=== design 1 ===
Design 1, layout detail:
Scale bar: 20 um. Window x 56 to 106, y 56 to 106 um. Cells in gray, sequential cells in the stronger gray; small squares are vias.
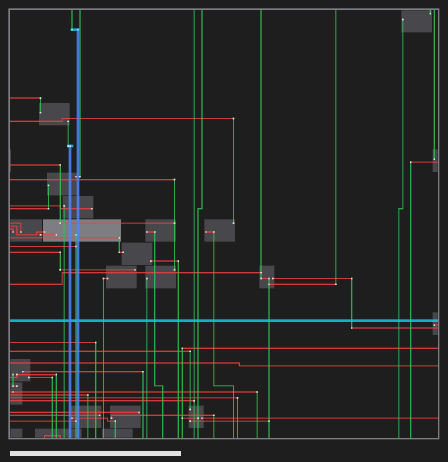
Design 1, signal metal coverage by tile:
Scale bar: 100 um. 32 x 32 tiles, from black (low) to pale yellow (high), scaled to the fullest tile. Values are wire area over tile area, all layers added.
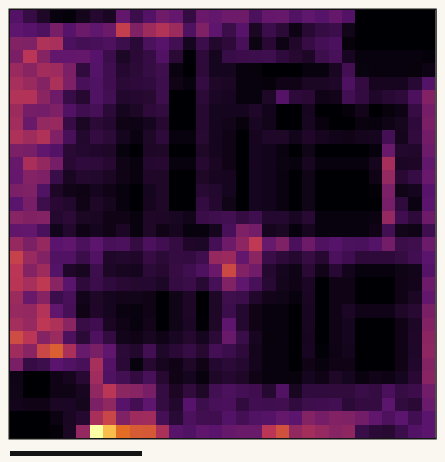
Design 1, placed cells, one color a class:
Fill, decap, tap and diode cells in gray.
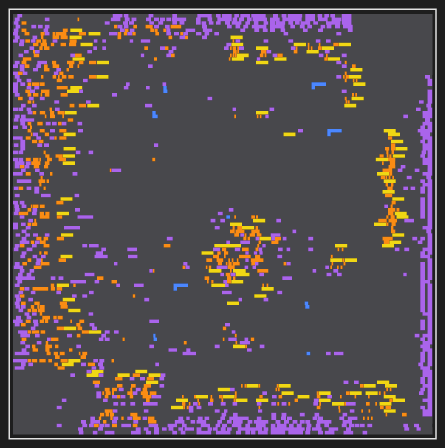
[src/rtl/surfturf_wb_if.sv]
// Wishbone master-port bundle for the SURF/TURF register splitter.
// The master drives the request fields; the interconnect returns the response fields.
interface surfturf_wb_if #(
   parameter int ADR_W = 12,
   parameter int DAT_W = 32
);
   logic               cyc;
   logic               stb;
   logic               we;
   logic [ADR_W-1:0]   adr;
   logic [DAT_W/8-1:0] sel;
   logic [DAT_W-1:0]   dat_w;
   logic               ack;
   logic               err;
   logic               rty;
   logic [DAT_W-1:0]   dat_r;

   modport master (
      output cyc, stb, we, adr, sel, dat_w,
      input  ack, err, rty, dat_r
   );

   modport slave (
      input  cyc, stb, we, adr, sel, dat_w,
      output ack, err, rty, dat_r
   );
endinterface

[src/rtl/surfturf_wb_intercon.sv]
// Registered Wishbone splitter: one master fanned out to NUM_SLAVES windows plus an AUX upper half.
// Optional stuck-slave watchdog enabled by defining SURFTURF_WB_INTERCON_TIMEOUT_EN.
//
// state  | meaning
// IDLE   | waiting for cyc&stb; request and decode are latched on acceptance
// ACTIVE | selected slave (or none, for an unmapped window) is strobed, awaiting ack/err/abort
// RESP   | one-cycle wb ack or err strobe, slave strobes already low
module surfturf_wb_intercon #(
   parameter int NUM_SLAVES = 8,
   parameter int ADR_W      = 12,
   parameter int SLV_ADR_W  = 6,
   parameter int AUX_ADR_W  = 10,
   parameter int DAT_W      = 32,
   parameter int TIMEOUT    = 255
) (
   input  logic                            wb_clk_i,
   input  logic                            wb_rst_n_i,
   surfturf_wb_if.slave                    wb,
   output logic [NUM_SLAVES-1:0]           s_cyc_o,
   output logic [NUM_SLAVES-1:0]           s_stb_o,
   output logic [NUM_SLAVES-1:0]           s_we_o,
   output logic [NUM_SLAVES*SLV_ADR_W-1:0] s_adr_o,
   output logic [NUM_SLAVES*DAT_W/8-1:0]   s_sel_o,
   output logic [NUM_SLAVES*DAT_W-1:0]     s_dat_o,
   input  logic [NUM_SLAVES-1:0]           s_ack_i,
   input  logic [NUM_SLAVES-1:0]           s_err_i,
   input  logic [NUM_SLAVES*DAT_W-1:0]     s_dat_i,
   output logic                            aux_cyc_o,
   output logic                            aux_stb_o,
   output logic                            aux_we_o,
   output logic [AUX_ADR_W-1:0]            aux_adr_o,
   output logic [DAT_W/8-1:0]              aux_sel_o,
   output logic [DAT_W-1:0]                aux_dat_o,
   input  logic                            aux_ack_i,
   input  logic                            aux_err_i,
   input  logic [DAT_W-1:0]                aux_dat_i,
   output logic [15:0]                     err_count_o
);

   localparam int IDX_W     = (NUM_SLAVES > 1) ? $clog2(NUM_SLAVES) : 1;
   localparam int SEL_W     = DAT_W / 8;
   localparam int LAT_ADR_W = (SLV_ADR_W > AUX_ADR_W) ? SLV_ADR_W : AUX_ADR_W;

   if (NUM_SLAVES < 1 || NUM_SLAVES > 2**(ADR_W-1-SLV_ADR_W) || TIMEOUT < 1 || TIMEOUT > 65535)
   begin : g_cfg_bad
      $error("surfturf_wb_intercon: illegal parameter set");
   end

   typedef enum logic [1:0] {
      IDLE   = 2'd0,
      ACTIVE = 2'd1,
      RESP   = 2'd2
   } state_t;

   state_t                 state_q, state_d;

   logic [LAT_ADR_W-1:0]   adr_q;
   logic                   we_q;
   logic [SEL_W-1:0]       sel_q;
   logic [DAT_W-1:0]       dat_q;
   logic                   bad_q;
   logic [NUM_SLAVES-1:0]  s_cyc_q;
   logic                   aux_cyc_q;
   logic                   ack_q;
   logic                   err_q;
   logic [DAT_W-1:0]       rdat_q;
   logic [15:0]            err_cnt_q;

   logic                   dec_aux;
   logic                   dec_bad;
   logic [IDX_W-1:0]       dec_idx;
   logic [ADR_W-2:0]       dec_hi;
   logic [NUM_SLAVES-1:0]  dec_onehot;

   logic                   rsp_ack;
   logic                   rsp_err;
   logic [DAT_W-1:0]       rsp_dat;

   logic                   req_go;
   logic                   req_drop;
   logic                   set_ack;
   logic                   set_err;
   logic                   cap_dat;

`ifdef SURFTURF_WB_INTERCON_TIMEOUT_EN
   logic [15:0]            wd_q;
`endif

   // Anything below AUX with index out of range or stray bits above the index field is unmapped.
   always_comb begin
      dec_aux    = wb.adr[ADR_W-1];
      dec_idx    = wb.adr[SLV_ADR_W +: IDX_W];
      dec_hi     = wb.adr[ADR_W-2:0] >> (SLV_ADR_W + IDX_W);
      dec_bad    = !dec_aux && ((int'(dec_idx) >= NUM_SLAVES) || (dec_hi != '0));
      dec_onehot = '0;
      for (int i = 0; i < NUM_SLAVES; i++) begin
         dec_onehot[i] = !dec_aux && !dec_bad && (int'(dec_idx) == i);
      end
   end

   // Responses are qualified by our own strobe, so late acks after abort/timeout fall away.
   always_comb begin
      rsp_ack = aux_cyc_q & aux_ack_i;
      rsp_err = aux_cyc_q & aux_err_i;
      rsp_dat = aux_dat_i;
      for (int i = 0; i < NUM_SLAVES; i++) begin
         if (s_cyc_q[i]) begin
            rsp_ack = rsp_ack | s_ack_i[i];
            rsp_err = rsp_err | s_err_i[i];
            rsp_dat = s_dat_i[i*DAT_W +: DAT_W];
         end
      end
   end

   always_ff @(posedge wb_clk_i or negedge wb_rst_n_i) begin
      if (!wb_rst_n_i) begin
         state_q <= IDLE;
      end else begin
         state_q <= state_d;
      end
   end

   always_comb begin
      state_d  = state_q;
      req_go   = 1'b0;
      req_drop = 1'b0;
      set_ack  = 1'b0;
      set_err  = 1'b0;
      cap_dat  = 1'b0;
      unique case (state_q)
         IDLE: begin
            if (wb.cyc && wb.stb) begin
               req_go  = 1'b1;
               state_d = ACTIVE;
            end
         end
         ACTIVE: begin
            if (!wb.cyc) begin
               req_drop = 1'b1;
               state_d  = IDLE;
            end else if (bad_q || rsp_err) begin
               set_err  = 1'b1;
               req_drop = 1'b1;
               state_d  = RESP;
            end else if (rsp_ack) begin
               set_ack  = 1'b1;
               cap_dat  = !we_q;
               req_drop = 1'b1;
               state_d  = RESP;
            end
`ifdef SURFTURF_WB_INTERCON_TIMEOUT_EN
            else if (wd_q == 16'(TIMEOUT)) begin
               set_err  = 1'b1;
               req_drop = 1'b1;
               state_d  = RESP;
            end
`endif
         end
         RESP: begin
            state_d = IDLE;
         end
         default: begin
            state_d = IDLE;
         end
      endcase
   end

   always_ff @(posedge wb_clk_i or negedge wb_rst_n_i) begin
      if (!wb_rst_n_i) begin
         adr_q     <= '0;
         we_q      <= 1'b0;
         sel_q     <= '0;
         dat_q     <= '0;
         bad_q     <= 1'b0;
         s_cyc_q   <= '0;
         aux_cyc_q <= 1'b0;
         ack_q     <= 1'b0;
         err_q     <= 1'b0;
         rdat_q    <= '0;
         err_cnt_q <= '0;
      end else begin
         if (req_go) begin
            adr_q     <= wb.adr[LAT_ADR_W-1:0];
            we_q      <= wb.we;
            sel_q     <= wb.sel;
            dat_q     <= wb.dat_w;
            bad_q     <= dec_bad;
            s_cyc_q   <= dec_onehot;
            aux_cyc_q <= dec_aux;
         end else if (req_drop) begin
            s_cyc_q   <= '0;
            aux_cyc_q <= 1'b0;
         end
         ack_q <= set_ack;
         err_q <= set_err;
         if (cap_dat) begin
            rdat_q <= rsp_dat;
         end
         if (set_err && (err_cnt_q != 16'hFFFF)) begin
            err_cnt_q <= err_cnt_q + 16'd1;
         end
      end
   end

`ifdef SURFTURF_WB_INTERCON_TIMEOUT_EN
   always_ff @(posedge wb_clk_i or negedge wb_rst_n_i) begin
      if (!wb_rst_n_i) begin
         wd_q <= '0;
      end else if (req_go) begin
         wd_q <= '0;
      end else if (state_q == ACTIVE) begin
         wd_q <= wd_q + 16'd1;
      end
   end
`endif

   // Request fields fan out to every slice; only the one-hot strobe qualifies them.
   assign s_cyc_o     = s_cyc_q;
   assign s_stb_o     = s_cyc_q;
   assign s_we_o      = s_cyc_q & {NUM_SLAVES{we_q}};
   assign s_adr_o     = {NUM_SLAVES{adr_q[SLV_ADR_W-1:0]}};
   assign s_sel_o     = {NUM_SLAVES{sel_q}};
   assign s_dat_o     = {NUM_SLAVES{dat_q}};

   assign aux_cyc_o   = aux_cyc_q;
   assign aux_stb_o   = aux_cyc_q;
   assign aux_we_o    = aux_cyc_q & we_q;
   assign aux_adr_o   = adr_q[AUX_ADR_W-1:0];
   assign aux_sel_o   = sel_q;
   assign aux_dat_o   = dat_q;

   assign wb.ack      = ack_q;
   assign wb.err      = err_q;
   assign wb.rty      = 1'b0;
   assign wb.dat_r    = rdat_q;
   assign err_count_o = err_cnt_q;

endmodule
[src/flat_wrapper.sv]
// flat-port wrapper written by rule: the top's interface ports become plain ports
module surfturf_wb_intercon_flat 
#(
   parameter int NUM_SLAVES = 8,
   parameter int ADR_W      = 12,
   parameter int SLV_ADR_W  = 6,
   parameter int AUX_ADR_W  = 10,
   parameter int DAT_W      = 32,
   parameter int TIMEOUT    = 255
)
  (wb_clk_i, wb_rst_n_i, s_cyc_o, s_stb_o, s_we_o, s_adr_o, s_sel_o, s_dat_o, s_ack_i, s_err_i, s_dat_i, aux_cyc_o, aux_stb_o, aux_we_o, aux_adr_o, aux_sel_o, aux_dat_o, aux_ack_i, aux_err_i, aux_dat_i, err_count_o, wb_cyc, wb_stb, wb_we, wb_adr, wb_sel, wb_dat_w, wb_ack, wb_err, wb_rty, wb_dat_r);
  surfturf_wb_if #(.ADR_W(ADR_W), .DAT_W(DAT_W)) wb_i ();
  input  logic wb_clk_i;
  input  logic wb_rst_n_i;
  output logic [NUM_SLAVES-1:0] s_cyc_o;
  output logic [NUM_SLAVES-1:0] s_stb_o;
  output logic [NUM_SLAVES-1:0] s_we_o;
  output logic [NUM_SLAVES*SLV_ADR_W-1:0] s_adr_o;
  output logic [NUM_SLAVES*DAT_W/8-1:0] s_sel_o;
  output logic [NUM_SLAVES*DAT_W-1:0] s_dat_o;
  input  logic [NUM_SLAVES-1:0] s_ack_i;
  input  logic [NUM_SLAVES-1:0] s_err_i;
  input  logic [NUM_SLAVES*DAT_W-1:0] s_dat_i;
  output logic aux_cyc_o;
  output logic aux_stb_o;
  output logic aux_we_o;
  output logic [AUX_ADR_W-1:0] aux_adr_o;
  output logic [DAT_W/8-1:0] aux_sel_o;
  output logic [DAT_W-1:0] aux_dat_o;
  input  logic aux_ack_i;
  input  logic aux_err_i;
  input  logic [DAT_W-1:0] aux_dat_i;
  output logic [15:0] err_count_o;
  input wire logic [$bits(wb_i.cyc)-1:0] wb_cyc;
  input wire logic [$bits(wb_i.stb)-1:0] wb_stb;
  input wire logic [$bits(wb_i.we)-1:0] wb_we;
  input wire logic [$bits(wb_i.adr)-1:0] wb_adr;
  input wire logic [$bits(wb_i.sel)-1:0] wb_sel;
  input wire logic [$bits(wb_i.dat_w)-1:0] wb_dat_w;
  output wire logic [$bits(wb_i.ack)-1:0] wb_ack;
  output wire logic [$bits(wb_i.err)-1:0] wb_err;
  output wire logic [$bits(wb_i.rty)-1:0] wb_rty;
  output wire logic [$bits(wb_i.dat_r)-1:0] wb_dat_r;
  assign wb_i.cyc = wb_cyc;
  assign wb_i.stb = wb_stb;
  assign wb_i.we = wb_we;
  assign wb_i.adr = wb_adr;
  assign wb_i.sel = wb_sel;
  assign wb_i.dat_w = wb_dat_w;
  assign wb_ack = wb_i.ack;
  assign wb_err = wb_i.err;
  assign wb_rty = wb_i.rty;
  assign wb_dat_r = wb_i.dat_r;
  surfturf_wb_intercon #(.NUM_SLAVES(NUM_SLAVES), .ADR_W(ADR_W), .SLV_ADR_W(SLV_ADR_W), .AUX_ADR_W(AUX_ADR_W), .DAT_W(DAT_W), .TIMEOUT(TIMEOUT)) u_core (.wb_clk_i(wb_clk_i), .wb_rst_n_i(wb_rst_n_i), .wb(wb_i), .s_cyc_o(s_cyc_o), .s_stb_o(s_stb_o), .s_we_o(s_we_o), .s_adr_o(s_adr_o), .s_sel_o(s_sel_o), .s_dat_o(s_dat_o), .s_ack_i(s_ack_i), .s_err_i(s_err_i), .s_dat_i(s_dat_i), .aux_cyc_o(aux_cyc_o), .aux_stb_o(aux_stb_o), .aux_we_o(aux_we_o), .aux_adr_o(aux_adr_o), .aux_sel_o(aux_sel_o), .aux_dat_o(aux_dat_o), .aux_ack_i(aux_ack_i), .aux_err_i(aux_err_i), .aux_dat_i(aux_dat_i), .err_count_o(err_count_o));
endmodule
[config.mk]
export PLATFORM = sky130hd
export DESIGN_NAME = surfturf_wb_intercon_flat
export DESIGN_NICKNAME = d
export VERILOG_FILES = /design/src/rtl/surfturf_wb_if.sv /design/src/rtl/surfturf_wb_intercon.sv /design/src/flat_wrapper.sv
export SDC_FILE = /design/constraint.sdc
export NUM_CORES = 1
export LEC_CHECK = 0
export CAP_MARGIN = 10
export CORE_AREA = 2 2 320 322
export CTS_BUF_LIST = sky130_fd_sc_hd__clkbuf_4
export DETAILED_ROUTE_END_ITERATION = 10
export DIE_AREA = 0 0 322 324
export PLACE_DENSITY = 0.38
export SLEW_MARGIN = 15
export SYNTH_ARGS = -nofsm -noshare
export SYNTH_HDL_FRONTEND = slang
export SYNTH_SLANG_ARGS = --single-unit
[constraint.sdc]
create_clock -name wb_clk_i -period 2.6 [get_ports wb_clk_i]
set_input_delay 0.26 -clock wb_clk_i [delete_from_list [all_inputs] [get_ports wb_clk_i]]
set_output_delay 0.26 -clock wb_clk_i [all_outputs]
set_load 0.02 [all_outputs]
==> flow_summary.ini <==
; generated from flow reports
[run_status]
status = finished clean

[power]
power_leakage_nw = 6.64
total_power_mw = 13.4
clock_power_share_pct = 9.7
power.switching_mw = 6.23
sequentialPowerShare_pct = 21.1
peakVddDrop_v = 0.000345

[critical_path]
path_delay_family = AND-OR/OR-AND gates
crit_buf_inv = 2
worst_r2r_startpoint = u_core.s_cyc_o[2]
rr_endpoint = u_core.wb.dat_r[28]
critPathKind = flop to flop

[route]
wl_met3_um = 4860

[layout]
finish.net_count = 1948
clock_area_share_pct = 1.07
nonClockBufferCount = 904
comb_share_pct = 22.3
logic_gates = 554
drive_gt1_share_pct = 11.4
num-nonclk-inverters = 10

[synth]
synth.area.mux_share_pct = 8.65
aoi_share_pct = 19.2
yosys.area_share.adder_pct = 0.131
ys_cells = 1088
synth-edff-count = 0

[clock_network]
post-cts-setup-buffers = 10
cts_buffer_depth = 2
cts_resized = 37
cts_root_buffer = clkbuf_4
clock_latency_ps = 650
cts_tree = built

[floorplanning]
initCoreUtil_pct = 9.45
fp.coreArea_um2 = 101000
fp.dieH_um = 324

[sta]
rsz0062_at_grt = true
fin_setup_tns_ps = 0
max_clock_freq_mhz = 393

[global_routing]
grt_use_total_pct = 11.5
antenna_found_initial = 15
Notes on 'layout detail' of design 1 above:
metal 4 -> blue
metal 2 -> green
metal 3 -> cyan
metal 1 -> red
netlist names of flops here include = u_core.wb.dat_r (1)
cells with their middle in the window = 16
sequential cells in the window = 1
most frequent = clkdlybuf4s50_1 (11), a21oi_1 (2)

Notes on 'signal metal coverage by tile' of design 1 above:
fullest tile = 0.68
nearly empty tiles = 13%
tiles over half the peak = 1.6%
mean over tiles = 0.098
emptiest ninth of the die = north-east
WL per Instance: 22.0 um
via count: 9888

Notes on 'placed cells, one color a class' of design 1 above:
clock drivers and dummy loads -> blue  # cells 16, share of their area 1.2%
other buffers and delay cells -> purple  # cells 904, share of their area 57%
flops -> yellow  # cells 109, share of their area 17%
combinational and other logic -> orange  # cells 564, share of their area 25%
post-route cell area: 17700 um^2
post-layout util: 17.5%


=== design 2 ===
Design 2, register map, names as in the netlist:
Other sequential cells in the stronger gray, the rest of the logic in the fainter gray.
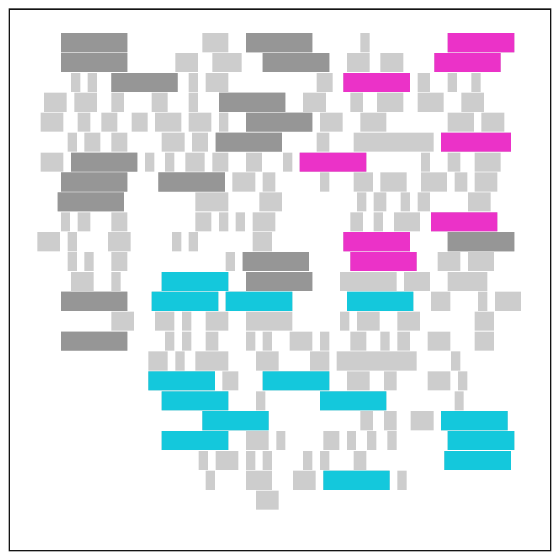
Design 2, placed cells, one color a class:
Fill, decap, tap and diode cells in gray.
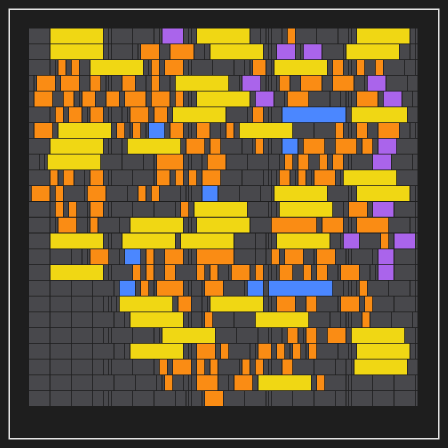
==> src/rtl/encoder.sv <==
// Rotary quadrature encoder: debounced A/B drive a one-hot LED position (optional ENCODER_SYNC_EN 2-flop input sync).
// led moves 1 clk after debounced A rises (+2 clks with sync); no flow control, every accepted step is applied.
module encoder #(
  parameter int LED_N      = 8,
  parameter int DEBONUCE_N = 14
) (
  input  logic             clk,
  input  logic             rst,
  input  logic             a,
  input  logic             b,
  output logic [LED_N-1:0] led
);

  localparam logic [DEBONUCE_N-1:0] CNT_MAX = '1;
  localparam logic [DEBONUCE_N-1:0] CNT_ONE = DEBONUCE_N'(1);

  logic                  a_s, b_s;
  logic                  a_db_q, a_db_d;
  logic                  b_db_q, b_db_d;
  logic [DEBONUCE_N-1:0] a_cnt_q, a_cnt_d;
  logic [DEBONUCE_N-1:0] b_cnt_q, b_cnt_d;
  logic                  a_prev_q, a_prev_d;
  logic [LED_N-1:0]      led_q, led_d;
  logic                  step;

`ifdef ENCODER_SYNC_EN
  logic [1:0] a_sync_q, a_sync_d;
  logic [1:0] b_sync_q, b_sync_d;

  always_comb begin
    a_sync_d = {a_sync_q[0], a};
    b_sync_d = {b_sync_q[0], b};
  end

  always_ff @(posedge clk or posedge rst) begin
    if (rst) begin
      a_sync_q <= '0;
      b_sync_q <= '0;
    end else begin
      a_sync_q <= a_sync_d;
      b_sync_q <= b_sync_d;
    end
  end

  assign a_s = a_sync_q[1];
  assign b_s = b_sync_q[1];
`else
  assign a_s = a;
  assign b_s = b;
`endif

  // A new level is accepted on the 2^DEBONUCE_N-th consecutive differing sample.
  always_comb begin
    a_db_d  = a_db_q;
    a_cnt_d = a_cnt_q;
    if (a_s == a_db_q) begin
      a_cnt_d = '0;
    end else if (a_cnt_q == CNT_MAX) begin
      a_db_d  = a_s;
      a_cnt_d = '0;
    end else begin
      a_cnt_d = a_cnt_q + CNT_ONE;
    end
  end

  always_comb begin
    b_db_d  = b_db_q;
    b_cnt_d = b_cnt_q;
    if (b_s == b_db_q) begin
      b_cnt_d = '0;
    end else if (b_cnt_q == CNT_MAX) begin
      b_db_d  = b_s;
      b_cnt_d = '0;
    end else begin
      b_cnt_d = b_cnt_q + CNT_ONE;
    end
  end

  assign step = a_db_q & ~a_prev_q;

  always_comb begin
    a_prev_d = a_db_q;
    led_d    = led_q;
    if (step) begin
      if (b_db_q) begin
        led_d = {led_q[0], led_q[LED_N-1:1]};
      end else begin
        led_d = {led_q[LED_N-2:0], led_q[LED_N-1]};
      end
    end
  end

  always_ff @(posedge clk or posedge rst) begin
    if (rst) begin
      a_db_q   <= 1'b0;
      b_db_q   <= 1'b0;
      a_cnt_q  <= '0;
      b_cnt_q  <= '0;
      a_prev_q <= 1'b0;
      led_q    <= LED_N'(1);
    end else begin
      a_db_q   <= a_db_d;
      b_db_q   <= b_db_d;
      a_cnt_q  <= a_cnt_d;
      b_cnt_q  <= b_cnt_d;
      a_prev_q <= a_prev_d;
      led_q    <= led_d;
    end
  end

  assign led = led_q;

endmodule

==> config.mk <==
export PLATFORM = sky130hd
export DESIGN_NAME = encoder
export DESIGN_NICKNAME = d
export VERILOG_FILES = /design/src/rtl/encoder.sv
export SDC_FILE = /design/constraint.sdc
export NUM_CORES = 1
export LEC_CHECK = 0
export CAP_MARGIN = 5
export CELL_PAD_IN_SITES_DETAIL_PLACEMENT = 1
export CELL_PAD_IN_SITES_GLOBAL_PLACEMENT = 1
export CORE_MARGIN = 3
export CORE_UTILIZATION = 40
export CTS_BUF_LIST = sky130_fd_sc_hd__clkbuf_4
export DETAILED_ROUTE_END_ITERATION = 16
export GPL_ROUTABILITY_DRIVEN = 0
export PLACE_DENSITY_LB_ADDON = 0.2
export SLEW_MARGIN = 20
export SYNTH_ARGS = -nofsm -noshare
export SYNTH_HDL_FRONTEND = slang
export SYNTH_SLANG_ARGS = --single-unit
==> constraint.sdc <==
create_clock -name clk -period 1.9 [get_ports clk]
set_input_delay 0.57 -clock clk [delete_from_list [all_inputs] [get_ports clk]]
set_output_delay 0.57 -clock clk [all_outputs]
set_load 0.02 [all_outputs]
==> flow_summary.ini <==
; generated from flow reports
[run]
cap_viol_max_count = 0

[hold_path]
hold_depth = 0
hp-class = flop to flop
hold_end = a_prev_q

[synth]
synth.area.mux_share_pct = 5.78
logic_family = simple AND/OR/NAND/NOR gates
synth.avg_cell_area_um2 = 10.6
fp_nets = 180
yosys-top-cells-count = dfrtp_1, nor2_1, xnor2_1
postSynthSeqShare_pct = 53.1
yosysWarnings = 0
synth_top_area_share_pct = 51.7
flop_cell = dfrtp_1
synth_area_um2 = 1840

[critical_path]
worst_r2r_startpoint = b_cnt_q[0]
critPathKind = flop to output pin
rr_endpoint = b_cnt_q[4]
crit_slowest_cell = dfstp_2
crit_buf_inv = 1
path_depth = 1
crit_start = led[0]
worstPathRequired_ps = 1330
path_delay_family = flip-flops
worst_r2r_path_depth = 5
r2r_slack_ps = 200

[global_routing]
use_met2_pct = 22.0
met3_usage_pct = 4.51
busiest_layer = met2
antenna_found_initial = 0
grt_pass1_wl_um = 5880
grt_use_total_pct = 14.2

[sta]
maxSlewViolCount = 0
fin_setup_tns_ps = 0
tightest_slew_ps = 487
slew_headroom_pct = 67.5
rsz0062_at_grt = false

[power]
comb-power_mw = 0.0818
share_comb_of_total_power_pct = 5.0
power_leakage_nw = 0.935
p_int_mw = 1.29
power.switching_mw = 0.347
sequentialPowerShare_pct = 53.0
cellPowerDensity_nw_per_um2 = 779

[layout]
stdcell_count = 244
drive_gt1_share_pct = 10.4
clock_area_share_pct = 5.00
nClkBuffers = 5
logic_gates = 124
area_growth_pct = 14.3
final_cell_mix = dfrtp_1, nor2_1, xnor2_1
layout_top_cell = dfrtp_1
nonClockBufferCount = 14

[route]
wl_um = 3360
wl_met2_um = 1650
ant_nets = 0
met1Wirelength_um = 1580
drt_iter0_drc = 53
dr.pass1.iters = 4
wire_per_inst_um = 13.8

[clock_network]
post-cts-setup-buffers = 0
cts_resized = 8
clkSlewWorstSetupHoldPaths_ps = 130
cts_tree = built
cts_buffer_depth = 2

[floorplanning]
io_pins = 12

[placed_design]
port_buffers = 11
placed_cells = 236
place_hpwl_um = 2490

[run_status]
status = finished clean
Notes on 'register map, names as in the netlist' of design 2 above:
b_cnt_q -> cyan  # flops 14
led -> magenta  # flops 8
not colored = 17
Register Area: 977 um^2
Sequential Power: 0.868 mW
sequential share of cell area: 46.5%

Notes on 'placed cells, one color a class' of design 2 above:
combinational and other logic -> orange  # cells 131, share of their area 41%
clock drivers and dummy loads -> blue  # cells 8, share of their area 5.2%
other buffers and delay cells -> purple  # cells 14, share of their area 6.0%
flops -> yellow  # cells 39, share of their area 48%
core box area: 4380 um^2
post-layout util: 48.0%
post-route cell area: 2100 um^2
Site Rows: 24


=== design 3 ===
Design 3, register map, names as in the netlist:
Other sequential cells in the stronger gray, the rest of the logic in the fainter gray.
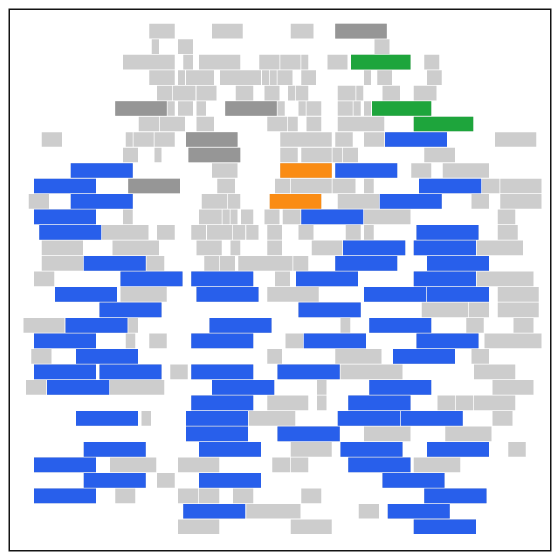
Design 3, cell placement:
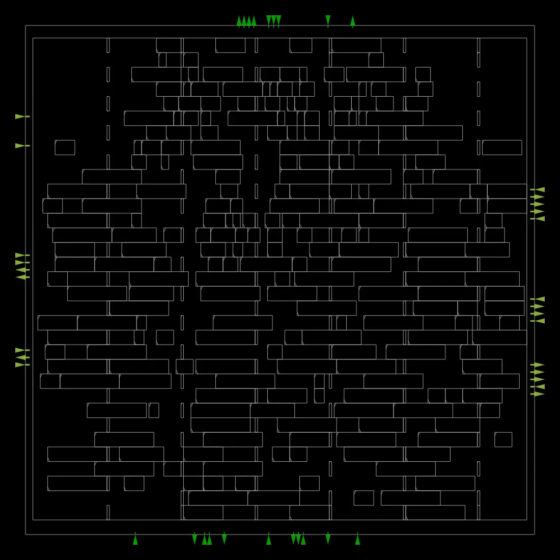
$ cat src/rtl/primo_prefetch.sv
// Prefetcher for primogen: drives its go/ready handshake and queues successive
// primes in a small FIFO presented as a valid/ready stream.
module primo_prefetch #(
   parameter int WIDTH    = 16,
   parameter int DEPTH    = 4,
   parameter int SKIP_ONE = 0
) (
   input  logic                       clk,
   input  logic                       rst,
   output logic                       gen_go,
   input  logic                       gen_ready,
   input  logic                       gen_error,
   input  logic [WIDTH-1:0]           gen_res,
   output logic                       out_valid,
   input  logic                       out_ready,
   output logic [WIDTH-1:0]           out_data,
   output logic                       out_error,
   output logic [$clog2(DEPTH+1)-1:0] count
);

   localparam int PW = $clog2(DEPTH);
   localparam int CW = $clog2(DEPTH+1);

   typedef enum logic [1:0] {
      S_WAIT_RDY,
      S_ISSUE,
      S_WAIT_LOW,
      S_ERR
   } state_t;

   state_t          state_q, state_d;
   logic            first_q, first_d;
   logic            err_q, err_d;
   logic            out_error_q;
   logic [PW-1:0]   wr_ptr_q, rd_ptr_q;
   logic [CW-1:0]   count_q, count_d;
   logic [WIDTH-1:0] mem_q [DEPTH];
   logic            push, pop;

   // NOTE: every signal written here gets a default first, so no path leaves
   // one unassigned and no latch is inferred.
   always_comb begin
      state_d = state_q;
      first_d = first_q;
      err_d   = err_q;
      push    = 1'b0;
      gen_go  = 1'b0;
      unique case (state_q)
         S_WAIT_RDY: begin
            if (gen_ready) begin
               if (gen_error) begin
                  state_d = S_ERR;
                  err_d   = 1'b1;
               end else begin
                  // Room is guaranteed: go is only issued while not full.
                  push    = !(first_q && (SKIP_ONE != 0));
                  first_d = 1'b0;
                  state_d = S_ISSUE;
               end
            end
         end
         S_ISSUE: begin
            if (count_q < CW'(DEPTH)) begin
               gen_go  = 1'b1;
               state_d = S_WAIT_LOW;
            end
         end
         S_WAIT_LOW: begin
            // Wait for the stale result to drop before listening for the next.
            if (!gen_ready) state_d = S_WAIT_RDY;
         end
         S_ERR: ;
         default: state_d = S_WAIT_RDY;
      endcase
   end

   assign pop = (count_q != '0) && out_ready;

   always_comb begin
      count_d = count_q;
      case ({push, pop})
         2'b10:   count_d = count_q + CW'(1);
         2'b01:   count_d = count_q - CW'(1);
         default: count_d = count_q;
      endcase
   end

   // NOTE: state registers use non-blocking assignments so every flop samples
   // pre-edge values regardless of block ordering.
   always_ff @(posedge clk or posedge rst) begin
      if (rst) begin
         state_q     <= S_WAIT_RDY;
         first_q     <= 1'b1;
         err_q       <= 1'b0;
         out_error_q <= 1'b0;
         wr_ptr_q    <= '0;
         rd_ptr_q    <= '0;
         count_q     <= '0;
      end else begin
         state_q     <= state_d;
         first_q     <= first_d;
         err_q       <= err_d;
         out_error_q <= err_q && (count_q == '0);
         count_q     <= count_d;
         if (push) wr_ptr_q <= wr_ptr_q + PW'(1);
         if (pop)  rd_ptr_q <= rd_ptr_q + PW'(1);
      end
   end

   // NOTE: the storage array is deliberately not reset; occupancy alone says
   // which entries are meaningful, and the head is masked while empty.
   always_ff @(posedge clk) begin
      if (push) mem_q[wr_ptr_q] <= gen_res;
   end

   assign out_valid = (count_q != '0);
   assign out_data  = out_valid ? mem_q[rd_ptr_q] : '0;
   assign out_error = out_error_q;
   assign count     = count_q;

endmodule
$ cat config.mk
export PLATFORM = sky130hd
export DESIGN_NAME = primo_prefetch
export DESIGN_NICKNAME = d
export VERILOG_FILES = /design/src/rtl/primo_prefetch.sv
export SDC_FILE = /design/constraint.sdc
export NUM_CORES = 1
export LEC_CHECK = 0
export CAP_MARGIN = 30
export CELL_PAD_IN_SITES_DETAIL_PLACEMENT = 0
export CELL_PAD_IN_SITES_GLOBAL_PLACEMENT = 1
export CORE_UTILIZATION = 36
export CTS_BUF_LIST = sky130_fd_sc_hd__clkbuf_2
export DETAILED_ROUTE_END_ITERATION = 16
export PLACE_DENSITY = 0.62
export RECOVER_POWER = 100
export SLEW_MARGIN = 20
export SYNTH_ARGS = -nofsm -noshare
export SYNTH_HDL_FRONTEND = slang
export SYNTH_SLANG_ARGS = --single-unit
$ cat constraint.sdc
create_clock -name clk -period 1.9 [get_ports clk]
set_clock_uncertainty 0.05 [all_clocks]
set_input_delay 0.38 -clock clk [delete_from_list [all_inputs] [get_ports clk]]
set_output_delay 0.38 -clock clk [all_outputs]
set_load 0.1 [all_outputs]
==> flow_summary.ini <==
; generated from flow reports
[global_routing]
grt_max_degree = 14
grt-ovfl-total = 0
grtUsageMet1_pct = 16.9
grt_pass1_wl_um = 9390
busiest_layer = met2
met3_usage_pct = 3.62
grt_use_total_pct = 14.9

[route]
ant_nets = 0
wl_um = 6030
vias = 1649
wl_met3_um = 235
wl_met2_um = 3250
drt_iter0_drc = 37

[clock_network]
cts_resized = 33
clkSlewWorstSetupHoldPaths_ps = 200
holdBufCountCts = 0
post-cts-setup-buffers = 6

[synth]
flop_cell = edfxtp_1
netlist_instances = 160
ys_cells = 160
postSynthSeqShare_pct = 70.8
yosys-top-cells-count = edfxtp_1, and2_1, dfrtp_1
ys_types = 23

[layout]
combGateArea_um2 = 880
comb_share_pct = 20.3
largest_register_ffs = 64
final_cell_mix = edfxtp_1, buf_4, buf_12
drive_gt1_share_pct = 45.3
buf_share_pct = 22.3

[sta]
finalClockPeriodUsage_pct = 129
setup_viol = 20
setup_slack_ps = -544
slew_headroom_pct = 69.5

[floorplanning]
initCoreUtil_pct = 37.6
die_width_um = 94.8

[critical_path]
crit_path_end = out_data[9]
slowest_delay_ps = 480
rr_endpoint = count[1]
crit_start = rd_ptr_q[0]
worstPathRequired_ps = 1470
crit_slowest_cell = mux4_2
path_delay_family = multiplexers
start_kind = flop

[run_status]
violations = setup timing
status = finished with violations

[run]
warnings = 35

[placed_design]
gp_congestion = 0.772
Notes on 'register map, names as in the netlist' of design 3 above:
rd_ptr_q -> orange  # flops 2
count -> green  # flops 3
mem_q -> blue  # flops 64
not colored = 6
post-layout util: 52.6%
Register Area: 2210 um^2

Notes on 'cell placement' of design 3 above:
Site Rows: 33
FFs & Latches: 75
Taps Inserted: 105
sequential share of cell area: 50.9%
fillcell total: 691


=== design 4 ===
### src/rtl/pipe_pkg.sv
// ---------------------------------------------------------------------------
// pipe_pkg
// Shared definitions for the pipeline stage registers (IF/ID, ID/EX, EX/MEM,
// MEM/WB): skid-buffer state encoding, stall counter width and a saturating
// increment helper.
// ---------------------------------------------------------------------------
package pipe_pkg;

    // Occupancy of a 2-entry skid stage.
    typedef enum logic [1:0] {
        EMPTY = 2'd0,
        ONE   = 2'd1,
        TWO   = 2'd2
    } pipe_state_e;

    localparam int unsigned STALL_CNT_W = 32;

    // Increment that sticks at the all-ones value instead of wrapping.
    function automatic logic [STALL_CNT_W-1:0] sat_inc(input logic [STALL_CNT_W-1:0] v);
        logic [STALL_CNT_W-1:0] r;
        r = v;
        if (v != {STALL_CNT_W{1'b1}}) begin
            r = v + STALL_CNT_W'(1);
        end
        return r;
    endfunction

endpackage : pipe_pkg

### src/rtl/pipe_sat_cnt.sv
// ---------------------------------------------------------------------------
// pipe_sat_cnt
// Saturating event counter used for the stage's downstream-stall statistic.
// Ports:
//   clk    - clock, rising edge
//   rst    - synchronous active-high reset, clears the count
//   inc_i  - count one event this cycle
//   cnt_o  - current count, saturates at all-ones
// ---------------------------------------------------------------------------
module pipe_sat_cnt
    import pipe_pkg::*;
(
    input  logic                   clk,
    input  logic                   rst,
    input  logic                   inc_i,
    output logic [STALL_CNT_W-1:0] cnt_o
);

    logic [STALL_CNT_W-1:0] cnt_q;
    logic [STALL_CNT_W-1:0] cnt_d;

    // Next count.
    always_comb begin
        cnt_d = cnt_q;
        if (inc_i) begin
            cnt_d = sat_inc(cnt_q);
        end
    end

    // Count register.
    always_ff @(posedge clk) begin
        if (rst) begin
            cnt_q <= '0;
        end else begin
            cnt_q <= cnt_d;
        end
    end

    assign cnt_o = cnt_q;

endmodule : pipe_sat_cnt

### src/rtl/pipe_skid_stage.sv
// ---------------------------------------------------------------------------
// pipe_skid_stage
// Two-entry skid-buffered pipeline stage register with flush. The main
// register drives out_data; the skid register catches the entry accepted in
// the cycle downstream stalls, so in_ready can be a pure flop output.
// Optional feature macro: PIPE_STALL_CNT_EN (adds the stall counter; when
// undefined stall_cnt is tied to zero and no counter flops exist).
// Ports:
//   clk, rst            - clock and synchronous active-high reset
//   flush               - squash every held entry at the next edge
//   in_valid/in_ready   - upstream handshake, in_data payload
//   out_valid/out_ready - downstream handshake, out_data payload (oldest)
//   stall_cnt           - cycles with out_valid=1 and out_ready=0
// ---------------------------------------------------------------------------
module pipe_skid_stage
    import pipe_pkg::*;
#(
    parameter int unsigned      WIDTH      = 32,
    parameter logic [WIDTH-1:0] BUBBLE_VAL = '0
) (
    input  logic                   clk,
    input  logic                   rst,
    input  logic                   flush,
    input  logic                   in_valid,
    output logic                   in_ready,
    input  logic [WIDTH-1:0]       in_data,
    output logic                   out_valid,
    input  logic                   out_ready,
    output logic [WIDTH-1:0]       out_data,
    output logic [STALL_CNT_W-1:0] stall_cnt
);

    pipe_state_e      state_q, state_d;
    logic [WIDTH-1:0] main_q, main_d;
    logic [WIDTH-1:0] skid_q, skid_d;
    logic             out_valid_q;
    logic             in_ready_q;

    logic accept;
    logic consume;

    // Handshakes use only the registered flags, so no ready/valid comb path.
    assign accept  = in_valid & in_ready_q;
    assign consume = out_valid_q & out_ready;

    // Next-state and datapath selection.
    always_comb begin
        state_d = state_q;
        main_d  = main_q;
        skid_d  = skid_q;

        if (flush) begin
            // Whatever was accepted this cycle is dropped along with the rest.
            state_d = EMPTY;
            main_d  = BUBBLE_VAL;
            skid_d  = BUBBLE_VAL;
        end else begin
            unique case (state_q)
                EMPTY: begin
                    if (accept) begin
                        main_d  = in_data;
                        state_d = ONE;
                    end
                end
                ONE: begin
                    if (accept && consume) begin
                        main_d = in_data;
                    end else if (accept) begin
                        skid_d  = in_data;
                        state_d = TWO;
                    end else if (consume) begin
                        main_d  = BUBBLE_VAL;
                        state_d = EMPTY;
                    end
                end
                TWO: begin
                    // in_ready is low here, so only a drain can happen.
                    if (consume) begin
                        main_d  = skid_q;
                        skid_d  = BUBBLE_VAL;
                        state_d = ONE;
                    end
                end
                default: begin
                    state_d = EMPTY;
                    main_d  = BUBBLE_VAL;
                    skid_d  = BUBBLE_VAL;
                end
            endcase
        end
    end

    // State, payload and handshake-flag registers.
    always_ff @(posedge clk) begin
        if (rst) begin
            state_q     <= EMPTY;
            main_q      <= BUBBLE_VAL;
            skid_q      <= BUBBLE_VAL;
            out_valid_q <= 1'b0;
            in_ready_q  <= 1'b1;
        end else begin
            state_q     <= state_d;
            main_q      <= main_d;
            skid_q      <= skid_d;
            // Flags are decoded from the next state so they are flops too.
            out_valid_q <= (state_d != EMPTY);
            in_ready_q  <= (state_d != TWO);
        end
    end

    assign out_valid = out_valid_q;
    assign in_ready  = in_ready_q;
    assign out_data  = main_q;

`ifdef PIPE_STALL_CNT_EN
    logic stall_inc;

    // A stall is a live output that downstream does not take.
    assign stall_inc = out_valid_q & ~out_ready;

    pipe_sat_cnt u_stall_cnt (
        .clk   (clk),
        .rst   (rst),
        .inc_i (stall_inc),
        .cnt_o (stall_cnt)
    );
`else
    assign stall_cnt = '0;
`endif

endmodule : pipe_skid_stage

### config.mk
export PLATFORM = sky130hd
export DESIGN_NAME = pipe_skid_stage
export DESIGN_NICKNAME = d
export VERILOG_FILES = /design/src/rtl/pipe_pkg.sv /design/src/rtl/pipe_sat_cnt.sv /design/src/rtl/pipe_skid_stage.sv
export SDC_FILE = /design/constraint.sdc
export NUM_CORES = 1
export LEC_CHECK = 0
export ABC_AREA = 0
export ABC_CLOCK_PERIOD_IN_PS = 2000
export CAP_MARGIN = 0
export CORE_MARGIN = 5
export CORE_UTILIZATION = 52
export DETAILED_ROUTE_END_ITERATION = 10
export GPL_TIMING_DRIVEN = 1
export PLACE_DENSITY = 0.85
export RECOVER_POWER = 100
export SETUP_SLACK_MARGIN = 0.1
export SLEW_MARGIN = 15
export SYNTH_ARGS = -nofsm -noshare
export SYNTH_HDL_FRONTEND = slang
export SYNTH_SLANG_ARGS = --single-unit
### constraint.sdc
create_clock -name clk -period 2 [get_ports clk]
set_input_delay 0.4 -clock clk [delete_from_list [all_inputs] [get_ports clk]]
set_output_delay 0.4 -clock clk [all_outputs]
set_load 0.01 [all_outputs]
Design 4, placed cells, one color a class:
Fill, decap, tap and diode cells in gray.
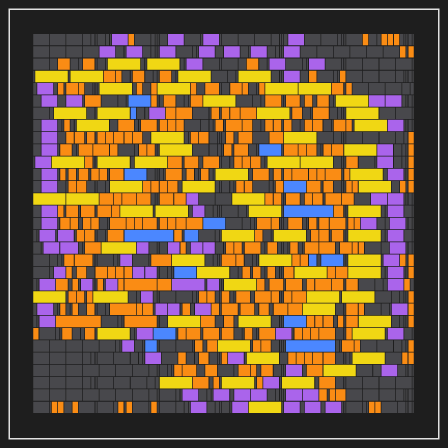
other buffers and delay cells -> purple  # cells 89, share of their area 19%
combinational and other logic -> orange  # cells 316, share of their area 45%
clock drivers and dummy loads -> blue  # cells 16, share of their area 5.4%
flops -> yellow  # cells 68, share of their area 31%
Site Rows: 31
post-route cell area: 4570 um^2

==> flow_summary.ini <==
; generated from flow reports
[synth]
yosys-top-cells-count = dfxtp_1, a21oi_1, buf_4
synthArstFlopShare_pct = 0
synth_top_area_share_pct = 36.3

[power]
comb-power_mw = 0.545
p_seq_mw = 1.40
cellPowerDensity_nw_per_um2 = 730

[hold_path]
hold_depth = 2

[layout]
final_cell_mix = dfxtp_1, a21oi_1, nor2_1, clkdlybuf4s50_1, dlygate4sd3_1
buf_share_pct = 18.8
num-fill-cells = 624
area_growth_pct = 21.7

[critical_path]
critPathKind = primary input to flop
slowest_delay_ps = 480
worst_r2r_path_depth = 4

[clock_network]
cts_tree = built

[placed_design]
gp_congestion = 0.820
port_buffers = 70
placed_cells = 572

[floorplanning]
die_area_um2 = 9020
io_pins = 103

[route]
wl_met2_um = 4830
drt_iter0_drc = 383

[global_routing]
grt_max_degree = 38

[sta]
hold_viol_final = 0

[run_status]
status = finished clean
Design 4, register map, names as in the netlist:
Other sequential cells in the stronger gray, the rest of the logic in the fainter gray.
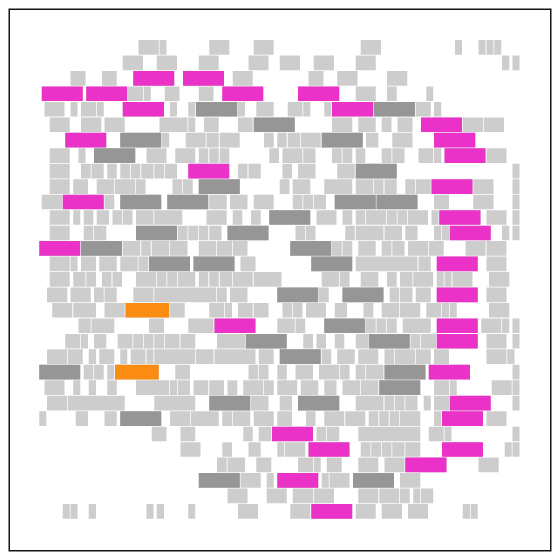
state_q -> orange  # flops 2
out_data -> magenta  # flops 32, where all over the die
not colored = 34
post-layout util: 64.0%
Register Area: 1360 um^2
sequential share of cell area: 29.8%


=== design 5 ===
--- src/rtl/lsq_store_forward.sv ---
// Store-to-load forwarding lookup for an LSQ: S1 request register, S2 older-store search + response register.
// Optional per-kind response counters are compiled in when LSQ_FWD_STATS_EN is defined.
module lsq_store_forward #(
  parameter int DEPTH  = 8,
  parameter int TAG_W  = $clog2(DEPTH),
  parameter int ADDR_W = 32,
  parameter int DATA_W = 32
) (
  input  logic                      clk,
  input  logic                      reset,
  input  logic                      flush,
  input  logic [TAG_W-1:0]          head_ptr,
  input  logic [DEPTH-1:0]          ent_valid,
  input  logic [DEPTH-1:0]          ent_is_store,
  input  logic [DEPTH*ADDR_W-1:0]   ent_addr,
  input  logic [DEPTH*DATA_W/8-1:0] ent_be,
  input  logic [DEPTH-1:0]          ent_data_valid,
  input  logic [DEPTH*DATA_W-1:0]   ent_data,
  input  logic                      req_valid,
  output logic                      req_ready,
  input  logic [TAG_W-1:0]          req_tag,
  input  logic [ADDR_W-1:0]         req_addr,
  input  logic [DATA_W/8-1:0]       req_be,
  output logic                      resp_valid,
  input  logic                      resp_ready,
  output logic [TAG_W-1:0]          resp_tag,
  output logic [1:0]                resp_kind,
  output logic [DATA_W-1:0]         resp_data,
  output logic [TAG_W-1:0]          resp_src
`ifdef LSQ_FWD_STATS_EN
  ,
  output logic [31:0]               stat_hit,
  output logic [31:0]               stat_miss,
  output logic [31:0]               stat_stall
`endif
);

  localparam int BE_W = DATA_W / 8;
  localparam logic [1:0] KIND_MISS  = 2'b00;
  localparam logic [1:0] KIND_HIT   = 2'b01;
  localparam logic [1:0] KIND_STALL = 2'b10;

  logic              s1_valid_q;
  logic [TAG_W-1:0]  s1_tag_q;
  logic [ADDR_W-1:0] s1_addr_q;
  logic [BE_W-1:0]   s1_be_q;

  logic              resp_valid_q;
  logic [TAG_W-1:0]  resp_tag_q;
  logic [1:0]        resp_kind_q;
  logic [DATA_W-1:0] resp_data_q;
  logic [TAG_W-1:0]  resp_src_q;

  logic              s2_advance_s;
  logic [DEPTH-1:0]  cand_s;
  logic [TAG_W-1:0]  win_s;
  logic              found_s;
  logic [TAG_W-1:0]  sel_s;
  logic [BE_W-1:0]   sel_be_s;
  logic              sel_dv_s;
  logic [DATA_W-1:0] sel_data_s;
  logic [1:0]        resp_kind_d;
  logic [DATA_W-1:0] resp_data_d;

  assign s2_advance_s = !resp_valid_q || resp_ready;
  assign req_ready    = !s1_valid_q || s2_advance_s;

  // Window length = number of entries strictly older than the load (0 when tag == head).
  assign win_s = s1_tag_q - head_ptr;

  for (genvar i = 0; i < DEPTH; i++) begin : g_cand
    assign cand_s[i] = ent_valid[i] && ent_is_store[i] &&
                       (ent_addr[i*ADDR_W +: ADDR_W] == s1_addr_q) &&
                       (|(ent_be[i*BE_W +: BE_W] & s1_be_q));
  end

  // Walk from head toward the load; later matches overwrite earlier, so the youngest wins.
  always_comb begin
    found_s = 1'b0;
    sel_s   = '0;
    for (int o = 0; o < DEPTH; o++) begin
      if ((o < int'(win_s)) && cand_s[head_ptr + TAG_W'(o)]) begin
        found_s = 1'b1;
        sel_s   = head_ptr + TAG_W'(o);
      end else begin
        found_s = found_s;
      end
    end
  end

  // Mux out the selected entry's byte enables, data-ready flag and data.
  always_comb begin
    sel_be_s   = '0;
    sel_dv_s   = 1'b0;
    sel_data_s = '0;
    for (int i = 0; i < DEPTH; i++) begin
      if (sel_s == TAG_W'(i)) begin
        sel_be_s   = ent_be[i*BE_W +: BE_W];
        sel_dv_s   = ent_data_valid[i];
        sel_data_s = ent_data[i*DATA_W +: DATA_W];
      end else begin
        sel_dv_s = sel_dv_s;
      end
    end
  end

  // Classify the lookup and mask forwarded data down to the load's bytes.
  always_comb begin
    resp_kind_d = KIND_MISS;
    resp_data_d = '0;
    if (!found_s) begin
      resp_kind_d = KIND_MISS;
    end else if (((sel_be_s & s1_be_q) == s1_be_q) && sel_dv_s) begin
      resp_kind_d = KIND_HIT;
      for (int b = 0; b < BE_W; b++) begin
        resp_data_d[b*8 +: 8] = s1_be_q[b] ? sel_data_s[b*8 +: 8] : 8'h00;
      end
    end else begin
      resp_kind_d = KIND_STALL;
    end
  end

  // Pipeline registers: S1 holds the request, S2 holds the response until it is taken.
  always_ff @(posedge clk or posedge reset) begin
    if (reset) begin
      s1_valid_q   <= 1'b0;
      s1_tag_q     <= '0;
      s1_addr_q    <= '0;
      s1_be_q      <= '0;
      resp_valid_q <= 1'b0;
      resp_tag_q   <= '0;
      resp_kind_q  <= KIND_MISS;
      resp_data_q  <= '0;
      resp_src_q   <= '0;
    end else if (flush) begin
      s1_valid_q   <= 1'b0;
      resp_valid_q <= 1'b0;
    end else begin
      if (s2_advance_s) begin
        resp_valid_q <= s1_valid_q;
        if (s1_valid_q) begin
          resp_tag_q  <= s1_tag_q;
          resp_kind_q <= resp_kind_d;
          resp_data_q <= resp_data_d;
          resp_src_q  <= sel_s;
        end
      end
      if (req_ready) begin
        s1_valid_q <= req_valid;
        if (req_valid) begin
          s1_tag_q  <= req_tag;
          s1_addr_q <= req_addr;
          s1_be_q   <= req_be;
        end
      end
    end
  end

  assign resp_valid = resp_valid_q;
  assign resp_tag   = resp_tag_q;
  assign resp_kind  = resp_kind_q;
  assign resp_data  = resp_data_q;
  assign resp_src   = resp_src_q;

`ifdef LSQ_FWD_STATS_EN
  logic [31:0] stat_hit_q;
  logic [31:0] stat_miss_q;
  logic [31:0] stat_stall_q;
  logic        fire_s;

  assign fire_s = resp_valid_q && resp_ready;

  // Saturating per-kind counters of completed response handshakes; only reset clears them.
  always_ff @(posedge clk or posedge reset) begin
    if (reset) begin
      stat_hit_q   <= 32'd0;
      stat_miss_q  <= 32'd0;
      stat_stall_q <= 32'd0;
    end else if (fire_s) begin
      case (resp_kind_q)
        KIND_HIT:   if (stat_hit_q   != 32'hFFFF_FFFF) stat_hit_q   <= stat_hit_q   + 32'd1;
        KIND_MISS:  if (stat_miss_q  != 32'hFFFF_FFFF) stat_miss_q  <= stat_miss_q  + 32'd1;
        KIND_STALL: if (stat_stall_q != 32'hFFFF_FFFF) stat_stall_q <= stat_stall_q + 32'd1;
        default:    stat_hit_q <= stat_hit_q;
      endcase
    end
  end

  assign stat_hit   = stat_hit_q;
  assign stat_miss  = stat_miss_q;
  assign stat_stall = stat_stall_q;
`endif

endmodule

--- config.mk ---
export PLATFORM = sky130hd
export DESIGN_NAME = lsq_store_forward
export DESIGN_NICKNAME = d
export VERILOG_FILES = /design/src/rtl/lsq_store_forward.sv
export SDC_FILE = /design/constraint.sdc
export NUM_CORES = 1
export LEC_CHECK = 0
export ABC_AREA = 1
export CAP_MARGIN = 10
export CORE_AREA = 3 3 252 254
export DETAILED_ROUTE_END_ITERATION = 10
export DIE_AREA = 0 0 255 257
export GPL_TIMING_DRIVEN = 1
export PLACE_DENSITY = 0.51
export SLEW_MARGIN = 20
export SYNTH_ARGS = -nofsm -noshare
export SYNTH_HDL_FRONTEND = slang
export SYNTH_SLANG_ARGS = --single-unit
--- constraint.sdc ---
create_clock -name clk -period 4.2 [get_ports clk]
set_input_delay 0.84 -clock clk [delete_from_list [all_inputs] [get_ports clk]]
set_output_delay 0.84 -clock clk [all_outputs]
set_load 0.01 [all_outputs]
Design 5, signal metal coverage by tile:
Scale bar: 100 um. 26 x 26 tiles, from black (low) to pale yellow (high), scaled to the fullest tile. Values are wire area over tile area, all layers added.
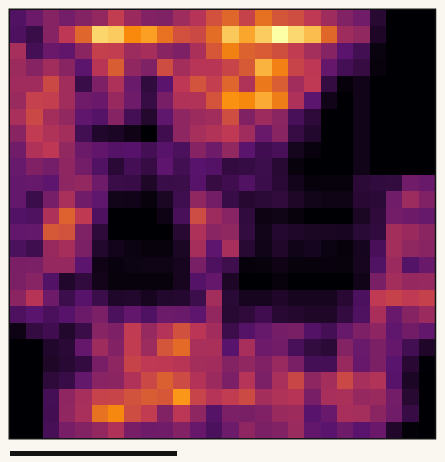
mean over tiles = 0.18
nearly empty tiles = 13%
densest ninth of the die = north
tiles over half the peak = 14%
fullest tile = 0.66

Design 5, layout detail:
Scale bar: 20 um. Window x 39 to 89, y 39 to 89 um. Cells in gray, sequential cells in the stronger gray; small squares are vias.
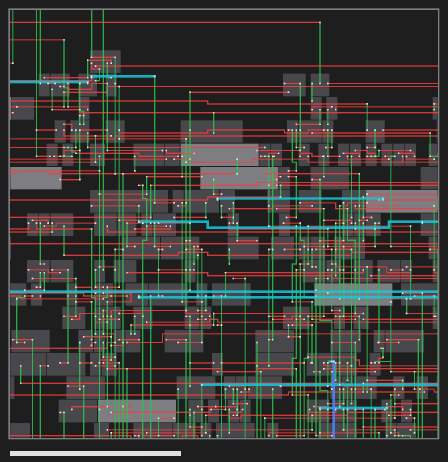
metal 4 -> blue
metal 3 -> cyan
metal 2 -> green
metal 1 -> red
netlist names of flops here include = s1_addr_q (6)
cells with their middle in the window = 151
most frequent = nand2_1 (43), dlymetal6s2s_1 (19), buf_4 (15)
sequential cells in the window = 6

==> flow_summary.ini <==
; generated from flow reports
[placed_design]
post-place-ws_ps = -615

[route]
vias = 15952

[clock_network]
holdBufCountCts = 0
htreeDepth = 3
clock_latency_ps = 390

[critical_path]
path_depth = 32
cp.arrival_ps = 4400

[power]
total_power_mw = 6.72
cellPowerDensity_nw_per_um2 = 304
peakVddDrop_v = 0.000206

[layout]
fin_util_pct = 36.0
comb_share_pct = 38.9

[synth]
ys_chip_area_um2 = 11100
ys_cells = 2076
most_common_cell = nand2_1

[sta]
setup_slack_ps = 119

[run_status]
status = finished clean

=== design 6 ===
<file path="config.mk">
export PLATFORM = sky130hd
export DESIGN_NAME = fifo_serializer
export DESIGN_NICKNAME = d
export VERILOG_FILES = /design/src/rtl/fifo_serializer.sv
export SDC_FILE = /design/constraint.sdc
export NUM_CORES = 1
export LEC_CHECK = 0
export ABC_AREA = 1
export CORE_MARGIN = 1
export CORE_UTILIZATION = 29
export DETAILED_ROUTE_END_ITERATION = 16
export PLACE_DENSITY_LB_ADDON = 0.25
export RECOVER_POWER = 100
export SYNTH_ARGS = -nofsm -noshare
export SYNTH_HDL_FRONTEND = slang
export SYNTH_SLANG_ARGS = --single-unit
</file>
<file path="constraint.sdc">
create_clock -name rdclk -period 2.14 [get_ports rdclk]
set_input_delay 0.642 -clock rdclk [delete_from_list [all_inputs] [get_ports rdclk]]
set_output_delay 0.642 -clock rdclk [all_outputs]
set_load 0.01 [all_outputs]
</file>
<file path="src/rtl/fifo_serializer.sv">
// -----------------------------------------------------------------------------
// fifo_serializer
//
// Pulls words from a show-ahead-less FIFO (read data valid one cycle after
// the pop strobe) and shifts them out one bit at a time over a valid/ready
// serial port.
//
//   IDLE  -> waits for a non-empty FIFO, pops combinationally
//   FETCH -> captures fifo_data into the shift register
//   SHIFT -> presents one bit per cycle, advancing only on handshake
//   PAR   -> (optional) presents the even-parity bit of the word
//
// Optional feature macro: FIFO_SERIALIZER_PARITY_EN
//   When defined, each word is followed by one even-parity bit and ser_last
//   marks the parity bit. When undefined, each word is exactly DATA_WIDTH bits.
// -----------------------------------------------------------------------------
module fifo_serializer #(
    parameter int DATA_WIDTH = 8,
    parameter bit MSB_FIRST  = 1'b1
) (
    input  logic                  rdclk,
    input  logic                  rd_rst,
    input  logic [DATA_WIDTH-1:0] fifo_data,
    input  logic                  fifo_empty,
    output logic                  fifo_pop,
    output logic                  ser_data,
    output logic                  ser_valid,
    input  logic                  ser_ready,
    output logic                  ser_last,
    output logic                  busy,
    output logic [15:0]           word_cnt
);

    // Bit counter just wide enough to index every bit of a word.
    localparam int CNT_W = (DATA_WIDTH > 1) ? $clog2(DATA_WIDTH) : 1;
    localparam logic [CNT_W-1:0] LAST_IDX = CNT_W'(DATA_WIDTH - 1);

`ifdef FIFO_SERIALIZER_PARITY_EN
    typedef enum logic [1:0] {
        S_IDLE  = 2'd0,
        S_FETCH = 2'd1,
        S_SHIFT = 2'd2,
        S_PAR   = 2'd3
    } state_t;

    // Even parity of a word: XOR of all bits, so word plus parity has an
    // even number of ones.
    function automatic logic even_parity(input logic [DATA_WIDTH-1:0] word);
        even_parity = ^word;
    endfunction
`else
    typedef enum logic [1:0] {
        S_IDLE  = 2'd0,
        S_FETCH = 2'd1,
        S_SHIFT = 2'd2
    } state_t;
`endif

    // Next shift-register value after one bit has been consumed.
    function automatic logic [DATA_WIDTH-1:0] shift_once(input logic [DATA_WIDTH-1:0] word);
        logic [DATA_WIDTH-1:0] res;
        if (MSB_FIRST) begin
            res = {word[DATA_WIDTH-2:0], 1'b0};
        end else begin
            res = {1'b0, word[DATA_WIDTH-1:1]};
        end
        shift_once = res;
    endfunction

    state_t                state_q,    state_d;
    logic [DATA_WIDTH-1:0] shift_q,    shift_d;
    logic [CNT_W-1:0]      bitcnt_q,   bitcnt_d;
    logic [15:0]           word_cnt_q, word_cnt_d;
    logic                  pop_s;
`ifdef FIFO_SERIALIZER_PARITY_EN
    logic                  par_q,      par_d;
`endif

    // Handshake on the serial port this cycle.
    logic                  accept_s;
    assign accept_s = ser_valid & ser_ready;

    // State, datapath and counter registers with asynchronous clear.
    always_ff @(posedge rdclk or negedge rd_rst) begin
        if (!rd_rst) begin
            state_q    <= S_IDLE;
            shift_q    <= {DATA_WIDTH{1'b0}};
            bitcnt_q   <= {CNT_W{1'b0}};
            word_cnt_q <= 16'd0;
`ifdef FIFO_SERIALIZER_PARITY_EN
            par_q      <= 1'b0;
`endif
        end else begin
            state_q    <= state_d;
            shift_q    <= shift_d;
            bitcnt_q   <= bitcnt_d;
            word_cnt_q <= word_cnt_d;
`ifdef FIFO_SERIALIZER_PARITY_EN
            par_q      <= par_d;
`endif
        end
    end

    // Next-state logic: fetch, shift on handshake, close out the word and
    // decide between back-to-back fetch and returning to IDLE.
    always_comb begin
        state_d    = state_q;
        shift_d    = shift_q;
        bitcnt_d   = bitcnt_q;
        word_cnt_d = word_cnt_q;
        pop_s      = 1'b0;
`ifdef FIFO_SERIALIZER_PARITY_EN
        par_d      = par_q;
`endif
        case (state_q)
            S_IDLE: begin
                // Pop only when the FIFO reports data; data arrives next cycle.
                if (!fifo_empty) begin
                    pop_s   = 1'b1;
                    state_d = S_FETCH;
                end else begin
                    state_d = S_IDLE;
                end
            end
            S_FETCH: begin
                shift_d  = fifo_data;
                bitcnt_d = {CNT_W{1'b0}};
`ifdef FIFO_SERIALIZER_PARITY_EN
                par_d    = even_parity(fifo_data);
`endif
                state_d  = S_SHIFT;
            end
            S_SHIFT: begin
                if (accept_s) begin
                    if (bitcnt_q == LAST_IDX) begin
`ifdef FIFO_SERIALIZER_PARITY_EN
                        // Data bits done; the parity bit closes the word.
                        shift_d = shift_once(shift_q);
                        state_d = S_PAR;
`else
                        // Word complete: count it and fetch the next one
                        // straight away if the FIFO has data.
                        shift_d    = shift_once(shift_q);
                        word_cnt_d = word_cnt_q + 16'd1;
                        if (!fifo_empty) begin
                            pop_s   = 1'b1;
                            state_d = S_FETCH;
                        end else begin
                            state_d = S_IDLE;
                        end
`endif
                    end else begin
                        shift_d  = shift_once(shift_q);
                        bitcnt_d = bitcnt_q + CNT_W'(1);
                    end
                end else begin
                    // Stalled by the sink: hold everything.
                    state_d = S_SHIFT;
                end
            end
`ifdef FIFO_SERIALIZER_PARITY_EN
            S_PAR: begin
                if (accept_s) begin
                    word_cnt_d = word_cnt_q + 16'd1;
                    if (!fifo_empty) begin
                        pop_s   = 1'b1;
                        state_d = S_FETCH;
                    end else begin
                        state_d = S_IDLE;
                    end
                end else begin
                    state_d = S_PAR;
                end
            end
`endif
            default: begin
                state_d = S_IDLE;
            end
        endcase
    end

    // Serial port decode from registered state; data forced low when not valid.
    always_comb begin
        ser_valid = 1'b0;
        ser_data  = 1'b0;
        ser_last  = 1'b0;
        case (state_q)
            S_SHIFT: begin
                ser_valid = 1'b1;
                if (MSB_FIRST) begin
                    ser_data = shift_q[DATA_WIDTH-1];
                end else begin
                    ser_data = shift_q[0];
                end
`ifdef FIFO_SERIALIZER_PARITY_EN
                ser_last = 1'b0;
`else
                ser_last = (bitcnt_q == LAST_IDX);
`endif
            end
`ifdef FIFO_SERIALIZER_PARITY_EN
            S_PAR: begin
                ser_valid = 1'b1;
                ser_data  = par_q;
                ser_last  = 1'b1;
            end
`endif
            default: begin
                ser_valid = 1'b0;
                ser_data  = 1'b0;
                ser_last  = 1'b0;
            end
        endcase
    end

    assign fifo_pop = pop_s;
    assign busy     = (state_q != S_IDLE);
    assign word_cnt = word_cnt_q;

endmodule

</file>
==> flow_summary.ini <==
; generated from flow reports
[layout]
comb_share_pct = 33.6
nonClockBufferCount = 39
combGateArea_um2 = 694
final_cell_mix = nand2_1, dfrtp_1, clkdlybuf4s50_1
finish.net_count = 245
diodes = 0
dominant_cells = registers

[clock_network]
cts_buffer_depth = 2
cts_buffers = 5
clkSlewWorstSetupHoldPaths_ps = 60

[run]
cap_viol_max_count = 0

[critical_path]
worst_r2r_path_depth = 8
slowest_delay_ps = 380
rr_endpoint = word_cnt[13]
path_delay_family = flip-flops
r2r_slack_ps = 650
crit_slowest_cell = dfrtp_1
crit_buf_inv = 3
path_depth = 7
cp_cell_sequence = ha_2 -> ha_4 -> nand2_2 -> inv_2 -> o21ai_2 -> inv_1 -> buf_2

[sta]
slew_headroom_pct = 52.0
whs_ps = 501
rsz0062_at_grt = true
fin_setup_tns_ps = 0

[floorplanning]
taps = 67
initCoreUtil_pct = 31.1
io_pins = 33

[route]
post-route-drc-count = 0
met1Wirelength_um = 1550
via_per_inst = 4.17

[global_routing]
grt_pass1_wl_um = 5200
antenna_found_initial = 0
busiest_layer = met2

[placed_design]
post-place-ws_ps = -437
port_buffers = 32

[synth]
synth_area_um2 = 1520
postSynthSeqShare_pct = 47.9
yosys-top-cells-count = nand2_1, dfrtp_1, inv_1
yosys.area_share.adder_pct = 2.48
synth.area.mux_share_pct = 0
aoi_share_pct = 8.09

[power]
p_seq_mw = 0.737
cellPowerDensity_nw_per_um2 = 872
power_leakage_nw = 0.980
peakVddDrop_v = 0.000497
p_int_mw = 1.21
comb-power_mw = 0.577

[run_status]
status = finished clean
Design 6, signal metal coverage by tile:
Scale bar: 20 um. 15 x 15 tiles, from black (low) to pale yellow (high), scaled to the fullest tile. Values are wire area over tile area, all layers added.
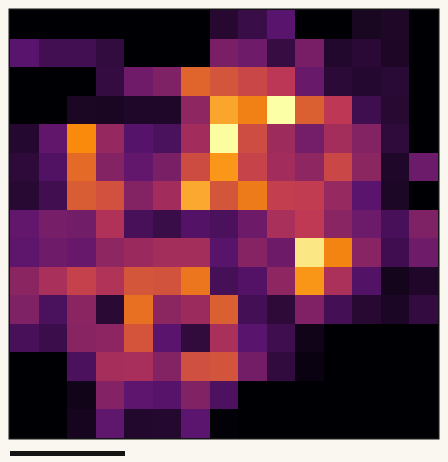
emptiest ninth of the die = south-east
nearly empty tiles = 23%
fullest tile = 0.33
mean over tiles = 0.084
densest ninth of the die = center
tiles over half the peak = 16%

Design 6, placed cells, one color a class:
Fill, decap, tap and diode cells in gray.
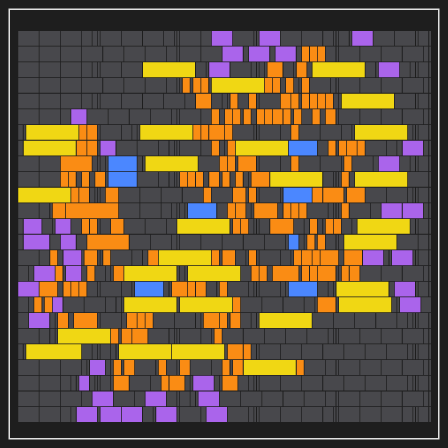
flops -> yellow  # cells 29, share of their area 37%
combinational and other logic -> orange  # cells 155, share of their area 40%
clock drivers and dummy loads -> blue  # cells 8, share of their area 5.1%
other buffers and delay cells -> purple  # cells 39, share of their area 18%
core box area: 4880 um^2
sequential share of cell area: 35.1%
post-layout util: 42.4%

Design 6, register map, names as in the netlist:
Other cells in gray.
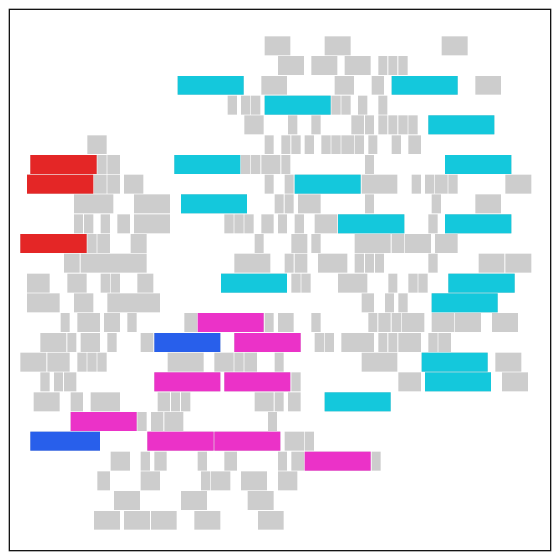
shift_q -> magenta  # flops 8, where south
word_cnt -> cyan  # flops 16
bitcnt_q -> red  # flops 3
state_q -> blue  # flops 2


=== design 7 ===
<file path="src/rtl/metronome_pkg.sv">
// Shared metronome types: BPM bounds, sequencer FSM states, step codes and
// small BPM arithmetic helpers.
package metronome_pkg;

  localparam int unsigned BPM_W         = 8;
  localparam int unsigned DIFF_W        = 9;
  localparam int unsigned BPM_MIN_DEF   = 30;
  localparam int unsigned BPM_MAX_DEF   = 250;
  localparam int unsigned BPM_RESET_DEF = 120;

  typedef enum logic [1:0] {
    ST_IDLE,
    ST_CALC,
    ST_ISSUE,
    ST_GAP
  } seq_state_e;

  typedef enum logic [2:0] {
    STEP_NONE,
    STEP_P1,
    STEP_P5,
    STEP_M1,
    STEP_M5
  } step_e;

  // Clamp an 8-bit BPM request into [lo, hi]
  function automatic logic [BPM_W-1:0] clamp_bpm(input logic [BPM_W-1:0] val,
                                                 input logic [BPM_W-1:0] lo,
                                                 input logic [BPM_W-1:0] hi);
    if (val < lo) return lo;
    if (val > hi) return hi;
    return val;
  endfunction

  // Signed BPM change carried by a step code
  function automatic logic signed [DIFF_W-1:0] step_delta(input step_e s);
    case (s)
      STEP_P1: return 9'sd1;
      STEP_P5: return 9'sd5;
      STEP_M1: return -9'sd1;
      STEP_M5: return -9'sd5;
      default: return 9'sd0;
    endcase
  endfunction

  // Apply a step to a BPM value, saturating at [lo, hi]
  function automatic logic [BPM_W-1:0] apply_step(input logic [BPM_W-1:0] bpm,
                                                  input step_e            s,
                                                  input logic [BPM_W-1:0] lo,
                                                  input logic [BPM_W-1:0] hi);
    logic signed [DIFF_W-1:0] sum;
    logic signed [DIFF_W-1:0] lo_s;
    logic signed [DIFF_W-1:0] hi_s;
    sum  = $signed({1'b0, bpm}) + step_delta(s);
    lo_s = $signed({1'b0, lo});
    hi_s = $signed({1'b0, hi});
    if (sum < lo_s) return lo;
    if (sum > hi_s) return hi;
    return sum[BPM_W-1:0];
  endfunction

endpackage

</file>
<file path="src/rtl/bpm_step_planner.sv">
// Chooses the next metronome step that moves current toward target:
// coarse 5-steps while at least 5 away, then single steps.
module bpm_step_planner
  import metronome_pkg::*;
(
  input  logic [BPM_W-1:0] current,
  input  logic [BPM_W-1:0] target,
  output step_e            step_c
);

  logic signed [DIFF_W-1:0] diff_c;

  // Signed distance to target selects step size and direction
  always_comb begin
    diff_c = $signed({1'b0, target}) - $signed({1'b0, current});
    step_c = STEP_NONE;
    if (diff_c >= 9'sd5)       step_c = STEP_P5;
    else if (diff_c >= 9'sd1)  step_c = STEP_P1;
    else if (diff_c <= -9'sd5) step_c = STEP_M5;
    else if (diff_c <= -9'sd1) step_c = STEP_M1;
  end

endmodule

</file>
<file path="src/rtl/bpm_cmd_sequencer.sv">
// Converts target-BPM commands into spaced +/-1/+/-5 step pulses for the
// metronome, forwards button pulses when idle and mirrors the metronome BPM.
// Optional macro BTN_ABORT_EN: a button press during a running sequence ends
// it at the next gap expiry.
module bpm_cmd_sequencer
  import metronome_pkg::*;
#(
  parameter int unsigned BPM_MIN   = BPM_MIN_DEF,
  parameter int unsigned BPM_MAX   = BPM_MAX_DEF,
  parameter int unsigned BPM_RESET = BPM_RESET_DEF,
  parameter int unsigned PULSE_GAP = 4
) (
  input  logic             i_clk,
  input  logic             i_reset_n,
  input  logic             i_btn_plus_1,
  input  logic             i_btn_plus_5,
  input  logic             i_btn_minus_1,
  input  logic             i_btn_minus_5,
  input  logic             i_cmd_valid,
  input  logic [BPM_W-1:0] i_cmd_bpm,
  output logic             o_cmd_ready,
  output logic             o_plus_1,
  output logic             o_plus_5,
  output logic             o_minus_1,
  output logic             o_minus_5,
  output logic [BPM_W-1:0] o_bpm,
  output logic             o_busy,
  output logic             o_done
);

  localparam logic [BPM_W-1:0] MIN_B    = BPM_W'(BPM_MIN);
  localparam logic [BPM_W-1:0] MAX_B    = BPM_W'(BPM_MAX);
  localparam logic [BPM_W-1:0] RESET_B  = BPM_W'(BPM_RESET);
  localparam logic [7:0]       GAP_LOAD = 8'(PULSE_GAP - 1);

  seq_state_e       state_q, state_d;
  logic [BPM_W-1:0] cmd_q, cmd_d;
  logic [BPM_W-1:0] target_q, target_d;
  logic [BPM_W-1:0] bpm_q, bpm_d;
  logic [7:0]       gap_q, gap_d;
  step_e            step_d;
  logic             done_d;
  logic             ready_q, busy_q, done_q;
  logic [3:0]       pulse_q;

  logic [BPM_W-1:0] clamp_c;
  logic [BPM_W-1:0] plan_target_c;
  step_e            plan_step_c;
  step_e            btn_step_c;
  logic             btn_any_c;
  logic             abort_c;

  assign btn_any_c     = i_btn_plus_1 | i_btn_plus_5 | i_btn_minus_1 | i_btn_minus_5;
  assign clamp_c       = clamp_bpm(cmd_q, MIN_B, MAX_B);
  assign plan_target_c = (state_q == ST_CALC) ? clamp_c : target_q;

  // Button priority when several arrive together: +5 > +1 > -5 > -1
  always_comb begin
    btn_step_c = STEP_NONE;
    if (i_btn_plus_5)       btn_step_c = STEP_P5;
    else if (i_btn_plus_1)  btn_step_c = STEP_P1;
    else if (i_btn_minus_5) btn_step_c = STEP_M5;
    else if (i_btn_minus_1) btn_step_c = STEP_M1;
  end

  bpm_step_planner u_planner (
    .current (bpm_q),
    .target  (plan_target_c),
    .step_c  (plan_step_c)
  );

`ifdef BTN_ABORT_EN
  logic abort_q;

  // Latch any button press seen mid-sequence until the sequence ends
  always_ff @(posedge i_clk or negedge i_reset_n) begin
    if (!i_reset_n) begin
      abort_q <= 1'b0;
    end else if (state_q == ST_IDLE || state_q == ST_CALC) begin
      abort_q <= 1'b0;
    end else if (btn_any_c) begin
      abort_q <= 1'b1;
    end
  end

  assign abort_c = abort_q | btn_any_c;
`else
  assign abort_c = 1'b0;
`endif

  // Next-state, step selection and mirror update
  always_comb begin
    state_d  = state_q;
    cmd_d    = cmd_q;
    target_d = target_q;
    gap_d    = gap_q;
    step_d   = STEP_NONE;
    done_d   = 1'b0;
    case (state_q)
      ST_IDLE: begin
        if (i_cmd_valid && ready_q) begin
          cmd_d   = i_cmd_bpm;
          state_d = ST_CALC;
        end else if (btn_any_c) begin
          step_d = btn_step_c;
        end
      end
      ST_CALC: begin
        target_d = clamp_c;
        if (plan_step_c == STEP_NONE) begin
          state_d = ST_IDLE;
          done_d  = 1'b1;
        end else begin
          state_d = ST_ISSUE;
          step_d  = plan_step_c;
        end
      end
      ST_ISSUE: begin
        state_d = ST_GAP;
        gap_d   = GAP_LOAD;
      end
      ST_GAP: begin
        if (gap_q == 8'd0) begin
          if (abort_c || plan_step_c == STEP_NONE) begin
            state_d = ST_IDLE;
            done_d  = 1'b1;
          end else begin
            state_d = ST_ISSUE;
            step_d  = plan_step_c;
          end
        end else begin
          gap_d = gap_q - 8'd1;
        end
      end
      default: state_d = ST_IDLE;
    endcase
    bpm_d = apply_step(bpm_q, step_d, MIN_B, MAX_B);
  end

  // State and registered outputs
  always_ff @(posedge i_clk or negedge i_reset_n) begin
    if (!i_reset_n) begin
      state_q  <= ST_IDLE;
      cmd_q    <= RESET_B;
      target_q <= RESET_B;
      bpm_q    <= RESET_B;
      gap_q    <= 8'd0;
      ready_q  <= 1'b0;
      busy_q   <= 1'b0;
      done_q   <= 1'b0;
      pulse_q  <= 4'b0000;
    end else begin
      state_q  <= state_d;
      cmd_q    <= cmd_d;
      target_q <= target_d;
      bpm_q    <= bpm_d;
      gap_q    <= gap_d;
      ready_q  <= (state_d == ST_IDLE);
      busy_q   <= (state_d != ST_IDLE);
      done_q   <= done_d;
      pulse_q  <= {step_d == STEP_P5, step_d == STEP_P1,
                   step_d == STEP_M5, step_d == STEP_M1};
    end
  end

  assign o_cmd_ready = ready_q;
  assign o_busy      = busy_q;
  assign o_done      = done_q;
  assign o_bpm       = bpm_q;
  assign o_plus_5    = pulse_q[3];
  assign o_plus_1    = pulse_q[2];
  assign o_minus_5   = pulse_q[1];
  assign o_minus_1   = pulse_q[0];

endmodule
</file>
<file path="config.mk">
export PLATFORM = sky130hd
export DESIGN_NAME = bpm_cmd_sequencer
export DESIGN_NICKNAME = d
export VERILOG_FILES = /design/src/rtl/metronome_pkg.sv /design/src/rtl/bpm_step_planner.sv /design/src/rtl/bpm_cmd_sequencer.sv
export SDC_FILE = /design/constraint.sdc
export NUM_CORES = 1
export LEC_CHECK = 0
export ABC_AREA = 1
export CORE_AREA = 2 2 83 165
export DETAILED_ROUTE_END_ITERATION = 7
export DIE_AREA = 0 0 85 167
export PLACE_DENSITY_LB_ADDON = 0.25
export SYNTH_ARGS = -nofsm -noshare
export SYNTH_HDL_FRONTEND = slang
export SYNTH_HIERARCHICAL = 1
export SYNTH_SLANG_ARGS = --single-unit
export TNS_END_PERCENT = 100
</file>
<file path="constraint.sdc">
create_clock -name i_clk -period 6.05 [get_ports i_clk]
set_input_delay 0.9075 -clock i_clk [delete_from_list [all_inputs] [get_ports i_clk]]
set_output_delay 0.9075 -clock i_clk [all_outputs]
set_load 0.01 [all_outputs]
</file>
==> flow_summary.ini <==
; generated from flow reports
[power]
cellPowerDensity_nw_per_um2 = 163
switching_share_pct = 20.1
comb-power_mw = 0.0158

[floorplanning]
initCoreUtil_pct = 23.7

[critical_path]
cp.arrival_ps = 5660
crit_start = cmd_q[3]
crit_top_cell = nand2_1

[route]
ant_nets = 0
wl_met2_um = 4500
wire_per_inst_um = 12.6
post-route-drc-count = 0

[synth]
most_common_cell = nand2_1
ys_types = 38
yosysWarnings = 6
yosys.area_share.adder_pct = 8.82

[layout]
dominant_cells = multi-input combinational cells
nClkBuffers = 6
ff_count = 41

[sta]
whs_ps = 482
setup_slack_ps = 562
min_period_ps = 5490
fin_setup_tns_ps = 0

[global_routing]
grt-ovfl-total = 0
antenna_found_initial = 0

[clock_network]
holdBufCountCts = 0

[run_status]
status = finished clean

[hold_path]
hold_end = cmd_q[4]

[placed_design]
port_buffers = 29
Design 7, register map, names as in the netlist:
Other sequential cells in the stronger gray, the rest of the logic in the fainter gray.
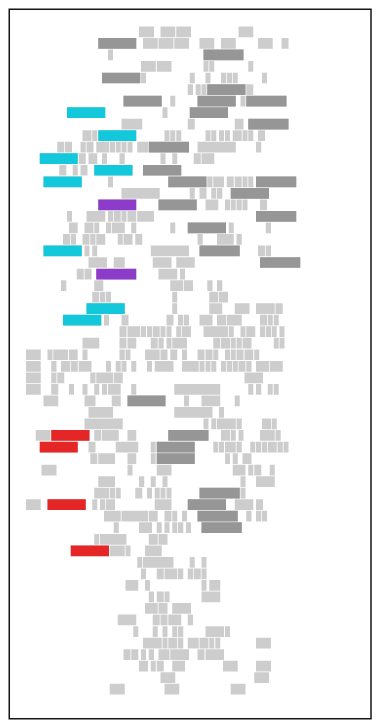
gap_q -> cyan  # flops 8, where north-west
pulse_q -> red  # flops 4
state_q -> purple  # flops 2
not colored = 27
Sequential Power: 0.275 mW
sequential share of cell area: 27.8%
Register Area: 1040 um^2
post-layout util: 29.1%

Design 7, placed cells, one color a class:
Fill, decap, tap and diode cells in gray.
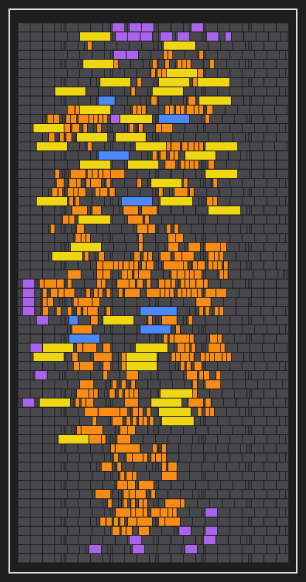
combinational and other logic -> orange  # cells 369, share of their area 58%
other buffers and delay cells -> purple  # cells 30, share of their area 8.2%
flops -> yellow  # cells 41, share of their area 29%
clock drivers and dummy loads -> blue  # cells 8, share of their area 4.9%

Design 7, layout detail:
Scale bar: 20 um. Window x 0 to 50, y 17 to 67 um. Cells in gray, sequential cells in the stronger gray; small squares are vias.
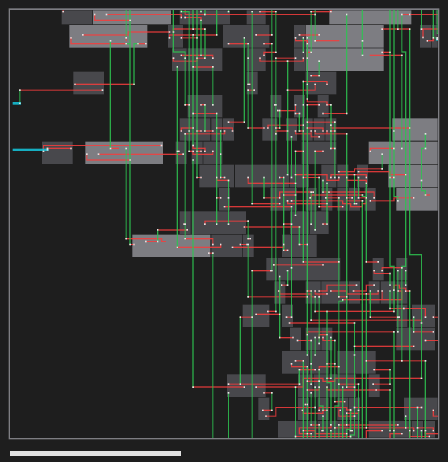
metal 3 -> cyan
metal 1 -> red
metal 2 -> green
sequential cells in the window = 11
netlist names of flops here include = o_bpm (7), pulse_q (4)
cells with their middle in the window = 105
most frequent = inv_1 (21), nand2_1 (20), dfrtp_1 (7)


=== design 8 ===
Design 8, cell placement:
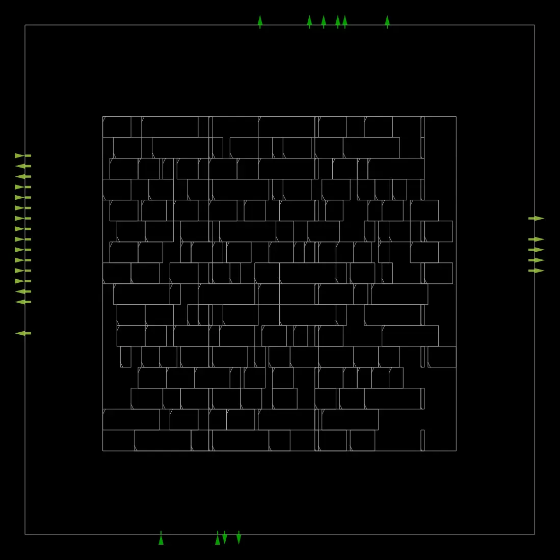
## src/rtl/filter_sched_pkg.sv

```systemverilog
// Shared types and constants for the filter scheduler: FSM state encoding,
// sample width and default filter latency.
package filter_sched_pkg;

  localparam int SAMPLE_W    = 4;
  localparam int LAT_DEFAULT = 2;

  typedef enum logic [1:0] {
    IDLE  = 2'd0,
    ISSUE = 2'd1,
    WAIT  = 2'd2,
    RESP  = 2'd3
  } state_t;

endpackage

```

## src/rtl/filter_sched_rr_arb2.sv

```systemverilog
// Two-way round-robin arbiter: a lone requester wins, on contention the
// requester that was not granted last wins. Grant is one-hot or zero.
module rr_arb2 (
  input  logic [1:0] req,
  input  logic       last_grant,
  input  logic       enable,
  output logic [1:0] grant
);

  always_comb begin
    grant = 2'b00;
    if (enable) begin
      if (req == 2'b11) grant = last_grant ? 2'b01 : 2'b10;
      else              grant = req;
    end
  end

endmodule

```

## src/rtl/filter_sched.sv

```systemverilog
// Schedules two requesters onto one shared filter unit, one operation in
// flight at a time: grant, strobe the sample, wait LAT cycles, capture, ack.
module filter_sched
  import filter_sched_pkg::*;
#(
  parameter int LAT  = LAT_DEFAULT,
  parameter int CNTW = 8
) (
  input  logic                clk,
  input  logic                rst,
  input  logic                req0,
  input  logic [SAMPLE_W-1:0] x0,
  output logic                ack0,
  output logic                res0,
  input  logic                req1,
  input  logic [SAMPLE_W-1:0] x1,
  output logic                ack1,
  output logic                res1,
  output logic [SAMPLE_W-1:0] f_x,
  output logic                f_x_is_valid,
  input  logic                f_y,
  output logic                busy,
  output logic [CNTW-1:0]     done_cnt
);

  state_t              r_state, w_state_nxt;
  logic [SAMPLE_W-1:0] r_sample;
  logic [3:0]          r_wcnt;
  logic                r_last;     // last granted requester, also owner of the op in flight
  logic                r_res0, r_res1;
  logic [CNTW-1:0]     r_done;
  logic [1:0]          w_gnt;

  rr_arb2 u_arb (
    .req        ({req1, req0}),
    .last_grant (r_last),
    .enable     (r_state == IDLE),
    .grant      (w_gnt)
  );

  always_comb begin
    w_state_nxt = r_state;
    case (r_state)
      IDLE:    if (|w_gnt) w_state_nxt = ISSUE;
      ISSUE:   w_state_nxt = WAIT;
      WAIT:    if (r_wcnt == 4'd0) w_state_nxt = RESP;
      RESP:    w_state_nxt = IDLE;
      default: w_state_nxt = IDLE;
    endcase
  end

  always_ff @(posedge clk) begin
    if (rst) begin
      r_state  <= IDLE;
      r_sample <= '0;
      r_wcnt   <= 4'd0;
      r_last   <= 1'b1;
      r_res0   <= 1'b0;
      r_res1   <= 1'b0;
      r_done   <= '0;
    end else begin
      r_state <= w_state_nxt;
      case (r_state)
        IDLE: if (|w_gnt) begin
          r_sample <= w_gnt[1] ? x1 : x0;
          r_last   <= w_gnt[1];
        end
        ISSUE: r_wcnt <= 4'(LAT - 1);
        WAIT: begin
          // f_y is only trusted on the final wait edge
          if (r_wcnt == 4'd0) begin
            if (r_last) r_res1 <= f_y;
            else        r_res0 <= f_y;
          end else begin
            r_wcnt <= r_wcnt - 4'd1;
          end
        end
        RESP: r_done <= r_done + CNTW'(1);
        default: ;
      endcase
    end
  end

  assign f_x          = r_sample;
  assign f_x_is_valid = (r_state == ISSUE);
  assign ack0         = (r_state == RESP) && !r_last;
  assign ack1         = (r_state == RESP) &&  r_last;
  assign res0         = r_res0;
  assign res1         = r_res1;
  assign busy         = (r_state != IDLE);
  assign done_cnt     = r_done;

endmodule
```

## config.mk

```make
export PLATFORM = sky130hd
export DESIGN_NAME = filter_sched
export DESIGN_NICKNAME = d
export VERILOG_FILES = /design/src/rtl/filter_sched_pkg.sv /design/src/rtl/filter_sched_rr_arb2.sv /design/src/rtl/filter_sched.sv
export SDC_FILE = /design/constraint.sdc
export NUM_CORES = 1
export LEC_CHECK = 0
export CAP_MARGIN = 25
export CORE_MARGIN = 10
export CORE_UTILIZATION = 50
export CTS_CLUSTER_DIAMETER = 120
export DETAILED_ROUTE_END_ITERATION = 8
export GPL_TIMING_DRIVEN = 0
export PLACE_DENSITY = 0.84
export SLEW_MARGIN = 20
export SYNTH_ARGS = -nofsm -noshare
export SYNTH_HDL_FRONTEND = slang
export SYNTH_SLANG_ARGS = --single-unit
```

## constraint.sdc

```tcl
create_clock -name clk -period 3 [get_ports clk]
set_input_delay 0.3 -clock clk [delete_from_list [all_inputs] [get_ports clk]]
set_output_delay 0.3 -clock clk [all_outputs]
set_load 0.02 [all_outputs]
```

==> flow_summary.ini <==
; generated from flow reports
[layout]
nClkBuffers = 3
final_cell_mix = clkdlybuf4s50_1, dfxtp_1, nor2_1
combGateArea_um2 = 587
comb_share_pct = 40.9
sh_seq_area_pct = 29.3
fin_util_pct = 71.8
buf_share_pct = 23.9
stdcell_count = 174
clock_area_share_pct = 2.09
dominant_cells = multi-input combinational cells

[synth]
aoi_share_pct = 18.6
postSynthSeqShare_pct = 39.2
synth.area.mux_share_pct = 3.73
synth_area_leader_cell = dfxtp_1
synth.avg_cell_area_um2 = 9.49
synth-edff-count = 0
yosys.area_share.adder_pct = 8.17
ys_types = 36
area_leaders = dfxtp_1, ha_1, a211oi_1

[placed_design]
gp_congestion = 0.817
post-place-ws_ps = 1140
port_buffers = 30

[hold_path]
hold_depth = 2
hp-start = res1
hold_end = res1

[power]
peakVddDrop_v = 0.000616
power.switching_mw = 0.406
clk-power_mw = 0.140
p_seq_mw = 0.378
clock_power_share_pct = 13.7
switching_share_pct = 39.7
power_leakage_nw = 0.526
share_comb_of_total_power_pct = 49.3
comb-power_mw = 0.504
top_power_group = combinational logic

[clock_network]
clock_latency_ps = 310
cts_buffers = 3

[global_routing]
grt_use_total_pct = 12.0
grt_max_degree = 14
grt_pass1_wl_um = 4060
busiest_layer = met2

[sta]
whs_ps = 489
hold_viol_final = 0
rsz0062_at_grt = false
finalClockPeriodUsage_pct = 73.5
min_period_ps = 2210
fin_setup_tns_ps = 0
slew_headroom_pct = 73.1
fin_skew_ps = 18.8
tightest_slew_ps = 404

[floorplanning]
die_area_um2 = 4400
taps = 27
fp.dieH_um = 66.3

[route]
met1Wirelength_um = 942
via_per_inst = 5.35
wl_met2_um = 1200

[run_status]
status = finished clean

[run]
warnings = 30

[critical_path]
path_delay_family = buffers and inverters
worst_r2r_startpoint = r_state[1]
About 'cell placement' of design 8:
core box area: 2000 um^2
Site Rows: 16
FFs & Latches: 21


=== design 9 ===
Design 9, layout detail:
Scale bar: 20 um. Window x 2 to 52, y 2 to 52 um. Cells in gray, sequential cells in the stronger gray; small squares are vias.
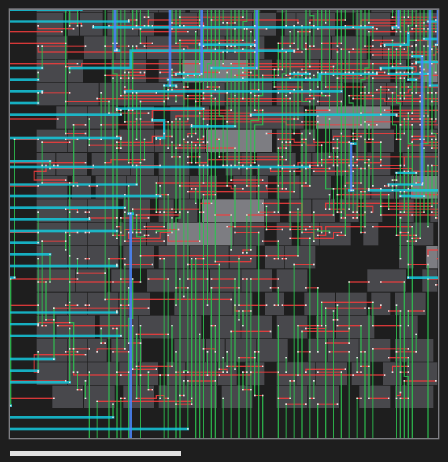
Design 9, signal metal coverage by tile:
Scale bar: 20 um. 21 x 21 tiles, from black (low) to pale yellow (high), scaled to the fullest tile. Values are wire area over tile area, all layers added.
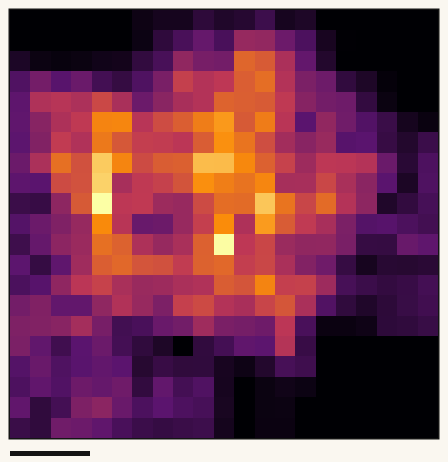
===== src/rtl/fetch_stage.sv =====
// Instruction-fetch stage: owns the PC, drives a synchronous instruction memory, and predicts taken control flow.
// Define FETCH_BHT_EN to build the direct-mapped BTB / 2-bit counter predictor; without it fetch is always PC+4.
module fetch_stage #(
    parameter logic [31:0] RESET_PC    = 32'h0000_0000,
    parameter int unsigned BHT_ENTRIES = 16,
    parameter logic [31:0] NOP_INST    = 32'h0000_0013
) (
    input  logic        clk,
    input  logic        rst_n,
    input  logic        stall_i,
    input  logic        redirect_i,
    input  logic [31:0] redirect_pc_i,
    output logic        imem_en_o,
    output logic [31:0] imem_addr_o,
    input  logic [31:0] imem_rdata_i,
    output logic [31:0] inst_o,
    output logic [31:0] pc_o,
    output logic        branchpredicted_o,
    input  logic        bp_update_i,
    input  logic [31:0] bp_update_pc_i,
    input  logic        bp_update_taken_i,
    input  logic [31:0] bp_update_target_i
);

    localparam int unsigned IDX   = $clog2(BHT_ENTRIES);
    localparam int unsigned TAG_W = 32 - IDX - 2;

    typedef enum logic {ST_RST, ST_RUN} state_t;

    state_t      state_q, state_d;
    logic [31:0] fpc_q, npc;
    logic        valid_q, valid_d;
    logic        pred;
    logic [31:0] pred_target;
    logic        unused_bp;

`ifdef FETCH_BHT_EN
    logic [BHT_ENTRIES-1:0] btb_valid;
    logic [TAG_W-1:0]       btb_tag    [BHT_ENTRIES];
    logic [31:0]            btb_target [BHT_ENTRIES];
    logic [1:0]             btb_ctr    [BHT_ENTRIES];

    logic [IDX-1:0]   lk_idx, up_idx;
    logic [TAG_W-1:0] lk_tag, up_tag;
    logic             up_hit;

    assign lk_idx = fpc_q[IDX+1:2];
    assign lk_tag = fpc_q[31:IDX+2];
    assign up_idx = bp_update_pc_i[IDX+1:2];
    assign up_tag = bp_update_pc_i[31:IDX+2];
    assign up_hit = btb_valid[up_idx] && (btb_tag[up_idx] == up_tag);

    // Lookup reads registered table contents, so a same-cycle update is seen only from the next cycle on.
    assign pred        = valid_q && btb_valid[lk_idx] && (btb_tag[lk_idx] == lk_tag) && btb_ctr[lk_idx][1];
    assign pred_target = btb_target[lk_idx];
    assign unused_bp   = ^bp_update_pc_i[1:0];

    always_ff @(posedge clk) begin
        if (!rst_n) begin
            btb_valid <= '0;
        end else if (bp_update_i && !up_hit && bp_update_taken_i) begin
            btb_valid[up_idx] <= 1'b1;
        end
    end

    always_ff @(posedge clk) begin
        if (rst_n && bp_update_i) begin
            if (up_hit) begin
                if (bp_update_taken_i) begin
                    btb_target[up_idx] <= bp_update_target_i;
                    if (btb_ctr[up_idx] != 2'b11) btb_ctr[up_idx] <= btb_ctr[up_idx] + 2'd1;
                end else if (btb_ctr[up_idx] != 2'b00) begin
                    btb_ctr[up_idx] <= btb_ctr[up_idx] - 2'd1;
                end
            end else if (bp_update_taken_i) begin
                btb_tag[up_idx]    <= up_tag;
                btb_target[up_idx] <= bp_update_target_i;
                btb_ctr[up_idx]    <= 2'b10;
            end
        end
    end
`else
    assign pred        = 1'b0;
    assign pred_target = '0;
    assign unused_bp   = ^{bp_update_i, bp_update_pc_i, bp_update_taken_i, bp_update_target_i};
`endif

    always_comb begin
        state_d   = state_q;
        valid_d   = valid_q;
        npc       = fpc_q;
        imem_en_o = 1'b1;
        case (state_q)
            ST_RST: begin
                imem_en_o = rst_n;
                npc       = RESET_PC;
                state_d   = ST_RUN;
                valid_d   = 1'b1;
            end
            ST_RUN: begin
                // Stall outranks redirect: decode operands are stale while the hazard holds.
                if (stall_i) begin
                    npc = fpc_q;
                end else if (redirect_i) begin
                    npc     = redirect_pc_i;
                    valid_d = 1'b1;
                end else if (pred) begin
                    npc     = pred_target;
                    valid_d = 1'b1;
                end else begin
                    npc     = fpc_q + 32'd4;
                    valid_d = 1'b1;
                end
            end
            default: ;
        endcase
    end

    always_ff @(posedge clk) begin
        if (!rst_n) begin
            state_q <= ST_RST;
            fpc_q   <= RESET_PC;
            valid_q <= 1'b0;
        end else begin
            state_q <= state_d;
            fpc_q   <= npc;
            valid_q <= valid_d;
        end
    end

    assign imem_addr_o       = npc;
    assign pc_o              = fpc_q;
    assign inst_o            = valid_q ? imem_rdata_i : NOP_INST;
    assign branchpredicted_o = pred;

endmodule


===== config.mk =====
export PLATFORM = sky130hd
export DESIGN_NAME = fetch_stage
export DESIGN_NICKNAME = d
export VERILOG_FILES = /design/src/rtl/fetch_stage.sv
export SDC_FILE = /design/constraint.sdc
export NUM_CORES = 1
export LEC_CHECK = 0
export CAP_MARGIN = 25
export CORE_MARGIN = 5
export CORE_UTILIZATION = 30
export DETAILED_ROUTE_END_ITERATION = 6
export PLACE_DENSITY = 0.79
export SLEW_MARGIN = 20
export SYNTH_ARGS = -nofsm -noshare
export SYNTH_HDL_FRONTEND = slang
export SYNTH_SLANG_ARGS = --single-unit

===== constraint.sdc =====
create_clock -name clk -period 3.1 [get_ports clk]
set_clock_uncertainty 0.1 [all_clocks]
set_input_delay 0.93 -clock clk [delete_from_list [all_inputs] [get_ports clk]]
set_output_delay 0.93 -clock clk [all_outputs]
set_load 0.01 [all_outputs]

==> flow_summary.ini <==
; generated from flow reports
[run_status]
status = finished with violations
violations = setup timing

[layout]
nClkBuffers = 7
final_cell_mix = buf_4, clkdlybuf4s50_1, and2_1
stdcell_count = 811
layout_top_cell = buf_4
num-nonclk-inverters = 14
fin_util_pct = 69.1
ff_count = 34
sh_seq_area_pct = 11.1
clock_area_share_pct = 1.44
final_area_um2 = 6330
comb_share_pct = 37.5
drive_gt1_share_pct = 43.0
buf_share_pct = 46.9

[power]
clk-power_mw = 0.369
clock_power_share_pct = 26.6
switching_share_pct = 32.4
top_power_group = combinational logic
total_power_mw = 1.38

[global_routing]
antenna_found_initial = 0
grt_max_degree = 34
grtUsageMet1_pct = 30.9
grt_pass1_wl_um = 23700
met3_usage_pct = 8.55
use_met2_pct = 43.4

[synth]
fp_nets = 523
flop_cell = dfxtp_1
postSynthSeqShare_pct = 24.3
area_leaders = dfxtp_1, and2_1, a21oi_1
ys_chip_area_um2 = 2800
yosys-top-cells-count = and2_1, dfxtp_1, nand2_1
netlist_instances = 388
yosysWarnings = 0
synth-simple-area-share_pct = 39.0
logic_family = simple AND/OR/NAND/NOR gates

[floorplanning]
fp.coreArea_um2 = 9150
die_area_um2 = 11400
rows = 35
initCoreUtil_pct = 30.6
io_pins = 232
fp.dieH_um = 107

[critical_path]
crit_top_cell = buf_4
crit_buf_inv = 6
path_delay_family = buffers and inverters
worst_r2r_path_depth = 19
rr_endpoint = pc_o[31]
cp_cell_sequence = buf_6 -> nand4_4 -> buf_8 -> nor4_2 -> buf_4 -> buf_4 -> nand4_1 -> buf_4 -> nand3_1 -> buf_2
cp.arrival_ps = 2230
path_depth = 10
crit_slowest_cell = dfxtp_4

[clock_network]
htreeDepth = 2
cts_tree = built
cts_buffers = 5
cts_buffer_depth = 2
cts_root_buffer = clkbuf_8
numClockSinks = 34

[route]
post-route-drc-count = 0
highest_layer = met4
via_per_inst = 5.91
wl_met2_um = 8170

[placed_design]
placed_cells = 740
post-place-ws_ps = -918

[sta]
max_clock_freq_mhz = 306
setup_slack_ps = -165
min_period_ps = 3260
setup_viol = 15
rsz0062_at_grt = true

[run]
warnings = 95
About 'layout detail' of design 9:
metal 4 -> blue
metal 2 -> green
metal 1 -> red
metal 3 -> cyan
sequential cells in the window = 5
cells with their middle in the window = 205
netlist names of flops here include = pc_o (4), valid_q (1)
most frequent = clkdlybuf4s50_1 (63), and2_1 (29), buf_4 (24)

About 'signal metal coverage by tile' of design 9:
fullest tile = 0.88
mean over tiles = 0.26
tiles over half the peak = 21%
densest ninth of the die = center
emptiest ninth of the die = south-east
WL per Instance: 21.2 um
Tot GR Track Use: 25.9%
Post-Route WL: 17200 um


=== design 10 ===
Design 10, cell placement:
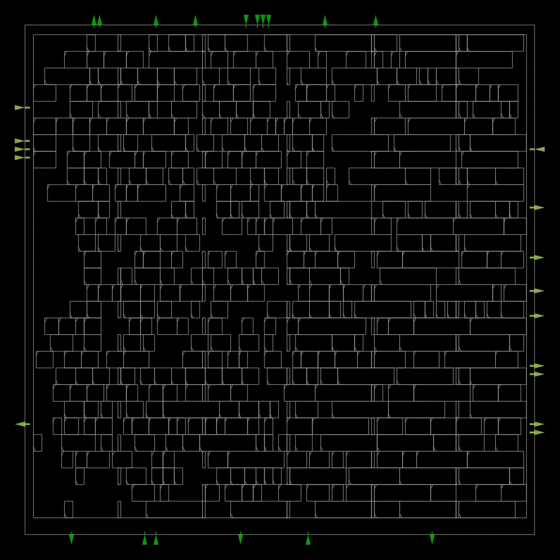
Design 10, register map, names as in the netlist:
Other sequential cells in the stronger gray, the rest of the logic in the fainter gray.
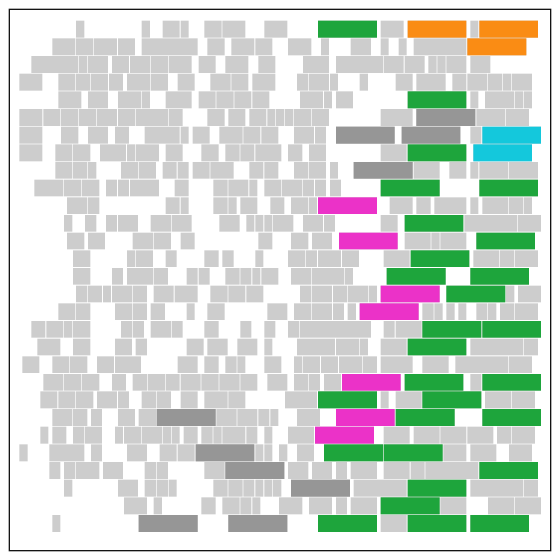
==> src/rtl/kbd_pkg.sv <==
// Shared prefix-state encoding and PS/2 set-2 scan-code constants
// for the keyboard-to-ASCII front end.
package kbd_pkg;

  typedef enum logic [1:0] {
    IDLE,
    EXT,
    BRK,
    EXT_BRK
  } pfx_e;

  localparam logic [7:0] E0     = 8'hE0;
  localparam logic [7:0] F0     = 8'hF0;
  localparam logic [7:0] LSHIFT = 8'h12;
  localparam logic [7:0] RSHIFT = 8'h59;
  localparam logic [7:0] CTRL   = 8'h14;
  localparam logic [7:0] CAPS   = 8'h58;
  localparam logic [7:0] ENTER  = 8'h5A;
  localparam logic [7:0] BKSP   = 8'h66;
  localparam logic [7:0] ESC    = 8'h76;
  localparam logic [7:0] SPACE  = 8'h29;
  localparam logic [7:0] TAB    = 8'h0D;

endpackage

==> src/rtl/kbd_fifo.sv <==
// Small character FIFO between the decoder and the CPU key register.
// Occupancy counter carries one extra bit so full and empty stay distinct.
module kbd_fifo #(
  parameter int DEPTH = 4,
  parameter int WIDTH = 7
) (
  input  logic             clk,
  input  logic             res,
  input  logic             push,
  input  logic [WIDTH-1:0] din,
  input  logic             pop,
  output logic             full,
  output logic             empty,
  output logic [WIDTH-1:0] head
);

  localparam int AW = (DEPTH > 1) ? $clog2(DEPTH) : 1;
  localparam logic [AW:0] CNT_MAX = (AW + 1)'(DEPTH);

  logic [WIDTH-1:0] mem_q [DEPTH];
  logic [AW-1:0]    rd_q;
  logic [AW-1:0]    wr_q;
  logic [AW:0]      cnt_q;
  logic             do_pop;
  logic             do_push;

  assign empty   = (cnt_q == '0);
  assign full    = (cnt_q == CNT_MAX);
  assign head    = mem_q[rd_q];
  assign do_pop  = pop && !empty;
  // A pop in the same cycle frees the slot, so a full FIFO still accepts.
  assign do_push = push && (!full || do_pop);

  always_ff @(posedge clk or posedge res) begin
    if (res) begin
      rd_q  <= '0;
      wr_q  <= '0;
      cnt_q <= '0;
      for (int i = 0; i < DEPTH; i++) begin
        mem_q[i] <= '0;
      end
    end else begin
      if (do_push) begin
        mem_q[wr_q] <= din;
        wr_q        <= wr_q + 1'b1;
      end
      if (do_pop) begin
        rd_q <= rd_q + 1'b1;
      end
      unique case ({do_push, do_pop})
        2'b10:   cnt_q <= cnt_q + 1'b1;
        2'b01:   cnt_q <= cnt_q - 1'b1;
        default: cnt_q <= cnt_q;
      endcase
    end
  end

endmodule

==> src/rtl/ps2_ascii.sv <==
// PS/2 set-2 scan-code decoder: prefix FSM, modifier tracking and
// US-layout ASCII translation feeding a CPU-readable character FIFO.
import kbd_pkg::*;

module ps2_ascii #(
  parameter int DEPTH = 4
) (
  input  logic       clk,
  input  logic       res,
  input  logic [7:0] scan_code,
  input  logic       scan_valid,
  input  logic       clr,
  output logic [7:0] kbd,
  output logic [7:0] kbd_strb,
  output logic       overflow,
  output logic       caps
);

  function automatic logic [7:0] scan2ascii(
    input logic [7:0] sc,
    input logic       sh,
    input logic       cp,
    input logic       ct
  );
    logic       l;
    logic       p;
    logic [6:0] un;
    logic [6:0] sv;
    logic [6:0] up;
    l  = 1'b0;
    p  = 1'b0;
    un = 7'h00;
    sv = 7'h00;
    case (sc)
      8'h1C: {l, un} = {1'b1, 7'h61};
      8'h32: {l, un} = {1'b1, 7'h62};
      8'h21: {l, un} = {1'b1, 7'h63};
      8'h23: {l, un} = {1'b1, 7'h64};
      8'h24: {l, un} = {1'b1, 7'h65};
      8'h2B: {l, un} = {1'b1, 7'h66};
      8'h34: {l, un} = {1'b1, 7'h67};
      8'h33: {l, un} = {1'b1, 7'h68};
      8'h43: {l, un} = {1'b1, 7'h69};
      8'h3B: {l, un} = {1'b1, 7'h6A};
      8'h42: {l, un} = {1'b1, 7'h6B};
      8'h4B: {l, un} = {1'b1, 7'h6C};
      8'h3A: {l, un} = {1'b1, 7'h6D};
      8'h31: {l, un} = {1'b1, 7'h6E};
      8'h44: {l, un} = {1'b1, 7'h6F};
      8'h4D: {l, un} = {1'b1, 7'h70};
      8'h15: {l, un} = {1'b1, 7'h71};
      8'h2D: {l, un} = {1'b1, 7'h72};
      8'h1B: {l, un} = {1'b1, 7'h73};
      8'h2C: {l, un} = {1'b1, 7'h74};
      8'h3C: {l, un} = {1'b1, 7'h75};
      8'h2A: {l, un} = {1'b1, 7'h76};
      8'h1D: {l, un} = {1'b1, 7'h77};
      8'h22: {l, un} = {1'b1, 7'h78};
      8'h35: {l, un} = {1'b1, 7'h79};
      8'h1A: {l, un} = {1'b1, 7'h7A};
      8'h16: {p, un, sv} = {1'b1, 7'h31, 7'h21};
      8'h1E: {p, un, sv} = {1'b1, 7'h32, 7'h40};
      8'h26: {p, un, sv} = {1'b1, 7'h33, 7'h23};
      8'h25: {p, un, sv} = {1'b1, 7'h34, 7'h24};
      8'h2E: {p, un, sv} = {1'b1, 7'h35, 7'h25};
      8'h36: {p, un, sv} = {1'b1, 7'h36, 7'h5E};
      8'h3D: {p, un, sv} = {1'b1, 7'h37, 7'h26};
      8'h3E: {p, un, sv} = {1'b1, 7'h38, 7'h2A};
      8'h46: {p, un, sv} = {1'b1, 7'h39, 7'h28};
      8'h45: {p, un, sv} = {1'b1, 7'h30, 7'h29};
      8'h0E: {p, un, sv} = {1'b1, 7'h60, 7'h7E};
      8'h4E: {p, un, sv} = {1'b1, 7'h2D, 7'h5F};
      8'h55: {p, un, sv} = {1'b1, 7'h3D, 7'h2B};
      8'h54: {p, un, sv} = {1'b1, 7'h5B, 7'h7B};
      8'h5B: {p, un, sv} = {1'b1, 7'h5D, 7'h7D};
      8'h5D: {p, un, sv} = {1'b1, 7'h5C, 7'h7C};
      8'h4C: {p, un, sv} = {1'b1, 7'h3B, 7'h3A};
      8'h52: {p, un, sv} = {1'b1, 7'h27, 7'h22};
      8'h41: {p, un, sv} = {1'b1, 7'h2C, 7'h3C};
      8'h49: {p, un, sv} = {1'b1, 7'h2E, 7'h3E};
      8'h4A: {p, un, sv} = {1'b1, 7'h2F, 7'h3F};
      ENTER: {p, un, sv} = {1'b1, 7'h0D, 7'h0D};
      BKSP:  {p, un, sv} = {1'b1, 7'h08, 7'h08};
      ESC:   {p, un, sv} = {1'b1, 7'h1B, 7'h1B};
      SPACE: {p, un, sv} = {1'b1, 7'h20, 7'h20};
      TAB:   {p, un, sv} = {1'b1, 7'h09, 7'h09};
      default: ;
    endcase
    up = un & 7'h5F;
    if (l) begin
      if (ct) return {1'b1, up & 7'h1F};
      return {1'b1, (sh ^ cp) ? up : un};
    end
    if (p) return {1'b1, sh ? sv : un};
    return 8'h00;
  endfunction

  pfx_e       state_q;
  logic       shift_l_q;
  logic       shift_r_q;
  logic       ctrl_q;
  logic       caps_q;
  logic       ovf_q;
  logic       push_q;
  logic [6:0] char_q;
  logic [7:0] tbl;
  logic       full;
  logic       empty;
  logic [6:0] head;

  always_comb begin
    tbl = scan2ascii(scan_code, shift_l_q | shift_r_q, caps_q, ctrl_q);
  end

  always_ff @(posedge clk or posedge res) begin
    if (res) begin
      state_q   <= IDLE;
      shift_l_q <= 1'b0;
      shift_r_q <= 1'b0;
      ctrl_q    <= 1'b0;
      caps_q    <= 1'b0;
      ovf_q     <= 1'b0;
      push_q    <= 1'b0;
      char_q    <= '0;
    end else begin
      push_q <= 1'b0;
      // full implies non-empty, so clr here always frees a slot
      if (push_q && full && !clr) ovf_q <= 1'b1;
      if (scan_valid) begin
        state_q <= IDLE;
        unique case (state_q)
          IDLE: begin
            if (scan_code == E0) begin
              state_q <= EXT;
            end else if (scan_code == F0) begin
              state_q <= BRK;
            end else begin
              case (scan_code)
                LSHIFT:  shift_l_q <= 1'b1;
                RSHIFT:  shift_r_q <= 1'b1;
                CTRL:    ctrl_q    <= 1'b1;
                CAPS:    caps_q    <= ~caps_q;
                default: begin
                  push_q <= tbl[7];
                  char_q <= tbl[6:0];
                end
              endcase
            end
          end
          EXT: begin
            if (scan_code == F0) begin
              state_q <= EXT_BRK;
            end else if (scan_code == CTRL) begin
              ctrl_q <= 1'b1;
            end else if (scan_code == ENTER) begin
              push_q <= 1'b1;
              char_q <= 7'h0D;
            end
          end
          BRK: begin
            case (scan_code)
              LSHIFT:  shift_l_q <= 1'b0;
              RSHIFT:  shift_r_q <= 1'b0;
              CTRL:    ctrl_q    <= 1'b0;
              default: ;
            endcase
          end
          EXT_BRK: begin
            if (scan_code == CTRL) ctrl_q <= 1'b0;
          end
        endcase
      end
    end
  end

  kbd_fifo #(
    .DEPTH(DEPTH),
    .WIDTH(7)
  ) u_fifo (
    .clk  (clk),
    .res  (res),
    .push (push_q),
    .din  (char_q),
    .pop  (clr),
    .full (full),
    .empty(empty),
    .head (head)
  );

  assign kbd      = empty ? 8'h00 : {1'b1, head};
  assign kbd_strb = {~empty, 7'b0};
  assign overflow = ovf_q;
  assign caps     = caps_q;

endmodule

==> config.mk <==
export PLATFORM = sky130hd
export DESIGN_NAME = ps2_ascii
export DESIGN_NICKNAME = d
export VERILOG_FILES = /design/src/rtl/kbd_pkg.sv /design/src/rtl/kbd_fifo.sv /design/src/rtl/ps2_ascii.sv
export SDC_FILE = /design/constraint.sdc
export NUM_CORES = 1
export LEC_CHECK = 0
export ABC_CLOCK_PERIOD_IN_PS = 3300
export CAP_MARGIN = 20
export CORE_UTILIZATION = 60
export DETAILED_ROUTE_END_ITERATION = 12
export HOLD_SLACK_MARGIN = 0.12
export PLACE_DENSITY = 0.86
export SLEW_MARGIN = 20
export SYNTH_ARGS = -nofsm -noshare
export SYNTH_HDL_FRONTEND = slang
export SYNTH_SLANG_ARGS = --single-unit
==> constraint.sdc <==
create_clock -name clk -period 3.3 [get_ports clk]
set_clock_uncertainty 0.15 [all_clocks]
set_input_delay 0.66 -clock clk [delete_from_list [all_inputs] [get_ports clk]]
set_output_delay 0.66 -clock clk [all_outputs]
set_load 0.01 [all_outputs]
==> flow_summary.ini <==
; generated from flow reports
[run_status]
status = finished clean

[synth]
postSynthSeqShare_pct = 31.6
synth_top_area_share_pct = 31.6
synth_area_um2 = 3960
area_leaders = dfrtp_1, mux2_2, mux4_2
synth_area_leader_cell = dfrtp_1
synthArstFlopShare_pct = 100
ys_chip_area_um2 = 3960

[global_routing]
grt_use_total_pct = 35.0
grt_max_degree = 51
antenna_found_initial = 0
grt_pass1_wl_um = 19200
grt-ovfl-total = 0

[sta]
slew_headroom_pct = 44.3
min_period_ps = 3050
setup_slack_ps = 250
rsz0062_at_grt = false

[layout]
nClkBuffers = 6
drive_gt1_share_pct = 24.1
layout_top_cell = buf_4
ff_count = 50
dominant_cells = multi-input combinational cells
num-nonclk-inverters = 17
nonClockBufferCount = 92
final_cell_mix = buf_4, dfrtp_1, nand2_1
comb_share_pct = 51.3
top_register = u_fifo.mem_q

[power]
peakVddDrop_v = 0.000588
total_power_mw = 2.19
switching_share_pct = 33.9
comb-power_mw = 0.839

[route]
post-route-drc-count = 0
via_per_inst = 6.75
met1Wirelength_um = 4460
wl_um = 11600
highest_layer = met4
wire_per_inst_um = 20.6

[critical_path]
slowest_delay_ps = 580
cp_cell_sequence = clkdlybuf4s50_1 -> nor4bb_1 -> buf_4 -> a32o_1 -> a211oi_2 -> nand4_2 -> or4_1 -> o311a_1
rr_endpoint = u_fifo.cnt_q[2]
r2r_slack_ps = 790
path_max_fanout = 9
start_kind = primary input
crit_path_end = char_q[3]
crit_slowest_cell = or4_1
cp.arrival_ps = 3090

[placed_design]
gp_congestion = 1.04
place_hpwl_um = 9040
placed_cells = 554

[clock_network]
clkSlewWorstSetupHoldPaths_ps = 90

[floorplanning]
fp.coreArea_um2 = 6350
## Picture notes: 'cell placement' of design 10
fillcell total: 470
sequential share of cell area: 26.7%

## Picture notes: 'register map, names as in the netlist' of design 10
u_fifo.cnt_q -> orange  # flops 3
char_q -> magenta  # flops 7
u_fifo.mem_q -> green  # flops 28
u_fifo.wr_q -> cyan  # flops 2
not colored = 10
Sequential Power: 0.925 mW
post-layout util: 73.8%
Register Area: 1250 um^2


=== design 11 ===
Design 11, cell placement:
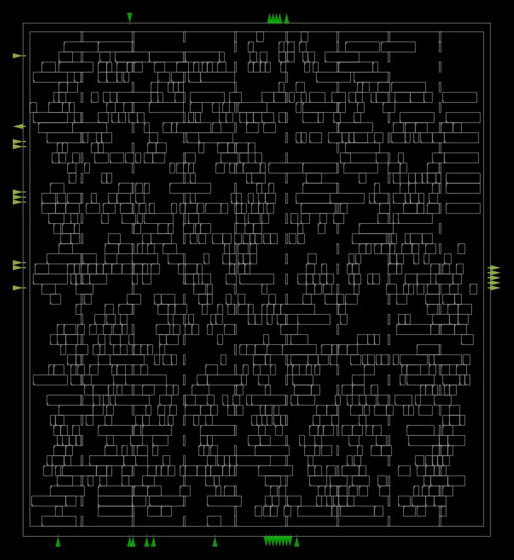
Design 11, layout detail:
Scale bar: 20 um. Window x 7 to 57, y 10 to 60 um. Cells in gray, sequential cells in the stronger gray; small squares are vias.
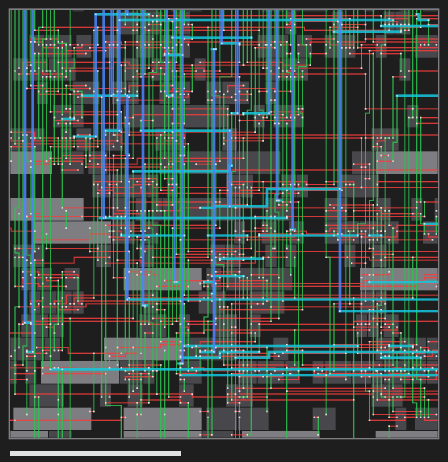
## src/rtl/bcd_calc_core.sv

```systemverilog
// Signed sign-magnitude BCD calculator core: keypad entry, digit-serial
// add/subtract (MSD-first compare, LSD-first ALU), memory register and display mux.
module bcd_calc_core #(
    parameter int DIGITS = 3
) (
    input  logic                clock,
    input  logic                resetn,
    input  logic                dig_strobe,
    input  logic [3:0]          dig_code,
    input  logic                op_strobe,
    input  logic [1:0]          op_code,
    input  logic                ex_strobe,
    input  logic                clear_strobe,
    input  logic                neg_strobe,
    input  logic                bksp_strobe,
    input  logic                ms_strobe,
    input  logic                mr_strobe,
    input  logic                mc_strobe,
    output logic [4*DIGITS-1:0] disp_bcd,
    output logic                disp_neg,
    output logic [2:0]          state_led,
    output logic                busy,
    output logic                error,
    output logic                mem_valid
);

    localparam int W  = 4 * DIGITS;
    localparam int CW = $clog2(DIGITS + 1);

    localparam logic [1:0] CMP_EQ = 2'd0;
    localparam logic [1:0] CMP_GT = 2'd1;
    localparam logic [1:0] CMP_LT = 2'd2;

    typedef enum logic [2:0] {
        ST_ENTER_A  = 3'b000,
        ST_OP_SEL   = 3'b001,
        ST_ENTER_B  = 3'b010,
        ST_EXEC_CMP = 3'b011,
        ST_EXEC_ALU = 3'b100,
        ST_RESULT   = 3'b101,
        ST_ERROR    = 3'b110
    } state_t;

    state_t          state_q, state_d;
    logic [W-1:0]    a_mag_q, a_mag_d, b_mag_q, b_mag_d, m_mag_q, m_mag_d;
    logic            a_sign_q, a_sign_d, b_sign_q, b_sign_d, m_sign_q, m_sign_d;
    logic [CW-1:0]   a_cnt_q, a_cnt_d, b_cnt_q, b_cnt_d;
    logic            mem_valid_q, mem_valid_d;
    logic            op_sub_q, op_sub_d;
    logic            show_b_q, show_b_d;
    logic [CW-1:0]   cyc_q, cyc_d;
    logic [1:0]      cmp_q, cmp_d;
    logic            carry_q, carry_d;
    logic [W-1:0]    res_q, res_d;

    function automatic logic [CW-1:0] sig_count(input logic [W-1:0] mag);
        logic [CW-1:0] n;
        n = '0;
        for (int i = 0; i < DIGITS; i++) begin
            if (mag[4*i +: 4] != 4'd0) n = CW'(i + 1);
        end
        return n;
    endfunction

    function automatic logic [3:0] nib_at(input logic [W-1:0] v, input logic [CW-1:0] idx);
        logic [3:0] n;
        n = 4'd0;
        for (int i = 0; i < DIGITS; i++) begin
            if (idx == CW'(i)) n = v[4*i +: 4];
        end
        return n;
    endfunction

    function automatic logic [W-1:0] nib_set(input logic [W-1:0] v, input logic [CW-1:0] idx,
                                             input logic [3:0] n);
        logic [W-1:0] r;
        r = v;
        for (int i = 0; i < DIGITS; i++) begin
            if (idx == CW'(i)) r[4*i +: 4] = n;
        end
        return r;
    endfunction

    // Strobe arbitration: exactly one (the highest-priority asserted) strobe acts.
    logic do_clear, do_ex, do_op, do_neg, do_bksp, do_dig, do_ms, do_mr, do_mc;
    always_comb begin
        do_clear = clear_strobe;
        do_ex    = ex_strobe   & ~clear_strobe;
        do_op    = op_strobe   & ~(clear_strobe | ex_strobe);
        do_neg   = neg_strobe  & ~(clear_strobe | ex_strobe | op_strobe);
        do_bksp  = bksp_strobe & ~(clear_strobe | ex_strobe | op_strobe | neg_strobe);
        do_dig   = dig_strobe  & ~(clear_strobe | ex_strobe | op_strobe | neg_strobe
                                   | bksp_strobe);
        do_ms    = ms_strobe   & ~(clear_strobe | ex_strobe | op_strobe | neg_strobe
                                   | bksp_strobe | dig_strobe);
        do_mr    = mr_strobe   & ~(clear_strobe | ex_strobe | op_strobe | neg_strobe
                                   | bksp_strobe | dig_strobe | ms_strobe);
        do_mc    = mc_strobe   & ~(clear_strobe | ex_strobe | op_strobe | neg_strobe
                                   | bksp_strobe | dig_strobe | ms_strobe | mr_strobe);
    end

    logic          in_exec, idle, dig_ok, last_cyc;
    logic [W-1:0]  dig_ext;
    logic          a_can_push, b_can_push;

    always_comb begin
        in_exec    = (state_q == ST_EXEC_CMP) || (state_q == ST_EXEC_ALU);
        idle       = !in_exec && (state_q != ST_ERROR);
        dig_ok     = (dig_code <= 4'd9);
        last_cyc   = (cyc_q == CW'(DIGITS - 1));
        dig_ext    = '0;
        dig_ext[3:0] = dig_code;
        // A leading zero is never stored, so count always equals significant digits.
        a_can_push = (a_cnt_q < CW'(DIGITS)) && !((a_cnt_q == '0) && (dig_code == 4'd0));
        b_can_push = (b_cnt_q < CW'(DIGITS)) && !((b_cnt_q == '0) && (dig_code == 4'd0));
    end

    // Digit-serial datapath
    logic [3:0] a_nib, b_nib, x_nib, y_nib, alu_nib, cmp_a, cmp_b;
    logic [4:0] sum5, sub5;
    logic       eff_add, alu_cout, res_sign;
    logic [W-1:0] res_full;

    always_comb begin
        cmp_a    = nib_at(a_mag_q, CW'(DIGITS - 1) - cyc_q);
        cmp_b    = nib_at(b_mag_q, CW'(DIGITS - 1) - cyc_q);
        a_nib    = nib_at(a_mag_q, cyc_q);
        b_nib    = nib_at(b_mag_q, cyc_q);
        eff_add  = (a_sign_q == (b_sign_q ^ op_sub_q));
        x_nib    = (cmp_q == CMP_LT) ? b_nib : a_nib;
        y_nib    = (cmp_q == CMP_LT) ? a_nib : b_nib;
        sum5     = {1'b0, a_nib} + {1'b0, b_nib} + {4'd0, carry_q};
        sub5     = {1'b0, x_nib} - {1'b0, y_nib} - {4'd0, carry_q};
        alu_nib  = 4'd0;
        alu_cout = 1'b0;
        if (eff_add) begin
            if (sum5 > 5'd9) begin
                alu_nib  = 4'(sum5 - 5'd10);
                alu_cout = 1'b1;
            end else begin
                alu_nib  = sum5[3:0];
            end
        end else begin
            if (sub5[4]) begin
                alu_nib  = 4'(sub5 + 5'd10);
                alu_cout = 1'b1;
            end else begin
                alu_nib  = sub5[3:0];
            end
        end
        res_full = nib_set(res_q, cyc_q, alu_nib);
        if (eff_add)               res_sign = a_sign_q;
        else if (cmp_q == CMP_GT)  res_sign = a_sign_q;
        else if (cmp_q == CMP_LT)  res_sign = b_sign_q ^ op_sub_q;
        else                       res_sign = 1'b0;
    end

    always_comb begin
        state_d     = state_q;
        a_mag_d     = a_mag_q;
        a_sign_d    = a_sign_q;
        a_cnt_d     = a_cnt_q;
        b_mag_d     = b_mag_q;
        b_sign_d    = b_sign_q;
        b_cnt_d     = b_cnt_q;
        m_mag_d     = m_mag_q;
        m_sign_d    = m_sign_q;
        mem_valid_d = mem_valid_q;
        op_sub_d    = op_sub_q;
        show_b_d    = show_b_q;
        cyc_d       = cyc_q;
        cmp_d       = cmp_q;
        carry_d     = carry_q;
        res_d       = res_q;

        case (state_q)
            ST_EXEC_CMP: begin
                if ((cmp_q == CMP_EQ) && (cmp_a != cmp_b)) begin
                    cmp_d = (cmp_a > cmp_b) ? CMP_GT : CMP_LT;
                end
                if (last_cyc) begin
                    cyc_d   = '0;
                    carry_d = 1'b0;
                    res_d   = '0;
                    state_d = ST_EXEC_ALU;
                end else begin
                    cyc_d = cyc_q + CW'(1);
                end
            end
            ST_EXEC_ALU: begin
                res_d   = res_full;
                carry_d = alu_cout;
                if (last_cyc) begin
                    if (eff_add && alu_cout) begin
                        state_d = ST_ERROR;
                    end else begin
                        a_mag_d  = res_full;
                        a_sign_d = res_sign;
                        a_cnt_d  = sig_count(res_full);
                        state_d  = ST_RESULT;
                    end
                end else begin
                    cyc_d = cyc_q + CW'(1);
                end
            end
            default: ;
        endcase

        if (do_clear) begin
            a_mag_d  = '0;
            a_sign_d = 1'b0;
            a_cnt_d  = '0;
            b_mag_d  = '0;
            b_sign_d = 1'b0;
            b_cnt_d  = '0;
            state_d  = ST_ENTER_A;
        end else if (idle) begin
            if (do_ex) begin
                if ((state_q == ST_ENTER_B) || (state_q == ST_RESULT)) begin
                    show_b_d = (state_q == ST_ENTER_B);
                    cyc_d    = '0;
                    cmp_d    = CMP_EQ;
                    state_d  = ST_EXEC_CMP;
                end
            end else if (do_op) begin
                if (!op_code[1]) begin
                    if ((state_q == ST_ENTER_A) || (state_q == ST_RESULT)) begin
                        op_sub_d = op_code[0];
                        b_mag_d  = '0;
                        b_sign_d = 1'b0;
                        b_cnt_d  = '0;
                        state_d  = ST_OP_SEL;
                    end else if (state_q == ST_OP_SEL) begin
                        op_sub_d = op_code[0];
                    end
                end
            end else if (do_neg) begin
                if ((state_q == ST_ENTER_A) || (state_q == ST_RESULT)) a_sign_d = ~a_sign_q;
                else if (state_q == ST_ENTER_B)                        b_sign_d = ~b_sign_q;
            end else if (do_bksp) begin
                if (state_q == ST_ENTER_A) begin
                    a_mag_d = a_mag_q >> 4;
                    if (a_cnt_q != '0) a_cnt_d = a_cnt_q - CW'(1);
                end else if (state_q == ST_ENTER_B) begin
                    b_mag_d = b_mag_q >> 4;
                    if (b_cnt_q != '0) b_cnt_d = b_cnt_q - CW'(1);
                end
            end else if (do_dig) begin
                if (dig_ok) begin
                    case (state_q)
                        ST_ENTER_A: if (a_can_push) begin
                            a_mag_d = (a_mag_q << 4) | dig_ext;
                            a_cnt_d = a_cnt_q + CW'(1);
                        end
                        ST_ENTER_B: if (b_can_push) begin
                            b_mag_d = (b_mag_q << 4) | dig_ext;
                            b_cnt_d = b_cnt_q + CW'(1);
                        end
                        ST_OP_SEL: begin
                            b_mag_d  = dig_ext;
                            b_sign_d = 1'b0;
                            b_cnt_d  = (dig_code != 4'd0) ? CW'(1) : '0;
                            state_d  = ST_ENTER_B;
                        end
                        ST_RESULT: begin
                            a_mag_d  = dig_ext;
                            a_sign_d = 1'b0;
                            a_cnt_d  = (dig_code != 4'd0) ? CW'(1) : '0;
                            state_d  = ST_ENTER_A;
                        end
                        default: ;
                    endcase
                end
            end else if (do_ms) begin
                if ((state_q == ST_ENTER_A) || (state_q == ST_RESULT)) begin
                    m_mag_d     = a_mag_q;
                    m_sign_d    = a_sign_q;
                    mem_valid_d = 1'b1;
                end else if (state_q == ST_ENTER_B) begin
                    m_mag_d     = b_mag_q;
                    m_sign_d    = b_sign_q;
                    mem_valid_d = 1'b1;
                end
            end else if (do_mr) begin
                if (mem_valid_q) begin
                    if ((state_q == ST_ENTER_A) || (state_q == ST_RESULT)) begin
                        a_mag_d  = m_mag_q;
                        a_sign_d = m_sign_q;
                        a_cnt_d  = sig_count(m_mag_q);
                        state_d  = ST_ENTER_A;
                    end else begin
                        b_mag_d  = m_mag_q;
                        b_sign_d = m_sign_q;
                        b_cnt_d  = sig_count(m_mag_q);
                        state_d  = ST_ENTER_B;
                    end
                end
            end else if (do_mc) begin
                m_mag_d     = '0;
                m_sign_d    = 1'b0;
                mem_valid_d = 1'b0;
            end
        end

        // Zero is always positive, whichever path produced it.
        if (a_mag_d == '0) a_sign_d = 1'b0;
        if (b_mag_d == '0) b_sign_d = 1'b0;
        if (m_mag_d == '0) m_sign_d = 1'b0;
    end

    always_ff @(posedge clock or negedge resetn) begin
        if (!resetn) begin
            state_q     <= ST_ENTER_A;
            a_mag_q     <= '0;
            a_sign_q    <= 1'b0;
            a_cnt_q     <= '0;
            b_mag_q     <= '0;
            b_sign_q    <= 1'b0;
            b_cnt_q     <= '0;
            m_mag_q     <= '0;
            m_sign_q    <= 1'b0;
            mem_valid_q <= 1'b0;
            op_sub_q    <= 1'b0;
            show_b_q    <= 1'b0;
            cyc_q       <= '0;
            cmp_q       <= CMP_EQ;
            carry_q     <= 1'b0;
            res_q       <= '0;
        end else begin
            state_q     <= state_d;
            a_mag_q     <= a_mag_d;
            a_sign_q    <= a_sign_d;
            a_cnt_q     <= a_cnt_d;
            b_mag_q     <= b_mag_d;
            b_sign_q    <= b_sign_d;
            b_cnt_q     <= b_cnt_d;
            m_mag_q     <= m_mag_d;
            m_sign_q    <= m_sign_d;
            mem_valid_q <= mem_valid_d;
            op_sub_q    <= op_sub_d;
            show_b_q    <= show_b_d;
            cyc_q       <= cyc_d;
            cmp_q       <= cmp_d;
            carry_q     <= carry_d;
            res_q       <= res_d;
        end
    end

    // A and B stay untouched during execution, so the held display is re-derived.
    logic [W-1:0] disp_mag;
    logic         disp_sgn;
    always_comb begin
        disp_mag = a_mag_q;
        disp_sgn = a_sign_q;
        if ((state_q == ST_ENTER_B) || (in_exec && show_b_q)) begin
            disp_mag = b_mag_q;
            disp_sgn = b_sign_q;
        end
        if (state_q == ST_ERROR) begin
            disp_bcd = {DIGITS{4'hE}};
            disp_neg = 1'b0;
        end else begin
            disp_bcd = disp_mag;
            disp_neg = disp_sgn & (|disp_mag);
        end
    end

    assign state_led = state_q;
    assign busy      = in_exec;
    assign error     = (state_q == ST_ERROR);
    assign mem_valid = mem_valid_q;

endmodule

```

## config.mk

```make
export PLATFORM = sky130hd
export DESIGN_NAME = bcd_calc_core
export DESIGN_NICKNAME = d
export VERILOG_FILES = /design/src/rtl/bcd_calc_core.sv
export SDC_FILE = /design/constraint.sdc
export NUM_CORES = 1
export LEC_CHECK = 0
export CAP_MARGIN = 20
export CELL_PAD_IN_SITES_DETAIL_PLACEMENT = 0
export CELL_PAD_IN_SITES_GLOBAL_PLACEMENT = 2
export CORE_ASPECT_RATIO = 1.1
export CORE_MARGIN = 1.5
export CORE_UTILIZATION = 39
export DETAILED_ROUTE_END_ITERATION = 7
export PLACE_DENSITY_LB_ADDON = 0.1
export SLEW_MARGIN = 40
export SYNTH_ARGS = -nofsm -noshare
export SYNTH_HDL_FRONTEND = slang
export SYNTH_SLANG_ARGS = --single-unit
```

## constraint.sdc

```tcl
create_clock -name clock -period 12 [get_ports clock]
set_input_delay 2.4 -clock clock [delete_from_list [all_inputs] [get_ports clock]]
set_output_delay 2.4 -clock clock [all_outputs]
set_load 0.1 [all_outputs]
```

==> flow_summary.ini <==
; generated from flow reports
[critical_path]
cp.arrival_ps = 7070
rr_endpoint = a_sign_q
critPathKind = flop to flop
crit_slowest_cell = ha_1
path_depth = 21
r2r_slack_ps = 5170
crit_start = cyc_q[0]
path_max_fanout = 20
start_kind = flop
crit_buf_inv = 1

[clock_network]
numClockSinks = 66
cts_buffer_depth = 2
clock_latency_ps = 360
post-cts-setup-buffers = 0

[layout]
buf_share_pct = 4.98
area_growth_pct = 10.9
dominant_cells = multi-input combinational cells
nonClockBufferCount = 49
seqCellArea_um2 = 1650
stdcell_count = 1084

[sta]
whs_ps = 481
min_period_ps = 6830
hold_viol_final = 0
slew_headroom_pct = 47.5

[synth]
postSynthSeqShare_pct = 25.4
logic_family = AND-OR/OR-AND gates
synth_area_um2 = 6490
synth_area_leader_cell = dfrtp_1
yosysWarnings = 0
synth-simple-area-share_pct = 25.4
ys_ff = 66
most_common_cell = nand2_1

[global_routing]
grt_pass1_wl_um = 43900
antenna_found_initial = 0
grtUsageMet1_pct = 40.5
grt-ovfl-total = 0
grt_pass1_vias = 7074
met3_usage_pct = 5.26

[placed_design]
place_area_um2 = 6880
post-place-ws_ps = 5290
placed_cells = 1068

[route]
wire_per_inst_um = 26.8
via_per_inst = 6.70
wl_um = 29100
vias = 7264
dr.pass1.iters = 8

[power]
power_leakage_nw = 2.94
p_int_mw = 0.701

[floorplanning]
die_width_um = 126

[hold_path]
hp-class = flop to flop

[run_status]
status = finished clean
About 'cell placement' of design 11:
post-layout util: 44.2%
Site Rows: 49
fillcell total: 1726
Taps Inserted: 204

About 'layout detail' of design 11:
metal 3 -> cyan
metal 4 -> blue
metal 2 -> green
metal 1 -> red
netlist names of flops here include = b_mag_q (7)
sequential cells in the window = 10
most frequent = nand2_1 (24), a21oi_1 (20), nor2_1 (19)
cells with their middle in the window = 166


=== design 12 ===
Design 12, register map, names as in the netlist:
Other sequential cells in the stronger gray, the rest of the logic in the fainter gray.
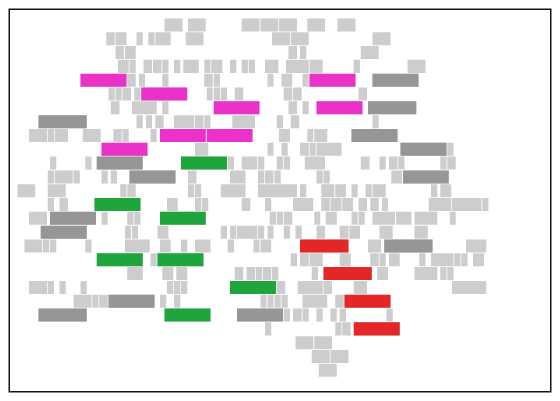
Design 12, signal metal coverage by tile:
Scale bar: 20 um. 21 x 15 tiles, from black (low) to pale yellow (high), scaled to the fullest tile. Values are wire area over tile area, all layers added.
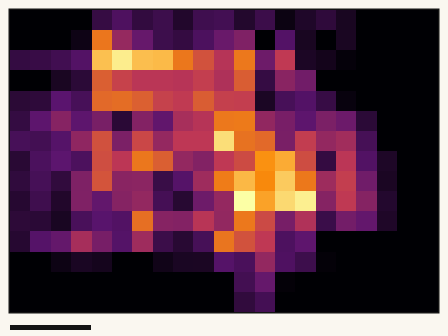
--- src/rtl/seq_detector_moore_param.sv ---
// Runtime-programmable serial pattern detector (Moore output) with a saturating match counter.
// Reset defaults give an overlapping "1001" detector.
module seq_detector_moore_param #(
  parameter int                 MAX_LEN       = 8,
  parameter int                 LEN_W         = $clog2(MAX_LEN + 1),
  parameter int                 CNT_W         = 8,
  parameter logic [MAX_LEN-1:0] RESET_PATTERN = MAX_LEN'(8'b0000_1001),
  parameter int                 RESET_LEN     = 4,
  parameter bit                 RESET_OVERLAP = 1'b1
) (
  input  logic               clk,
  input  logic               reset,
  input  logic               din,
  input  logic               din_valid,
  input  logic               cfg_load,
  input  logic [MAX_LEN-1:0] cfg_pattern,
  input  logic [LEN_W-1:0]   cfg_len,
  input  logic               cfg_overlap,
  input  logic               count_clear,
  output logic               match,
  output logic [CNT_W-1:0]   match_count
);

  logic [MAX_LEN-1:0] hist;
  logic [LEN_W-1:0]   fill;
  logic [MAX_LEN-1:0] pat;
  logic [LEN_W-1:0]   len;
  logic               ovl;

  logic [MAX_LEN-1:0] hist_n;
  logic [LEN_W-1:0]   fill_n;
  logic [MAX_LEN-1:0] mask;
  logic               hit;
  logic [LEN_W-1:0]   cfg_len_c;

  always_comb begin
    hist_n = {hist[MAX_LEN-2:0], din};
    fill_n = (fill >= len) ? len : fill + LEN_W'(1);
    mask   = '0;
    for (int i = 0; i < MAX_LEN; i++) begin
      mask[i] = (LEN_W'(i) < len);
    end
    // Only the low len bits of history and pattern take part in the compare.
    hit       = (len != '0) && (fill_n == len) && ((hist_n & mask) == (pat & mask));
    cfg_len_c = (cfg_len > LEN_W'(MAX_LEN)) ? LEN_W'(MAX_LEN) : cfg_len;
  end

  always_ff @(posedge clk or posedge reset) begin
    if (reset) begin
      hist        <= '0;
      fill        <= '0;
      pat         <= RESET_PATTERN;
      len         <= LEN_W'(RESET_LEN);
      ovl         <= RESET_OVERLAP;
      match       <= 1'b0;
      match_count <= '0;
    end else if (cfg_load) begin
      pat   <= cfg_pattern;
      len   <= cfg_len_c;
      ovl   <= cfg_overlap;
      hist  <= '0;
      fill  <= '0;
      match <= 1'b0;
      if (count_clear) match_count <= '0;
    end else begin
      if (din_valid) begin
        hist  <= hist_n;
        fill  <= (hit && !ovl) ? '0 : fill_n;
        match <= hit;
      end else begin
        match <= 1'b0;
      end
      // A hit on the clearing edge counts as the first match after the clear.
      if (count_clear) begin
        match_count <= (din_valid && hit) ? CNT_W'(1) : '0;
      end else if (din_valid && hit && (match_count != {CNT_W{1'b1}})) begin
        match_count <= match_count + CNT_W'(1);
      end
    end
  end

endmodule

--- config.mk ---
export PLATFORM = sky130hd
export DESIGN_NAME = seq_detector_moore_param
export DESIGN_NICKNAME = d
export VERILOG_FILES = /design/src/rtl/seq_detector_moore_param.sv
export SDC_FILE = /design/constraint.sdc
export NUM_CORES = 1
export LEC_CHECK = 0
export ABC_AREA = 1
export CAP_MARGIN = 40
export CORE_ASPECT_RATIO = 0.7
export CORE_UTILIZATION = 25
export CTS_CLUSTER_DIAMETER = 200
export DETAILED_ROUTE_END_ITERATION = 6
export PLACE_DENSITY = 0.5
export SETUP_SLACK_MARGIN = 0.15
export SLEW_MARGIN = 20
export SYNTH_ARGS = -nofsm -noshare
export SYNTH_HDL_FRONTEND = slang
export SYNTH_SLANG_ARGS = --single-unit
--- constraint.sdc ---
create_clock -name clk -period 2.35 [get_ports clk]
set_input_delay 0.705 -clock clk [delete_from_list [all_inputs] [get_ports clk]]
set_output_delay 0.705 -clock clk [all_outputs]
set_load 0.005 [all_outputs]
==> flow_summary.ini <==
; generated from flow reports
[synth]
yosys-top-cells-count = nand2_1, dfrtp_1, inv_1
synth.area.mux_share_pct = 0
synth-edff-count = 0
synth.avg_cell_area_um2 = 7.74

[layout]
logic_gates = 179
buf_share_pct = 14.2

[placed_design]
placed_cells = 376

[sta]
setup_viol = 0

[critical_path]
crit_top_cell = nand2_1
cp.arrival_ps = 2270
worst_r2r_path_depth = 12
worstPathRequired_ps = 2580
crit_buf_inv = 2

[run_status]
status = finished clean

[power]
p_int_mw = 1.15
clock_power_share_pct = 24.1
clk-power_mw = 0.437
sequentialPowerShare_pct = 37.9

[clock_network]
holdBufCountCts = 0

[global_routing]
met3_usage_pct = 3.03
grt_pass1_wl_um = 7670
grt_pass1_vias = 1584

[route]
post-route-drc-count = 0
## Picture notes: 'register map, names as in the netlist' of design 12
match_count -> magenta  # flops 8
hist -> green  # flops 7
len -> red  # flops 4
not colored = 14

## Picture notes: 'signal metal coverage by tile' of design 12
emptiest ninth of the die = north-east
tiles over half the peak = 18%
mean over tiles = 0.092
densest ninth of the die = center
nearly empty tiles = 32%
via count: 1710
Post-Route WL: 4750 um


=== design 13 ===
<file path="config.mk">
export PLATFORM = sky130hd
export DESIGN_NAME = bcd_stopwatch_ctrl
export DESIGN_NICKNAME = d
export VERILOG_FILES = /design/src/rtl/bcd_stopwatch_ctrl.sv
export SDC_FILE = /design/constraint.sdc
export NUM_CORES = 1
export LEC_CHECK = 0
export CAP_MARGIN = 40
export CELL_PAD_IN_SITES_DETAIL_PLACEMENT = 1
export CELL_PAD_IN_SITES_GLOBAL_PLACEMENT = 1
export CORE_ASPECT_RATIO = 1.5
export CORE_MARGIN = 10
export CORE_UTILIZATION = 26
export CTS_CLUSTER_DIAMETER = 40
export DETAILED_ROUTE_END_ITERATION = 7
export PLACE_DENSITY = 0.6
export SYNTH_ARGS = -nofsm -noshare
export SYNTH_HDL_FRONTEND = slang
export SYNTH_SLANG_ARGS = --single-unit
</file>
<file path="constraint.sdc">
create_clock -name clk -period 6.1 [get_ports clk]
set_input_delay 1.22 -clock clk [delete_from_list [all_inputs] [get_ports clk]]
set_output_delay 1.22 -clock clk [all_outputs]
set_load 0.02 [all_outputs]
</file>
<file path="src/rtl/bcd_stopwatch_ctrl.sv">
//------------------------------------------------------------------------------
// bcd_stopwatch_ctrl
//
// Four-digit BCD stopwatch controller. A prescaler divides clk into count
// ticks, a start/pause/clear state machine gates it, and four cascaded decade
// digits count 0000..9999 with 9->0 rollover. The digit register is the
// display register, so the display follows the count with no extra latency.
//
// Optional feature macro: STOPWATCH_LAP_EN
//   defined   : lap in RUN toggles a display hold (lap freeze), counting
//               continues underneath.
//   undefined : lap is accepted but ignored; no hold/capture state exists.
//
// Parameters
//   TICK_DIV   system clocks per count tick (1..65535)
//
// Ports
//   clk         in   system clock, rising edge
//   rst_n       in   asynchronous active-low reset
//   start_stop  in   one-cycle pulse, toggles run/pause
//   clear       in   one-cycle pulse, zeroes the count (wins over start_stop)
//   lap         in   one-cycle pulse, toggles display hold in RUN
//   display     out  BCD digits {d3,d2,d1,d0}
//   running     out  high while in RUN
//   wrap        out  one-cycle pulse after 9999 rolls to 0000
//------------------------------------------------------------------------------
`timescale 1ns/1ps
module bcd_stopwatch_ctrl #(
   parameter int TICK_DIV = 10
) (
   input  logic        clk,
   input  logic        rst_n,
   input  logic        start_stop,
   input  logic        clear,
   input  logic        lap,
   output logic [15:0] display,
   output logic        running,
   output logic        wrap
);

   typedef enum logic [1:0] {
      S_IDLE  = 2'd0,
      S_RUN   = 2'd1,
      S_PAUSE = 2'd2
   } state_t;

   localparam logic [15:0] PRESC_MAX = 16'(TICK_DIV - 1);

   state_t      state, state_nxt;
   logic [15:0] presc, presc_nxt;
   logic [15:0] digits, digits_nxt;
   logic        wrap_nxt;
   logic        tick;

   // Ripple a +1 through four BCD digits. Bit 16 of the result is the carry
   // out of d3, i.e. the 9999 -> 0000 rollover.
   function automatic logic [16:0] bcd_inc(input logic [15:0] d);
      logic [15:0] r;
      logic        carry;
      r     = d;
      carry = 1'b1;
      for (int i = 0; i < 4; i++) begin
         if (carry) begin
            if (d[4*i +: 4] == 4'd9) begin
               r[4*i +: 4] = 4'd0;
            end else begin
               r[4*i +: 4] = d[4*i +: 4] + 4'd1;
               carry       = 1'b0;
            end
         end
      end
      return {carry, r};
   endfunction

   // Next-state / datapath control. Within a state, clear beats start_stop,
   // and start_stop beats a due tick, so a pause or clear edge never counts.
   always_comb begin
      state_nxt  = state;
      presc_nxt  = presc;
      digits_nxt = digits;
      wrap_nxt   = 1'b0;
      tick       = (state == S_RUN) && (presc == PRESC_MAX);

      case (state)
         S_IDLE: begin
            if (clear) begin
               digits_nxt = '0;
               presc_nxt  = '0;
            end else if (start_stop) begin
               state_nxt = S_RUN;
               presc_nxt = '0;
            end
         end
         S_RUN: begin
            if (clear) begin
               digits_nxt = '0;
               presc_nxt  = '0;
            end else if (start_stop) begin
               // prescaler keeps its phase so resume loses no partial tick
               state_nxt = S_PAUSE;
            end else if (tick) begin
               presc_nxt              = '0;
               {wrap_nxt, digits_nxt} = bcd_inc(digits);
            end else begin
               presc_nxt = presc + 16'd1;
            end
         end
         S_PAUSE: begin
            if (clear) begin
               state_nxt  = S_IDLE;
               digits_nxt = '0;
               presc_nxt  = '0;
            end else if (start_stop) begin
               state_nxt = S_RUN;
            end
         end
         default: begin
            state_nxt  = S_IDLE;
            digits_nxt = '0;
            presc_nxt  = '0;
         end
      endcase
   end

   always_ff @(posedge clk or negedge rst_n) begin
      if (!rst_n) begin
         state   <= S_IDLE;
         presc   <= '0;
         digits  <= '0;
         wrap    <= 1'b0;
         running <= 1'b0;
      end else begin
         state   <= state_nxt;
         presc   <= presc_nxt;
         digits  <= digits_nxt;
         wrap    <= wrap_nxt;
         running <= (state_nxt == S_RUN);
      end
   end

`ifdef STOPWATCH_LAP_EN
   logic        hold, hold_nxt;
   logic [15:0] lap_q;

   // lap toggles hold only while running; anywhere else it releases it.
   always_comb begin
      hold_nxt = hold;
      if (clear) begin
         hold_nxt = 1'b0;
      end else if (lap) begin
         hold_nxt = (state == S_RUN) ? ~hold : 1'b0;
      end
   end

   always_ff @(posedge clk or negedge rst_n) begin
      if (!rst_n) begin
         hold  <= 1'b0;
         lap_q <= '0;
      end else begin
         hold <= hold_nxt;
         // snapshot the digits as they stand when hold is being set
         if (lap && !clear && (state == S_RUN) && !hold) begin
            lap_q <= digits;
         end
      end
   end

   assign display = hold ? lap_q : digits;
`else
   logic lap_unused;
   assign lap_unused = lap;
   assign display    = digits;
`endif

endmodule

</file>
Design 13, placed cells, one color a class:
Fill, decap, tap and diode cells in gray.
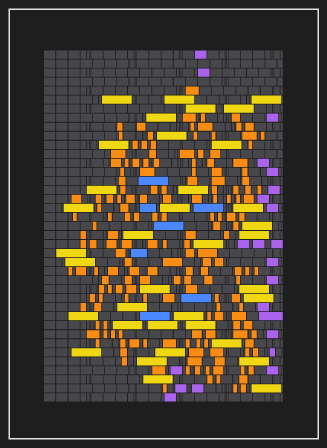
combinational and other logic -> orange  # cells 173, share of their area 46%
clock drivers and dummy loads -> blue  # cells 7, share of their area 6.4%
flops -> yellow  # cells 36, share of their area 38%
other buffers and delay cells -> purple  # cells 22, share of their area 9.4%

==> flow_summary.ini <==
; generated from flow reports
[clock_network]
holdBufCountCts = 0
cts_root_buffer = clkbuf_16

[run_status]
status = finished clean

[critical_path]
cp_cell_sequence = clkdlybuf4s50_1 -> or2_2 -> nor2_1 -> or3_4 -> mux2_2
crit_start = clear

[global_routing]
grt-ovfl-total = 0

[sta]
tightest_slew_ps = 694
rsz0062_at_grt = false

[synth]
flop_cell = dfrtp_1
ys_chip_area_um2 = 2060

[power]
clock_power_share_pct = 31.7
p_int_mw = 0.546

[layout]
comb_share_pct = 42.3
ff_count = 36

[hold_path]
hp-start = display[7]
Design 13, cell placement:
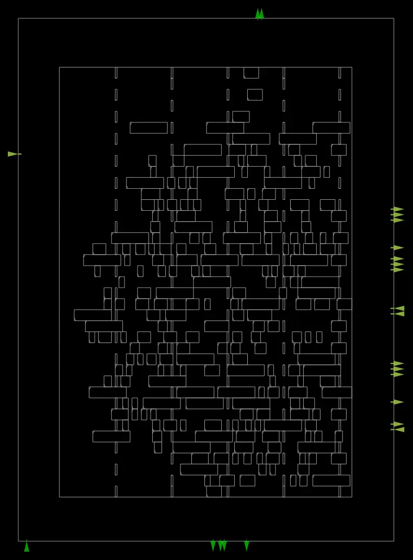
core box area: 7660 um^2
fillcell total: 892
sequential share of cell area: 35.8%
post-layout util: 32.8%


=== design 14 ===
$ cat src/rtl/mem_stage_pkg.sv
// Shared types and constants for the MEM pipeline stage: FSM states,
// byte-enable patterns, lane geometry and load-extension selectors.
package mem_stage_pkg;

  typedef enum logic [1:0] {
    ST_IDLE = 2'd0,
    ST_BUSY = 2'd1,
    ST_DONE = 2'd2
  } state_e;

  localparam logic [3:0] BE_WORD  = 4'hF;
  localparam logic [3:0] BE_BYTE0 = 4'b0001;

  localparam int LANE_BITS = 8;
  localparam int NUM_LANES = 4;

  localparam logic EXT_SIGN = 1'b1;
  localparam logic EXT_ZERO = 1'b0;

  // Byte stores drive the same byte on every lane; mem_be picks the live one.
  function automatic logic [31:0] replicate_byte(input logic [7:0] b);
    return {NUM_LANES{b}};
  endfunction

endpackage

$ cat src/rtl/mem_access_unit_load_align.sv
// Load alignment: picks the addressed byte lane out of a memory word and
// sign- or zero-extends it; word loads pass through untouched.
module load_align
  import mem_stage_pkg::*;
(
  input  logic [31:0] rdata,
  input  logic [1:0]  lane,
  input  logic        byte_sel,
  input  logic        sign_ext,
  output logic [31:0] result
);

  logic [LANE_BITS-1:0] lane_byte;

  always_comb begin
    lane_byte = rdata[7:0];
    case (lane)
      2'd0:    lane_byte = rdata[7:0];
      2'd1:    lane_byte = rdata[15:8];
      2'd2:    lane_byte = rdata[23:16];
      default: lane_byte = rdata[31:24];
    endcase
  end

  always_comb begin
    result = rdata;
    if (byte_sel) begin
      if (sign_ext == EXT_SIGN) begin
        result = {{(32 - LANE_BITS){lane_byte[LANE_BITS-1]}}, lane_byte};
      end else begin
        result = {{(32 - LANE_BITS){1'b0}}, lane_byte};
      end
    end
  end

endmodule

$ cat src/rtl/mem_access_unit.sv
// MEM pipeline stage: issues one data-memory request per load/store, stalls
// upstream until the response (or timeout), and drives the MEM/WB registers.
module mem_access_unit
  import mem_stage_pkg::*;
#(
  parameter int TIMEOUT = 255
) (
  input  logic        clk,
  input  logic        rst,
  input  logic        MemRd_MEM,
  input  logic        MemWr_MEM,
  input  logic        byte_MEM,
  input  logic        SigCtr_MEM,
  input  logic [31:0] ALU_OUT_MEM,
  input  logic [31:0] MEM_WRITE_MEM,
  input  logic        RegWr_MEM,
  input  logic [31:0] REG_WRITE,
  input  logic [4:0]  REG_WRITE_ADDR,
  output logic        mem_req,
  output logic        mem_we,
  output logic [31:0] mem_addr,
  output logic [31:0] mem_wdata,
  output logic [3:0]  mem_be,
  input  logic [31:0] mem_rdata,
  input  logic        mem_ack,
  output logic        stall,
  output logic        RegWr_WB,
  output logic [4:0]  REG_WRITE_ADDR_WB,
  output logic [31:0] REG_WRITE_WB,
  output logic        mem_err
);

  localparam int CNT_W = (TIMEOUT < 2) ? 1 : $clog2(TIMEOUT);
  localparam logic [CNT_W-1:0] CNT_LAST = CNT_W'(TIMEOUT - 1);

  state_e      state_q, state_d;
  logic [CNT_W-1:0] cnt_q, cnt_d;
  logic        req_q, req_d;
  logic        we_q, we_d;
  logic [31:0] addr_q, addr_d;
  logic [31:0] wdata_q, wdata_d;
  logic [3:0]  be_q, be_d;
  logic        err_q, err_d;
  logic        wb_en_q, wb_en_d;
  logic [4:0]  wb_addr_q, wb_addr_d;
  logic [31:0] wb_data_q, wb_data_d;
  logic [31:0] load_q, load_d;
  logic [1:0]  lane_q, lane_d;
  logic        byte_q, byte_d;
  logic        sign_q, sign_d;
  logic        is_load_q, is_load_d;
  logic        tmo_q, tmo_d;
  logic        stall_c;

  logic        mem_op;
  logic        misalign;
  logic [31:0] load_aligned;

  assign mem_op   = MemRd_MEM | MemWr_MEM;
  assign misalign = mem_op & ~byte_MEM & (|ALU_OUT_MEM[1:0]);

  // Lane/size/extension are latched at issue so the result never depends
  // on what EX/MEM shows later.
  load_align u_load_align (
    .rdata    (mem_rdata),
    .lane     (lane_q),
    .byte_sel (byte_q),
    .sign_ext (sign_q),
    .result   (load_aligned)
  );

  always_comb begin
    state_d   = state_q;
    cnt_d     = cnt_q;
    req_d     = req_q;
    we_d      = we_q;
    addr_d    = addr_q;
    wdata_d   = wdata_q;
    be_d      = be_q;
    err_d     = 1'b0;
    wb_en_d   = 1'b0;
    wb_addr_d = REG_WRITE_ADDR;
    wb_data_d = REG_WRITE;
    load_d    = load_q;
    lane_d    = lane_q;
    byte_d    = byte_q;
    sign_d    = sign_q;
    is_load_d = is_load_q;
    tmo_d     = tmo_q;
    stall_c   = 1'b0;

    case (state_q)
      ST_IDLE: begin
        if (mem_op && !misalign) begin
          stall_c   = 1'b1;
          state_d   = ST_BUSY;
          cnt_d     = '0;
          req_d     = 1'b1;
          // A load+store conflict is carried out as the load alone.
          we_d      = MemWr_MEM & ~MemRd_MEM;
          err_d     = MemRd_MEM & MemWr_MEM;
          addr_d    = {ALU_OUT_MEM[31:2], 2'b00};
          be_d      = byte_MEM ? (BE_BYTE0 << ALU_OUT_MEM[1:0]) : BE_WORD;
          wdata_d   = byte_MEM ? replicate_byte(MEM_WRITE_MEM[7:0]) : MEM_WRITE_MEM;
          lane_d    = ALU_OUT_MEM[1:0];
          byte_d    = byte_MEM;
          sign_d    = SigCtr_MEM;
          is_load_d = MemRd_MEM;
          tmo_d     = 1'b0;
        end else if (misalign) begin
          err_d = 1'b1;
        end else begin
          wb_en_d = RegWr_MEM;
        end
      end

      ST_BUSY: begin
        stall_c = 1'b1;
        // Ack is checked before the limit so an ack on the last cycle wins.
        if (mem_ack) begin
          req_d   = 1'b0;
          state_d = ST_DONE;
          if (is_load_q) begin
            load_d = load_aligned;
          end
        end else if (cnt_q == CNT_LAST) begin
          req_d   = 1'b0;
          err_d   = 1'b1;
          tmo_d   = 1'b1;
          state_d = ST_DONE;
        end else begin
          cnt_d = cnt_q + CNT_W'(1);
        end
      end

      ST_DONE: begin
        wb_en_d   = RegWr_MEM & ~tmo_q;
        wb_data_d = is_load_q ? load_q : REG_WRITE;
        state_d   = ST_IDLE;
      end

      default: begin
        state_d = ST_IDLE;
        req_d   = 1'b0;
      end
    endcase
  end

  always_ff @(posedge clk) begin
    if (rst) begin
      state_q   <= ST_IDLE;
      cnt_q     <= '0;
      req_q     <= 1'b0;
      we_q      <= 1'b0;
      addr_q    <= '0;
      wdata_q   <= '0;
      be_q      <= '0;
      err_q     <= 1'b0;
      wb_en_q   <= 1'b0;
      wb_addr_q <= '0;
      wb_data_q <= '0;
      load_q    <= '0;
      lane_q    <= '0;
      byte_q    <= 1'b0;
      sign_q    <= 1'b0;
      is_load_q <= 1'b0;
      tmo_q     <= 1'b0;
    end else begin
      state_q   <= state_d;
      cnt_q     <= cnt_d;
      req_q     <= req_d;
      we_q      <= we_d;
      addr_q    <= addr_d;
      wdata_q   <= wdata_d;
      be_q      <= be_d;
      err_q     <= err_d;
      wb_en_q   <= wb_en_d;
      wb_addr_q <= wb_addr_d;
      wb_data_q <= wb_data_d;
      load_q    <= load_d;
      lane_q    <= lane_d;
      byte_q    <= byte_d;
      sign_q    <= sign_d;
      is_load_q <= is_load_d;
      tmo_q     <= tmo_d;
    end
  end

  assign stall             = stall_c & ~rst;
  assign mem_req           = req_q;
  assign mem_we            = we_q;
  assign mem_addr          = addr_q;
  assign mem_wdata         = wdata_q;
  assign mem_be            = be_q;
  assign mem_err           = err_q;
  assign RegWr_WB          = wb_en_q;
  assign REG_WRITE_ADDR_WB = wb_addr_q;
  assign REG_WRITE_WB      = wb_data_q;

endmodule

$ cat config.mk
export PLATFORM = sky130hd
export DESIGN_NAME = mem_access_unit
export DESIGN_NICKNAME = d
export VERILOG_FILES = /design/src/rtl/mem_stage_pkg.sv /design/src/rtl/mem_access_unit_load_align.sv /design/src/rtl/mem_access_unit.sv
export SDC_FILE = /design/constraint.sdc
export NUM_CORES = 1
export LEC_CHECK = 0
export CORE_MARGIN = 3
export CORE_UTILIZATION = 35
export DETAILED_ROUTE_END_ITERATION = 10
export GPL_TIMING_DRIVEN = 0
export PLACE_DENSITY = 0.69
export SLEW_MARGIN = 20
export SYNTH_ARGS = -nofsm -noshare
export SYNTH_HDL_FRONTEND = slang
export SYNTH_SLANG_ARGS = --single-unit
$ cat constraint.sdc
create_clock -name clk -period 1.8 [get_ports clk]
set_input_delay 0.54 -clock clk [delete_from_list [all_inputs] [get_ports clk]]
set_output_delay 0.54 -clock clk [all_outputs]
set_load 0.01 [all_outputs]
Design 14, placed cells, one color a class:
Fill, decap, tap and diode cells in gray.
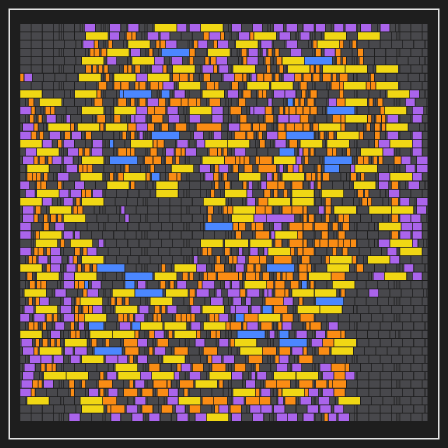
other buffers and delay cells -> purple  # cells 307, share of their area 29%
combinational and other logic -> orange  # cells 514, share of their area 32%
clock drivers and dummy loads -> blue  # cells 32, share of their area 5.9%
flops -> yellow  # cells 155, share of their area 33%
sequential share of cell area: 32.4%
post-layout util: 54.8%

==> flow_summary.ini <==
; generated from flow reports
[run_status]
status = finished with violations
violations = setup timing

[layout]
drive_gt1_share_pct = 11.3
area_growth_pct = 51.5
num-fill-cells = 1676
dominant_cells = registers
seqCellArea_um2 = 3100
diodes = 0
buf_share_pct = 28.2

[power]
share_comb_of_total_power_pct = 18.1
power.switching_mw = 2.32
top_power_group = registers
p_seq_mw = 3.74
clk-power_mw = 3.31
total_power_mw = 8.61
peakVddDrop_v = 0.000643
comb-power_mw = 1.56

[route]
drt_iter0_drc = 345
wl_um = 20900
ant_nets = 0
highest_layer = met4
wl_met2_um = 10200
met1Wirelength_um = 8720
post-route-drc-count = 0

[critical_path]
crit_path_end = stall
crit_buf_inv = 2
slowest_delay_ps = 200
rr_endpoint = load_q[27]
critPathKind = primary input to output pin
r2r_slack_ps = 130
crit_start = ALU_OUT_MEM[0]

[sta]
setup_slack_ps = -40.5
tightest_slew_ps = 793
setup_viol = 1
slew_headroom_pct = 47.1
hold_viol_final = 0
max_clock_freq_mhz = 543
finalClockPeriodUsage_pct = 102
whs_ps = 357

[hold_path]
hold_depth = 3
hp-class = primary input to flop
hp-start = MemRd_MEM

[synth]
ys_types = 47
xor_share_pct = 0.554
ys_cells = 726
ys_chip_area_um2 = 6320
flop_cell = dfxtp_1
synth.avg_cell_area_um2 = 8.71

[global_routing]
grt_pass1_wl_um = 31900
antenna_found_initial = 0
grt_max_degree = 20

[floorplanning]
rows = 48
fp.coreArea_um2 = 17500
die_area_um2 = 19700
initCoreUtil_pct = 36.2

[clock_network]
numClockSinks = 155
cts_resized = 144
holdBufCountCts = 0
cts_buffers = 17

[placed_design]
place_area_um2 = 9090
place_hpwl_um = 16100

=== design 15 ===
`config.mk`:
```
export PLATFORM = sky130hd
export DESIGN_NAME = mem_ctrl_bus_flat
export DESIGN_NICKNAME = d
export VERILOG_FILES = /design/src/rtl/mem_ctrl_bus_pkg.sv /design/src/rtl/mem_ctrl_bus_if.sv /design/src/rtl/mem_ctrl_bus_lane_align.sv /design/src/rtl/mem_ctrl_bus.sv /design/src/flat_wrapper.sv
export SDC_FILE = /design/constraint.sdc
export NUM_CORES = 1
export LEC_CHECK = 0
export ABC_AREA = 0
export CAP_MARGIN = 20
export CORE_MARGIN = 2
export CORE_UTILIZATION = 35
export DETAILED_ROUTE_END_ITERATION = 7
export GPL_ROUTABILITY_DRIVEN = 0
export PLACE_DENSITY = 0.66
export SLEW_MARGIN = 20
export SYNTH_ARGS = -nofsm -noshare
export SYNTH_HDL_FRONTEND = slang
export SYNTH_SLANG_ARGS = --single-unit
```
`constraint.sdc`:
```
create_clock -name clk -period 2.1 [get_ports clk]
set_clock_uncertainty 0.15 [all_clocks]
set_input_delay 0.42 -clock clk [delete_from_list [all_inputs] [get_ports clk]]
set_output_delay 0.42 -clock clk [all_outputs]
set_load 0.03 [all_outputs]
```
`src/rtl/mem_ctrl_bus_pkg.sv`:
```
// Shared definitions for the memory-stage controller: op codes, bus
// direction, FSM states and small op-decode helpers.
package mem_ctrl_bus_pkg;

   localparam int MEM_OP_W = 4;

   typedef enum logic [MEM_OP_W-1:0] {
      MEM_OP_NOP  = 4'd0,
      MEM_OP_LDW  = 4'd1,
      MEM_OP_LDH  = 4'd2,
      MEM_OP_LDHU = 4'd3,
      MEM_OP_LDB  = 4'd4,
      MEM_OP_LDBU = 4'd5,
      MEM_OP_STW  = 4'd6,
      MEM_OP_STH  = 4'd7,
      MEM_OP_STB  = 4'd8
   } mem_op_e;

   localparam logic READ  = 1'b1;
   localparam logic WRITE = 1'b0;

   typedef enum logic {ST_IDLE, ST_ACCESS} state_e;

   typedef enum logic [1:0] {SZ_NONE, SZ_BYTE, SZ_HALF, SZ_WORD} size_e;

   // Access size of an op; undefined codes decode as SZ_NONE (treated as NOP).
   function automatic size_e op_size(input logic [MEM_OP_W-1:0] op);
      case (op)
         MEM_OP_LDW, MEM_OP_STW:              return SZ_WORD;
         MEM_OP_LDH, MEM_OP_LDHU, MEM_OP_STH: return SZ_HALF;
         MEM_OP_LDB, MEM_OP_LDBU, MEM_OP_STB: return SZ_BYTE;
         default:                             return SZ_NONE;
      endcase
   endfunction

   function automatic logic op_is_load(input logic [MEM_OP_W-1:0] op);
      return (op >= MEM_OP_LDW) && (op <= MEM_OP_LDBU);
   endfunction

   function automatic logic op_is_store(input logic [MEM_OP_W-1:0] op);
      return (op >= MEM_OP_STW) && (op <= MEM_OP_STB);
   endfunction

endpackage

```
`src/rtl/mem_ctrl_bus_if.sv`:
```
// System bus seen by the memory stage: strobe/direction/address/lanes out,
// read data and active-low ready back.
interface mem_ctrl_bus_if #(
   parameter int DATA_W = 32,
   parameter int ADDR_W = 30
) ();
   logic                  bus_as_;
   logic                  bus_rw;
   logic [ADDR_W-1:0]     bus_addr;
   logic [DATA_W/8-1:0]   bus_be;
   logic [DATA_W-1:0]     bus_wr_data;
   logic [DATA_W-1:0]     bus_rd_data;
   logic                  bus_rdy_;

   modport master (
      output bus_as_, bus_rw, bus_addr, bus_be, bus_wr_data,
      input  bus_rd_data, bus_rdy_
   );

   modport slave (
      input  bus_as_, bus_rw, bus_addr, bus_be, bus_wr_data,
      output bus_rd_data, bus_rdy_
   );
endinterface

```
`src/rtl/mem_ctrl_bus_lane_align.sv`:
```
// Byte-lane steering: store replication + byte enables + alignment check on
// the request side, lane extraction + sign/zero extension on the response side.
module mem_ctrl_bus_lane_align
   import mem_ctrl_bus_pkg::*;
#(
   parameter int DATA_W = 32
) (
   input  logic [MEM_OP_W-1:0]          req_op_i,
   input  logic [$clog2(DATA_W/8)-1:0]  req_off_i,
   input  logic [DATA_W-1:0]            req_wr_data_i,
   output logic                         req_misalign_o,
   output logic [DATA_W/8-1:0]          req_be_o,
   output logic [DATA_W-1:0]            req_wr_lanes_o,
   input  logic [MEM_OP_W-1:0]          rsp_op_i,
   input  logic [$clog2(DATA_W/8)-1:0]  rsp_off_i,
   input  logic [DATA_W-1:0]            rsp_rd_data_i,
   output logic [DATA_W-1:0]            rsp_data_o
);
   localparam int NB = DATA_W / 8;

   logic [DATA_W-1:0] shifted;

   // Request side: replicate the right-aligned store data into every lane so
   // the byte enables alone select where it lands.
   always_comb begin
      req_misalign_o = 1'b0;
      req_be_o       = '0;
      req_wr_lanes_o = '0;
      case (op_size(req_op_i))
         SZ_BYTE: begin
            req_be_o       = NB'(1) << req_off_i;
            req_wr_lanes_o = {NB{req_wr_data_i[7:0]}};
         end
         SZ_HALF: begin
            req_misalign_o = req_off_i[0];
            req_be_o       = NB'(3) << req_off_i;
            req_wr_lanes_o = {(NB/2){req_wr_data_i[15:0]}};
         end
         SZ_WORD: begin
            req_misalign_o = |req_off_i;
            req_be_o       = '1;
            req_wr_lanes_o = req_wr_data_i;
         end
         default: ;
      endcase
   end

   assign shifted = rsp_rd_data_i >> {rsp_off_i, 3'b000};

   // Response side: pull the addressed lane down to bit 0 and extend it.
   always_comb begin
      rsp_data_o = '0;
      case (rsp_op_i)
         MEM_OP_LDW:  rsp_data_o = rsp_rd_data_i;
         MEM_OP_LDH:  rsp_data_o = {{(DATA_W-16){shifted[15]}}, shifted[15:0]};
         MEM_OP_LDHU: rsp_data_o = {{(DATA_W-16){1'b0}}, shifted[15:0]};
         MEM_OP_LDB:  rsp_data_o = {{(DATA_W-8){shifted[7]}}, shifted[7:0]};
         MEM_OP_LDBU: rsp_data_o = {{(DATA_W-8){1'b0}}, shifted[7:0]};
         default:     rsp_data_o = '0;
      endcase
   end

endmodule

```
`src/rtl/mem_ctrl_bus.sv`:
```
// Memory-stage controller between the EX/MEM register and the system bus.
// Non-memory ops pass through in one cycle; memory ops run a registered bus
// cycle with wait states, stall upstream, and abort on timeout.
module mem_ctrl_bus
   import mem_ctrl_bus_pkg::*;
#(
   parameter int DATA_W  = 32,
   parameter int ADDR_W  = 30,
   parameter int TIMEOUT = 255
) (
   input  logic                                 clk,
   input  logic                                 reset_,
   input  logic                                 ex_en_,
   input  logic [MEM_OP_W-1:0]                  ex_mem_op,
   input  logic [DATA_W-1:0]                    ex_mem_wr_data,
   input  logic [ADDR_W+$clog2(DATA_W/8)-1:0]   ex_out,
   output logic                                 stall,
   output logic [DATA_W-1:0]                    out,
   output logic                                 miss_align,
   output logic                                 bus_err,
   mem_ctrl_bus_if.master                       bus
);
   localparam int NB    = DATA_W / 8;
   localparam int OFF_W = $clog2(NB);
   localparam int BA_W  = ADDR_W + OFF_W;
   localparam int CNT_W = $clog2(TIMEOUT + 1);

   state_e              state_q, state_d;
   logic [MEM_OP_W-1:0] op_q, op_d;
   logic [OFF_W-1:0]    off_q, off_d;
   logic [CNT_W-1:0]    cnt_q, cnt_d, cnt_inc;
   logic [DATA_W-1:0]   out_q, out_d;
   logic                miss_q, miss_d;
   logic                err_q, err_d;
   logic                as_q, as_d;
   logic                rw_q, rw_d;
   logic [ADDR_W-1:0]   addr_q, addr_d;
   logic [NB-1:0]       be_q, be_d;
   logic [DATA_W-1:0]   wdat_q, wdat_d;

   logic                req_misalign;
   logic [NB-1:0]       req_be;
   logic [DATA_W-1:0]   req_lanes;
   logic [DATA_W-1:0]   rsp_data;
   logic                req_is_load, req_is_mem;

   mem_ctrl_bus_lane_align #(.DATA_W(DATA_W)) u_lane (
      .req_op_i       (ex_mem_op),
      .req_off_i      (ex_out[OFF_W-1:0]),
      .req_wr_data_i  (ex_mem_wr_data),
      .req_misalign_o (req_misalign),
      .req_be_o       (req_be),
      .req_wr_lanes_o (req_lanes),
      .rsp_op_i       (op_q),
      .rsp_off_i      (off_q),
      .rsp_rd_data_i  (bus.bus_rd_data),
      .rsp_data_o     (rsp_data)
   );

   assign req_is_load = op_is_load(ex_mem_op);
   assign req_is_mem  = req_is_load || op_is_store(ex_mem_op);
   assign cnt_inc     = cnt_q + CNT_W'(1);

   // Next-state: accept requests in IDLE, wait for ready or timeout in ACCESS.
   always_comb begin
      state_d = state_q;
      op_d    = op_q;
      off_d   = off_q;
      cnt_d   = cnt_q;
      out_d   = out_q;
      miss_d  = 1'b0;
      err_d   = 1'b0;
      as_d    = as_q;
      rw_d    = rw_q;
      addr_d  = addr_q;
      be_d    = be_q;
      wdat_d  = wdat_q;
      stall   = 1'b0;
      case (state_q)
         ST_IDLE: begin
            if (ex_en_) begin
               out_d = '0;
            end else if (!req_is_mem) begin
               out_d = DATA_W'(ex_out);
            end else if (req_misalign) begin
               out_d  = '0;
               miss_d = 1'b1;
            end else begin
               // Hold EX/MEM this cycle; out keeps its value until the bus completes.
               stall   = 1'b1;
               op_d    = ex_mem_op;
               off_d   = ex_out[OFF_W-1:0];
               addr_d  = ex_out[BA_W-1:OFF_W];
               be_d    = req_be;
               rw_d    = req_is_load ? READ : WRITE;
               wdat_d  = req_is_load ? '0 : req_lanes;
               as_d    = 1'b0;
               cnt_d   = '0;
               state_d = ST_ACCESS;
            end
         end
         ST_ACCESS: begin
            stall = bus.bus_rdy_;
            if (!bus.bus_rdy_) begin
               out_d   = op_is_load(op_q) ? rsp_data : '0;
               as_d    = 1'b1;
               be_d    = '0;
               cnt_d   = '0;
               state_d = ST_IDLE;
            end else if (cnt_inc == CNT_W'(TIMEOUT)) begin
               out_d   = '0;
               err_d   = 1'b1;
               as_d    = 1'b1;
               be_d    = '0;
               cnt_d   = '0;
               state_d = ST_IDLE;
            end else begin
               cnt_d = cnt_inc;
            end
         end
         default: state_d = ST_IDLE;
      endcase
   end

   // State and output registers; reset drops the strobe without waiting for clk.
   always_ff @(posedge clk or negedge reset_) begin
      if (!reset_) begin
         state_q <= ST_IDLE;
         op_q    <= MEM_OP_NOP;
         off_q   <= '0;
         cnt_q   <= '0;
         out_q   <= '0;
         miss_q  <= 1'b0;
         err_q   <= 1'b0;
         as_q    <= 1'b1;
         rw_q    <= READ;
         addr_q  <= '0;
         be_q    <= '0;
         wdat_q  <= '0;
      end else begin
         state_q <= state_d;
         op_q    <= op_d;
         off_q   <= off_d;
         cnt_q   <= cnt_d;
         out_q   <= out_d;
         miss_q  <= miss_d;
         err_q   <= err_d;
         as_q    <= as_d;
         rw_q    <= rw_d;
         addr_q  <= addr_d;
         be_q    <= be_d;
         wdat_q  <= wdat_d;
      end
   end

   assign out             = out_q;
   assign miss_align      = miss_q;
   assign bus_err         = err_q;
   assign bus.bus_as_     = as_q;
   assign bus.bus_rw      = rw_q;
   assign bus.bus_addr    = addr_q;
   assign bus.bus_be      = be_q;
   assign bus.bus_wr_data = wdat_q;

endmodule

```
`src/flat_wrapper.sv`:
```
// flat-port wrapper written by rule: the top's interface ports become plain ports
module mem_ctrl_bus_flat import mem_ctrl_bus_pkg::*;
#(
   parameter int DATA_W  = 32,
   parameter int ADDR_W  = 30,
   parameter int TIMEOUT = 255
)
  (clk, reset_, ex_en_, ex_mem_op, ex_mem_wr_data, ex_out, stall, out, miss_align, bus_err, bus_bus_as_, bus_bus_rw, bus_bus_addr, bus_bus_be, bus_bus_wr_data, bus_bus_rd_data, bus_bus_rdy_);
  mem_ctrl_bus_if #(.DATA_W(DATA_W), .ADDR_W(ADDR_W)) bus_i ();
  input  logic clk;
  input  logic reset_;
  input  logic ex_en_;
  input  logic [MEM_OP_W-1:0] ex_mem_op;
  input  logic [DATA_W-1:0] ex_mem_wr_data;
  input  logic [ADDR_W+$clog2(DATA_W/8)-1:0] ex_out;
  output logic stall;
  output logic [DATA_W-1:0] out;
  output logic miss_align;
  output logic bus_err;
  output wire logic [$bits(bus_i.bus_as_)-1:0] bus_bus_as_;
  output wire logic [$bits(bus_i.bus_rw)-1:0] bus_bus_rw;
  output wire logic [$bits(bus_i.bus_addr)-1:0] bus_bus_addr;
  output wire logic [$bits(bus_i.bus_be)-1:0] bus_bus_be;
  output wire logic [$bits(bus_i.bus_wr_data)-1:0] bus_bus_wr_data;
  input wire logic [$bits(bus_i.bus_rd_data)-1:0] bus_bus_rd_data;
  input wire logic [$bits(bus_i.bus_rdy_)-1:0] bus_bus_rdy_;
  assign bus_bus_as_ = bus_i.bus_as_;
  assign bus_bus_rw = bus_i.bus_rw;
  assign bus_bus_addr = bus_i.bus_addr;
  assign bus_bus_be = bus_i.bus_be;
  assign bus_bus_wr_data = bus_i.bus_wr_data;
  assign bus_i.bus_rd_data = bus_bus_rd_data;
  assign bus_i.bus_rdy_ = bus_bus_rdy_;
  mem_ctrl_bus #(.DATA_W(DATA_W), .ADDR_W(ADDR_W), .TIMEOUT(TIMEOUT)) u_core (.clk(clk), .reset_(reset_), .ex_en_(ex_en_), .ex_mem_op(ex_mem_op), .ex_mem_wr_data(ex_mem_wr_data), .ex_out(ex_out), .stall(stall), .out(out), .miss_align(miss_align), .bus_err(bus_err), .bus(bus_i));
endmodule
```
Design 15, placed cells, one color a class:
Fill, decap, tap and diode cells in gray.
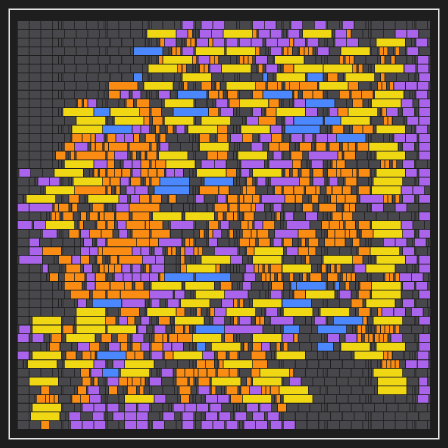
clock drivers and dummy loads -> blue  # cells 32, share of their area 6.7%
other buffers and delay cells -> purple  # cells 302, share of their area 31%
combinational and other logic -> orange  # cells 453, share of their area 32%
flops -> yellow  # cells 117, share of their area 30%
core box area: 16500 um^2
post-layout util: 61.0%
Site Rows: 47
sequential share of cell area: 29.1%
post-route cell area: 10100 um^2

==> flow_summary.ini <==
; generated from flow reports
[critical_path]
path_depth = 13
cp.arrival_ps = 2530
start_kind = primary input
crit_path_end = u_core.out[6]
r2r_slack_ps = -100
worst_r2r_path_depth = 5

[route]
via_per_inst = 5.54
post-route-drc-count = 0
ant_nets = 0

[power]
top_power_group = combinational logic
sequentialPowerShare_pct = 30.9

[run_status]
status = finished with violations
violations = setup timing

[clock_network]
clock_latency_ps = 410
cts_resized = 53

[sta]
slew_headroom_pct = 55.3
setup_slack_ps = -285
setup_viol = 45
maxSlewViolCount = 0

[synth]
ys_chip_area_um2 = 5910
synth-simple-area-share_pct = 16.3
area_leaders = dfrtp_1, nand2_1, a211o_1

[layout]
drive_gt1_share_pct = 21.7
dominant_cells = multi-input combinational cells

[hold_path]
hold_depth = 4
hp-start = ex_mem_op[1]
hp-class = primary input to flop

[global_routing]
grt_pass1_vias = 6196
Design 15, cell placement:
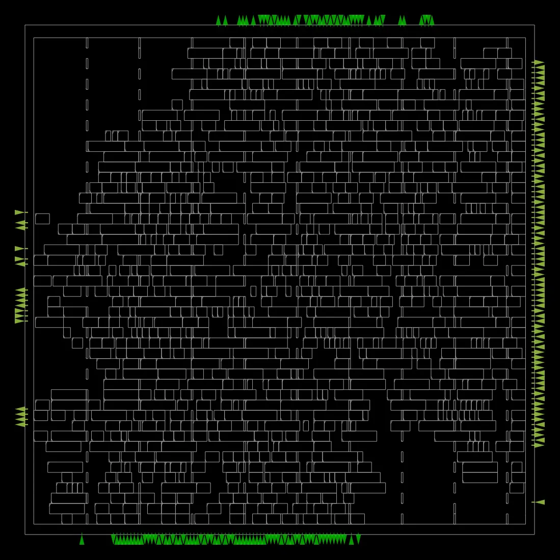
fillcell total: 1347
FFs & Latches: 117
Taps Inserted: 220
Non-Filler Instances: 1125


=== design 16 ===
Design 16, placed cells, one color a class:
Fill, decap, tap and diode cells in gray.
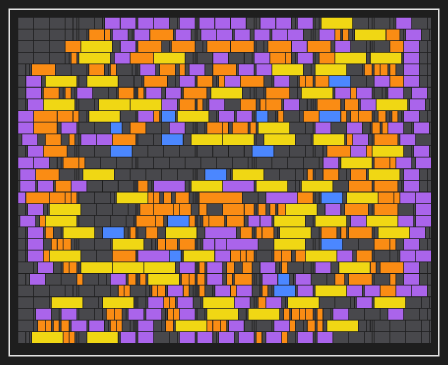
Design 16, cell placement:
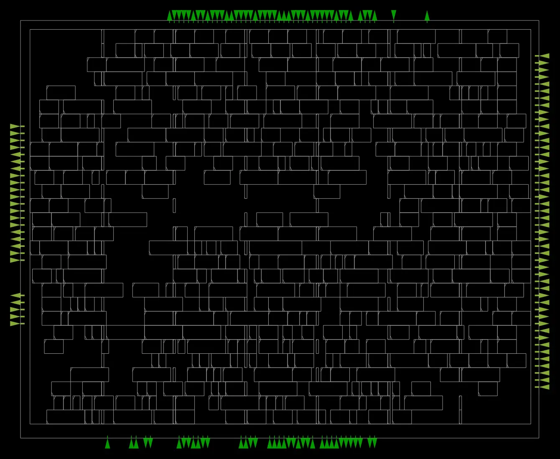
Design 16, layout detail:
Scale bar: 20 um. Window x 0 to 50, y 0 to 50 um. Cells in gray, sequential cells in the stronger gray; small squares are vias.
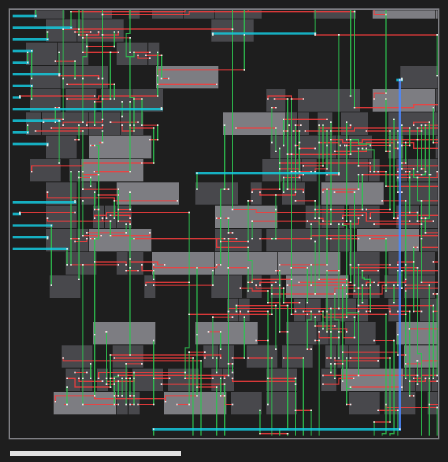
--- src/rtl/alu_arb.sv ---
// Two-requester round-robin front end for a shared combinational ALU.
// Optional feature: define ALU_ARB_OPC_CHECK_EN to suppress opcode 3'b111 and flag it on err.
module alu_arb #(
  parameter int unsigned LAT = 1
) (
  input  logic        clk,
  input  logic        rst,
  input  logic        req0,
  input  logic        req1,
  input  logic [2:0]  opc0,
  input  logic [2:0]  opc1,
  input  logic [15:0] a0,
  input  logic [15:0] a1,
  input  logic [15:0] b0,
  input  logic [15:0] b1,
  input  logic        c0,
  input  logic        c1,
  output logic        gnt0,
  output logic        gnt1,
  output logic        done0,
  output logic        done1,
  output logic [2:0]  alu_opc,
  output logic [15:0] alu_ina,
  output logic [15:0] alu_inb,
  output logic        alu_inc,
  input  logic [15:0] alu_w,
  input  logic        alu_zer,
  input  logic        alu_neg,
  output logic [15:0] res,
  output logic        res_zer,
  output logic        res_neg,
  output logic        res_id,
  output logic        err,
  output logic        busy
);

  localparam int unsigned CW = 3;
  localparam logic [1:0] S_IDLE = 2'd0;
  localparam logic [1:0] S_EXEC = 2'd1;
  localparam logic [1:0] S_DONE = 2'd2;

  logic [1:0]    state, state_nx;
  logic [CW-1:0] cnt, cnt_nx;
  logic          ptr;
  logic          take, win, capture;
  logic [2:0]    opc_sel;

  // Arbitration and next-state decision
  always_comb begin
    state_nx = state;
    cnt_nx   = cnt;
    take     = 1'b0;
    capture  = 1'b0;
    win      = (req0 && req1) ? ptr : req1;
    opc_sel  = win ? opc1 : opc0;
    case (state)
      S_IDLE: begin
        if (req0 || req1) begin
          take     = 1'b1;
          state_nx = S_EXEC;
          cnt_nx   = CW'(LAT);
        end
      end
      S_EXEC: begin
        if (cnt <= CW'(1)) begin
          capture  = 1'b1;
          state_nx = S_DONE;
          cnt_nx   = '0;
        end else begin
          cnt_nx = cnt - CW'(1);
        end
      end
      S_DONE:  state_nx = S_IDLE;
      default: state_nx = S_IDLE;
    endcase
  end

  always_ff @(posedge clk) begin
    if (rst) begin
      state <= S_IDLE;
      cnt   <= '0;
    end else begin
      state <= state_nx;
      cnt   <= cnt_nx;
    end
  end

`ifdef ALU_ARB_OPC_CHECK_EN
  logic bad, err_q;
  assign err = err_q;
`else
  assign err = 1'b0;
`endif

  // Registered outputs; alu_* double as the in-flight operand latch
  always_ff @(posedge clk) begin
    if (rst) begin
      gnt0    <= 1'b0;
      gnt1    <= 1'b0;
      done0   <= 1'b0;
      done1   <= 1'b0;
      busy    <= 1'b0;
      ptr     <= 1'b0;
      alu_opc <= '0;
      alu_ina <= '0;
      alu_inb <= '0;
      alu_inc <= 1'b0;
      res     <= '0;
      res_zer <= 1'b0;
      res_neg <= 1'b0;
      res_id  <= 1'b0;
`ifdef ALU_ARB_OPC_CHECK_EN
      bad     <= 1'b0;
      err_q   <= 1'b0;
`endif
    end else begin
      gnt0  <= take & ~win;
      gnt1  <= take & win;
      done0 <= capture & ~res_id;
      done1 <= capture & res_id;
      busy  <= (state_nx != S_IDLE);
      if (state == S_DONE) ptr <= ~res_id;
      if (take) begin
        res_id  <= win;
        alu_ina <= win ? a1 : a0;
        alu_inb <= win ? b1 : b0;
        alu_inc <= win ? c1 : c0;
`ifdef ALU_ARB_OPC_CHECK_EN
        bad     <= (opc_sel == 3'b111);
        alu_opc <= (opc_sel == 3'b111) ? 3'b000 : opc_sel;
`else
        alu_opc <= opc_sel;
`endif
      end else if (capture) begin
        alu_opc <= '0;
        alu_ina <= '0;
        alu_inb <= '0;
        alu_inc <= 1'b0;
`ifdef ALU_ARB_OPC_CHECK_EN
        err_q <= bad;
        if (!bad) begin
          res     <= alu_w;
          res_zer <= alu_zer;
          res_neg <= alu_neg;
        end
`else
        res     <= alu_w;
        res_zer <= alu_zer;
        res_neg <= alu_neg;
`endif
      end
    end
  end

endmodule

--- config.mk ---
export PLATFORM = sky130hd
export DESIGN_NAME = alu_arb
export DESIGN_NICKNAME = d
export VERILOG_FILES = /design/src/rtl/alu_arb.sv
export SDC_FILE = /design/constraint.sdc
export NUM_CORES = 1
export LEC_CHECK = 0
export CORE_ASPECT_RATIO = 0.8
export CORE_MARGIN = 1.5
export CORE_UTILIZATION = 40
export DETAILED_ROUTE_END_ITERATION = 10
export PLACE_DENSITY = 0.81
export SLEW_MARGIN = 30
export SYNTH_ARGS = -nofsm -noshare
export SYNTH_HDL_FRONTEND = slang
export SYNTH_SLANG_ARGS = --single-unit
--- constraint.sdc ---
create_clock -name clk -period 2.1 [get_ports clk]
set_input_delay 0.63 -clock clk [delete_from_list [all_inputs] [get_ports clk]]
set_output_delay 0.63 -clock clk [all_outputs]
set_load 0.02 [all_outputs]
==> flow_summary.ini <==
; generated from flow reports
[run_status]
status = finished clean

[clock_network]
htreeDepth = 3
clkSlewWorstSetupHoldPaths_ps = 70

[route]
wl_met3_um = 442
wl_met2_um = 4000
wl_um = 8220
ant_nets = 0
dr.pass1.iters = 4
highest_layer = met4

[hold_path]
hold_depth = 2
hold_end = res[4]

[synth]
ys_types = 36
synth_area_um2 = 3010
synth_top_area_share_pct = 43.9
yosysWarnings = 0
synth.avg_cell_area_um2 = 10.1
flop_cell = dfxtp_1
fp_nets = 393

[critical_path]
crit_path_end = res_id
cp_cell_sequence = clkdlybuf4s50_1
end_kind = output pin
start_kind = flop
slowest_delay_ps = 640
r2r_slack_ps = 280
crit_slowest_cell = clkdlybuf4s50_1

[run]
warnings = 27
cap_viol_max_count = 0

[sta]
min_period_ps = 2010
setup_viol = 0
max_clock_freq_mhz = 497
finalClockPeriodUsage_pct = 95.7

[global_routing]
grt_use_total_pct = 20.1

[power]
p_seq_mw = 1.57
clk-power_mw = 0.996
power.switching_mw = 1.57
p_int_mw = 2.83
total_power_mw = 4.40

[layout]
stdcell_count = 539
finish.net_count = 540
final_cell_mix = clkdlybuf4s50_1, dfxtp_1, nor2_1
combGateArea_um2 = 1490
final_area_um2 = 4800

[floorplanning]
die_width_um = 100
## Picture notes: 'placed cells, one color a class' of design 16
flops -> yellow  # cells 66, share of their area 28%
combinational and other logic -> orange  # cells 204, share of their area 32%
clock drivers and dummy loads -> blue  # cells 16, share of their area 4.1%
other buffers and delay cells -> purple  # cells 163, share of their area 36%
core box area: 7360 um^2
sequential share of cell area: 27.5%
post-layout util: 65.2%

## Picture notes: 'cell placement' of design 16
FFs & Latches: 66
Site Rows: 28
Taps Inserted: 90

## Picture notes: 'layout detail' of design 16
metal 1 -> red
metal 4 -> blue
metal 3 -> cyan
metal 2 -> green
cells with their middle in the window = 137
sequential cells in the window = 21
most frequent = clkdlybuf4s50_1 (35), nand2_1 (27), dfxtp_1 (21)
netlist names of flops here include = res (13), alu_ina (3), cnt (3)


=== design 17 ===
[src/rtl/mem_bus_bridge.sv]
// mem_bus_bridge
//   Turns one word-addressed load/store request from the alignment stage into
//   a valid/ready transaction on an external memory bus with variable latency.
//   The pipeline is stalled until the bus responds, and read data is
//   registered so the alignment stage sees it in the cycle after it advances.
//
// Ports
//   clk, reset            clock, asynchronous active-high reset
//   re, we, addr, wdata   request from the alignment stage (we != 0 => write)
//   rdata                 registered read data back to the alignment stage
//   stall                 holds the pipeline while a transaction is in flight
//   bus_err               one-cycle pulse when a response times out
//   bus_valid/bus_ready   request handshake; bus_addr/bus_we/bus_wdata fields
//   bus_rvalid/bus_rdata  response (acknowledges reads and writes)
//
// state  | meaning
// IDLE   | no transaction; a request is latched onto the bus the cycle it appears
// REQ    | bus_valid high, waiting for bus_ready
// RESP   | request accepted, waiting for bus_rvalid (timeout counter running)
// DONE   | pipeline released for one cycle; request inputs ignored
module mem_bus_bridge #(
  parameter int TIMEOUT = 255,
  parameter int CNT_W   = 8
) (
  input  logic        clk,
  input  logic        reset,
  input  logic        re,
  input  logic [3:0]  we,
  input  logic [29:0] addr,
  input  logic [31:0] wdata,
  output logic [31:0] rdata,
  output logic        stall,
  output logic        bus_err,
  output logic        bus_valid,
  input  logic        bus_ready,
  output logic [29:0] bus_addr,
  output logic [3:0]  bus_we,
  output logic [31:0] bus_wdata,
  input  logic        bus_rvalid,
  input  logic [31:0] bus_rdata
);

  typedef enum logic [1:0] {S_IDLE, S_REQ, S_RESP, S_DONE} state_t;

  // Counter value on the last RESP cycle allowed before aborting.
  localparam logic [CNT_W-1:0] CNT_LAST = CNT_W'(TIMEOUT - 1);

  state_t      state_q, state_d;
  logic [31:0] rdata_q, rdata_d;
  logic        valid_q, valid_d;
  logic [29:0] addr_q, addr_d;
  logic [3:0]  we_q, we_d;
  logic [31:0] wdata_q, wdata_d;
  logic        err_q, err_d;
  logic [CNT_W-1:0] cnt_q, cnt_d;

  logic req;
  logic is_read;
  logic timeout_hit;

  assign req         = re | (we != 4'b0000);
  assign is_read     = (we_q == 4'b0000);
  assign timeout_hit = (TIMEOUT != 0) && (cnt_q == CNT_LAST);

  // State and datapath registers
  always_ff @(posedge clk or posedge reset) begin
    if (reset) begin
      state_q <= S_IDLE;
      rdata_q <= '0;
      valid_q <= 1'b0;
      addr_q  <= '0;
      we_q    <= '0;
      wdata_q <= '0;
      err_q   <= 1'b0;
      cnt_q   <= '0;
    end else begin
      state_q <= state_d;
      rdata_q <= rdata_d;
      valid_q <= valid_d;
      addr_q  <= addr_d;
      we_q    <= we_d;
      wdata_q <= wdata_d;
      err_q   <= err_d;
      cnt_q   <= cnt_d;
    end
  end

  // Next state and datapath updates
  always_comb begin
    state_d = state_q;
    rdata_d = rdata_q;
    valid_d = valid_q;
    addr_d  = addr_q;
    we_d    = we_q;
    wdata_d = wdata_q;
    err_d   = 1'b0;
    cnt_d   = cnt_q;
    unique case (state_q)
      S_IDLE: begin
        if (req) begin
          valid_d = 1'b1;
          addr_d  = addr;
          we_d    = we;     // a read carries we == 0, so re needs no separate latch
          wdata_d = wdata;
          state_d = S_REQ;
        end
      end
      S_REQ: begin
        if (bus_ready) begin
          valid_d = 1'b0;
          cnt_d   = '0;
          state_d = S_RESP;
        end
      end
      S_RESP: begin
        if (cnt_q != {CNT_W{1'b1}}) cnt_d = cnt_q + 1'b1;
        if (bus_rvalid) begin
          if (is_read) rdata_d = bus_rdata;
          state_d = S_DONE;
        end else if (timeout_hit) begin
          err_d = 1'b1;
          if (is_read) rdata_d = '0;
          state_d = S_DONE;
        end
      end
      S_DONE: state_d = S_IDLE;
      default: state_d = S_IDLE;
    endcase
  end

  // Outputs; stall in IDLE must rise in the same cycle the request appears.
  always_comb begin
    stall = 1'b0;
    if (!reset) begin
      unique case (state_q)
        S_IDLE:  stall = req;
        S_REQ:   stall = 1'b1;
        S_RESP:  stall = 1'b1;
        S_DONE:  stall = 1'b0;
        default: stall = 1'b0;
      endcase
    end
  end

  assign rdata     = rdata_q;
  assign bus_valid = valid_q;
  assign bus_addr  = addr_q;
  assign bus_we    = we_q;
  assign bus_wdata = wdata_q;
  assign bus_err   = err_q;

endmodule

[config.mk]
export PLATFORM = sky130hd
export DESIGN_NAME = mem_bus_bridge
export DESIGN_NICKNAME = d
export VERILOG_FILES = /design/src/rtl/mem_bus_bridge.sv
export SDC_FILE = /design/constraint.sdc
export NUM_CORES = 1
export LEC_CHECK = 0
export ABC_AREA = 1
export CORE_MARGIN = 2
export CORE_UTILIZATION = 33
export CTS_BUF_LIST = sky130_fd_sc_hd__clkbuf_4 sky130_fd_sc_hd__clkbuf_8
export DETAILED_ROUTE_END_ITERATION = 16
export GPL_ROUTABILITY_DRIVEN = 1
export PLACE_DENSITY = 0.73
export SYNTH_ARGS = -nofsm -noshare
export SYNTH_HDL_FRONTEND = slang
export SYNTH_SLANG_ARGS = --single-unit
[constraint.sdc]
create_clock -name clk -period 4.16 [get_ports clk]
set_input_delay 0.416 -clock clk [delete_from_list [all_inputs] [get_ports clk]]
set_output_delay 0.416 -clock clk [all_outputs]
set_load 0.05 [all_outputs]
Design 17, cell placement:
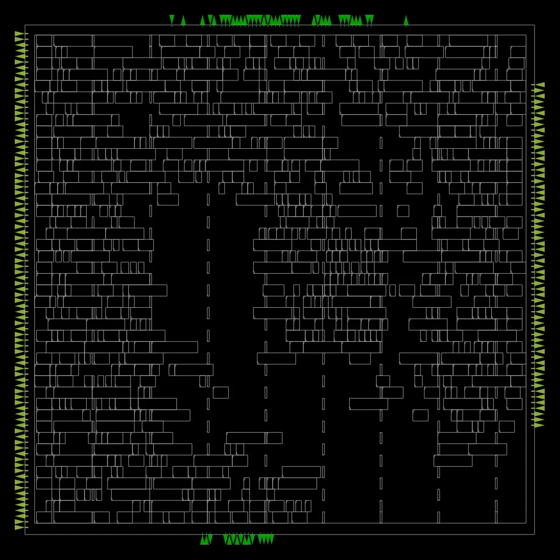
Taps Inserted: 180
Non-Filler Instances: 909
sequential share of cell area: 39.2%
post-layout util: 50.9%
FFs & Latches: 110

Design 17, layout detail:
Scale bar: 20 um. Window x 6 to 56, y 6 to 56 um. Cells in gray, sequential cells in the stronger gray; small squares are vias.
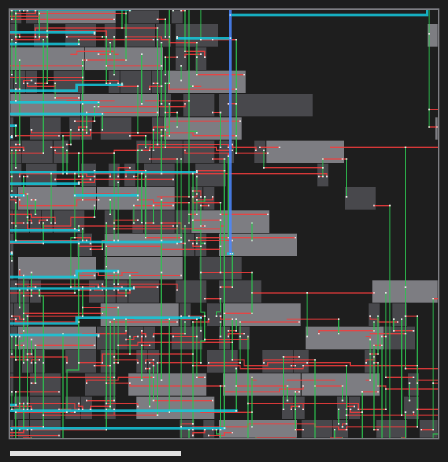
metal 3 -> cyan
metal 1 -> red
metal 4 -> blue
metal 2 -> green
netlist names of flops here include = bus_addr (14), bus_wdata (11)
sequential cells in the window = 25
most frequent = nand2_1 (50), clkdlybuf4s50_1 (32), dfrtp_1 (25)
cells with their middle in the window = 133

==> flow_summary.ini <==
; generated from flow reports
[layout]
finish.net_count = 833
buf_share_pct = 29.7
combGateArea_um2 = 1660
diodes = 0
clock_area_share_pct = 3.09
num-fill-cells = 1298
drive_gt1_share_pct = 4.12

[sta]
rsz0062_at_grt = false
min_period_ps = 2690
finalClockPeriodUsage_pct = 64.7
setup_slack_ps = 1470
tightest_slew_ps = 1050

[synth]
ys_chip_area_um2 = 4600
synth_area_leader_cell = dfrtp_1
yosys-top-cells-count = nand2_1, dfrtp_1, nand3_1
area_leaders = dfrtp_1, nand2_1, nand3_1
xor_share_pct = 0.381
logic_family = simple AND/OR/NAND/NOR gates
ys_cells = 534
synth_area_um2 = 4600

[global_routing]
grt-ovfl-total = 0

[critical_path]
worstPathRequired_ps = 3740
crit_path_end = stall
crit_buf_inv = 2
start_kind = flop
worst_r2r_startpoint = state_q[0]
rr_endpoint = rdata[4]
crit_slowest_cell = clkdlybuf4s50_1

[placed_design]
port_buffers = 203
placed_cells = 893

[hold_path]
hold_end = rdata[23]
hp-class = flop to flop

[power]
switching_share_pct = 50.6
share_comb_of_total_power_pct = 58.1
p_seq_mw = 1.76
top_power_group = combinational logic

[run_status]
status = finished clean

[clock_network]
htreeDepth = 3
cts_tree = built
clkSlewWorstSetupHoldPaths_ps = 90

[floorplanning]
fp.dieH_um = 122
Design 17, placed cells, one color a class:
Fill, decap, tap and diode cells in gray.
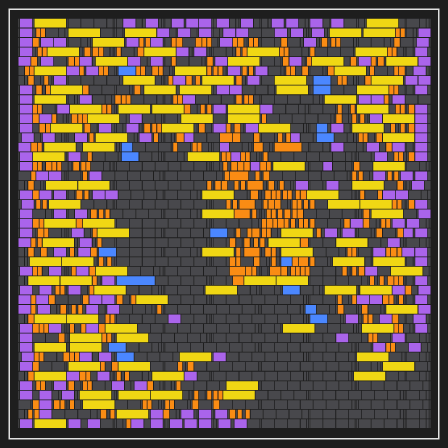
flops -> yellow  # cells 110, share of their area 41%
combinational and other logic -> orange  # cells 393, share of their area 26%
clock drivers and dummy loads -> blue  # cells 16, share of their area 3.2%
other buffers and delay cells -> purple  # cells 210, share of their area 31%
core box area: 13800 um^2
Site Rows: 43
post-route cell area: 7010 um^2


=== design 18 ===
Design 18, cell placement:
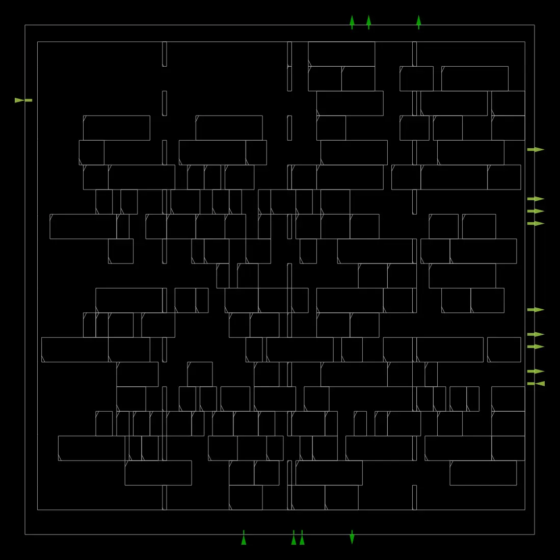
Design 18, signal wires by layer:
Scale bar: 20 um. Two of the layers only.
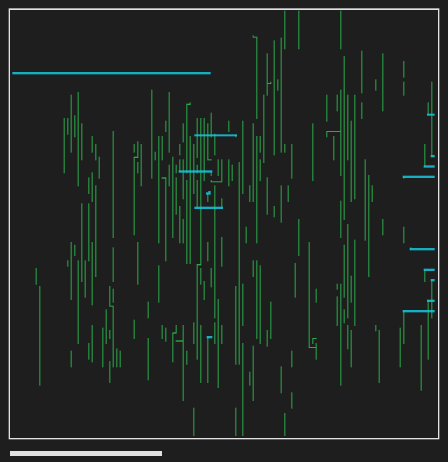
===== config.mk =====
export PLATFORM = sky130hd
export DESIGN_NAME = parity_frame_rx_flat
export DESIGN_NICKNAME = d
export VERILOG_FILES = /design/src/rtl/parity_frame_rx_if.sv /design/src/rtl/parity_frame_rx.sv /design/src/flat_wrapper.sv
export SDC_FILE = /design/constraint.sdc
export NUM_CORES = 1
export LEC_CHECK = 0
export CAP_MARGIN = 20
export CORE_UTILIZATION = 40
export DETAILED_ROUTE_END_ITERATION = 10
export SETUP_SLACK_MARGIN = 0.05
export SLEW_MARGIN = 20
export SYNTH_ARGS = -nofsm -noshare
export SYNTH_HDL_FRONTEND = slang
export SYNTH_SLANG_ARGS = --single-unit

===== constraint.sdc =====
create_clock -name clk -period 2.3 [get_ports clk]
set_input_delay 0.69 -clock clk [delete_from_list [all_inputs] [get_ports clk]]
set_output_delay 0.69 -clock clk [all_outputs]
set_load 0.01 [all_outputs]

===== src/rtl/parity_frame_rx_if.sv =====
// parity_frame_rx_if
//   Bundles the bit-serial line side and the word-level result side of
//   parity_frame_rx.
//   Line side   : ser_in, ser_valid, par_mode (driven by the line master)
//   Result side : data_out[DATA_W-1:0], data_valid, parity_err, frame_err,
//                 busy, and err_cnt[7:0] when PARITY_FRAME_RX_ERRCNT_EN is
//                 defined
//   Modports    : master (line driver / result consumer), slave (receiver)
interface parity_frame_rx_if #(
  parameter int DATA_W = 8
);
  logic              ser_in;
  logic              ser_valid;
  logic              par_mode;
  logic [DATA_W-1:0] data_out;
  logic              data_valid;
  logic              parity_err;
  logic              frame_err;
  logic              busy;
`ifdef PARITY_FRAME_RX_ERRCNT_EN
  logic [7:0]        err_cnt;
`endif

  modport master (
    output ser_in,
    output ser_valid,
    output par_mode,
    input  data_out,
    input  data_valid,
    input  parity_err,
    input  frame_err,
`ifdef PARITY_FRAME_RX_ERRCNT_EN
    input  err_cnt,
`endif
    input  busy
  );

  modport slave (
    input  ser_in,
    input  ser_valid,
    input  par_mode,
    output data_out,
    output data_valid,
    output parity_err,
    output frame_err,
`ifdef PARITY_FRAME_RX_ERRCNT_EN
    output err_cnt,
`endif
    output busy
  );
endinterface


===== src/rtl/parity_frame_rx.sv =====
// parity_frame_rx
//   Bit-serial frame receiver: start bit (0), DATA_W data bits LSB first,
//   one parity bit, one stop bit (1). One line bit is consumed per cycle
//   with ser_valid=1; idle gaps between strobes are allowed anywhere.
//   par_mode (0 = even, 1 = odd) is latched on the start-bit strobe.
//   Results are registered on the stop-bit strobe and appear the next
//   cycle with a one-cycle data_valid pulse.
// Ports
//   clk : rising-edge clock
//   rst : synchronous reset, active-high
//   bus : parity_frame_rx_if.slave (see interface for signal list)
// Optional feature
//   PARITY_FRAME_RX_ERRCNT_EN : adds saturating 8-bit err_cnt counting
//   frames delivered with parity_err or frame_err set.
module parity_frame_rx #(
  parameter int DATA_W = 8
) (
  input  logic              clk,
  input  logic              rst,
  parity_frame_rx_if.slave  bus
);

  localparam int CNT_W = (DATA_W > 1) ? $clog2(DATA_W) : 1;
  localparam logic [CNT_W-1:0] LAST_IDX = CNT_W'(DATA_W - 1);

  typedef enum logic [1:0] {
    IDLE   = 2'd0,
    DATA   = 2'd1,
    PARITY = 2'd2,
    STOP   = 2'd3
  } state_t;

  state_t             state_q, state_d;
  logic [CNT_W-1:0]   cnt_q, cnt_d;
  logic [DATA_W-1:0]  shift_q, shift_d;
  logic               mode_q, mode_d;
  logic               par_bit_q, par_bit_d;
  logic [DATA_W-1:0]  data_out_q, data_out_d;
  logic               data_valid_q, data_valid_d;
  logic               parity_err_q, parity_err_d;
  logic               frame_err_q, frame_err_d;
  logic               busy_q, busy_d;
`ifdef PARITY_FRAME_RX_ERRCNT_EN
  logic [7:0]         err_cnt_q, err_cnt_d;
`endif

  // Next-state and output computation
  always_comb begin
    state_d      = state_q;
    cnt_d        = cnt_q;
    shift_d      = shift_q;
    mode_d       = mode_q;
    par_bit_d    = par_bit_q;
    data_out_d   = data_out_q;
    data_valid_d = 1'b0;
    parity_err_d = parity_err_q;
    frame_err_d  = frame_err_q;
`ifdef PARITY_FRAME_RX_ERRCNT_EN
    err_cnt_d    = err_cnt_q;
`endif

    if (bus.ser_valid) begin
      unique case (state_q)
        IDLE: begin
          if (!bus.ser_in) begin
            mode_d  = bus.par_mode;
            shift_d = '0;
            cnt_d   = '0;
            state_d = DATA;
          end
        end
        DATA: begin
          shift_d[cnt_q] = bus.ser_in;
          cnt_d          = cnt_q + CNT_W'(1);
          if (cnt_q == LAST_IDX) begin
            state_d = PARITY;
          end
        end
        PARITY: begin
          par_bit_d = bus.ser_in;
          state_d   = STOP;
        end
        STOP: begin
          // A bad stop bit still delivers the word as received.
          data_out_d   = shift_q;
          data_valid_d = 1'b1;
          parity_err_d = ((^shift_q) ^ par_bit_q) != mode_q;
          frame_err_d  = ~bus.ser_in;
`ifdef PARITY_FRAME_RX_ERRCNT_EN
          if ((parity_err_d || frame_err_d) && (err_cnt_q != '1)) begin
            err_cnt_d = err_cnt_q + 8'd1;
          end
`endif
          state_d = IDLE;
        end
        default: state_d = IDLE;
      endcase
    end

    busy_d = (state_d != IDLE);
  end

  always_ff @(posedge clk) begin
    if (rst) begin
      state_q      <= IDLE;
      cnt_q        <= '0;
      shift_q      <= '0;
      mode_q       <= 1'b0;
      par_bit_q    <= 1'b0;
      data_out_q   <= '0;
      data_valid_q <= 1'b0;
      parity_err_q <= 1'b0;
      frame_err_q  <= 1'b0;
      busy_q       <= 1'b0;
`ifdef PARITY_FRAME_RX_ERRCNT_EN
      err_cnt_q    <= '0;
`endif
    end else begin
      state_q      <= state_d;
      cnt_q        <= cnt_d;
      shift_q      <= shift_d;
      mode_q       <= mode_d;
      par_bit_q    <= par_bit_d;
      data_out_q   <= data_out_d;
      data_valid_q <= data_valid_d;
      parity_err_q <= parity_err_d;
      frame_err_q  <= frame_err_d;
      busy_q       <= busy_d;
`ifdef PARITY_FRAME_RX_ERRCNT_EN
      err_cnt_q    <= err_cnt_d;
`endif
    end
  end

  assign bus.data_out   = data_out_q;
  assign bus.data_valid = data_valid_q;
  assign bus.parity_err = parity_err_q;
  assign bus.frame_err  = frame_err_q;
  assign bus.busy       = busy_q;
`ifdef PARITY_FRAME_RX_ERRCNT_EN
  assign bus.err_cnt    = err_cnt_q;
`endif

endmodule


===== src/flat_wrapper.sv =====
// flat-port wrapper written by rule: the top's interface ports become plain ports
module parity_frame_rx_flat 
#(
  parameter int DATA_W = 8
)
  (clk, rst, bus_ser_in, bus_ser_valid, bus_par_mode, bus_data_out, bus_data_valid, bus_parity_err, bus_frame_err, bus_busy);
  parity_frame_rx_if #(.DATA_W(DATA_W)) bus_i ();
  input  logic clk;
  input  logic rst;
  input wire logic [$bits(bus_i.ser_in)-1:0] bus_ser_in;
  input wire logic [$bits(bus_i.ser_valid)-1:0] bus_ser_valid;
  input wire logic [$bits(bus_i.par_mode)-1:0] bus_par_mode;
  output wire logic [$bits(bus_i.data_out)-1:0] bus_data_out;
  output wire logic [$bits(bus_i.data_valid)-1:0] bus_data_valid;
  output wire logic [$bits(bus_i.parity_err)-1:0] bus_parity_err;
  output wire logic [$bits(bus_i.frame_err)-1:0] bus_frame_err;
  output wire logic [$bits(bus_i.busy)-1:0] bus_busy;
  assign bus_i.ser_in = bus_ser_in;
  assign bus_i.ser_valid = bus_ser_valid;
  assign bus_i.par_mode = bus_par_mode;
  assign bus_data_out = bus_i.data_out;
  assign bus_data_valid = bus_i.data_valid;
  assign bus_parity_err = bus_i.parity_err;
  assign bus_frame_err = bus_i.frame_err;
  assign bus_busy = bus_i.busy;
  parity_frame_rx #(.DATA_W(DATA_W)) u_core (.clk(clk), .rst(rst), .bus(bus_i));
endmodule

==> flow_summary.ini <==
; generated from flow reports
[clock_network]
clkSlewWorstSetupHoldPaths_ps = 150
clock_latency_ps = 340
numClockSinks = 27
cts_buffers = 3
cts_buffer_depth = 2
htreeDepth = 1
cts_resized = 0

[layout]
nClkBuffers = 3
final_area_um2 = 1410
num-fill-cells = 287
nonClockBufferCount = 22
comb_share_pct = 41.1
sh_seq_area_pct = 38.4
finish.net_count = 148
logic_gates = 83
num-nonclk-inverters = 4

[power]
sequentialPowerShare_pct = 63.7
p_seq_mw = 0.479
power_leakage_nw = 0.520
cellPowerDensity_nw_per_um2 = 534
comb-power_mw = 0.0571
clk-power_mw = 0.215
top_power_group = registers
clock_power_share_pct = 28.6
peakVddDrop_v = 0.000315

[global_routing]
grtUsageMet1_pct = 21.7
use_met2_pct = 25.7
met3_usage_pct = 2.76

[sta]
max_clock_freq_mhz = 514
hold_viol_final = 0
slew_headroom_pct = 75.0
fin_setup_tns_ps = 0
min_period_ps = 1950

[floorplanning]
initCoreUtil_pct = 42.3
fp.dieH_um = 56.3

[route]
wl_met2_um = 1040
drt_iter0_drc = 18
post-route-drc-count = 0

[run]
warnings = 26
cap_viol_max_count = 0

[synth]
flop_cell = dfxtp_1
logic_family = AND-OR/OR-AND gates
netlist_instances = 121
xor_share_pct = 7.12

[run_status]
status = finished clean

[hold_path]
hp-class = flop to flop
hp-start = u_core.bus.parity_err
hold_depth = 2

[placed_design]
port_buffers = 16
post-place-ws_ps = 139
place_hpwl_um = 1690

[critical_path]
end_kind = output pin
r2r_slack_ps = 880
cp.arrival_ps = 1260
path_depth = 1
About 'cell placement' of design 18:
Taps Inserted: 31
FFs & Latches: 27
post-layout util: 50.6%
Non-Filler Instances: 171

About 'signal wires by layer' of design 18:
metal 3 -> cyan  # wire length 54.2 um
metal 2 -> green  # wire length 1040 um
Tot GR Track Use: 16.1%
via count: 918


=== design 19 ===
Design 19, signal metal coverage by tile:
Scale bar: 20 um. 22 x 22 tiles, from black (low) to pale yellow (high), scaled to the fullest tile. Values are wire area over tile area, all layers added.
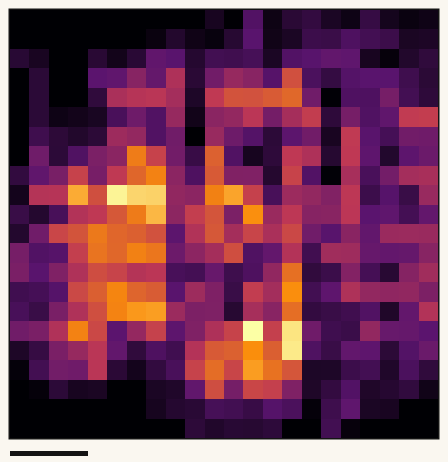
Design 19, signal wires by layer:
Scale bar: 20 um. Two of the layers only.
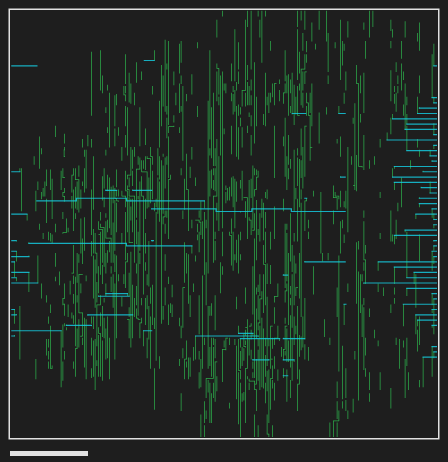
===== src/rtl/vga_pkg.sv =====
// rtl/vga_pkg.sv - shared VGA timing constants and sync decoder types
package vga_pkg;

    localparam int HACTIVE = 640;
    localparam int HFP     = 16;
    localparam int HSYN    = 96;
    localparam int HBP     = 48;
    localparam int VACTIVE = 480;
    localparam int VFP     = 11;
    localparam int VSYN    = 2;
    localparam int VBP     = 32;
    localparam int HMAX    = HACTIVE + HFP + HSYN + HBP;
    localparam int VMAX    = VACTIVE + VFP + VSYN + VBP;

    // Line/frame length counters stick here once the sync source goes quiet
    localparam logic [9:0] LEN_SAT = 10'd1023;

    typedef enum logic [1:0] {
        SEARCH = 2'd0,
        VERIFY = 2'd1,
        LOCKED = 2'd2
    } sync_state_t;

    function automatic logic [9:0] len_inc(input logic [9:0] v);
        return (v == LEN_SAT) ? v : v + 10'd1;
    endfunction

endpackage


===== src/rtl/sync_edge_det.sv =====
// rtl/sync_edge_det.sv - two-flop sync sampler with falling-edge pulse
module sync_edge_det (
    input  logic clk,
    input  logic reset_n,
    input  logic din,
    output logic fall
);

    logic s1_q, s1_d;
    logic s2_q, s2_d;

    // Shift the sync level through two stages
    always_comb begin
        s1_d = din;
        s2_d = s1_q;
    end

    // History resets to idle-high so no edge is seen right after reset
    always_ff @(posedge clk) begin
        if (!reset_n) begin
            s1_q <= 1'b1;
            s2_q <= 1'b1;
        end else begin
            s1_q <= s1_d;
            s2_q <= s2_d;
        end
    end

    assign fall = s2_q & ~s1_q;

endmodule


===== src/rtl/vga_sync_decoder.sv =====
// rtl/vga_sync_decoder.sv - recovers pixel coordinates and timing lock from VGA sync
module vga_sync_decoder #(
    parameter int HACTIVE     = vga_pkg::HACTIVE,
    parameter int HFP         = vga_pkg::HFP,
    parameter int HSYN        = vga_pkg::HSYN,
    parameter int HBP         = vga_pkg::HBP,
    parameter int VACTIVE     = vga_pkg::VACTIVE,
    parameter int VFP         = vga_pkg::VFP,
    parameter int VSYN        = vga_pkg::VSYN,
    parameter int VBP         = vga_pkg::VBP,
    parameter int LOCK_FRAMES = 2
) (
    input  logic       vgaclk,
    input  logic       reset_n,
    input  logic       hsync,
    input  logic       vsync,
    input  logic       blank_b,
    input  logic [7:0] r,
    input  logic [7:0] g,
    input  logic [7:0] b,
    output logic [9:0] x,
    output logic [9:0] y,
    output logic [7:0] pr,
    output logic [7:0] pg,
    output logic [7:0] pb,
    output logic       pixel_valid,
    output logic       frame_start,
    output logic       locked,
    output logic       timing_err,
    output logic [7:0] err_count
);

    import vga_pkg::*;

    localparam logic [9:0] H_LEN  = 10'(HACTIVE + HFP + HSYN + HBP);
    localparam logic [9:0] V_LEN  = 10'(VACTIVE + VFP + VSYN + VBP);
    localparam logic [9:0] X_REF  = 10'(HACTIVE + HFP);
    localparam logic [9:0] Y_REF  = 10'(VACTIVE + VFP);
    localparam logic [9:0] X_LAST = H_LEN - 10'd1;
    localparam logic [9:0] Y_LAST = V_LEN - 10'd1;
    localparam logic [9:0] H_ACT  = 10'(HACTIVE);
    localparam logic [9:0] V_ACT  = 10'(VACTIVE);
    localparam logic [3:0] LOCK_N = 4'(LOCK_FRAMES);

    logic h_fall, v_fall;

    sync_edge_det u_hs_edge (.clk(vgaclk), .reset_n(reset_n), .din(hsync), .fall(h_fall));
    sync_edge_det u_vs_edge (.clk(vgaclk), .reset_n(reset_n), .din(vsync), .fall(v_fall));

    sync_state_t state_q, state_d;
    logic [7:0]  r_s1_q, g_s1_q, b_s1_q;
    logic        blank_s1_q;
    logic [9:0]  x_q, x_d, y_q, y_d;
    logic [9:0]  hlen_q, hlen_d, vlen_q, vlen_d;
    logic [3:0]  gf_q, gf_d, gf_inc;
    logic        h_started_q, h_started_d;
    logic [7:0]  pr_q, pg_q, pb_q;
    logic        pixel_valid_q, pixel_valid_d;
    logic        frame_start_q, frame_start_d;
    logic        locked_q, locked_d;
    logic        timing_err_q, timing_err_d;
    logic [7:0]  err_count_q, err_count_d;
    logic        x_wrap, active, line_fail, blank_bad, err_inc;

    // Coordinate of the sample now in stage 1, plus the timing checks on it
    always_comb begin
        x_wrap = (x_q == X_LAST);
        x_d    = h_fall ? X_REF : (x_wrap ? 10'd0 : x_q + 10'd1);
        if (v_fall) begin
            y_d = Y_REF;
        end else if (!h_fall && x_wrap) begin
            y_d = (y_q == Y_LAST) ? 10'd0 : y_q + 10'd1;
        end else begin
            y_d = y_q;
        end
        active    = (x_d < H_ACT) && (y_d < V_ACT);
        // Vertical and horizontal failures fold into one event so a
        // coincident double violation counts once
        line_fail = (v_fall && (vlen_q != V_LEN)) ||
                    (h_fall && h_started_q && (hlen_q != H_LEN)) ||
                    (hlen_q == LEN_SAT) || (vlen_q == LEN_SAT);
        blank_bad = (blank_s1_q != active);
        gf_inc    = gf_q + 4'd1;
    end

    // Lock FSM next state
    always_comb begin
        state_d = state_q;
        case (state_q)
            SEARCH: if (v_fall) state_d = VERIFY;
            VERIFY: begin
                if (line_fail)                        state_d = SEARCH;
                else if (v_fall && (gf_inc == LOCK_N)) state_d = LOCKED;
            end
            LOCKED: if (line_fail) state_d = SEARCH;
            default: state_d = SEARCH;
        endcase
    end

    // Line/frame length measurement and good-frame count
    always_comb begin
        hlen_d      = hlen_q;
        vlen_d      = vlen_q;
        gf_d        = gf_q;
        h_started_d = h_started_q;
        if (state_q == SEARCH) begin
            // A vsync edge restarts measurement; until then hold cleared
            h_started_d = v_fall && h_fall;
            hlen_d      = (v_fall && h_fall) ? 10'd1 : 10'd0;
            vlen_d      = (v_fall && h_fall) ? 10'd1 : 10'd0;
            gf_d        = 4'd0;
        end else if (line_fail) begin
            h_started_d = 1'b0;
            hlen_d      = 10'd0;
            vlen_d      = 10'd0;
            gf_d        = 4'd0;
        end else begin
            h_started_d = h_started_q | h_fall;
            hlen_d      = h_fall ? 10'd1 : len_inc(hlen_q);
            if (v_fall)      vlen_d = h_fall ? 10'd1 : 10'd0;
            else if (h_fall) vlen_d = len_inc(vlen_q);
            if (v_fall && (state_q == VERIFY)) gf_d = gf_inc;
        end
    end

    // Registered outputs, qualified by the lock state the sample lands in
    always_comb begin
        locked_d      = (state_d == LOCKED);
        pixel_valid_d = locked_d && active;
        frame_start_d = locked_d && (x_d == 10'd0) && (y_d == 10'd0);
        err_inc       = (state_q == LOCKED) && (line_fail || blank_bad);
        timing_err_d  = err_inc;
        err_count_d   = (err_inc && (err_count_q != 8'hFF)) ? err_count_q + 8'd1 : err_count_q;
    end

    // Lock FSM state register
    always_ff @(posedge vgaclk) begin
        if (!reset_n) state_q <= SEARCH;
        else          state_q <= state_d;
    end

    // Stage-1 capture, measurement counters and output registers
    always_ff @(posedge vgaclk) begin
        if (!reset_n) begin
            r_s1_q        <= 8'd0;
            g_s1_q        <= 8'd0;
            b_s1_q        <= 8'd0;
            blank_s1_q    <= 1'b0;
            x_q           <= 10'd0;
            y_q           <= 10'd0;
            hlen_q        <= 10'd0;
            vlen_q        <= 10'd0;
            gf_q          <= 4'd0;
            h_started_q   <= 1'b0;
            pr_q          <= 8'd0;
            pg_q          <= 8'd0;
            pb_q          <= 8'd0;
            pixel_valid_q <= 1'b0;
            frame_start_q <= 1'b0;
            locked_q      <= 1'b0;
            timing_err_q  <= 1'b0;
            err_count_q   <= 8'd0;
        end else begin
            r_s1_q        <= r;
            g_s1_q        <= g;
            b_s1_q        <= b;
            blank_s1_q    <= blank_b;
            x_q           <= x_d;
            y_q           <= y_d;
            hlen_q        <= hlen_d;
            vlen_q        <= vlen_d;
            gf_q          <= gf_d;
            h_started_q   <= h_started_d;
            pr_q          <= r_s1_q;
            pg_q          <= g_s1_q;
            pb_q          <= b_s1_q;
            pixel_valid_q <= pixel_valid_d;
            frame_start_q <= frame_start_d;
            locked_q      <= locked_d;
            timing_err_q  <= timing_err_d;
            err_count_q   <= err_count_d;
        end
    end

    assign x           = x_q;
    assign y           = y_q;
    assign pr          = pr_q;
    assign pg          = pg_q;
    assign pb          = pb_q;
    assign pixel_valid = pixel_valid_q;
    assign frame_start = frame_start_q;
    assign locked      = locked_q;
    assign timing_err  = timing_err_q;
    assign err_count   = err_count_q;

endmodule


===== config.mk =====
export PLATFORM = sky130hd
export DESIGN_NAME = vga_sync_decoder
export DESIGN_NICKNAME = d
export VERILOG_FILES = /design/src/rtl/vga_pkg.sv /design/src/rtl/sync_edge_det.sv /design/src/rtl/vga_sync_decoder.sv
export SDC_FILE = /design/constraint.sdc
export NUM_CORES = 1
export LEC_CHECK = 0
export CORE_UTILIZATION = 39
export CTS_CLUSTER_SIZE = 10
export DETAILED_ROUTE_END_ITERATION = 10
export GPL_ROUTABILITY_DRIVEN = 0
export GPL_TIMING_DRIVEN = 0
export HOLD_SLACK_MARGIN = 0.05
export PLACE_DENSITY = 0.62
export SETUP_SLACK_MARGIN = 0.5
export SLEW_MARGIN = 20
export SYNTH_ARGS = -nofsm -noshare
export SYNTH_HDL_FRONTEND = slang
export SYNTH_SLANG_ARGS = --single-unit

===== constraint.sdc =====
create_clock -name vgaclk -period 3.25 [get_ports vgaclk]
set_input_delay 0.4875 -clock vgaclk [delete_from_list [all_inputs] [get_ports vgaclk]]
set_output_delay 0.4875 -clock vgaclk [all_outputs]
set_load 0.005 [all_outputs]

==> flow_summary.ini <==
; generated from flow reports
[global_routing]
use_met2_pct = 30.0
grt_pass1_wl_um = 17700
busiest_layer = met2

[placed_design]
place_area_um2 = 5570
port_buffers = 84

[power]
peakVddDrop_v = 0.000313
total_power_mw = 2.83
clk-power_mw = 1.10
power.switching_mw = 0.650
power_leakage_nw = 2.37

[critical_path]
rr_endpoint = err_count[7]
crit_path_end = err_count[7]
path_delay_family = simple AND/OR/NAND/NOR gates

[clock_network]
cts_buffers = 9
numClockSinks = 112

[route]
dr.pass1.iters = 4
post-route-drc-count = 0
drt_iter0_drc = 134

[synth]
ys_types = 61
area_leaders = dfxtp_1, and2_1, nor2_1
yosysWarnings = 0
synth_area_leader_cell = dfxtp_1

[sta]
min_period_ps = 2870
rsz0062_at_grt = true
setup_slack_ps = 375
max_clock_freq_mhz = 348

[layout]
num-nonclk-inverters = 15
nClkBuffers = 11

[run]
warnings = 33

[floorplanning]
initCoreUtil_pct = 39.9
die_width_um = 110

[run_status]
status = finished clean
Notes on 'signal metal coverage by tile' of design 19 above:
densest ninth of the die = west
tiles over half the peak = 18%
mean over tiles = 0.14
fullest tile = 0.50
nearly empty tiles = 13%
emptiest ninth of the die = north-west
via count: 3858
Post-Route WL: 10800 um

Notes on 'signal wires by layer' of design 19 above:
metal 3 -> cyan  # wire length 528 um
metal 2 -> green  # wire length 4870 um
Tot GR Track Use: 18.9%
WL per Instance: 14.4 um


=== design 20 ===
`config.mk`:
```
export PLATFORM = sky130hd
export DESIGN_NAME = tick_period_meter
export DESIGN_NICKNAME = d
export VERILOG_FILES = /design/src/rtl/tick_period_meter_pkg.sv /design/src/rtl/tick_period_meter_edge_detect.sv /design/src/rtl/tick_period_meter.sv
export SDC_FILE = /design/constraint.sdc
export NUM_CORES = 1
export LEC_CHECK = 0
export ABC_AREA = 1
export CAP_MARGIN = 10
export CORE_ASPECT_RATIO = 0.6
export CORE_MARGIN = 2
export CORE_UTILIZATION = 67
export CTS_CLUSTER_SIZE = 40
export DETAILED_ROUTE_END_ITERATION = 6
export PLACE_DENSITY = 0.87
export SKIP_LAST_GASP = 1
export SLEW_MARGIN = 20
export SYNTH_ARGS = -nofsm -noshare
export SYNTH_HDL_FRONTEND = slang
export SYNTH_SLANG_ARGS = --single-unit
export TNS_END_PERCENT = 5
```
`constraint.sdc`:
```
create_clock -name CLOCK_50 -period 6 [get_ports CLOCK_50]
set_input_delay 1.2 -clock CLOCK_50 [delete_from_list [all_inputs] [get_ports CLOCK_50]]
set_output_delay 1.2 -clock CLOCK_50 [all_outputs]
set_load 0.02 [all_outputs]
```
`src/rtl/tick_period_meter_pkg.sv`:
```
// Shared defaults and state encoding for the tick period meter.
package tick_period_meter_pkg;

  localparam int          WIDTH_DEF    = 29;
  // 2 s at 50 MHz; gaps longer than this are reported as a stalled source.
  localparam logic [28:0] MAX_RATE_DEF = 29'd100000000;

  typedef enum logic {
    WAIT_FIRST = 1'b0,
    MEASURE    = 1'b1
  } state_t;

endpackage

```
`src/rtl/tick_period_meter_edge_detect.sv`:
```
// Rising-edge detector: one-cycle pulse on each 0->1 transition of tick.
// A tick already high when reset releases yields a pulse on the first cycle.
module tick_edge_detect (
  input  logic CLOCK_50,
  input  logic reset,
  input  logic tick,
  output logic rise
);

  logic tick_d;

  // Delayed copy of the strobe, cleared by reset so a held-high level reads as an edge.
  always_ff @(posedge CLOCK_50) begin
    if (reset) tick_d <= 1'b0;
    else       tick_d <= tick;
  end

  assign rise = tick & ~tick_d;

endmodule

```
`src/rtl/tick_period_meter.sv`:
```
// Measures cycles between rising tick edges, reports them as period-1,
// tracks lock on a stable period and flags a stalled source.
module tick_period_meter
  import tick_period_meter_pkg::*;
#(
  parameter int               WIDTH      = WIDTH_DEF,
  parameter logic [WIDTH-1:0] MAX_RATE   = WIDTH'(MAX_RATE_DEF),
  parameter int               LOCK_COUNT = 4,
  parameter int               TOL        = 0
) (
  input  logic             CLOCK_50,
  input  logic             reset,
  input  logic             tick,
  output logic [WIDTH-1:0] rate_out,
  output logic             rate_valid,
  output logic             locked,
  output logic             timeout
);

  localparam int               MW     = $clog2(LOCK_COUNT + 1);
  localparam logic [MW-1:0]    LOCK_N = MW'(LOCK_COUNT);
  localparam logic [WIDTH-1:0] TOL_W  = WIDTH'(TOL);

  state_t           state, state_nxt;
  logic             rise;
  logic [WIDTH-1:0] cnt;
  logic [WIDTH-1:0] diff;
  logic [WIDTH-1:0] rate_nxt;
  logic             valid_nxt, to_nxt, locked_nxt;
  logic [MW-1:0]    match_cnt, match_nxt;

  tick_edge_detect u_edge (
    .CLOCK_50 (CLOCK_50),
    .reset    (reset),
    .tick     (tick),
    .rise     (rise)
  );

  // Cycles since the last edge; holds at MAX_RATE so the timeout compare stays true.
  always_ff @(posedge CLOCK_50) begin
    if (reset)                 cnt <= '0;
    else if (rise)             cnt <= '0;
    else if (cnt != MAX_RATE)  cnt <= cnt + 1'b1;
  end

  // Unsigned distance between the new measurement and the previous one.
  always_comb diff = (cnt > rate_out) ? (cnt - rate_out) : (rate_out - cnt);

  // Next state plus next values of every registered output; edge beats timeout.
  always_comb begin
    state_nxt  = state;
    rate_nxt   = rate_out;
    valid_nxt  = 1'b0;
    to_nxt     = 1'b0;
    match_nxt  = match_cnt;
    locked_nxt = locked;
    case (state)
      WAIT_FIRST: begin
        if (rise) state_nxt = MEASURE;
      end
      MEASURE: begin
        if (rise) begin
          rate_nxt  = cnt;
          valid_nxt = 1'b1;
          if (match_cnt == '0 || diff > TOL_W) match_nxt = MW'(1);
          else if (match_cnt != LOCK_N)        match_nxt = match_cnt + 1'b1;
          locked_nxt = (match_nxt == LOCK_N);
        end else if (cnt == MAX_RATE) begin
          to_nxt     = 1'b1;
          locked_nxt = 1'b0;
          match_nxt  = '0;
          state_nxt  = WAIT_FIRST;
        end
      end
    endcase
  end

  // State register.
  always_ff @(posedge CLOCK_50) begin
    if (reset) state <= WAIT_FIRST;
    else       state <= state_nxt;
  end

  // Output and lock-tracking registers.
  always_ff @(posedge CLOCK_50) begin
    if (reset) begin
      rate_out   <= '0;
      rate_valid <= 1'b0;
      timeout    <= 1'b0;
      locked     <= 1'b0;
      match_cnt  <= '0;
    end else begin
      rate_out   <= rate_nxt;
      rate_valid <= valid_nxt;
      timeout    <= to_nxt;
      locked     <= locked_nxt;
      match_cnt  <= match_nxt;
    end
  end

endmodule

```
Design 20, layout detail:
Scale bar: 20 um. Window x 9 to 59, y 0 to 50 um. Cells in gray, sequential cells in the stronger gray; small squares are vias.
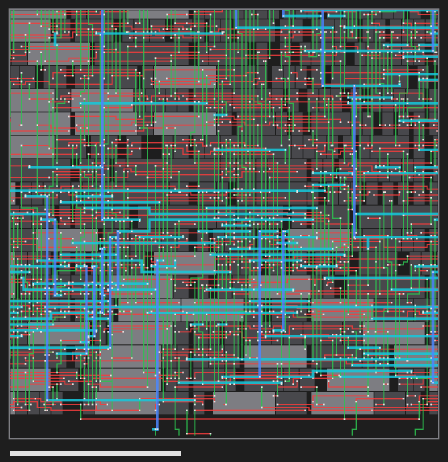
metal 4 -> blue
metal 2 -> green
metal 3 -> cyan
metal 1 -> red
cells with their middle in the window = 283
sequential cells in the window = 29
most frequent = nand2_1 (68), inv_1 (55), dfxtp_1 (29)
netlist names of flops here include = cnt (16), rate_out (8)

==> flow_summary.ini <==
; generated from flow reports
[global_routing]
grt_pass1_vias = 7278
antenna_found_initial = 0
busiest_layer = met1

[placed_design]
placed_cells = 1430

[route]
post-route-drc-count = 2

[critical_path]
path_depth = 20
crit_start = rate_out[8]
end_kind = flop
rr_endpoint = match_cnt[1]

[synth]
synth_area_leader_cell = nand2_1
netlist_instances = 1277
ys_cells = 1277

[layout]
nClkBuffers = 10
dominant_cells = multi-input combinational cells
largestRegisters = cnt: 29 flops, rate_out: 29 flops, match_cnt: 3 flops

[floorplanning]
io_pins = 35
fp.coreArea_um2 = 10000

[run_status]
violations = DRC
status = finished with violations

[power]
peakVddDrop_v = 0.000277

[clock_network]
cts_resized = 0

=== design 21 ===
Design 21, signal metal coverage by tile:
Scale bar: 20 um. 11 x 11 tiles, from black (low) to pale yellow (high), scaled to the fullest tile. Values are wire area over tile area, all layers added.
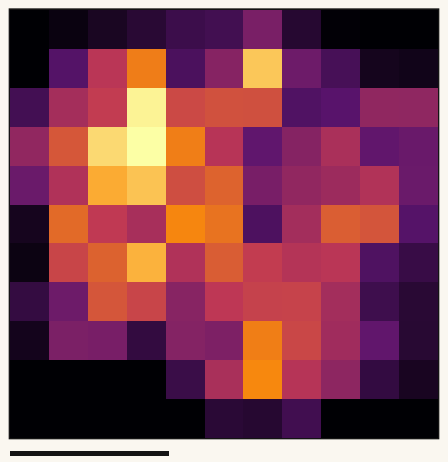
==> src/rtl/nrs_reader_if.sv <==
// rtl/nrs_reader_if.sv - NRS reader bus: generator handshake, register-file read port, estimator stream.
interface nrs_reader_if #(
   parameter int ADDR_W = 4,
   parameter int DATA_W = 2
);
   logic              new_frame;
   logic              NRS_gen_ready;
   logic              est_ack;
   logic              rd_en;
   logic [ADDR_W-1:0] rd_addr;
   logic [DATA_W-1:0] rd_data;
   logic              nrs_valid;
   logic [DATA_W-1:0] nrs_data;
   logic              nrs_last;
   logic              nrs_ready;

   modport master (
      input  new_frame, NRS_gen_ready, rd_data, nrs_ready,
      output est_ack, rd_en, rd_addr, nrs_valid, nrs_data, nrs_last
   );

   modport slave (
      output new_frame, NRS_gen_ready, rd_data, nrs_ready,
      input  est_ack, rd_en, rd_addr, nrs_valid, nrs_data, nrs_last
   );
endinterface

==> src/rtl/nrs_reader.sv <==
// rtl/nrs_reader.sv - Reads one batch of NRS values per generator ready and streams them to the estimator.
module nrs_reader #(
   parameter int DEPTH  = 16,
   parameter int ADDR_W = $clog2(DEPTH),
   parameter int DATA_W = 2,
   parameter int BATCH  = 4
) (
   input  logic          clk,
   input  logic          rst,
   nrs_reader_if.master  bus
);
   localparam int CNT_W = $clog2(BATCH + 1);

   typedef enum logic [1:0] {IDLE, FETCH, DRAIN, ACK} state_t;

   state_t            state, state_nxt;
   logic [CNT_W-1:0]  issued;
   logic              frame_pend;
   logic              inflight, inflight_last;
   logic [DATA_W-1:0] fifo_data [2];
   logic              fifo_last [2];
   logic              wr_ptr, rd_ptr;
   logic [1:0]        count;
   logic              pop, push, room, last_issue, accept_last;

   assign pop         = bus.nrs_valid & bus.nrs_ready;
   assign push        = inflight;
   assign last_issue  = (issued == CNT_W'(BATCH - 1));
   assign accept_last = pop & bus.nrs_last;
   // A pop this cycle frees a slot, which is what sustains one read per cycle.
   assign room        = ({1'b0, count} + {2'b00, inflight}) < (3'd2 + {2'b00, pop});

   assign bus.nrs_valid = (count != 2'd0);
   assign bus.nrs_data  = fifo_data[rd_ptr];
   assign bus.nrs_last  = bus.nrs_valid & fifo_last[rd_ptr];

   always_ff @(posedge clk or posedge rst) begin
      if (rst) state <= IDLE;
      else     state <= state_nxt;
   end

   always_comb begin
      state_nxt = state;
      case (state)
         IDLE:    if (bus.NRS_gen_ready) state_nxt = FETCH;
         FETCH:   if (bus.rd_en && last_issue) state_nxt = DRAIN;
         DRAIN:   if (accept_last) state_nxt = ACK;
         ACK:     state_nxt = IDLE;
         default: state_nxt = IDLE;
      endcase
   end

   always_comb begin
      bus.rd_en   = 1'b0;
      bus.est_ack = 1'b0;
      case (state)
         FETCH:   bus.rd_en   = (issued < CNT_W'(BATCH)) && room;
         ACK:     bus.est_ack = 1'b1;
         default: ;
      endcase
   end

   always_ff @(posedge clk or posedge rst) begin
      if (rst) begin
         issued        <= '0;
         bus.rd_addr   <= '0;
         frame_pend    <= 1'b0;
         inflight      <= 1'b0;
         inflight_last <= 1'b0;
         wr_ptr        <= 1'b0;
         rd_ptr        <= 1'b0;
         count         <= 2'd0;
         for (int i = 0; i < 2; i++) begin
            fifo_data[i] <= '0;
            fifo_last[i] <= 1'b0;
         end
      end else begin
         if (state == IDLE && state_nxt == FETCH) issued <= '0;
         else if (bus.rd_en)                      issued <= issued + CNT_W'(1);

         // A new frame seen mid-batch takes effect on the ACK->IDLE edge.
         if ((state == IDLE && bus.new_frame) || (state == ACK && (frame_pend || bus.new_frame)))
            bus.rd_addr <= '0;
         else if (bus.rd_en)
            bus.rd_addr <= (bus.rd_addr == ADDR_W'(DEPTH - 1)) ? '0 : bus.rd_addr + ADDR_W'(1);

         if (state == ACK)                          frame_pend <= 1'b0;
         else if (bus.new_frame && state != IDLE)   frame_pend <= 1'b1;

         inflight      <= bus.rd_en;
         inflight_last <= bus.rd_en & last_issue;

         if (push) begin
            fifo_data[wr_ptr] <= bus.rd_data;
            fifo_last[wr_ptr] <= inflight_last;
            wr_ptr            <= ~wr_ptr;
         end
         if (pop) rd_ptr <= ~rd_ptr;

         case ({push, pop})
            2'b10:   count <= count + 2'd1;
            2'b01:   count <= count - 2'd1;
            default: ;
         endcase
      end
   end
endmodule

==> src/flat_wrapper.sv <==
// flat-port wrapper written by rule: the top's interface ports become plain ports
module nrs_reader_flat 
#(
   parameter int DEPTH  = 16,
   parameter int ADDR_W = $clog2(DEPTH),
   parameter int DATA_W = 2,
   parameter int BATCH  = 4
)
  (clk, rst, bus_new_frame, bus_NRS_gen_ready, bus_rd_data, bus_nrs_ready, bus_est_ack, bus_rd_en, bus_rd_addr, bus_nrs_valid, bus_nrs_data, bus_nrs_last);
  nrs_reader_if #(.ADDR_W(ADDR_W), .DATA_W(DATA_W)) bus_i ();
  input  logic clk;
  input  logic rst;
  input wire logic [$bits(bus_i.new_frame)-1:0] bus_new_frame;
  input wire logic [$bits(bus_i.NRS_gen_ready)-1:0] bus_NRS_gen_ready;
  input wire logic [$bits(bus_i.rd_data)-1:0] bus_rd_data;
  input wire logic [$bits(bus_i.nrs_ready)-1:0] bus_nrs_ready;
  output wire logic [$bits(bus_i.est_ack)-1:0] bus_est_ack;
  output wire logic [$bits(bus_i.rd_en)-1:0] bus_rd_en;
  output wire logic [$bits(bus_i.rd_addr)-1:0] bus_rd_addr;
  output wire logic [$bits(bus_i.nrs_valid)-1:0] bus_nrs_valid;
  output wire logic [$bits(bus_i.nrs_data)-1:0] bus_nrs_data;
  output wire logic [$bits(bus_i.nrs_last)-1:0] bus_nrs_last;
  assign bus_i.new_frame = bus_new_frame;
  assign bus_i.NRS_gen_ready = bus_NRS_gen_ready;
  assign bus_i.rd_data = bus_rd_data;
  assign bus_i.nrs_ready = bus_nrs_ready;
  assign bus_est_ack = bus_i.est_ack;
  assign bus_rd_en = bus_i.rd_en;
  assign bus_rd_addr = bus_i.rd_addr;
  assign bus_nrs_valid = bus_i.nrs_valid;
  assign bus_nrs_data = bus_i.nrs_data;
  assign bus_nrs_last = bus_i.nrs_last;
  nrs_reader #(.DEPTH(DEPTH), .ADDR_W(ADDR_W), .DATA_W(DATA_W), .BATCH(BATCH)) u_core (.clk(clk), .rst(rst), .bus(bus_i));
endmodule
==> config.mk <==
export PLATFORM = sky130hd
export DESIGN_NAME = nrs_reader_flat
export DESIGN_NICKNAME = d
export VERILOG_FILES = /design/src/rtl/nrs_reader_if.sv /design/src/rtl/nrs_reader.sv /design/src/flat_wrapper.sv
export SDC_FILE = /design/constraint.sdc
export NUM_CORES = 1
export LEC_CHECK = 0
export CELL_PAD_IN_SITES_DETAIL_PLACEMENT = 1
export CELL_PAD_IN_SITES_GLOBAL_PLACEMENT = 1
export CORE_MARGIN = 1
export CORE_UTILIZATION = 40
export DETAILED_ROUTE_END_ITERATION = 6
export GPL_TIMING_DRIVEN = 0
export PLACE_DENSITY = 0.86
export REMOVE_ABC_BUFFERS = 1
export SYNTH_ARGS = -nofsm -noshare
export SYNTH_HDL_FRONTEND = slang
export SYNTH_SLANG_ARGS = --single-unit
==> constraint.sdc <==
create_clock -name clk -period 2.91 [get_ports clk]
set_clock_uncertainty 0.05 [all_clocks]
set_input_delay 0.7275 -clock clk [delete_from_list [all_inputs] [get_ports clk]]
set_output_delay 0.7275 -clock clk [all_outputs]
set_load 0.1 [all_outputs]
==> flow_summary.ini <==
; generated from flow reports
[sta]
setup_slack_ps = 36.4
finalClockPeriodUsage_pct = 98.7
whs_ps = 452

[synth]
area_leaders = dfrtp_1, mux2_2, ha_1
synth.area.mux_share_pct = 9.36
synth.avg_cell_area_um2 = 10.9
synth_area_um2 = 1070
aoi_share_pct = 11.5
postSynthSeqShare_pct = 51.5
synthArstFlopShare_pct = 100
synth-edff-count = 0
most_common_cell = dfrtp_1
xor_share_pct = 4.09

[placed_design]
place_area_um2 = 1260
gp_congestion = 0.802
placed_cells = 143

[floorplanning]
fp.dieH_um = 53.7
taps = 30

[layout]
comb_share_pct = 37.3
sh_seq_area_pct = 39.9
finish.net_count = 136
stdcell_count = 152
final_cell_mix = dfrtp_1, clkdlybuf4s50_1, inv_1
ff_count = 22
drive_gt1_share_pct = 21.3
diodes = 0
clock_area_share_pct = 2.62

[critical_path]
cp.arrival_ps = 2100
path_delay_family = simple AND/OR/NAND/NOR gates
cp_cell_sequence = ha_4 -> ha_4 -> or4b_4 -> nor2_4 -> buf_12
path_depth = 5
worst_r2r_startpoint = u_core.inflight
r2r_slack_ps = 560
worstPathRequired_ps = 2130
start_kind = flop
path_max_fanout = 6
crit_slowest_cell = or4b_4
crit_start = u_core.inflight

[clock_network]
cts_root_buffer = clkbuf_4
cts_resized = 17
cts_tree = built
post-cts-setup-buffers = 0

[global_routing]
met3_usage_pct = 2.82
antenna_found_initial = 0
grtUsageMet1_pct = 22.0
grt_max_degree = 23
grt_pass1_vias = 848

[route]
wl_met2_um = 1250
wl_met3_um = 63
vias = 803

[run]
cap_viol_max_count = 0

[hold_path]
hold_depth = 1

[run_status]
status = finished clean
Notes on 'signal metal coverage by tile' of design 21 above:
nearly empty tiles = 14%
tiles over half the peak = 27%
mean over tiles = 0.13
emptiest ninth of the die = south-west


=== design 22 ===
### src/rtl/desynk_sweep_if.sv
// Host / target-side signal bundle for the desynk_sweep glitch-sweep controller.
// Groups sweep configuration, target drive, target status and sweep results.
// Ports: slave = controller side, master = host/environment side.
interface desynk_sweep_if #(
  parameter int DELAY_W = 16,
  parameter int WIDTH_W = 8,
  parameter int CNT_W   = 16
);
  // sweep request and configuration
  logic               io_start;
  logic [DELAY_W-1:0] io_delay_min;
  logic [DELAY_W-1:0] io_delay_max;
  logic [DELAY_W-1:0] io_delay_step;
  logic [WIDTH_W-1:0] io_glitch_width;

  // target drive
  logic               io_target_clk;
  logic               io_target_reset;
  logic               io_target_power;
  logic               io_target_throttle;

  // target status, already synchronous to clk
  logic               io_target_ready;
  logic               io_target_success;

  // sweep status / result
  logic               io_busy;
  logic               io_done;
  logic               io_found;
  logic [DELAY_W-1:0] io_found_delay;
  logic [CNT_W-1:0]   io_attempts;

  modport slave (
    input  io_start, io_delay_min, io_delay_max, io_delay_step, io_glitch_width,
    input  io_target_ready, io_target_success,
    output io_target_clk, io_target_reset, io_target_power, io_target_throttle,
    output io_busy, io_done, io_found, io_found_delay, io_attempts
  );

  modport master (
    output io_start, io_delay_min, io_delay_max, io_delay_step, io_glitch_width,
    output io_target_ready, io_target_success,
    input  io_target_clk, io_target_reset, io_target_power, io_target_throttle,
    input  io_busy, io_done, io_found, io_found_delay, io_attempts
  );
endinterface

### src/rtl/desynk_sweep.sv
// Clock-glitch sweep controller: powers a target, resets it, waits for ready,
// waits cur_delay cycles, freezes the target clock for glitch_width cycles and
// watches for success; steps the delay from delay_min to delay_max.
// Ports: clk, io_reset_n (sync, active-low), bus (desynk_sweep_if.slave):
//   config/start in, target clk/reset/power/throttle out, target ready/success
//   in, busy/done/found/found_delay/attempts out. All outputs are registered.
module desynk_sweep #(
  parameter int DELAY_W      = 16,
  parameter int WIDTH_W      = 8,
  parameter int CNT_W        = 16,
  parameter int CLK_DIV      = 2,
  parameter int RESET_CYCLES = 4,
  parameter int TIMEOUT      = 1024
) (
  input logic           clk,
  input logic           io_reset_n,
  desynk_sweep_if.slave bus
);

  // One shared down/up counter serves reset length, ready/success timeouts,
  // the delay wait and the glitch width, so it must fit the widest of them.
  localparam int TW = $clog2(TIMEOUT + 1);
  localparam int RW = $clog2(RESET_CYCLES + 1);
  localparam int AW = (TW > RW) ? TW : RW;
  localparam int BW = (DELAY_W > WIDTH_W) ? DELAY_W : WIDTH_W;
  localparam int CW = (AW > BW) ? AW : BW;
  localparam int DW = $clog2(CLK_DIV) + 1;

  typedef enum logic [2:0] {
    IDLE,
    RST_TGT,
    WAIT_RDY,
    DELAY,
    GLITCH,
    OBSERVE,
    NEXT,
    DONE
  } state_t;

  state_t             st;
  logic [CW-1:0]      cnt;
  logic [DW-1:0]      div_cnt;

  // configuration captured at start; inputs are ignored while busy
  logic [DELAY_W-1:0] cur_delay;
  logic [DELAY_W-1:0] max_q;
  logic [DELAY_W-1:0] step_q;
  logic [WIDTH_W-1:0] width_q;

  // registered outputs
  logic               tclk_q;
  logic               trst_q;
  logic               power_q;
  logic               thr_q;
  logic               busy_q;
  logic               done_q;
  logic               found_q;
  logic [DELAY_W-1:0] found_delay_q;
  logic [CNT_W-1:0]   attempts_q;

  // next-delay computation with one extra bit so wrap-around is caught
  logic [DELAY_W:0]   next_sum;
  logic               sweep_end;
  logic [CNT_W-1:0]   attempts_inc;
  logic [CW-1:0]      glitch_load;
  logic               cfg_bad;

  assign next_sum     = {1'b0, cur_delay} + {1'b0, step_q};
  assign sweep_end    = next_sum[DELAY_W] || (next_sum[DELAY_W-1:0] > max_q);
  assign attempts_inc = (attempts_q == '1) ? attempts_q : attempts_q + CNT_W'(1);
  // a zero glitch width still freezes the clock for one cycle
  assign glitch_load  = (width_q == '0) ? '0 : CW'(width_q) - CW'(1);
  assign cfg_bad      = (bus.io_delay_min > bus.io_delay_max) || (bus.io_delay_step == '0);

  always_ff @(posedge clk) begin
    if (!io_reset_n) begin
      st            <= IDLE;
      cnt           <= '0;
      div_cnt       <= '0;
      cur_delay     <= '0;
      max_q         <= '0;
      step_q        <= '0;
      width_q       <= '0;
      tclk_q        <= 1'b0;
      trst_q        <= 1'b0;
      power_q       <= 1'b0;
      thr_q         <= 1'b0;
      busy_q        <= 1'b0;
      done_q        <= 1'b0;
      found_q       <= 1'b0;
      found_delay_q <= '0;
      attempts_q    <= '0;
    end else begin
      done_q <= 1'b0;

      // Target clock divider. It holds (counter and level) while the FSM sits
      // in GLITCH and picks up where it left off afterwards. Branches below
      // that drop power override it to force the clock low in the same edge.
      if (!power_q) begin
        tclk_q  <= 1'b0;
        div_cnt <= '0;
      end else if (st != GLITCH) begin
        if (div_cnt == DW'(CLK_DIV - 1)) begin
          div_cnt <= '0;
          tclk_q  <= ~tclk_q;
        end else begin
          div_cnt <= div_cnt + DW'(1);
        end
      end

      case (st)
        IDLE: begin
          if (bus.io_start) begin
            found_q       <= 1'b0;
            found_delay_q <= '0;
            attempts_q    <= '0;
            cur_delay     <= bus.io_delay_min;
            max_q         <= bus.io_delay_max;
            step_q        <= bus.io_delay_step;
            width_q       <= bus.io_glitch_width;
            busy_q        <= 1'b1;
            if (cfg_bad) begin
              // empty sweep: report done without ever powering the target
              st <= DONE;
            end else begin
              st      <= RST_TGT;
              power_q <= 1'b1;
              trst_q  <= 1'b1;
              cnt     <= CW'(RESET_CYCLES - 1);
            end
          end
        end

        RST_TGT: begin
          if (cnt == '0) begin
            trst_q <= 1'b0;
            cnt    <= '0;
            st     <= WAIT_RDY;
          end else begin
            cnt <= cnt - CW'(1);
          end
        end

        WAIT_RDY: begin
          if (bus.io_target_ready) begin
            if (cur_delay == '0) begin
              st    <= GLITCH;
              thr_q <= 1'b1;
              cnt   <= glitch_load;
            end else begin
              st  <= DELAY;
              cnt <= CW'(cur_delay) - CW'(1);
            end
          end else if (cnt == CW'(TIMEOUT - 1)) begin
            st <= NEXT;
          end else begin
            cnt <= cnt + CW'(1);
          end
        end

        DELAY: begin
          if (cnt == '0) begin
            st    <= GLITCH;
            thr_q <= 1'b1;
            cnt   <= glitch_load;
          end else begin
            cnt <= cnt - CW'(1);
          end
        end

        GLITCH: begin
          if (cnt == '0) begin
            st    <= OBSERVE;
            thr_q <= 1'b0;
            cnt   <= '0;
          end else begin
            cnt <= cnt - CW'(1);
          end
        end

        OBSERVE: begin
          // success is tested before the timeout so a last-cycle hit counts
          if (bus.io_target_success) begin
            found_q       <= 1'b1;
            found_delay_q <= cur_delay;
            attempts_q    <= attempts_inc;
            st            <= DONE;
          end else if (cnt == CW'(TIMEOUT - 1)) begin
            st <= NEXT;
          end else begin
            cnt <= cnt + CW'(1);
          end
        end

        NEXT: begin
          attempts_q <= attempts_inc;
          if (sweep_end) begin
            st <= DONE;
          end else begin
            cur_delay <= next_sum[DELAY_W-1:0];
            st        <= RST_TGT;
            trst_q    <= 1'b1;
            cnt       <= CW'(RESET_CYCLES - 1);
          end
        end

        DONE: begin
          done_q  <= 1'b1;
          busy_q  <= 1'b0;
          power_q <= 1'b0;
          thr_q   <= 1'b0;
          tclk_q  <= 1'b0;
          div_cnt <= '0;
          st      <= IDLE;
        end

        default: st <= IDLE;
      endcase
    end
  end

  assign bus.io_target_clk      = tclk_q;
  assign bus.io_target_reset    = trst_q;
  assign bus.io_target_power    = power_q;
  assign bus.io_target_throttle = thr_q;
  assign bus.io_busy            = busy_q;
  assign bus.io_done            = done_q;
  assign bus.io_found           = found_q;
  assign bus.io_found_delay     = found_delay_q;
  assign bus.io_attempts        = attempts_q;

endmodule

### src/flat_wrapper.sv
// flat-port wrapper written by rule: the top's interface ports become plain ports
module desynk_sweep_flat 
#(
  parameter int DELAY_W      = 16,
  parameter int WIDTH_W      = 8,
  parameter int CNT_W        = 16,
  parameter int CLK_DIV      = 2,
  parameter int RESET_CYCLES = 4,
  parameter int TIMEOUT      = 1024
)
  (clk, io_reset_n, bus_io_start, bus_io_delay_min, bus_io_delay_max, bus_io_delay_step, bus_io_glitch_width, bus_io_target_ready, bus_io_target_success, bus_io_target_clk, bus_io_target_reset, bus_io_target_power, bus_io_target_throttle, bus_io_busy, bus_io_done, bus_io_found, bus_io_found_delay, bus_io_attempts);
  desynk_sweep_if #(.DELAY_W(DELAY_W), .WIDTH_W(WIDTH_W), .CNT_W(CNT_W)) bus_i ();
  input logic clk;
  input logic io_reset_n;
  input wire logic [$bits(bus_i.io_start)-1:0] bus_io_start;
  input wire logic [$bits(bus_i.io_delay_min)-1:0] bus_io_delay_min;
  input wire logic [$bits(bus_i.io_delay_max)-1:0] bus_io_delay_max;
  input wire logic [$bits(bus_i.io_delay_step)-1:0] bus_io_delay_step;
  input wire logic [$bits(bus_i.io_glitch_width)-1:0] bus_io_glitch_width;
  input wire logic [$bits(bus_i.io_target_ready)-1:0] bus_io_target_ready;
  input wire logic [$bits(bus_i.io_target_success)-1:0] bus_io_target_success;
  output wire logic [$bits(bus_i.io_target_clk)-1:0] bus_io_target_clk;
  output wire logic [$bits(bus_i.io_target_reset)-1:0] bus_io_target_reset;
  output wire logic [$bits(bus_i.io_target_power)-1:0] bus_io_target_power;
  output wire logic [$bits(bus_i.io_target_throttle)-1:0] bus_io_target_throttle;
  output wire logic [$bits(bus_i.io_busy)-1:0] bus_io_busy;
  output wire logic [$bits(bus_i.io_done)-1:0] bus_io_done;
  output wire logic [$bits(bus_i.io_found)-1:0] bus_io_found;
  output wire logic [$bits(bus_i.io_found_delay)-1:0] bus_io_found_delay;
  output wire logic [$bits(bus_i.io_attempts)-1:0] bus_io_attempts;
  assign bus_i.io_start = bus_io_start;
  assign bus_i.io_delay_min = bus_io_delay_min;
  assign bus_i.io_delay_max = bus_io_delay_max;
  assign bus_i.io_delay_step = bus_io_delay_step;
  assign bus_i.io_glitch_width = bus_io_glitch_width;
  assign bus_i.io_target_ready = bus_io_target_ready;
  assign bus_i.io_target_success = bus_io_target_success;
  assign bus_io_target_clk = bus_i.io_target_clk;
  assign bus_io_target_reset = bus_i.io_target_reset;
  assign bus_io_target_power = bus_i.io_target_power;
  assign bus_io_target_throttle = bus_i.io_target_throttle;
  assign bus_io_busy = bus_i.io_busy;
  assign bus_io_done = bus_i.io_done;
  assign bus_io_found = bus_i.io_found;
  assign bus_io_found_delay = bus_i.io_found_delay;
  assign bus_io_attempts = bus_i.io_attempts;
  desynk_sweep #(.DELAY_W(DELAY_W), .WIDTH_W(WIDTH_W), .CNT_W(CNT_W), .CLK_DIV(CLK_DIV), .RESET_CYCLES(RESET_CYCLES), .TIMEOUT(TIMEOUT)) u_core (.clk(clk), .io_reset_n(io_reset_n), .bus(bus_i));
endmodule
### config.mk
export PLATFORM = sky130hd
export DESIGN_NAME = desynk_sweep_flat
export DESIGN_NICKNAME = d
export VERILOG_FILES = /design/src/rtl/desynk_sweep_if.sv /design/src/rtl/desynk_sweep.sv /design/src/flat_wrapper.sv
export SDC_FILE = /design/constraint.sdc
export NUM_CORES = 1
export LEC_CHECK = 0
export ABC_AREA = 1
export ABC_CLOCK_PERIOD_IN_PS = 4200
export CAP_MARGIN = 20
export CORE_ASPECT_RATIO = 1.4
export CORE_MARGIN = 10
export CORE_UTILIZATION = 46
export CTS_CLUSTER_SIZE = 12
export DETAILED_ROUTE_END_ITERATION = 10
export PLACE_DENSITY = 0.69
export SYNTH_ARGS = -nofsm -noshare
export SYNTH_HDL_FRONTEND = slang
export SYNTH_SLANG_ARGS = --single-unit
export TNS_END_PERCENT = 20
### constraint.sdc
create_clock -name clk -period 4.2 [get_ports clk]
set_clock_uncertainty 0.05 [all_clocks]
set_input_delay 0.84 -clock clk [delete_from_list [all_inputs] [get_ports clk]]
set_output_delay 0.84 -clock clk [all_outputs]
set_load 0.05 [all_outputs]
Design 22, register map, names as in the netlist:
Other sequential cells in the stronger gray, the rest of the logic in the fainter gray.
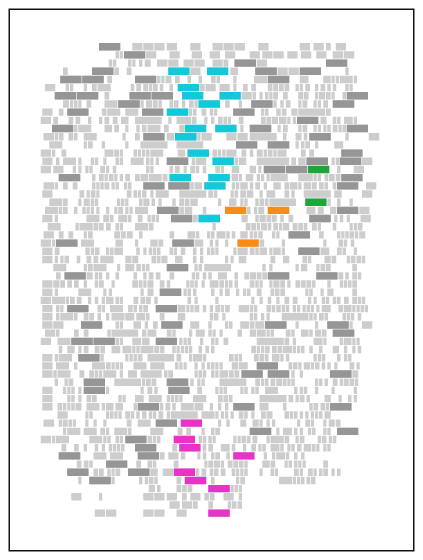
u_core.width_q -> magenta  # flops 8, where south
u_core.bus.io_found_delay -> cyan  # flops 16, where north
u_core.st -> orange  # flops 3
u_core.div_cnt -> green  # flops 2
not colored = 87

Design 22, cell placement:
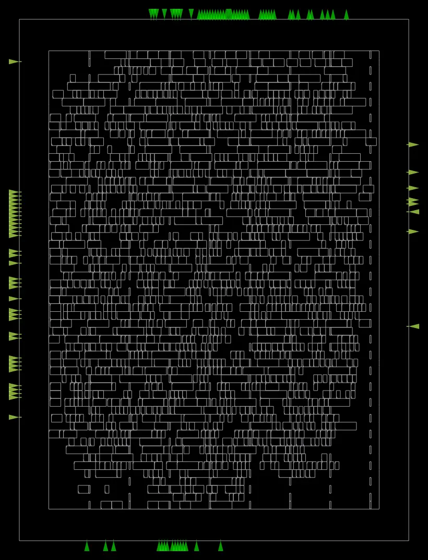
Site Rows: 58
core box area: 17900 um^2

==> flow_summary.ini <==
; generated from flow reports
[clock_network]
htreeDepth = 4
cts_buffer_depth = 2
holdBufCountCts = 0

[sta]
tightest_slew_ps = 771
finalClockPeriodUsage_pct = 89.3
min_period_ps = 3750
maxSlewViolCount = 0

[layout]
logic_gates = 1049
nClkBuffers = 20
stdcell_count = 1710
num-fill-cells = 1833
final_area_um2 = 10200

[power]
cellPowerDensity_nw_per_um2 = 730

[floorplanning]
die_area_um2 = 24000

[hold_path]
hold_depth = 2

[synth]
synth-simple-area-share_pct = 37.4
yosysWarnings = 0
ys_chip_area_um2 = 8360
fp_nets = 1482
synth_top_area_share_pct = 27.8
synth-edff-count = 0

[placed_design]
port_buffers = 99

[route]
wire_per_inst_um = 15.9

[run_status]
status = finished clean

[global_routing]
use_met2_pct = 41.7
grt_pass1_vias = 8748

[critical_path]
crit_start = u_core.cur_delay[0]
start_kind = flop

=== design 23 ===
--- src/rtl/uart_rx_fsm_if.sv ---
// Control bundle between the UART RX frame controller (master) and the RX datapath (slave).
// Line/sampler/config inputs flow to the controller; one-cycle strobes and status flow back.
interface uart_rx_fsm_if #(
  parameter int PRESC_W = 6
);
  logic               rx_in;
  logic               sampled_bit;
  logic [PRESC_W-1:0] prescale;
  logic               par_en;
  logic               par_err;
  logic [PRESC_W-1:0] edge_cnt;
  logic               sample_en;
  logic               deser_en;
  logic               par_load;
  logic               par_chk_en;
  logic               strt_glitch;
  logic               stp_err;
  logic               data_valid;
  logic               busy;

  modport master (
    input  rx_in, sampled_bit, prescale, par_en, par_err,
    output edge_cnt, sample_en, deser_en, par_load, par_chk_en,
           strt_glitch, stp_err, data_valid, busy
  );

  modport slave (
    output rx_in, sampled_bit, prescale, par_en, par_err,
    input  edge_cnt, sample_en, deser_en, par_load, par_chk_en,
           strt_glitch, stp_err, data_valid, busy
  );
endinterface

--- src/rtl/uart_rx_fsm.sv ---
// UART RX frame controller: start / data / parity / stop sequencing with oversample and bit counters.
// Strobes land in the cycle edge_cnt hits their sample point; no backpressure, the line sets the pace.
module uart_rx_fsm #(
  parameter int DATA_WIDTH = 8,
  parameter int PRESC_W    = 6
) (
  input logic           clk,
  input logic           reset,
  uart_rx_fsm_if.master bus
);
  localparam logic [2:0] IDLE   = 3'd0;
  localparam logic [2:0] START  = 3'd1;
  localparam logic [2:0] DATA   = 3'd2;
  localparam logic [2:0] PARITY = 3'd3;
  localparam logic [2:0] STOP   = 3'd4;

  localparam int                BW       = $clog2(DATA_WIDTH + 1);
  localparam logic [BW-1:0]     LAST_BIT = BW'(DATA_WIDTH - 1);
  localparam logic [BW-1:0]     BIT_ONE  = BW'(1);
  localparam logic [PRESC_W-1:0] P_MIN   = PRESC_W'(8);
  localparam logic [PRESC_W-1:0] ONE     = PRESC_W'(1);
  localparam logic [PRESC_W-1:0] TWO     = PRESC_W'(2);

  logic [2:0]         state, state_nx;
  logic [PRESC_W-1:0] edge_cnt, edge_nx;
  logic [PRESC_W-1:0] p_lat, p_eff, half, h1, h2;
  logic [BW-1:0]      bit_cnt, bit_nx;
  logic               pen_lat, perr_flag, at_last;
  logic               start_mid, stop_mid, deser_q, par_load_q, par_chk_q;

  assign p_eff   = (bus.prescale[0] || (bus.prescale < P_MIN)) ? P_MIN : bus.prescale;
  assign half    = p_lat >> 1;
  assign h1      = half + ONE;
  assign h2      = half + TWO;
  assign at_last = (edge_cnt == (p_lat - ONE));

  always_comb begin
    state_nx = state;
    edge_nx  = edge_cnt + ONE;
    bit_nx   = bit_cnt;
    case (state)
      IDLE: begin
        edge_nx = '0;
        if (!bus.rx_in) state_nx = START;
      end
      START: begin
        if ((edge_cnt == h1) && bus.sampled_bit) begin
          state_nx = IDLE;
          edge_nx  = '0;
        end else if (at_last) begin
          state_nx = DATA;
          edge_nx  = '0;
          bit_nx   = '0;
        end
      end
      DATA: begin
        if (at_last) begin
          edge_nx = '0;
          bit_nx  = bit_cnt + BIT_ONE;
          if (bit_cnt == LAST_BIT) state_nx = pen_lat ? PARITY : STOP;
        end
      end
      PARITY: begin
        if (at_last) begin
          state_nx = STOP;
          edge_nx  = '0;
        end
      end
      STOP: begin
        // Leave right after the stop sample so a back-to-back start bit is not missed.
        if (edge_cnt == h1) begin
          state_nx = IDLE;
          edge_nx  = '0;
        end
      end
      default: begin
        state_nx = IDLE;
        edge_nx  = '0;
      end
    endcase
  end

  always_ff @(posedge clk) begin
    if (!reset) begin
      state      <= IDLE;
      edge_cnt   <= '0;
      bit_cnt    <= '0;
      p_lat      <= '0;
      pen_lat    <= 1'b0;
      perr_flag  <= 1'b0;
      start_mid  <= 1'b0;
      stop_mid   <= 1'b0;
      deser_q    <= 1'b0;
      par_load_q <= 1'b0;
      par_chk_q  <= 1'b0;
    end else begin
      state    <= state_nx;
      edge_cnt <= edge_nx;
      bit_cnt  <= bit_nx;
      if ((state == IDLE) && (state_nx == START)) begin
        p_lat     <= p_eff;
        pen_lat   <= bus.par_en;
        perr_flag <= 1'b0;
      end else if ((state == PARITY) && (edge_cnt == h2)) begin
        perr_flag <= bus.par_err & pen_lat;
      end
      // Look ahead one cycle so each strobe is a flop output aligned to its edge_cnt slot.
      start_mid  <= (state_nx == START)  && (edge_nx == h1);
      stop_mid   <= (state_nx == STOP)   && (edge_nx == h1);
      deser_q    <= (state_nx == DATA)   && (edge_nx == h1);
      par_load_q <= (state_nx == PARITY) && (edge_nx == h1);
      par_chk_q  <= (state_nx == PARITY) && (edge_nx >= h2);
    end
  end

  assign bus.edge_cnt    = edge_cnt;
  assign bus.busy        = (state != IDLE);
  assign bus.sample_en   = (state != IDLE);
  assign bus.deser_en    = deser_q;
  assign bus.par_load    = par_load_q;
  assign bus.par_chk_en  = par_chk_q;
  assign bus.strt_glitch = start_mid & bus.sampled_bit;
  assign bus.stp_err     = stop_mid & ~bus.sampled_bit;
  assign bus.data_valid  = stop_mid & bus.sampled_bit & ~(perr_flag & pen_lat);
endmodule

--- src/flat_wrapper.sv ---
// flat-port wrapper written by rule: the top's interface ports become plain ports
module uart_rx_fsm_flat 
#(
  parameter int DATA_WIDTH = 8,
  parameter int PRESC_W    = 6
)
  (clk, reset, bus_rx_in, bus_sampled_bit, bus_prescale, bus_par_en, bus_par_err, bus_edge_cnt, bus_sample_en, bus_deser_en, bus_par_load, bus_par_chk_en, bus_strt_glitch, bus_stp_err, bus_data_valid, bus_busy);
  uart_rx_fsm_if #(.PRESC_W(PRESC_W)) bus_i ();
  input logic clk;
  input logic reset;
  input wire logic [$bits(bus_i.rx_in)-1:0] bus_rx_in;
  input wire logic [$bits(bus_i.sampled_bit)-1:0] bus_sampled_bit;
  input wire logic [$bits(bus_i.prescale)-1:0] bus_prescale;
  input wire logic [$bits(bus_i.par_en)-1:0] bus_par_en;
  input wire logic [$bits(bus_i.par_err)-1:0] bus_par_err;
  output wire logic [$bits(bus_i.edge_cnt)-1:0] bus_edge_cnt;
  output wire logic [$bits(bus_i.sample_en)-1:0] bus_sample_en;
  output wire logic [$bits(bus_i.deser_en)-1:0] bus_deser_en;
  output wire logic [$bits(bus_i.par_load)-1:0] bus_par_load;
  output wire logic [$bits(bus_i.par_chk_en)-1:0] bus_par_chk_en;
  output wire logic [$bits(bus_i.strt_glitch)-1:0] bus_strt_glitch;
  output wire logic [$bits(bus_i.stp_err)-1:0] bus_stp_err;
  output wire logic [$bits(bus_i.data_valid)-1:0] bus_data_valid;
  output wire logic [$bits(bus_i.busy)-1:0] bus_busy;
  assign bus_i.rx_in = bus_rx_in;
  assign bus_i.sampled_bit = bus_sampled_bit;
  assign bus_i.prescale = bus_prescale;
  assign bus_i.par_en = bus_par_en;
  assign bus_i.par_err = bus_par_err;
  assign bus_edge_cnt = bus_i.edge_cnt;
  assign bus_sample_en = bus_i.sample_en;
  assign bus_deser_en = bus_i.deser_en;
  assign bus_par_load = bus_i.par_load;
  assign bus_par_chk_en = bus_i.par_chk_en;
  assign bus_strt_glitch = bus_i.strt_glitch;
  assign bus_stp_err = bus_i.stp_err;
  assign bus_data_valid = bus_i.data_valid;
  assign bus_busy = bus_i.busy;
  uart_rx_fsm #(.DATA_WIDTH(DATA_WIDTH), .PRESC_W(PRESC_W)) u_core (.clk(clk), .reset(reset), .bus(bus_i));
endmodule
--- config.mk ---
export PLATFORM = sky130hd
export DESIGN_NAME = uart_rx_fsm_flat
export DESIGN_NICKNAME = d
export VERILOG_FILES = /design/src/rtl/uart_rx_fsm_if.sv /design/src/rtl/uart_rx_fsm.sv /design/src/flat_wrapper.sv
export SDC_FILE = /design/constraint.sdc
export NUM_CORES = 1
export LEC_CHECK = 0
export CELL_PAD_IN_SITES_DETAIL_PLACEMENT = 1
export CELL_PAD_IN_SITES_GLOBAL_PLACEMENT = 1
export CORE_ASPECT_RATIO = 1.25
export CORE_MARGIN = 3
export CORE_UTILIZATION = 44
export DETAILED_ROUTE_END_ITERATION = 16
export PLACE_DENSITY_LB_ADDON = 0.05
export SLEW_MARGIN = 10
export SYNTH_ARGS = -nofsm -noshare
export SYNTH_HDL_FRONTEND = slang
export SYNTH_SLANG_ARGS = --single-unit
export TNS_END_PERCENT = 10
--- constraint.sdc ---
create_clock -name clk -period 6.6 [get_ports clk]
set_input_delay 1.32 -clock clk [delete_from_list [all_inputs] [get_ports clk]]
set_output_delay 1.32 -clock clk [all_outputs]
set_load 0.01 [all_outputs]
Design 23, signal metal coverage by tile:
Scale bar: 20 um. 13 x 16 tiles, from black (low) to pale yellow (high), scaled to the fullest tile. Values are wire area over tile area, all layers added.
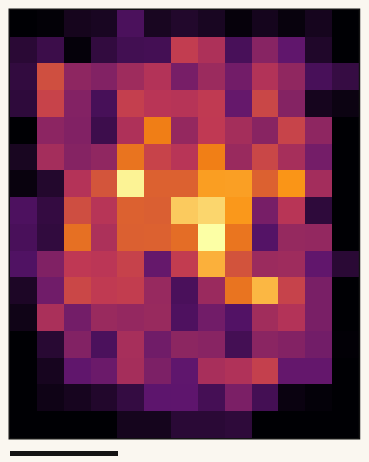
fullest tile = 0.45
densest ninth of the die = center
nearly empty tiles = 14%
tiles over half the peak = 22%
mean over tiles = 0.14
WL per Instance: 15.9 um
Tot GR Track Use: 21.1%
via count: 1661
Post-Route WL: 4820 um

==> flow_summary.ini <==
; generated from flow reports
[route]
via_per_inst = 5.48
drt_iter0_drc = 60
ant_nets = 0
wl_met2_um = 2490

[global_routing]
grt-ovfl-total = 0
busiest_layer = met2

[layout]
logic_gates = 178
layout_top_cell = dfxtp_1
sh_seq_area_pct = 23.4
fin_util_pct = 53.9
final_area_um2 = 2230
num-nonclk-inverters = 14
drive_gt1_share_pct = 5.26

[critical_path]
worst_r2r_path_depth = 16
crit_start = u_core.p_lat[1]
crit_buf_inv = 1
worstPathRequired_ps = 6770
cp.arrival_ps = 4520
slowest_delay_ps = 570

[placed_design]
place_hpwl_um = 3910
post-place-ws_ps = 2270

[synth]
synth.area.mux_share_pct = 1.05
ys_chip_area_um2 = 1900
synth-edff-count = 0
synth.avg_cell_area_um2 = 8.36
synth_top_area_share_pct = 27.4
yosys.area_share.adder_pct = 9.10

[clock_network]
cts_tree = built
htreeDepth = 1

[power]
p_int_mw = 0.246
switching_share_pct = 27.1

[floorplanning]
fp.coreArea_um2 = 4130
die_area_um2 = 5140
initCoreUtil_pct = 45.9
taps = 56

[hold_path]
hp-start = u_core.perr_flag

[sta]
hold_viol_final = 0
fin_skew_ps = 2.89
maxSlewViolCount = 0
fin_setup_tns_ps = 0

[run]
warnings = 29

[run_status]
status = finished clean


==> gallery <==
Layout detail.
Plate I
Scale bar: 20 um. Window x 0 to 50, y 0 to 50 um. Cells in gray, sequential cells in the stronger gray; small squares are vias.
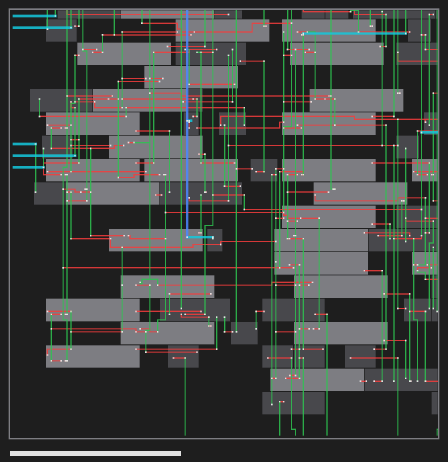
Plate II
Scale bar: 20 um. Window x 8 to 58, y 20 to 70 um. Cells in gray, sequential cells in the stronger gray; small squares are vias.
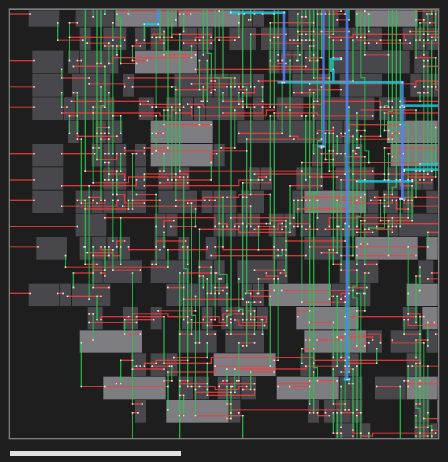
Plate III
Scale bar: 20 um. Window x 0 to 50, y 0 to 50 um. Cells in gray, sequential cells in the stronger gray; small squares are vias.
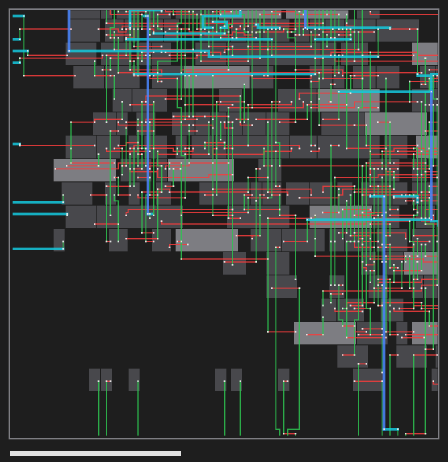
Plate IV
Scale bar: 20 um. Window x 0 to 50, y 7 to 57 um. Cells in gray, sequential cells in the stronger gray; small squares are vias.
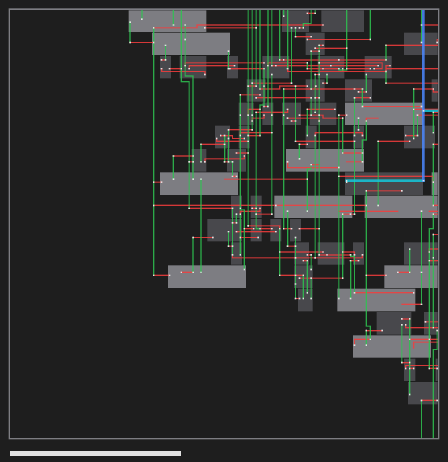
Plate V
Scale bar: 20 um. Window x 0 to 50, y 0 to 50 um. Cells in gray, sequential cells in the stronger gray; small squares are vias.
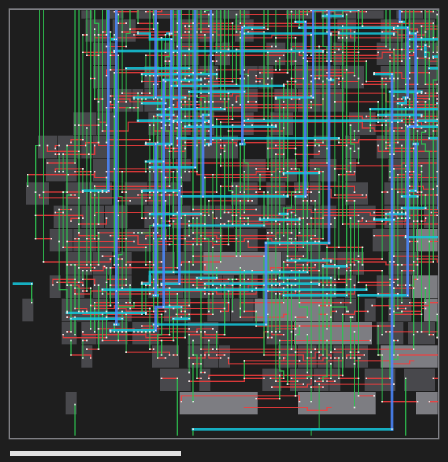
Plate VI
Scale bar: 20 um. Window x 2 to 52, y 0 to 50 um. Cells in gray, sequential cells in the stronger gray; small squares are vias.
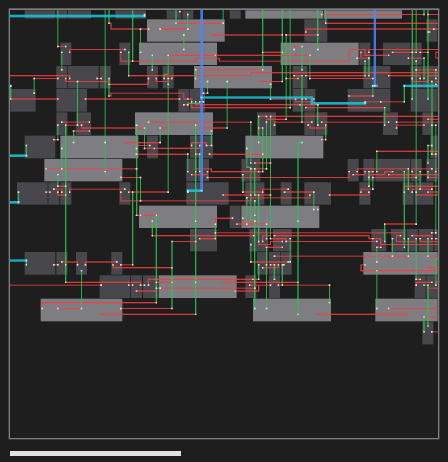
For design 3, see Plate I.
For design 13, see Plate IV.
For design 4, see Plate III.
For design 10, see Plate V.
For design 12, see Plate VI.
For design 22, see Plate II.
Of these, largest die: Plate II
Of these, smallest die: Plate V

Key to Plate IV:
metal 3 -> cyan
metal 1 -> red
metal 4 -> blue
metal 2 -> green
most frequent = dfrtp_1 (11), nor2_1 (10)
netlist names of flops here include = presc (8), display (2)
cells with their middle in the window = 52
sequential cells in the window = 11


==> gallery <==
Register map, names as in the netlist.
Other sequential cells in the stronger gray, the rest of the logic in the fainter gray.
picture 1
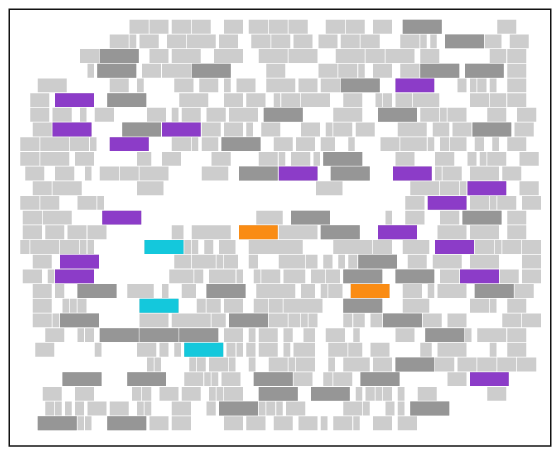
picture 2
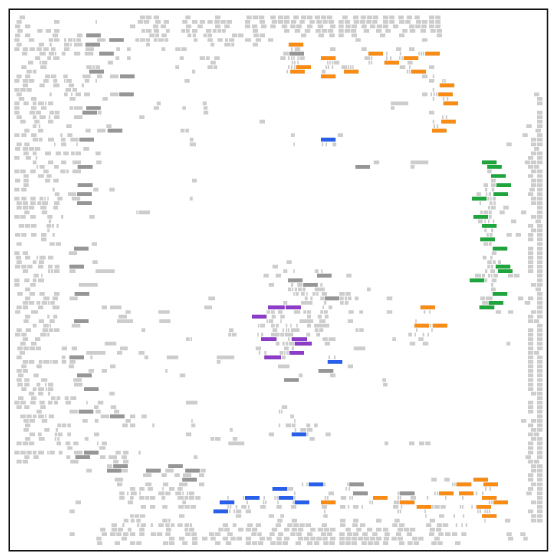
picture 3
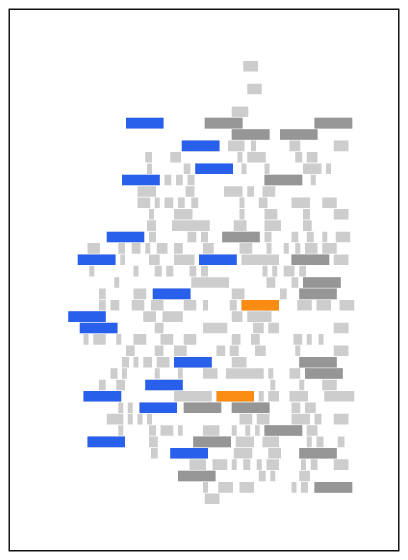
picture 4
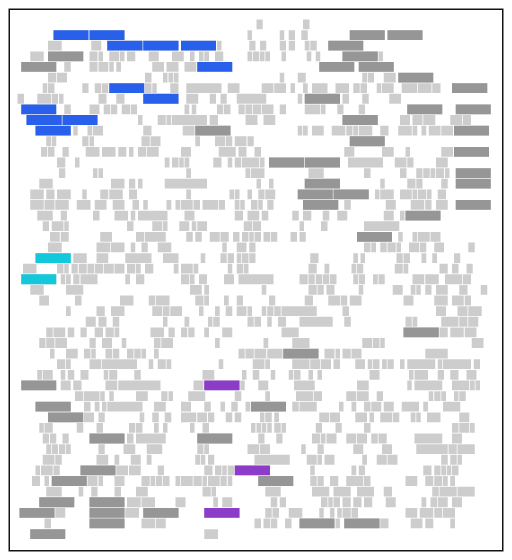
picture 5
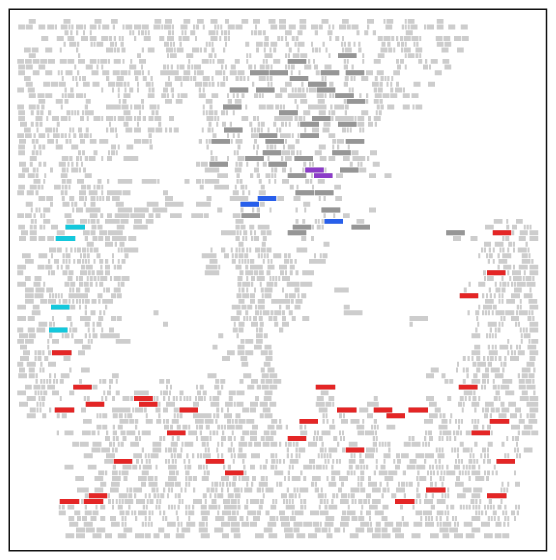
picture 6
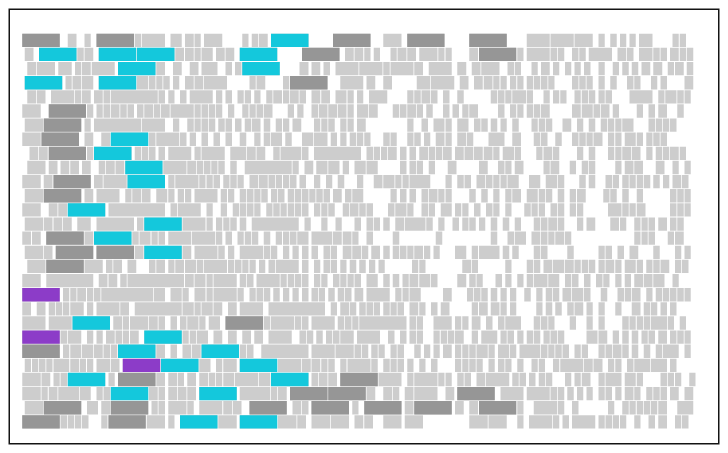
- fewest cells: picture 3
- fewest sequential cells: picture 3
For design 11, see picture 4.
For design 16, see picture 1.
For design 13, see picture 3.
For design 20, see picture 6.
For design 5, see picture 5.
For design 1, see picture 2.

Power is estimated from default activity; no workload was simulated.
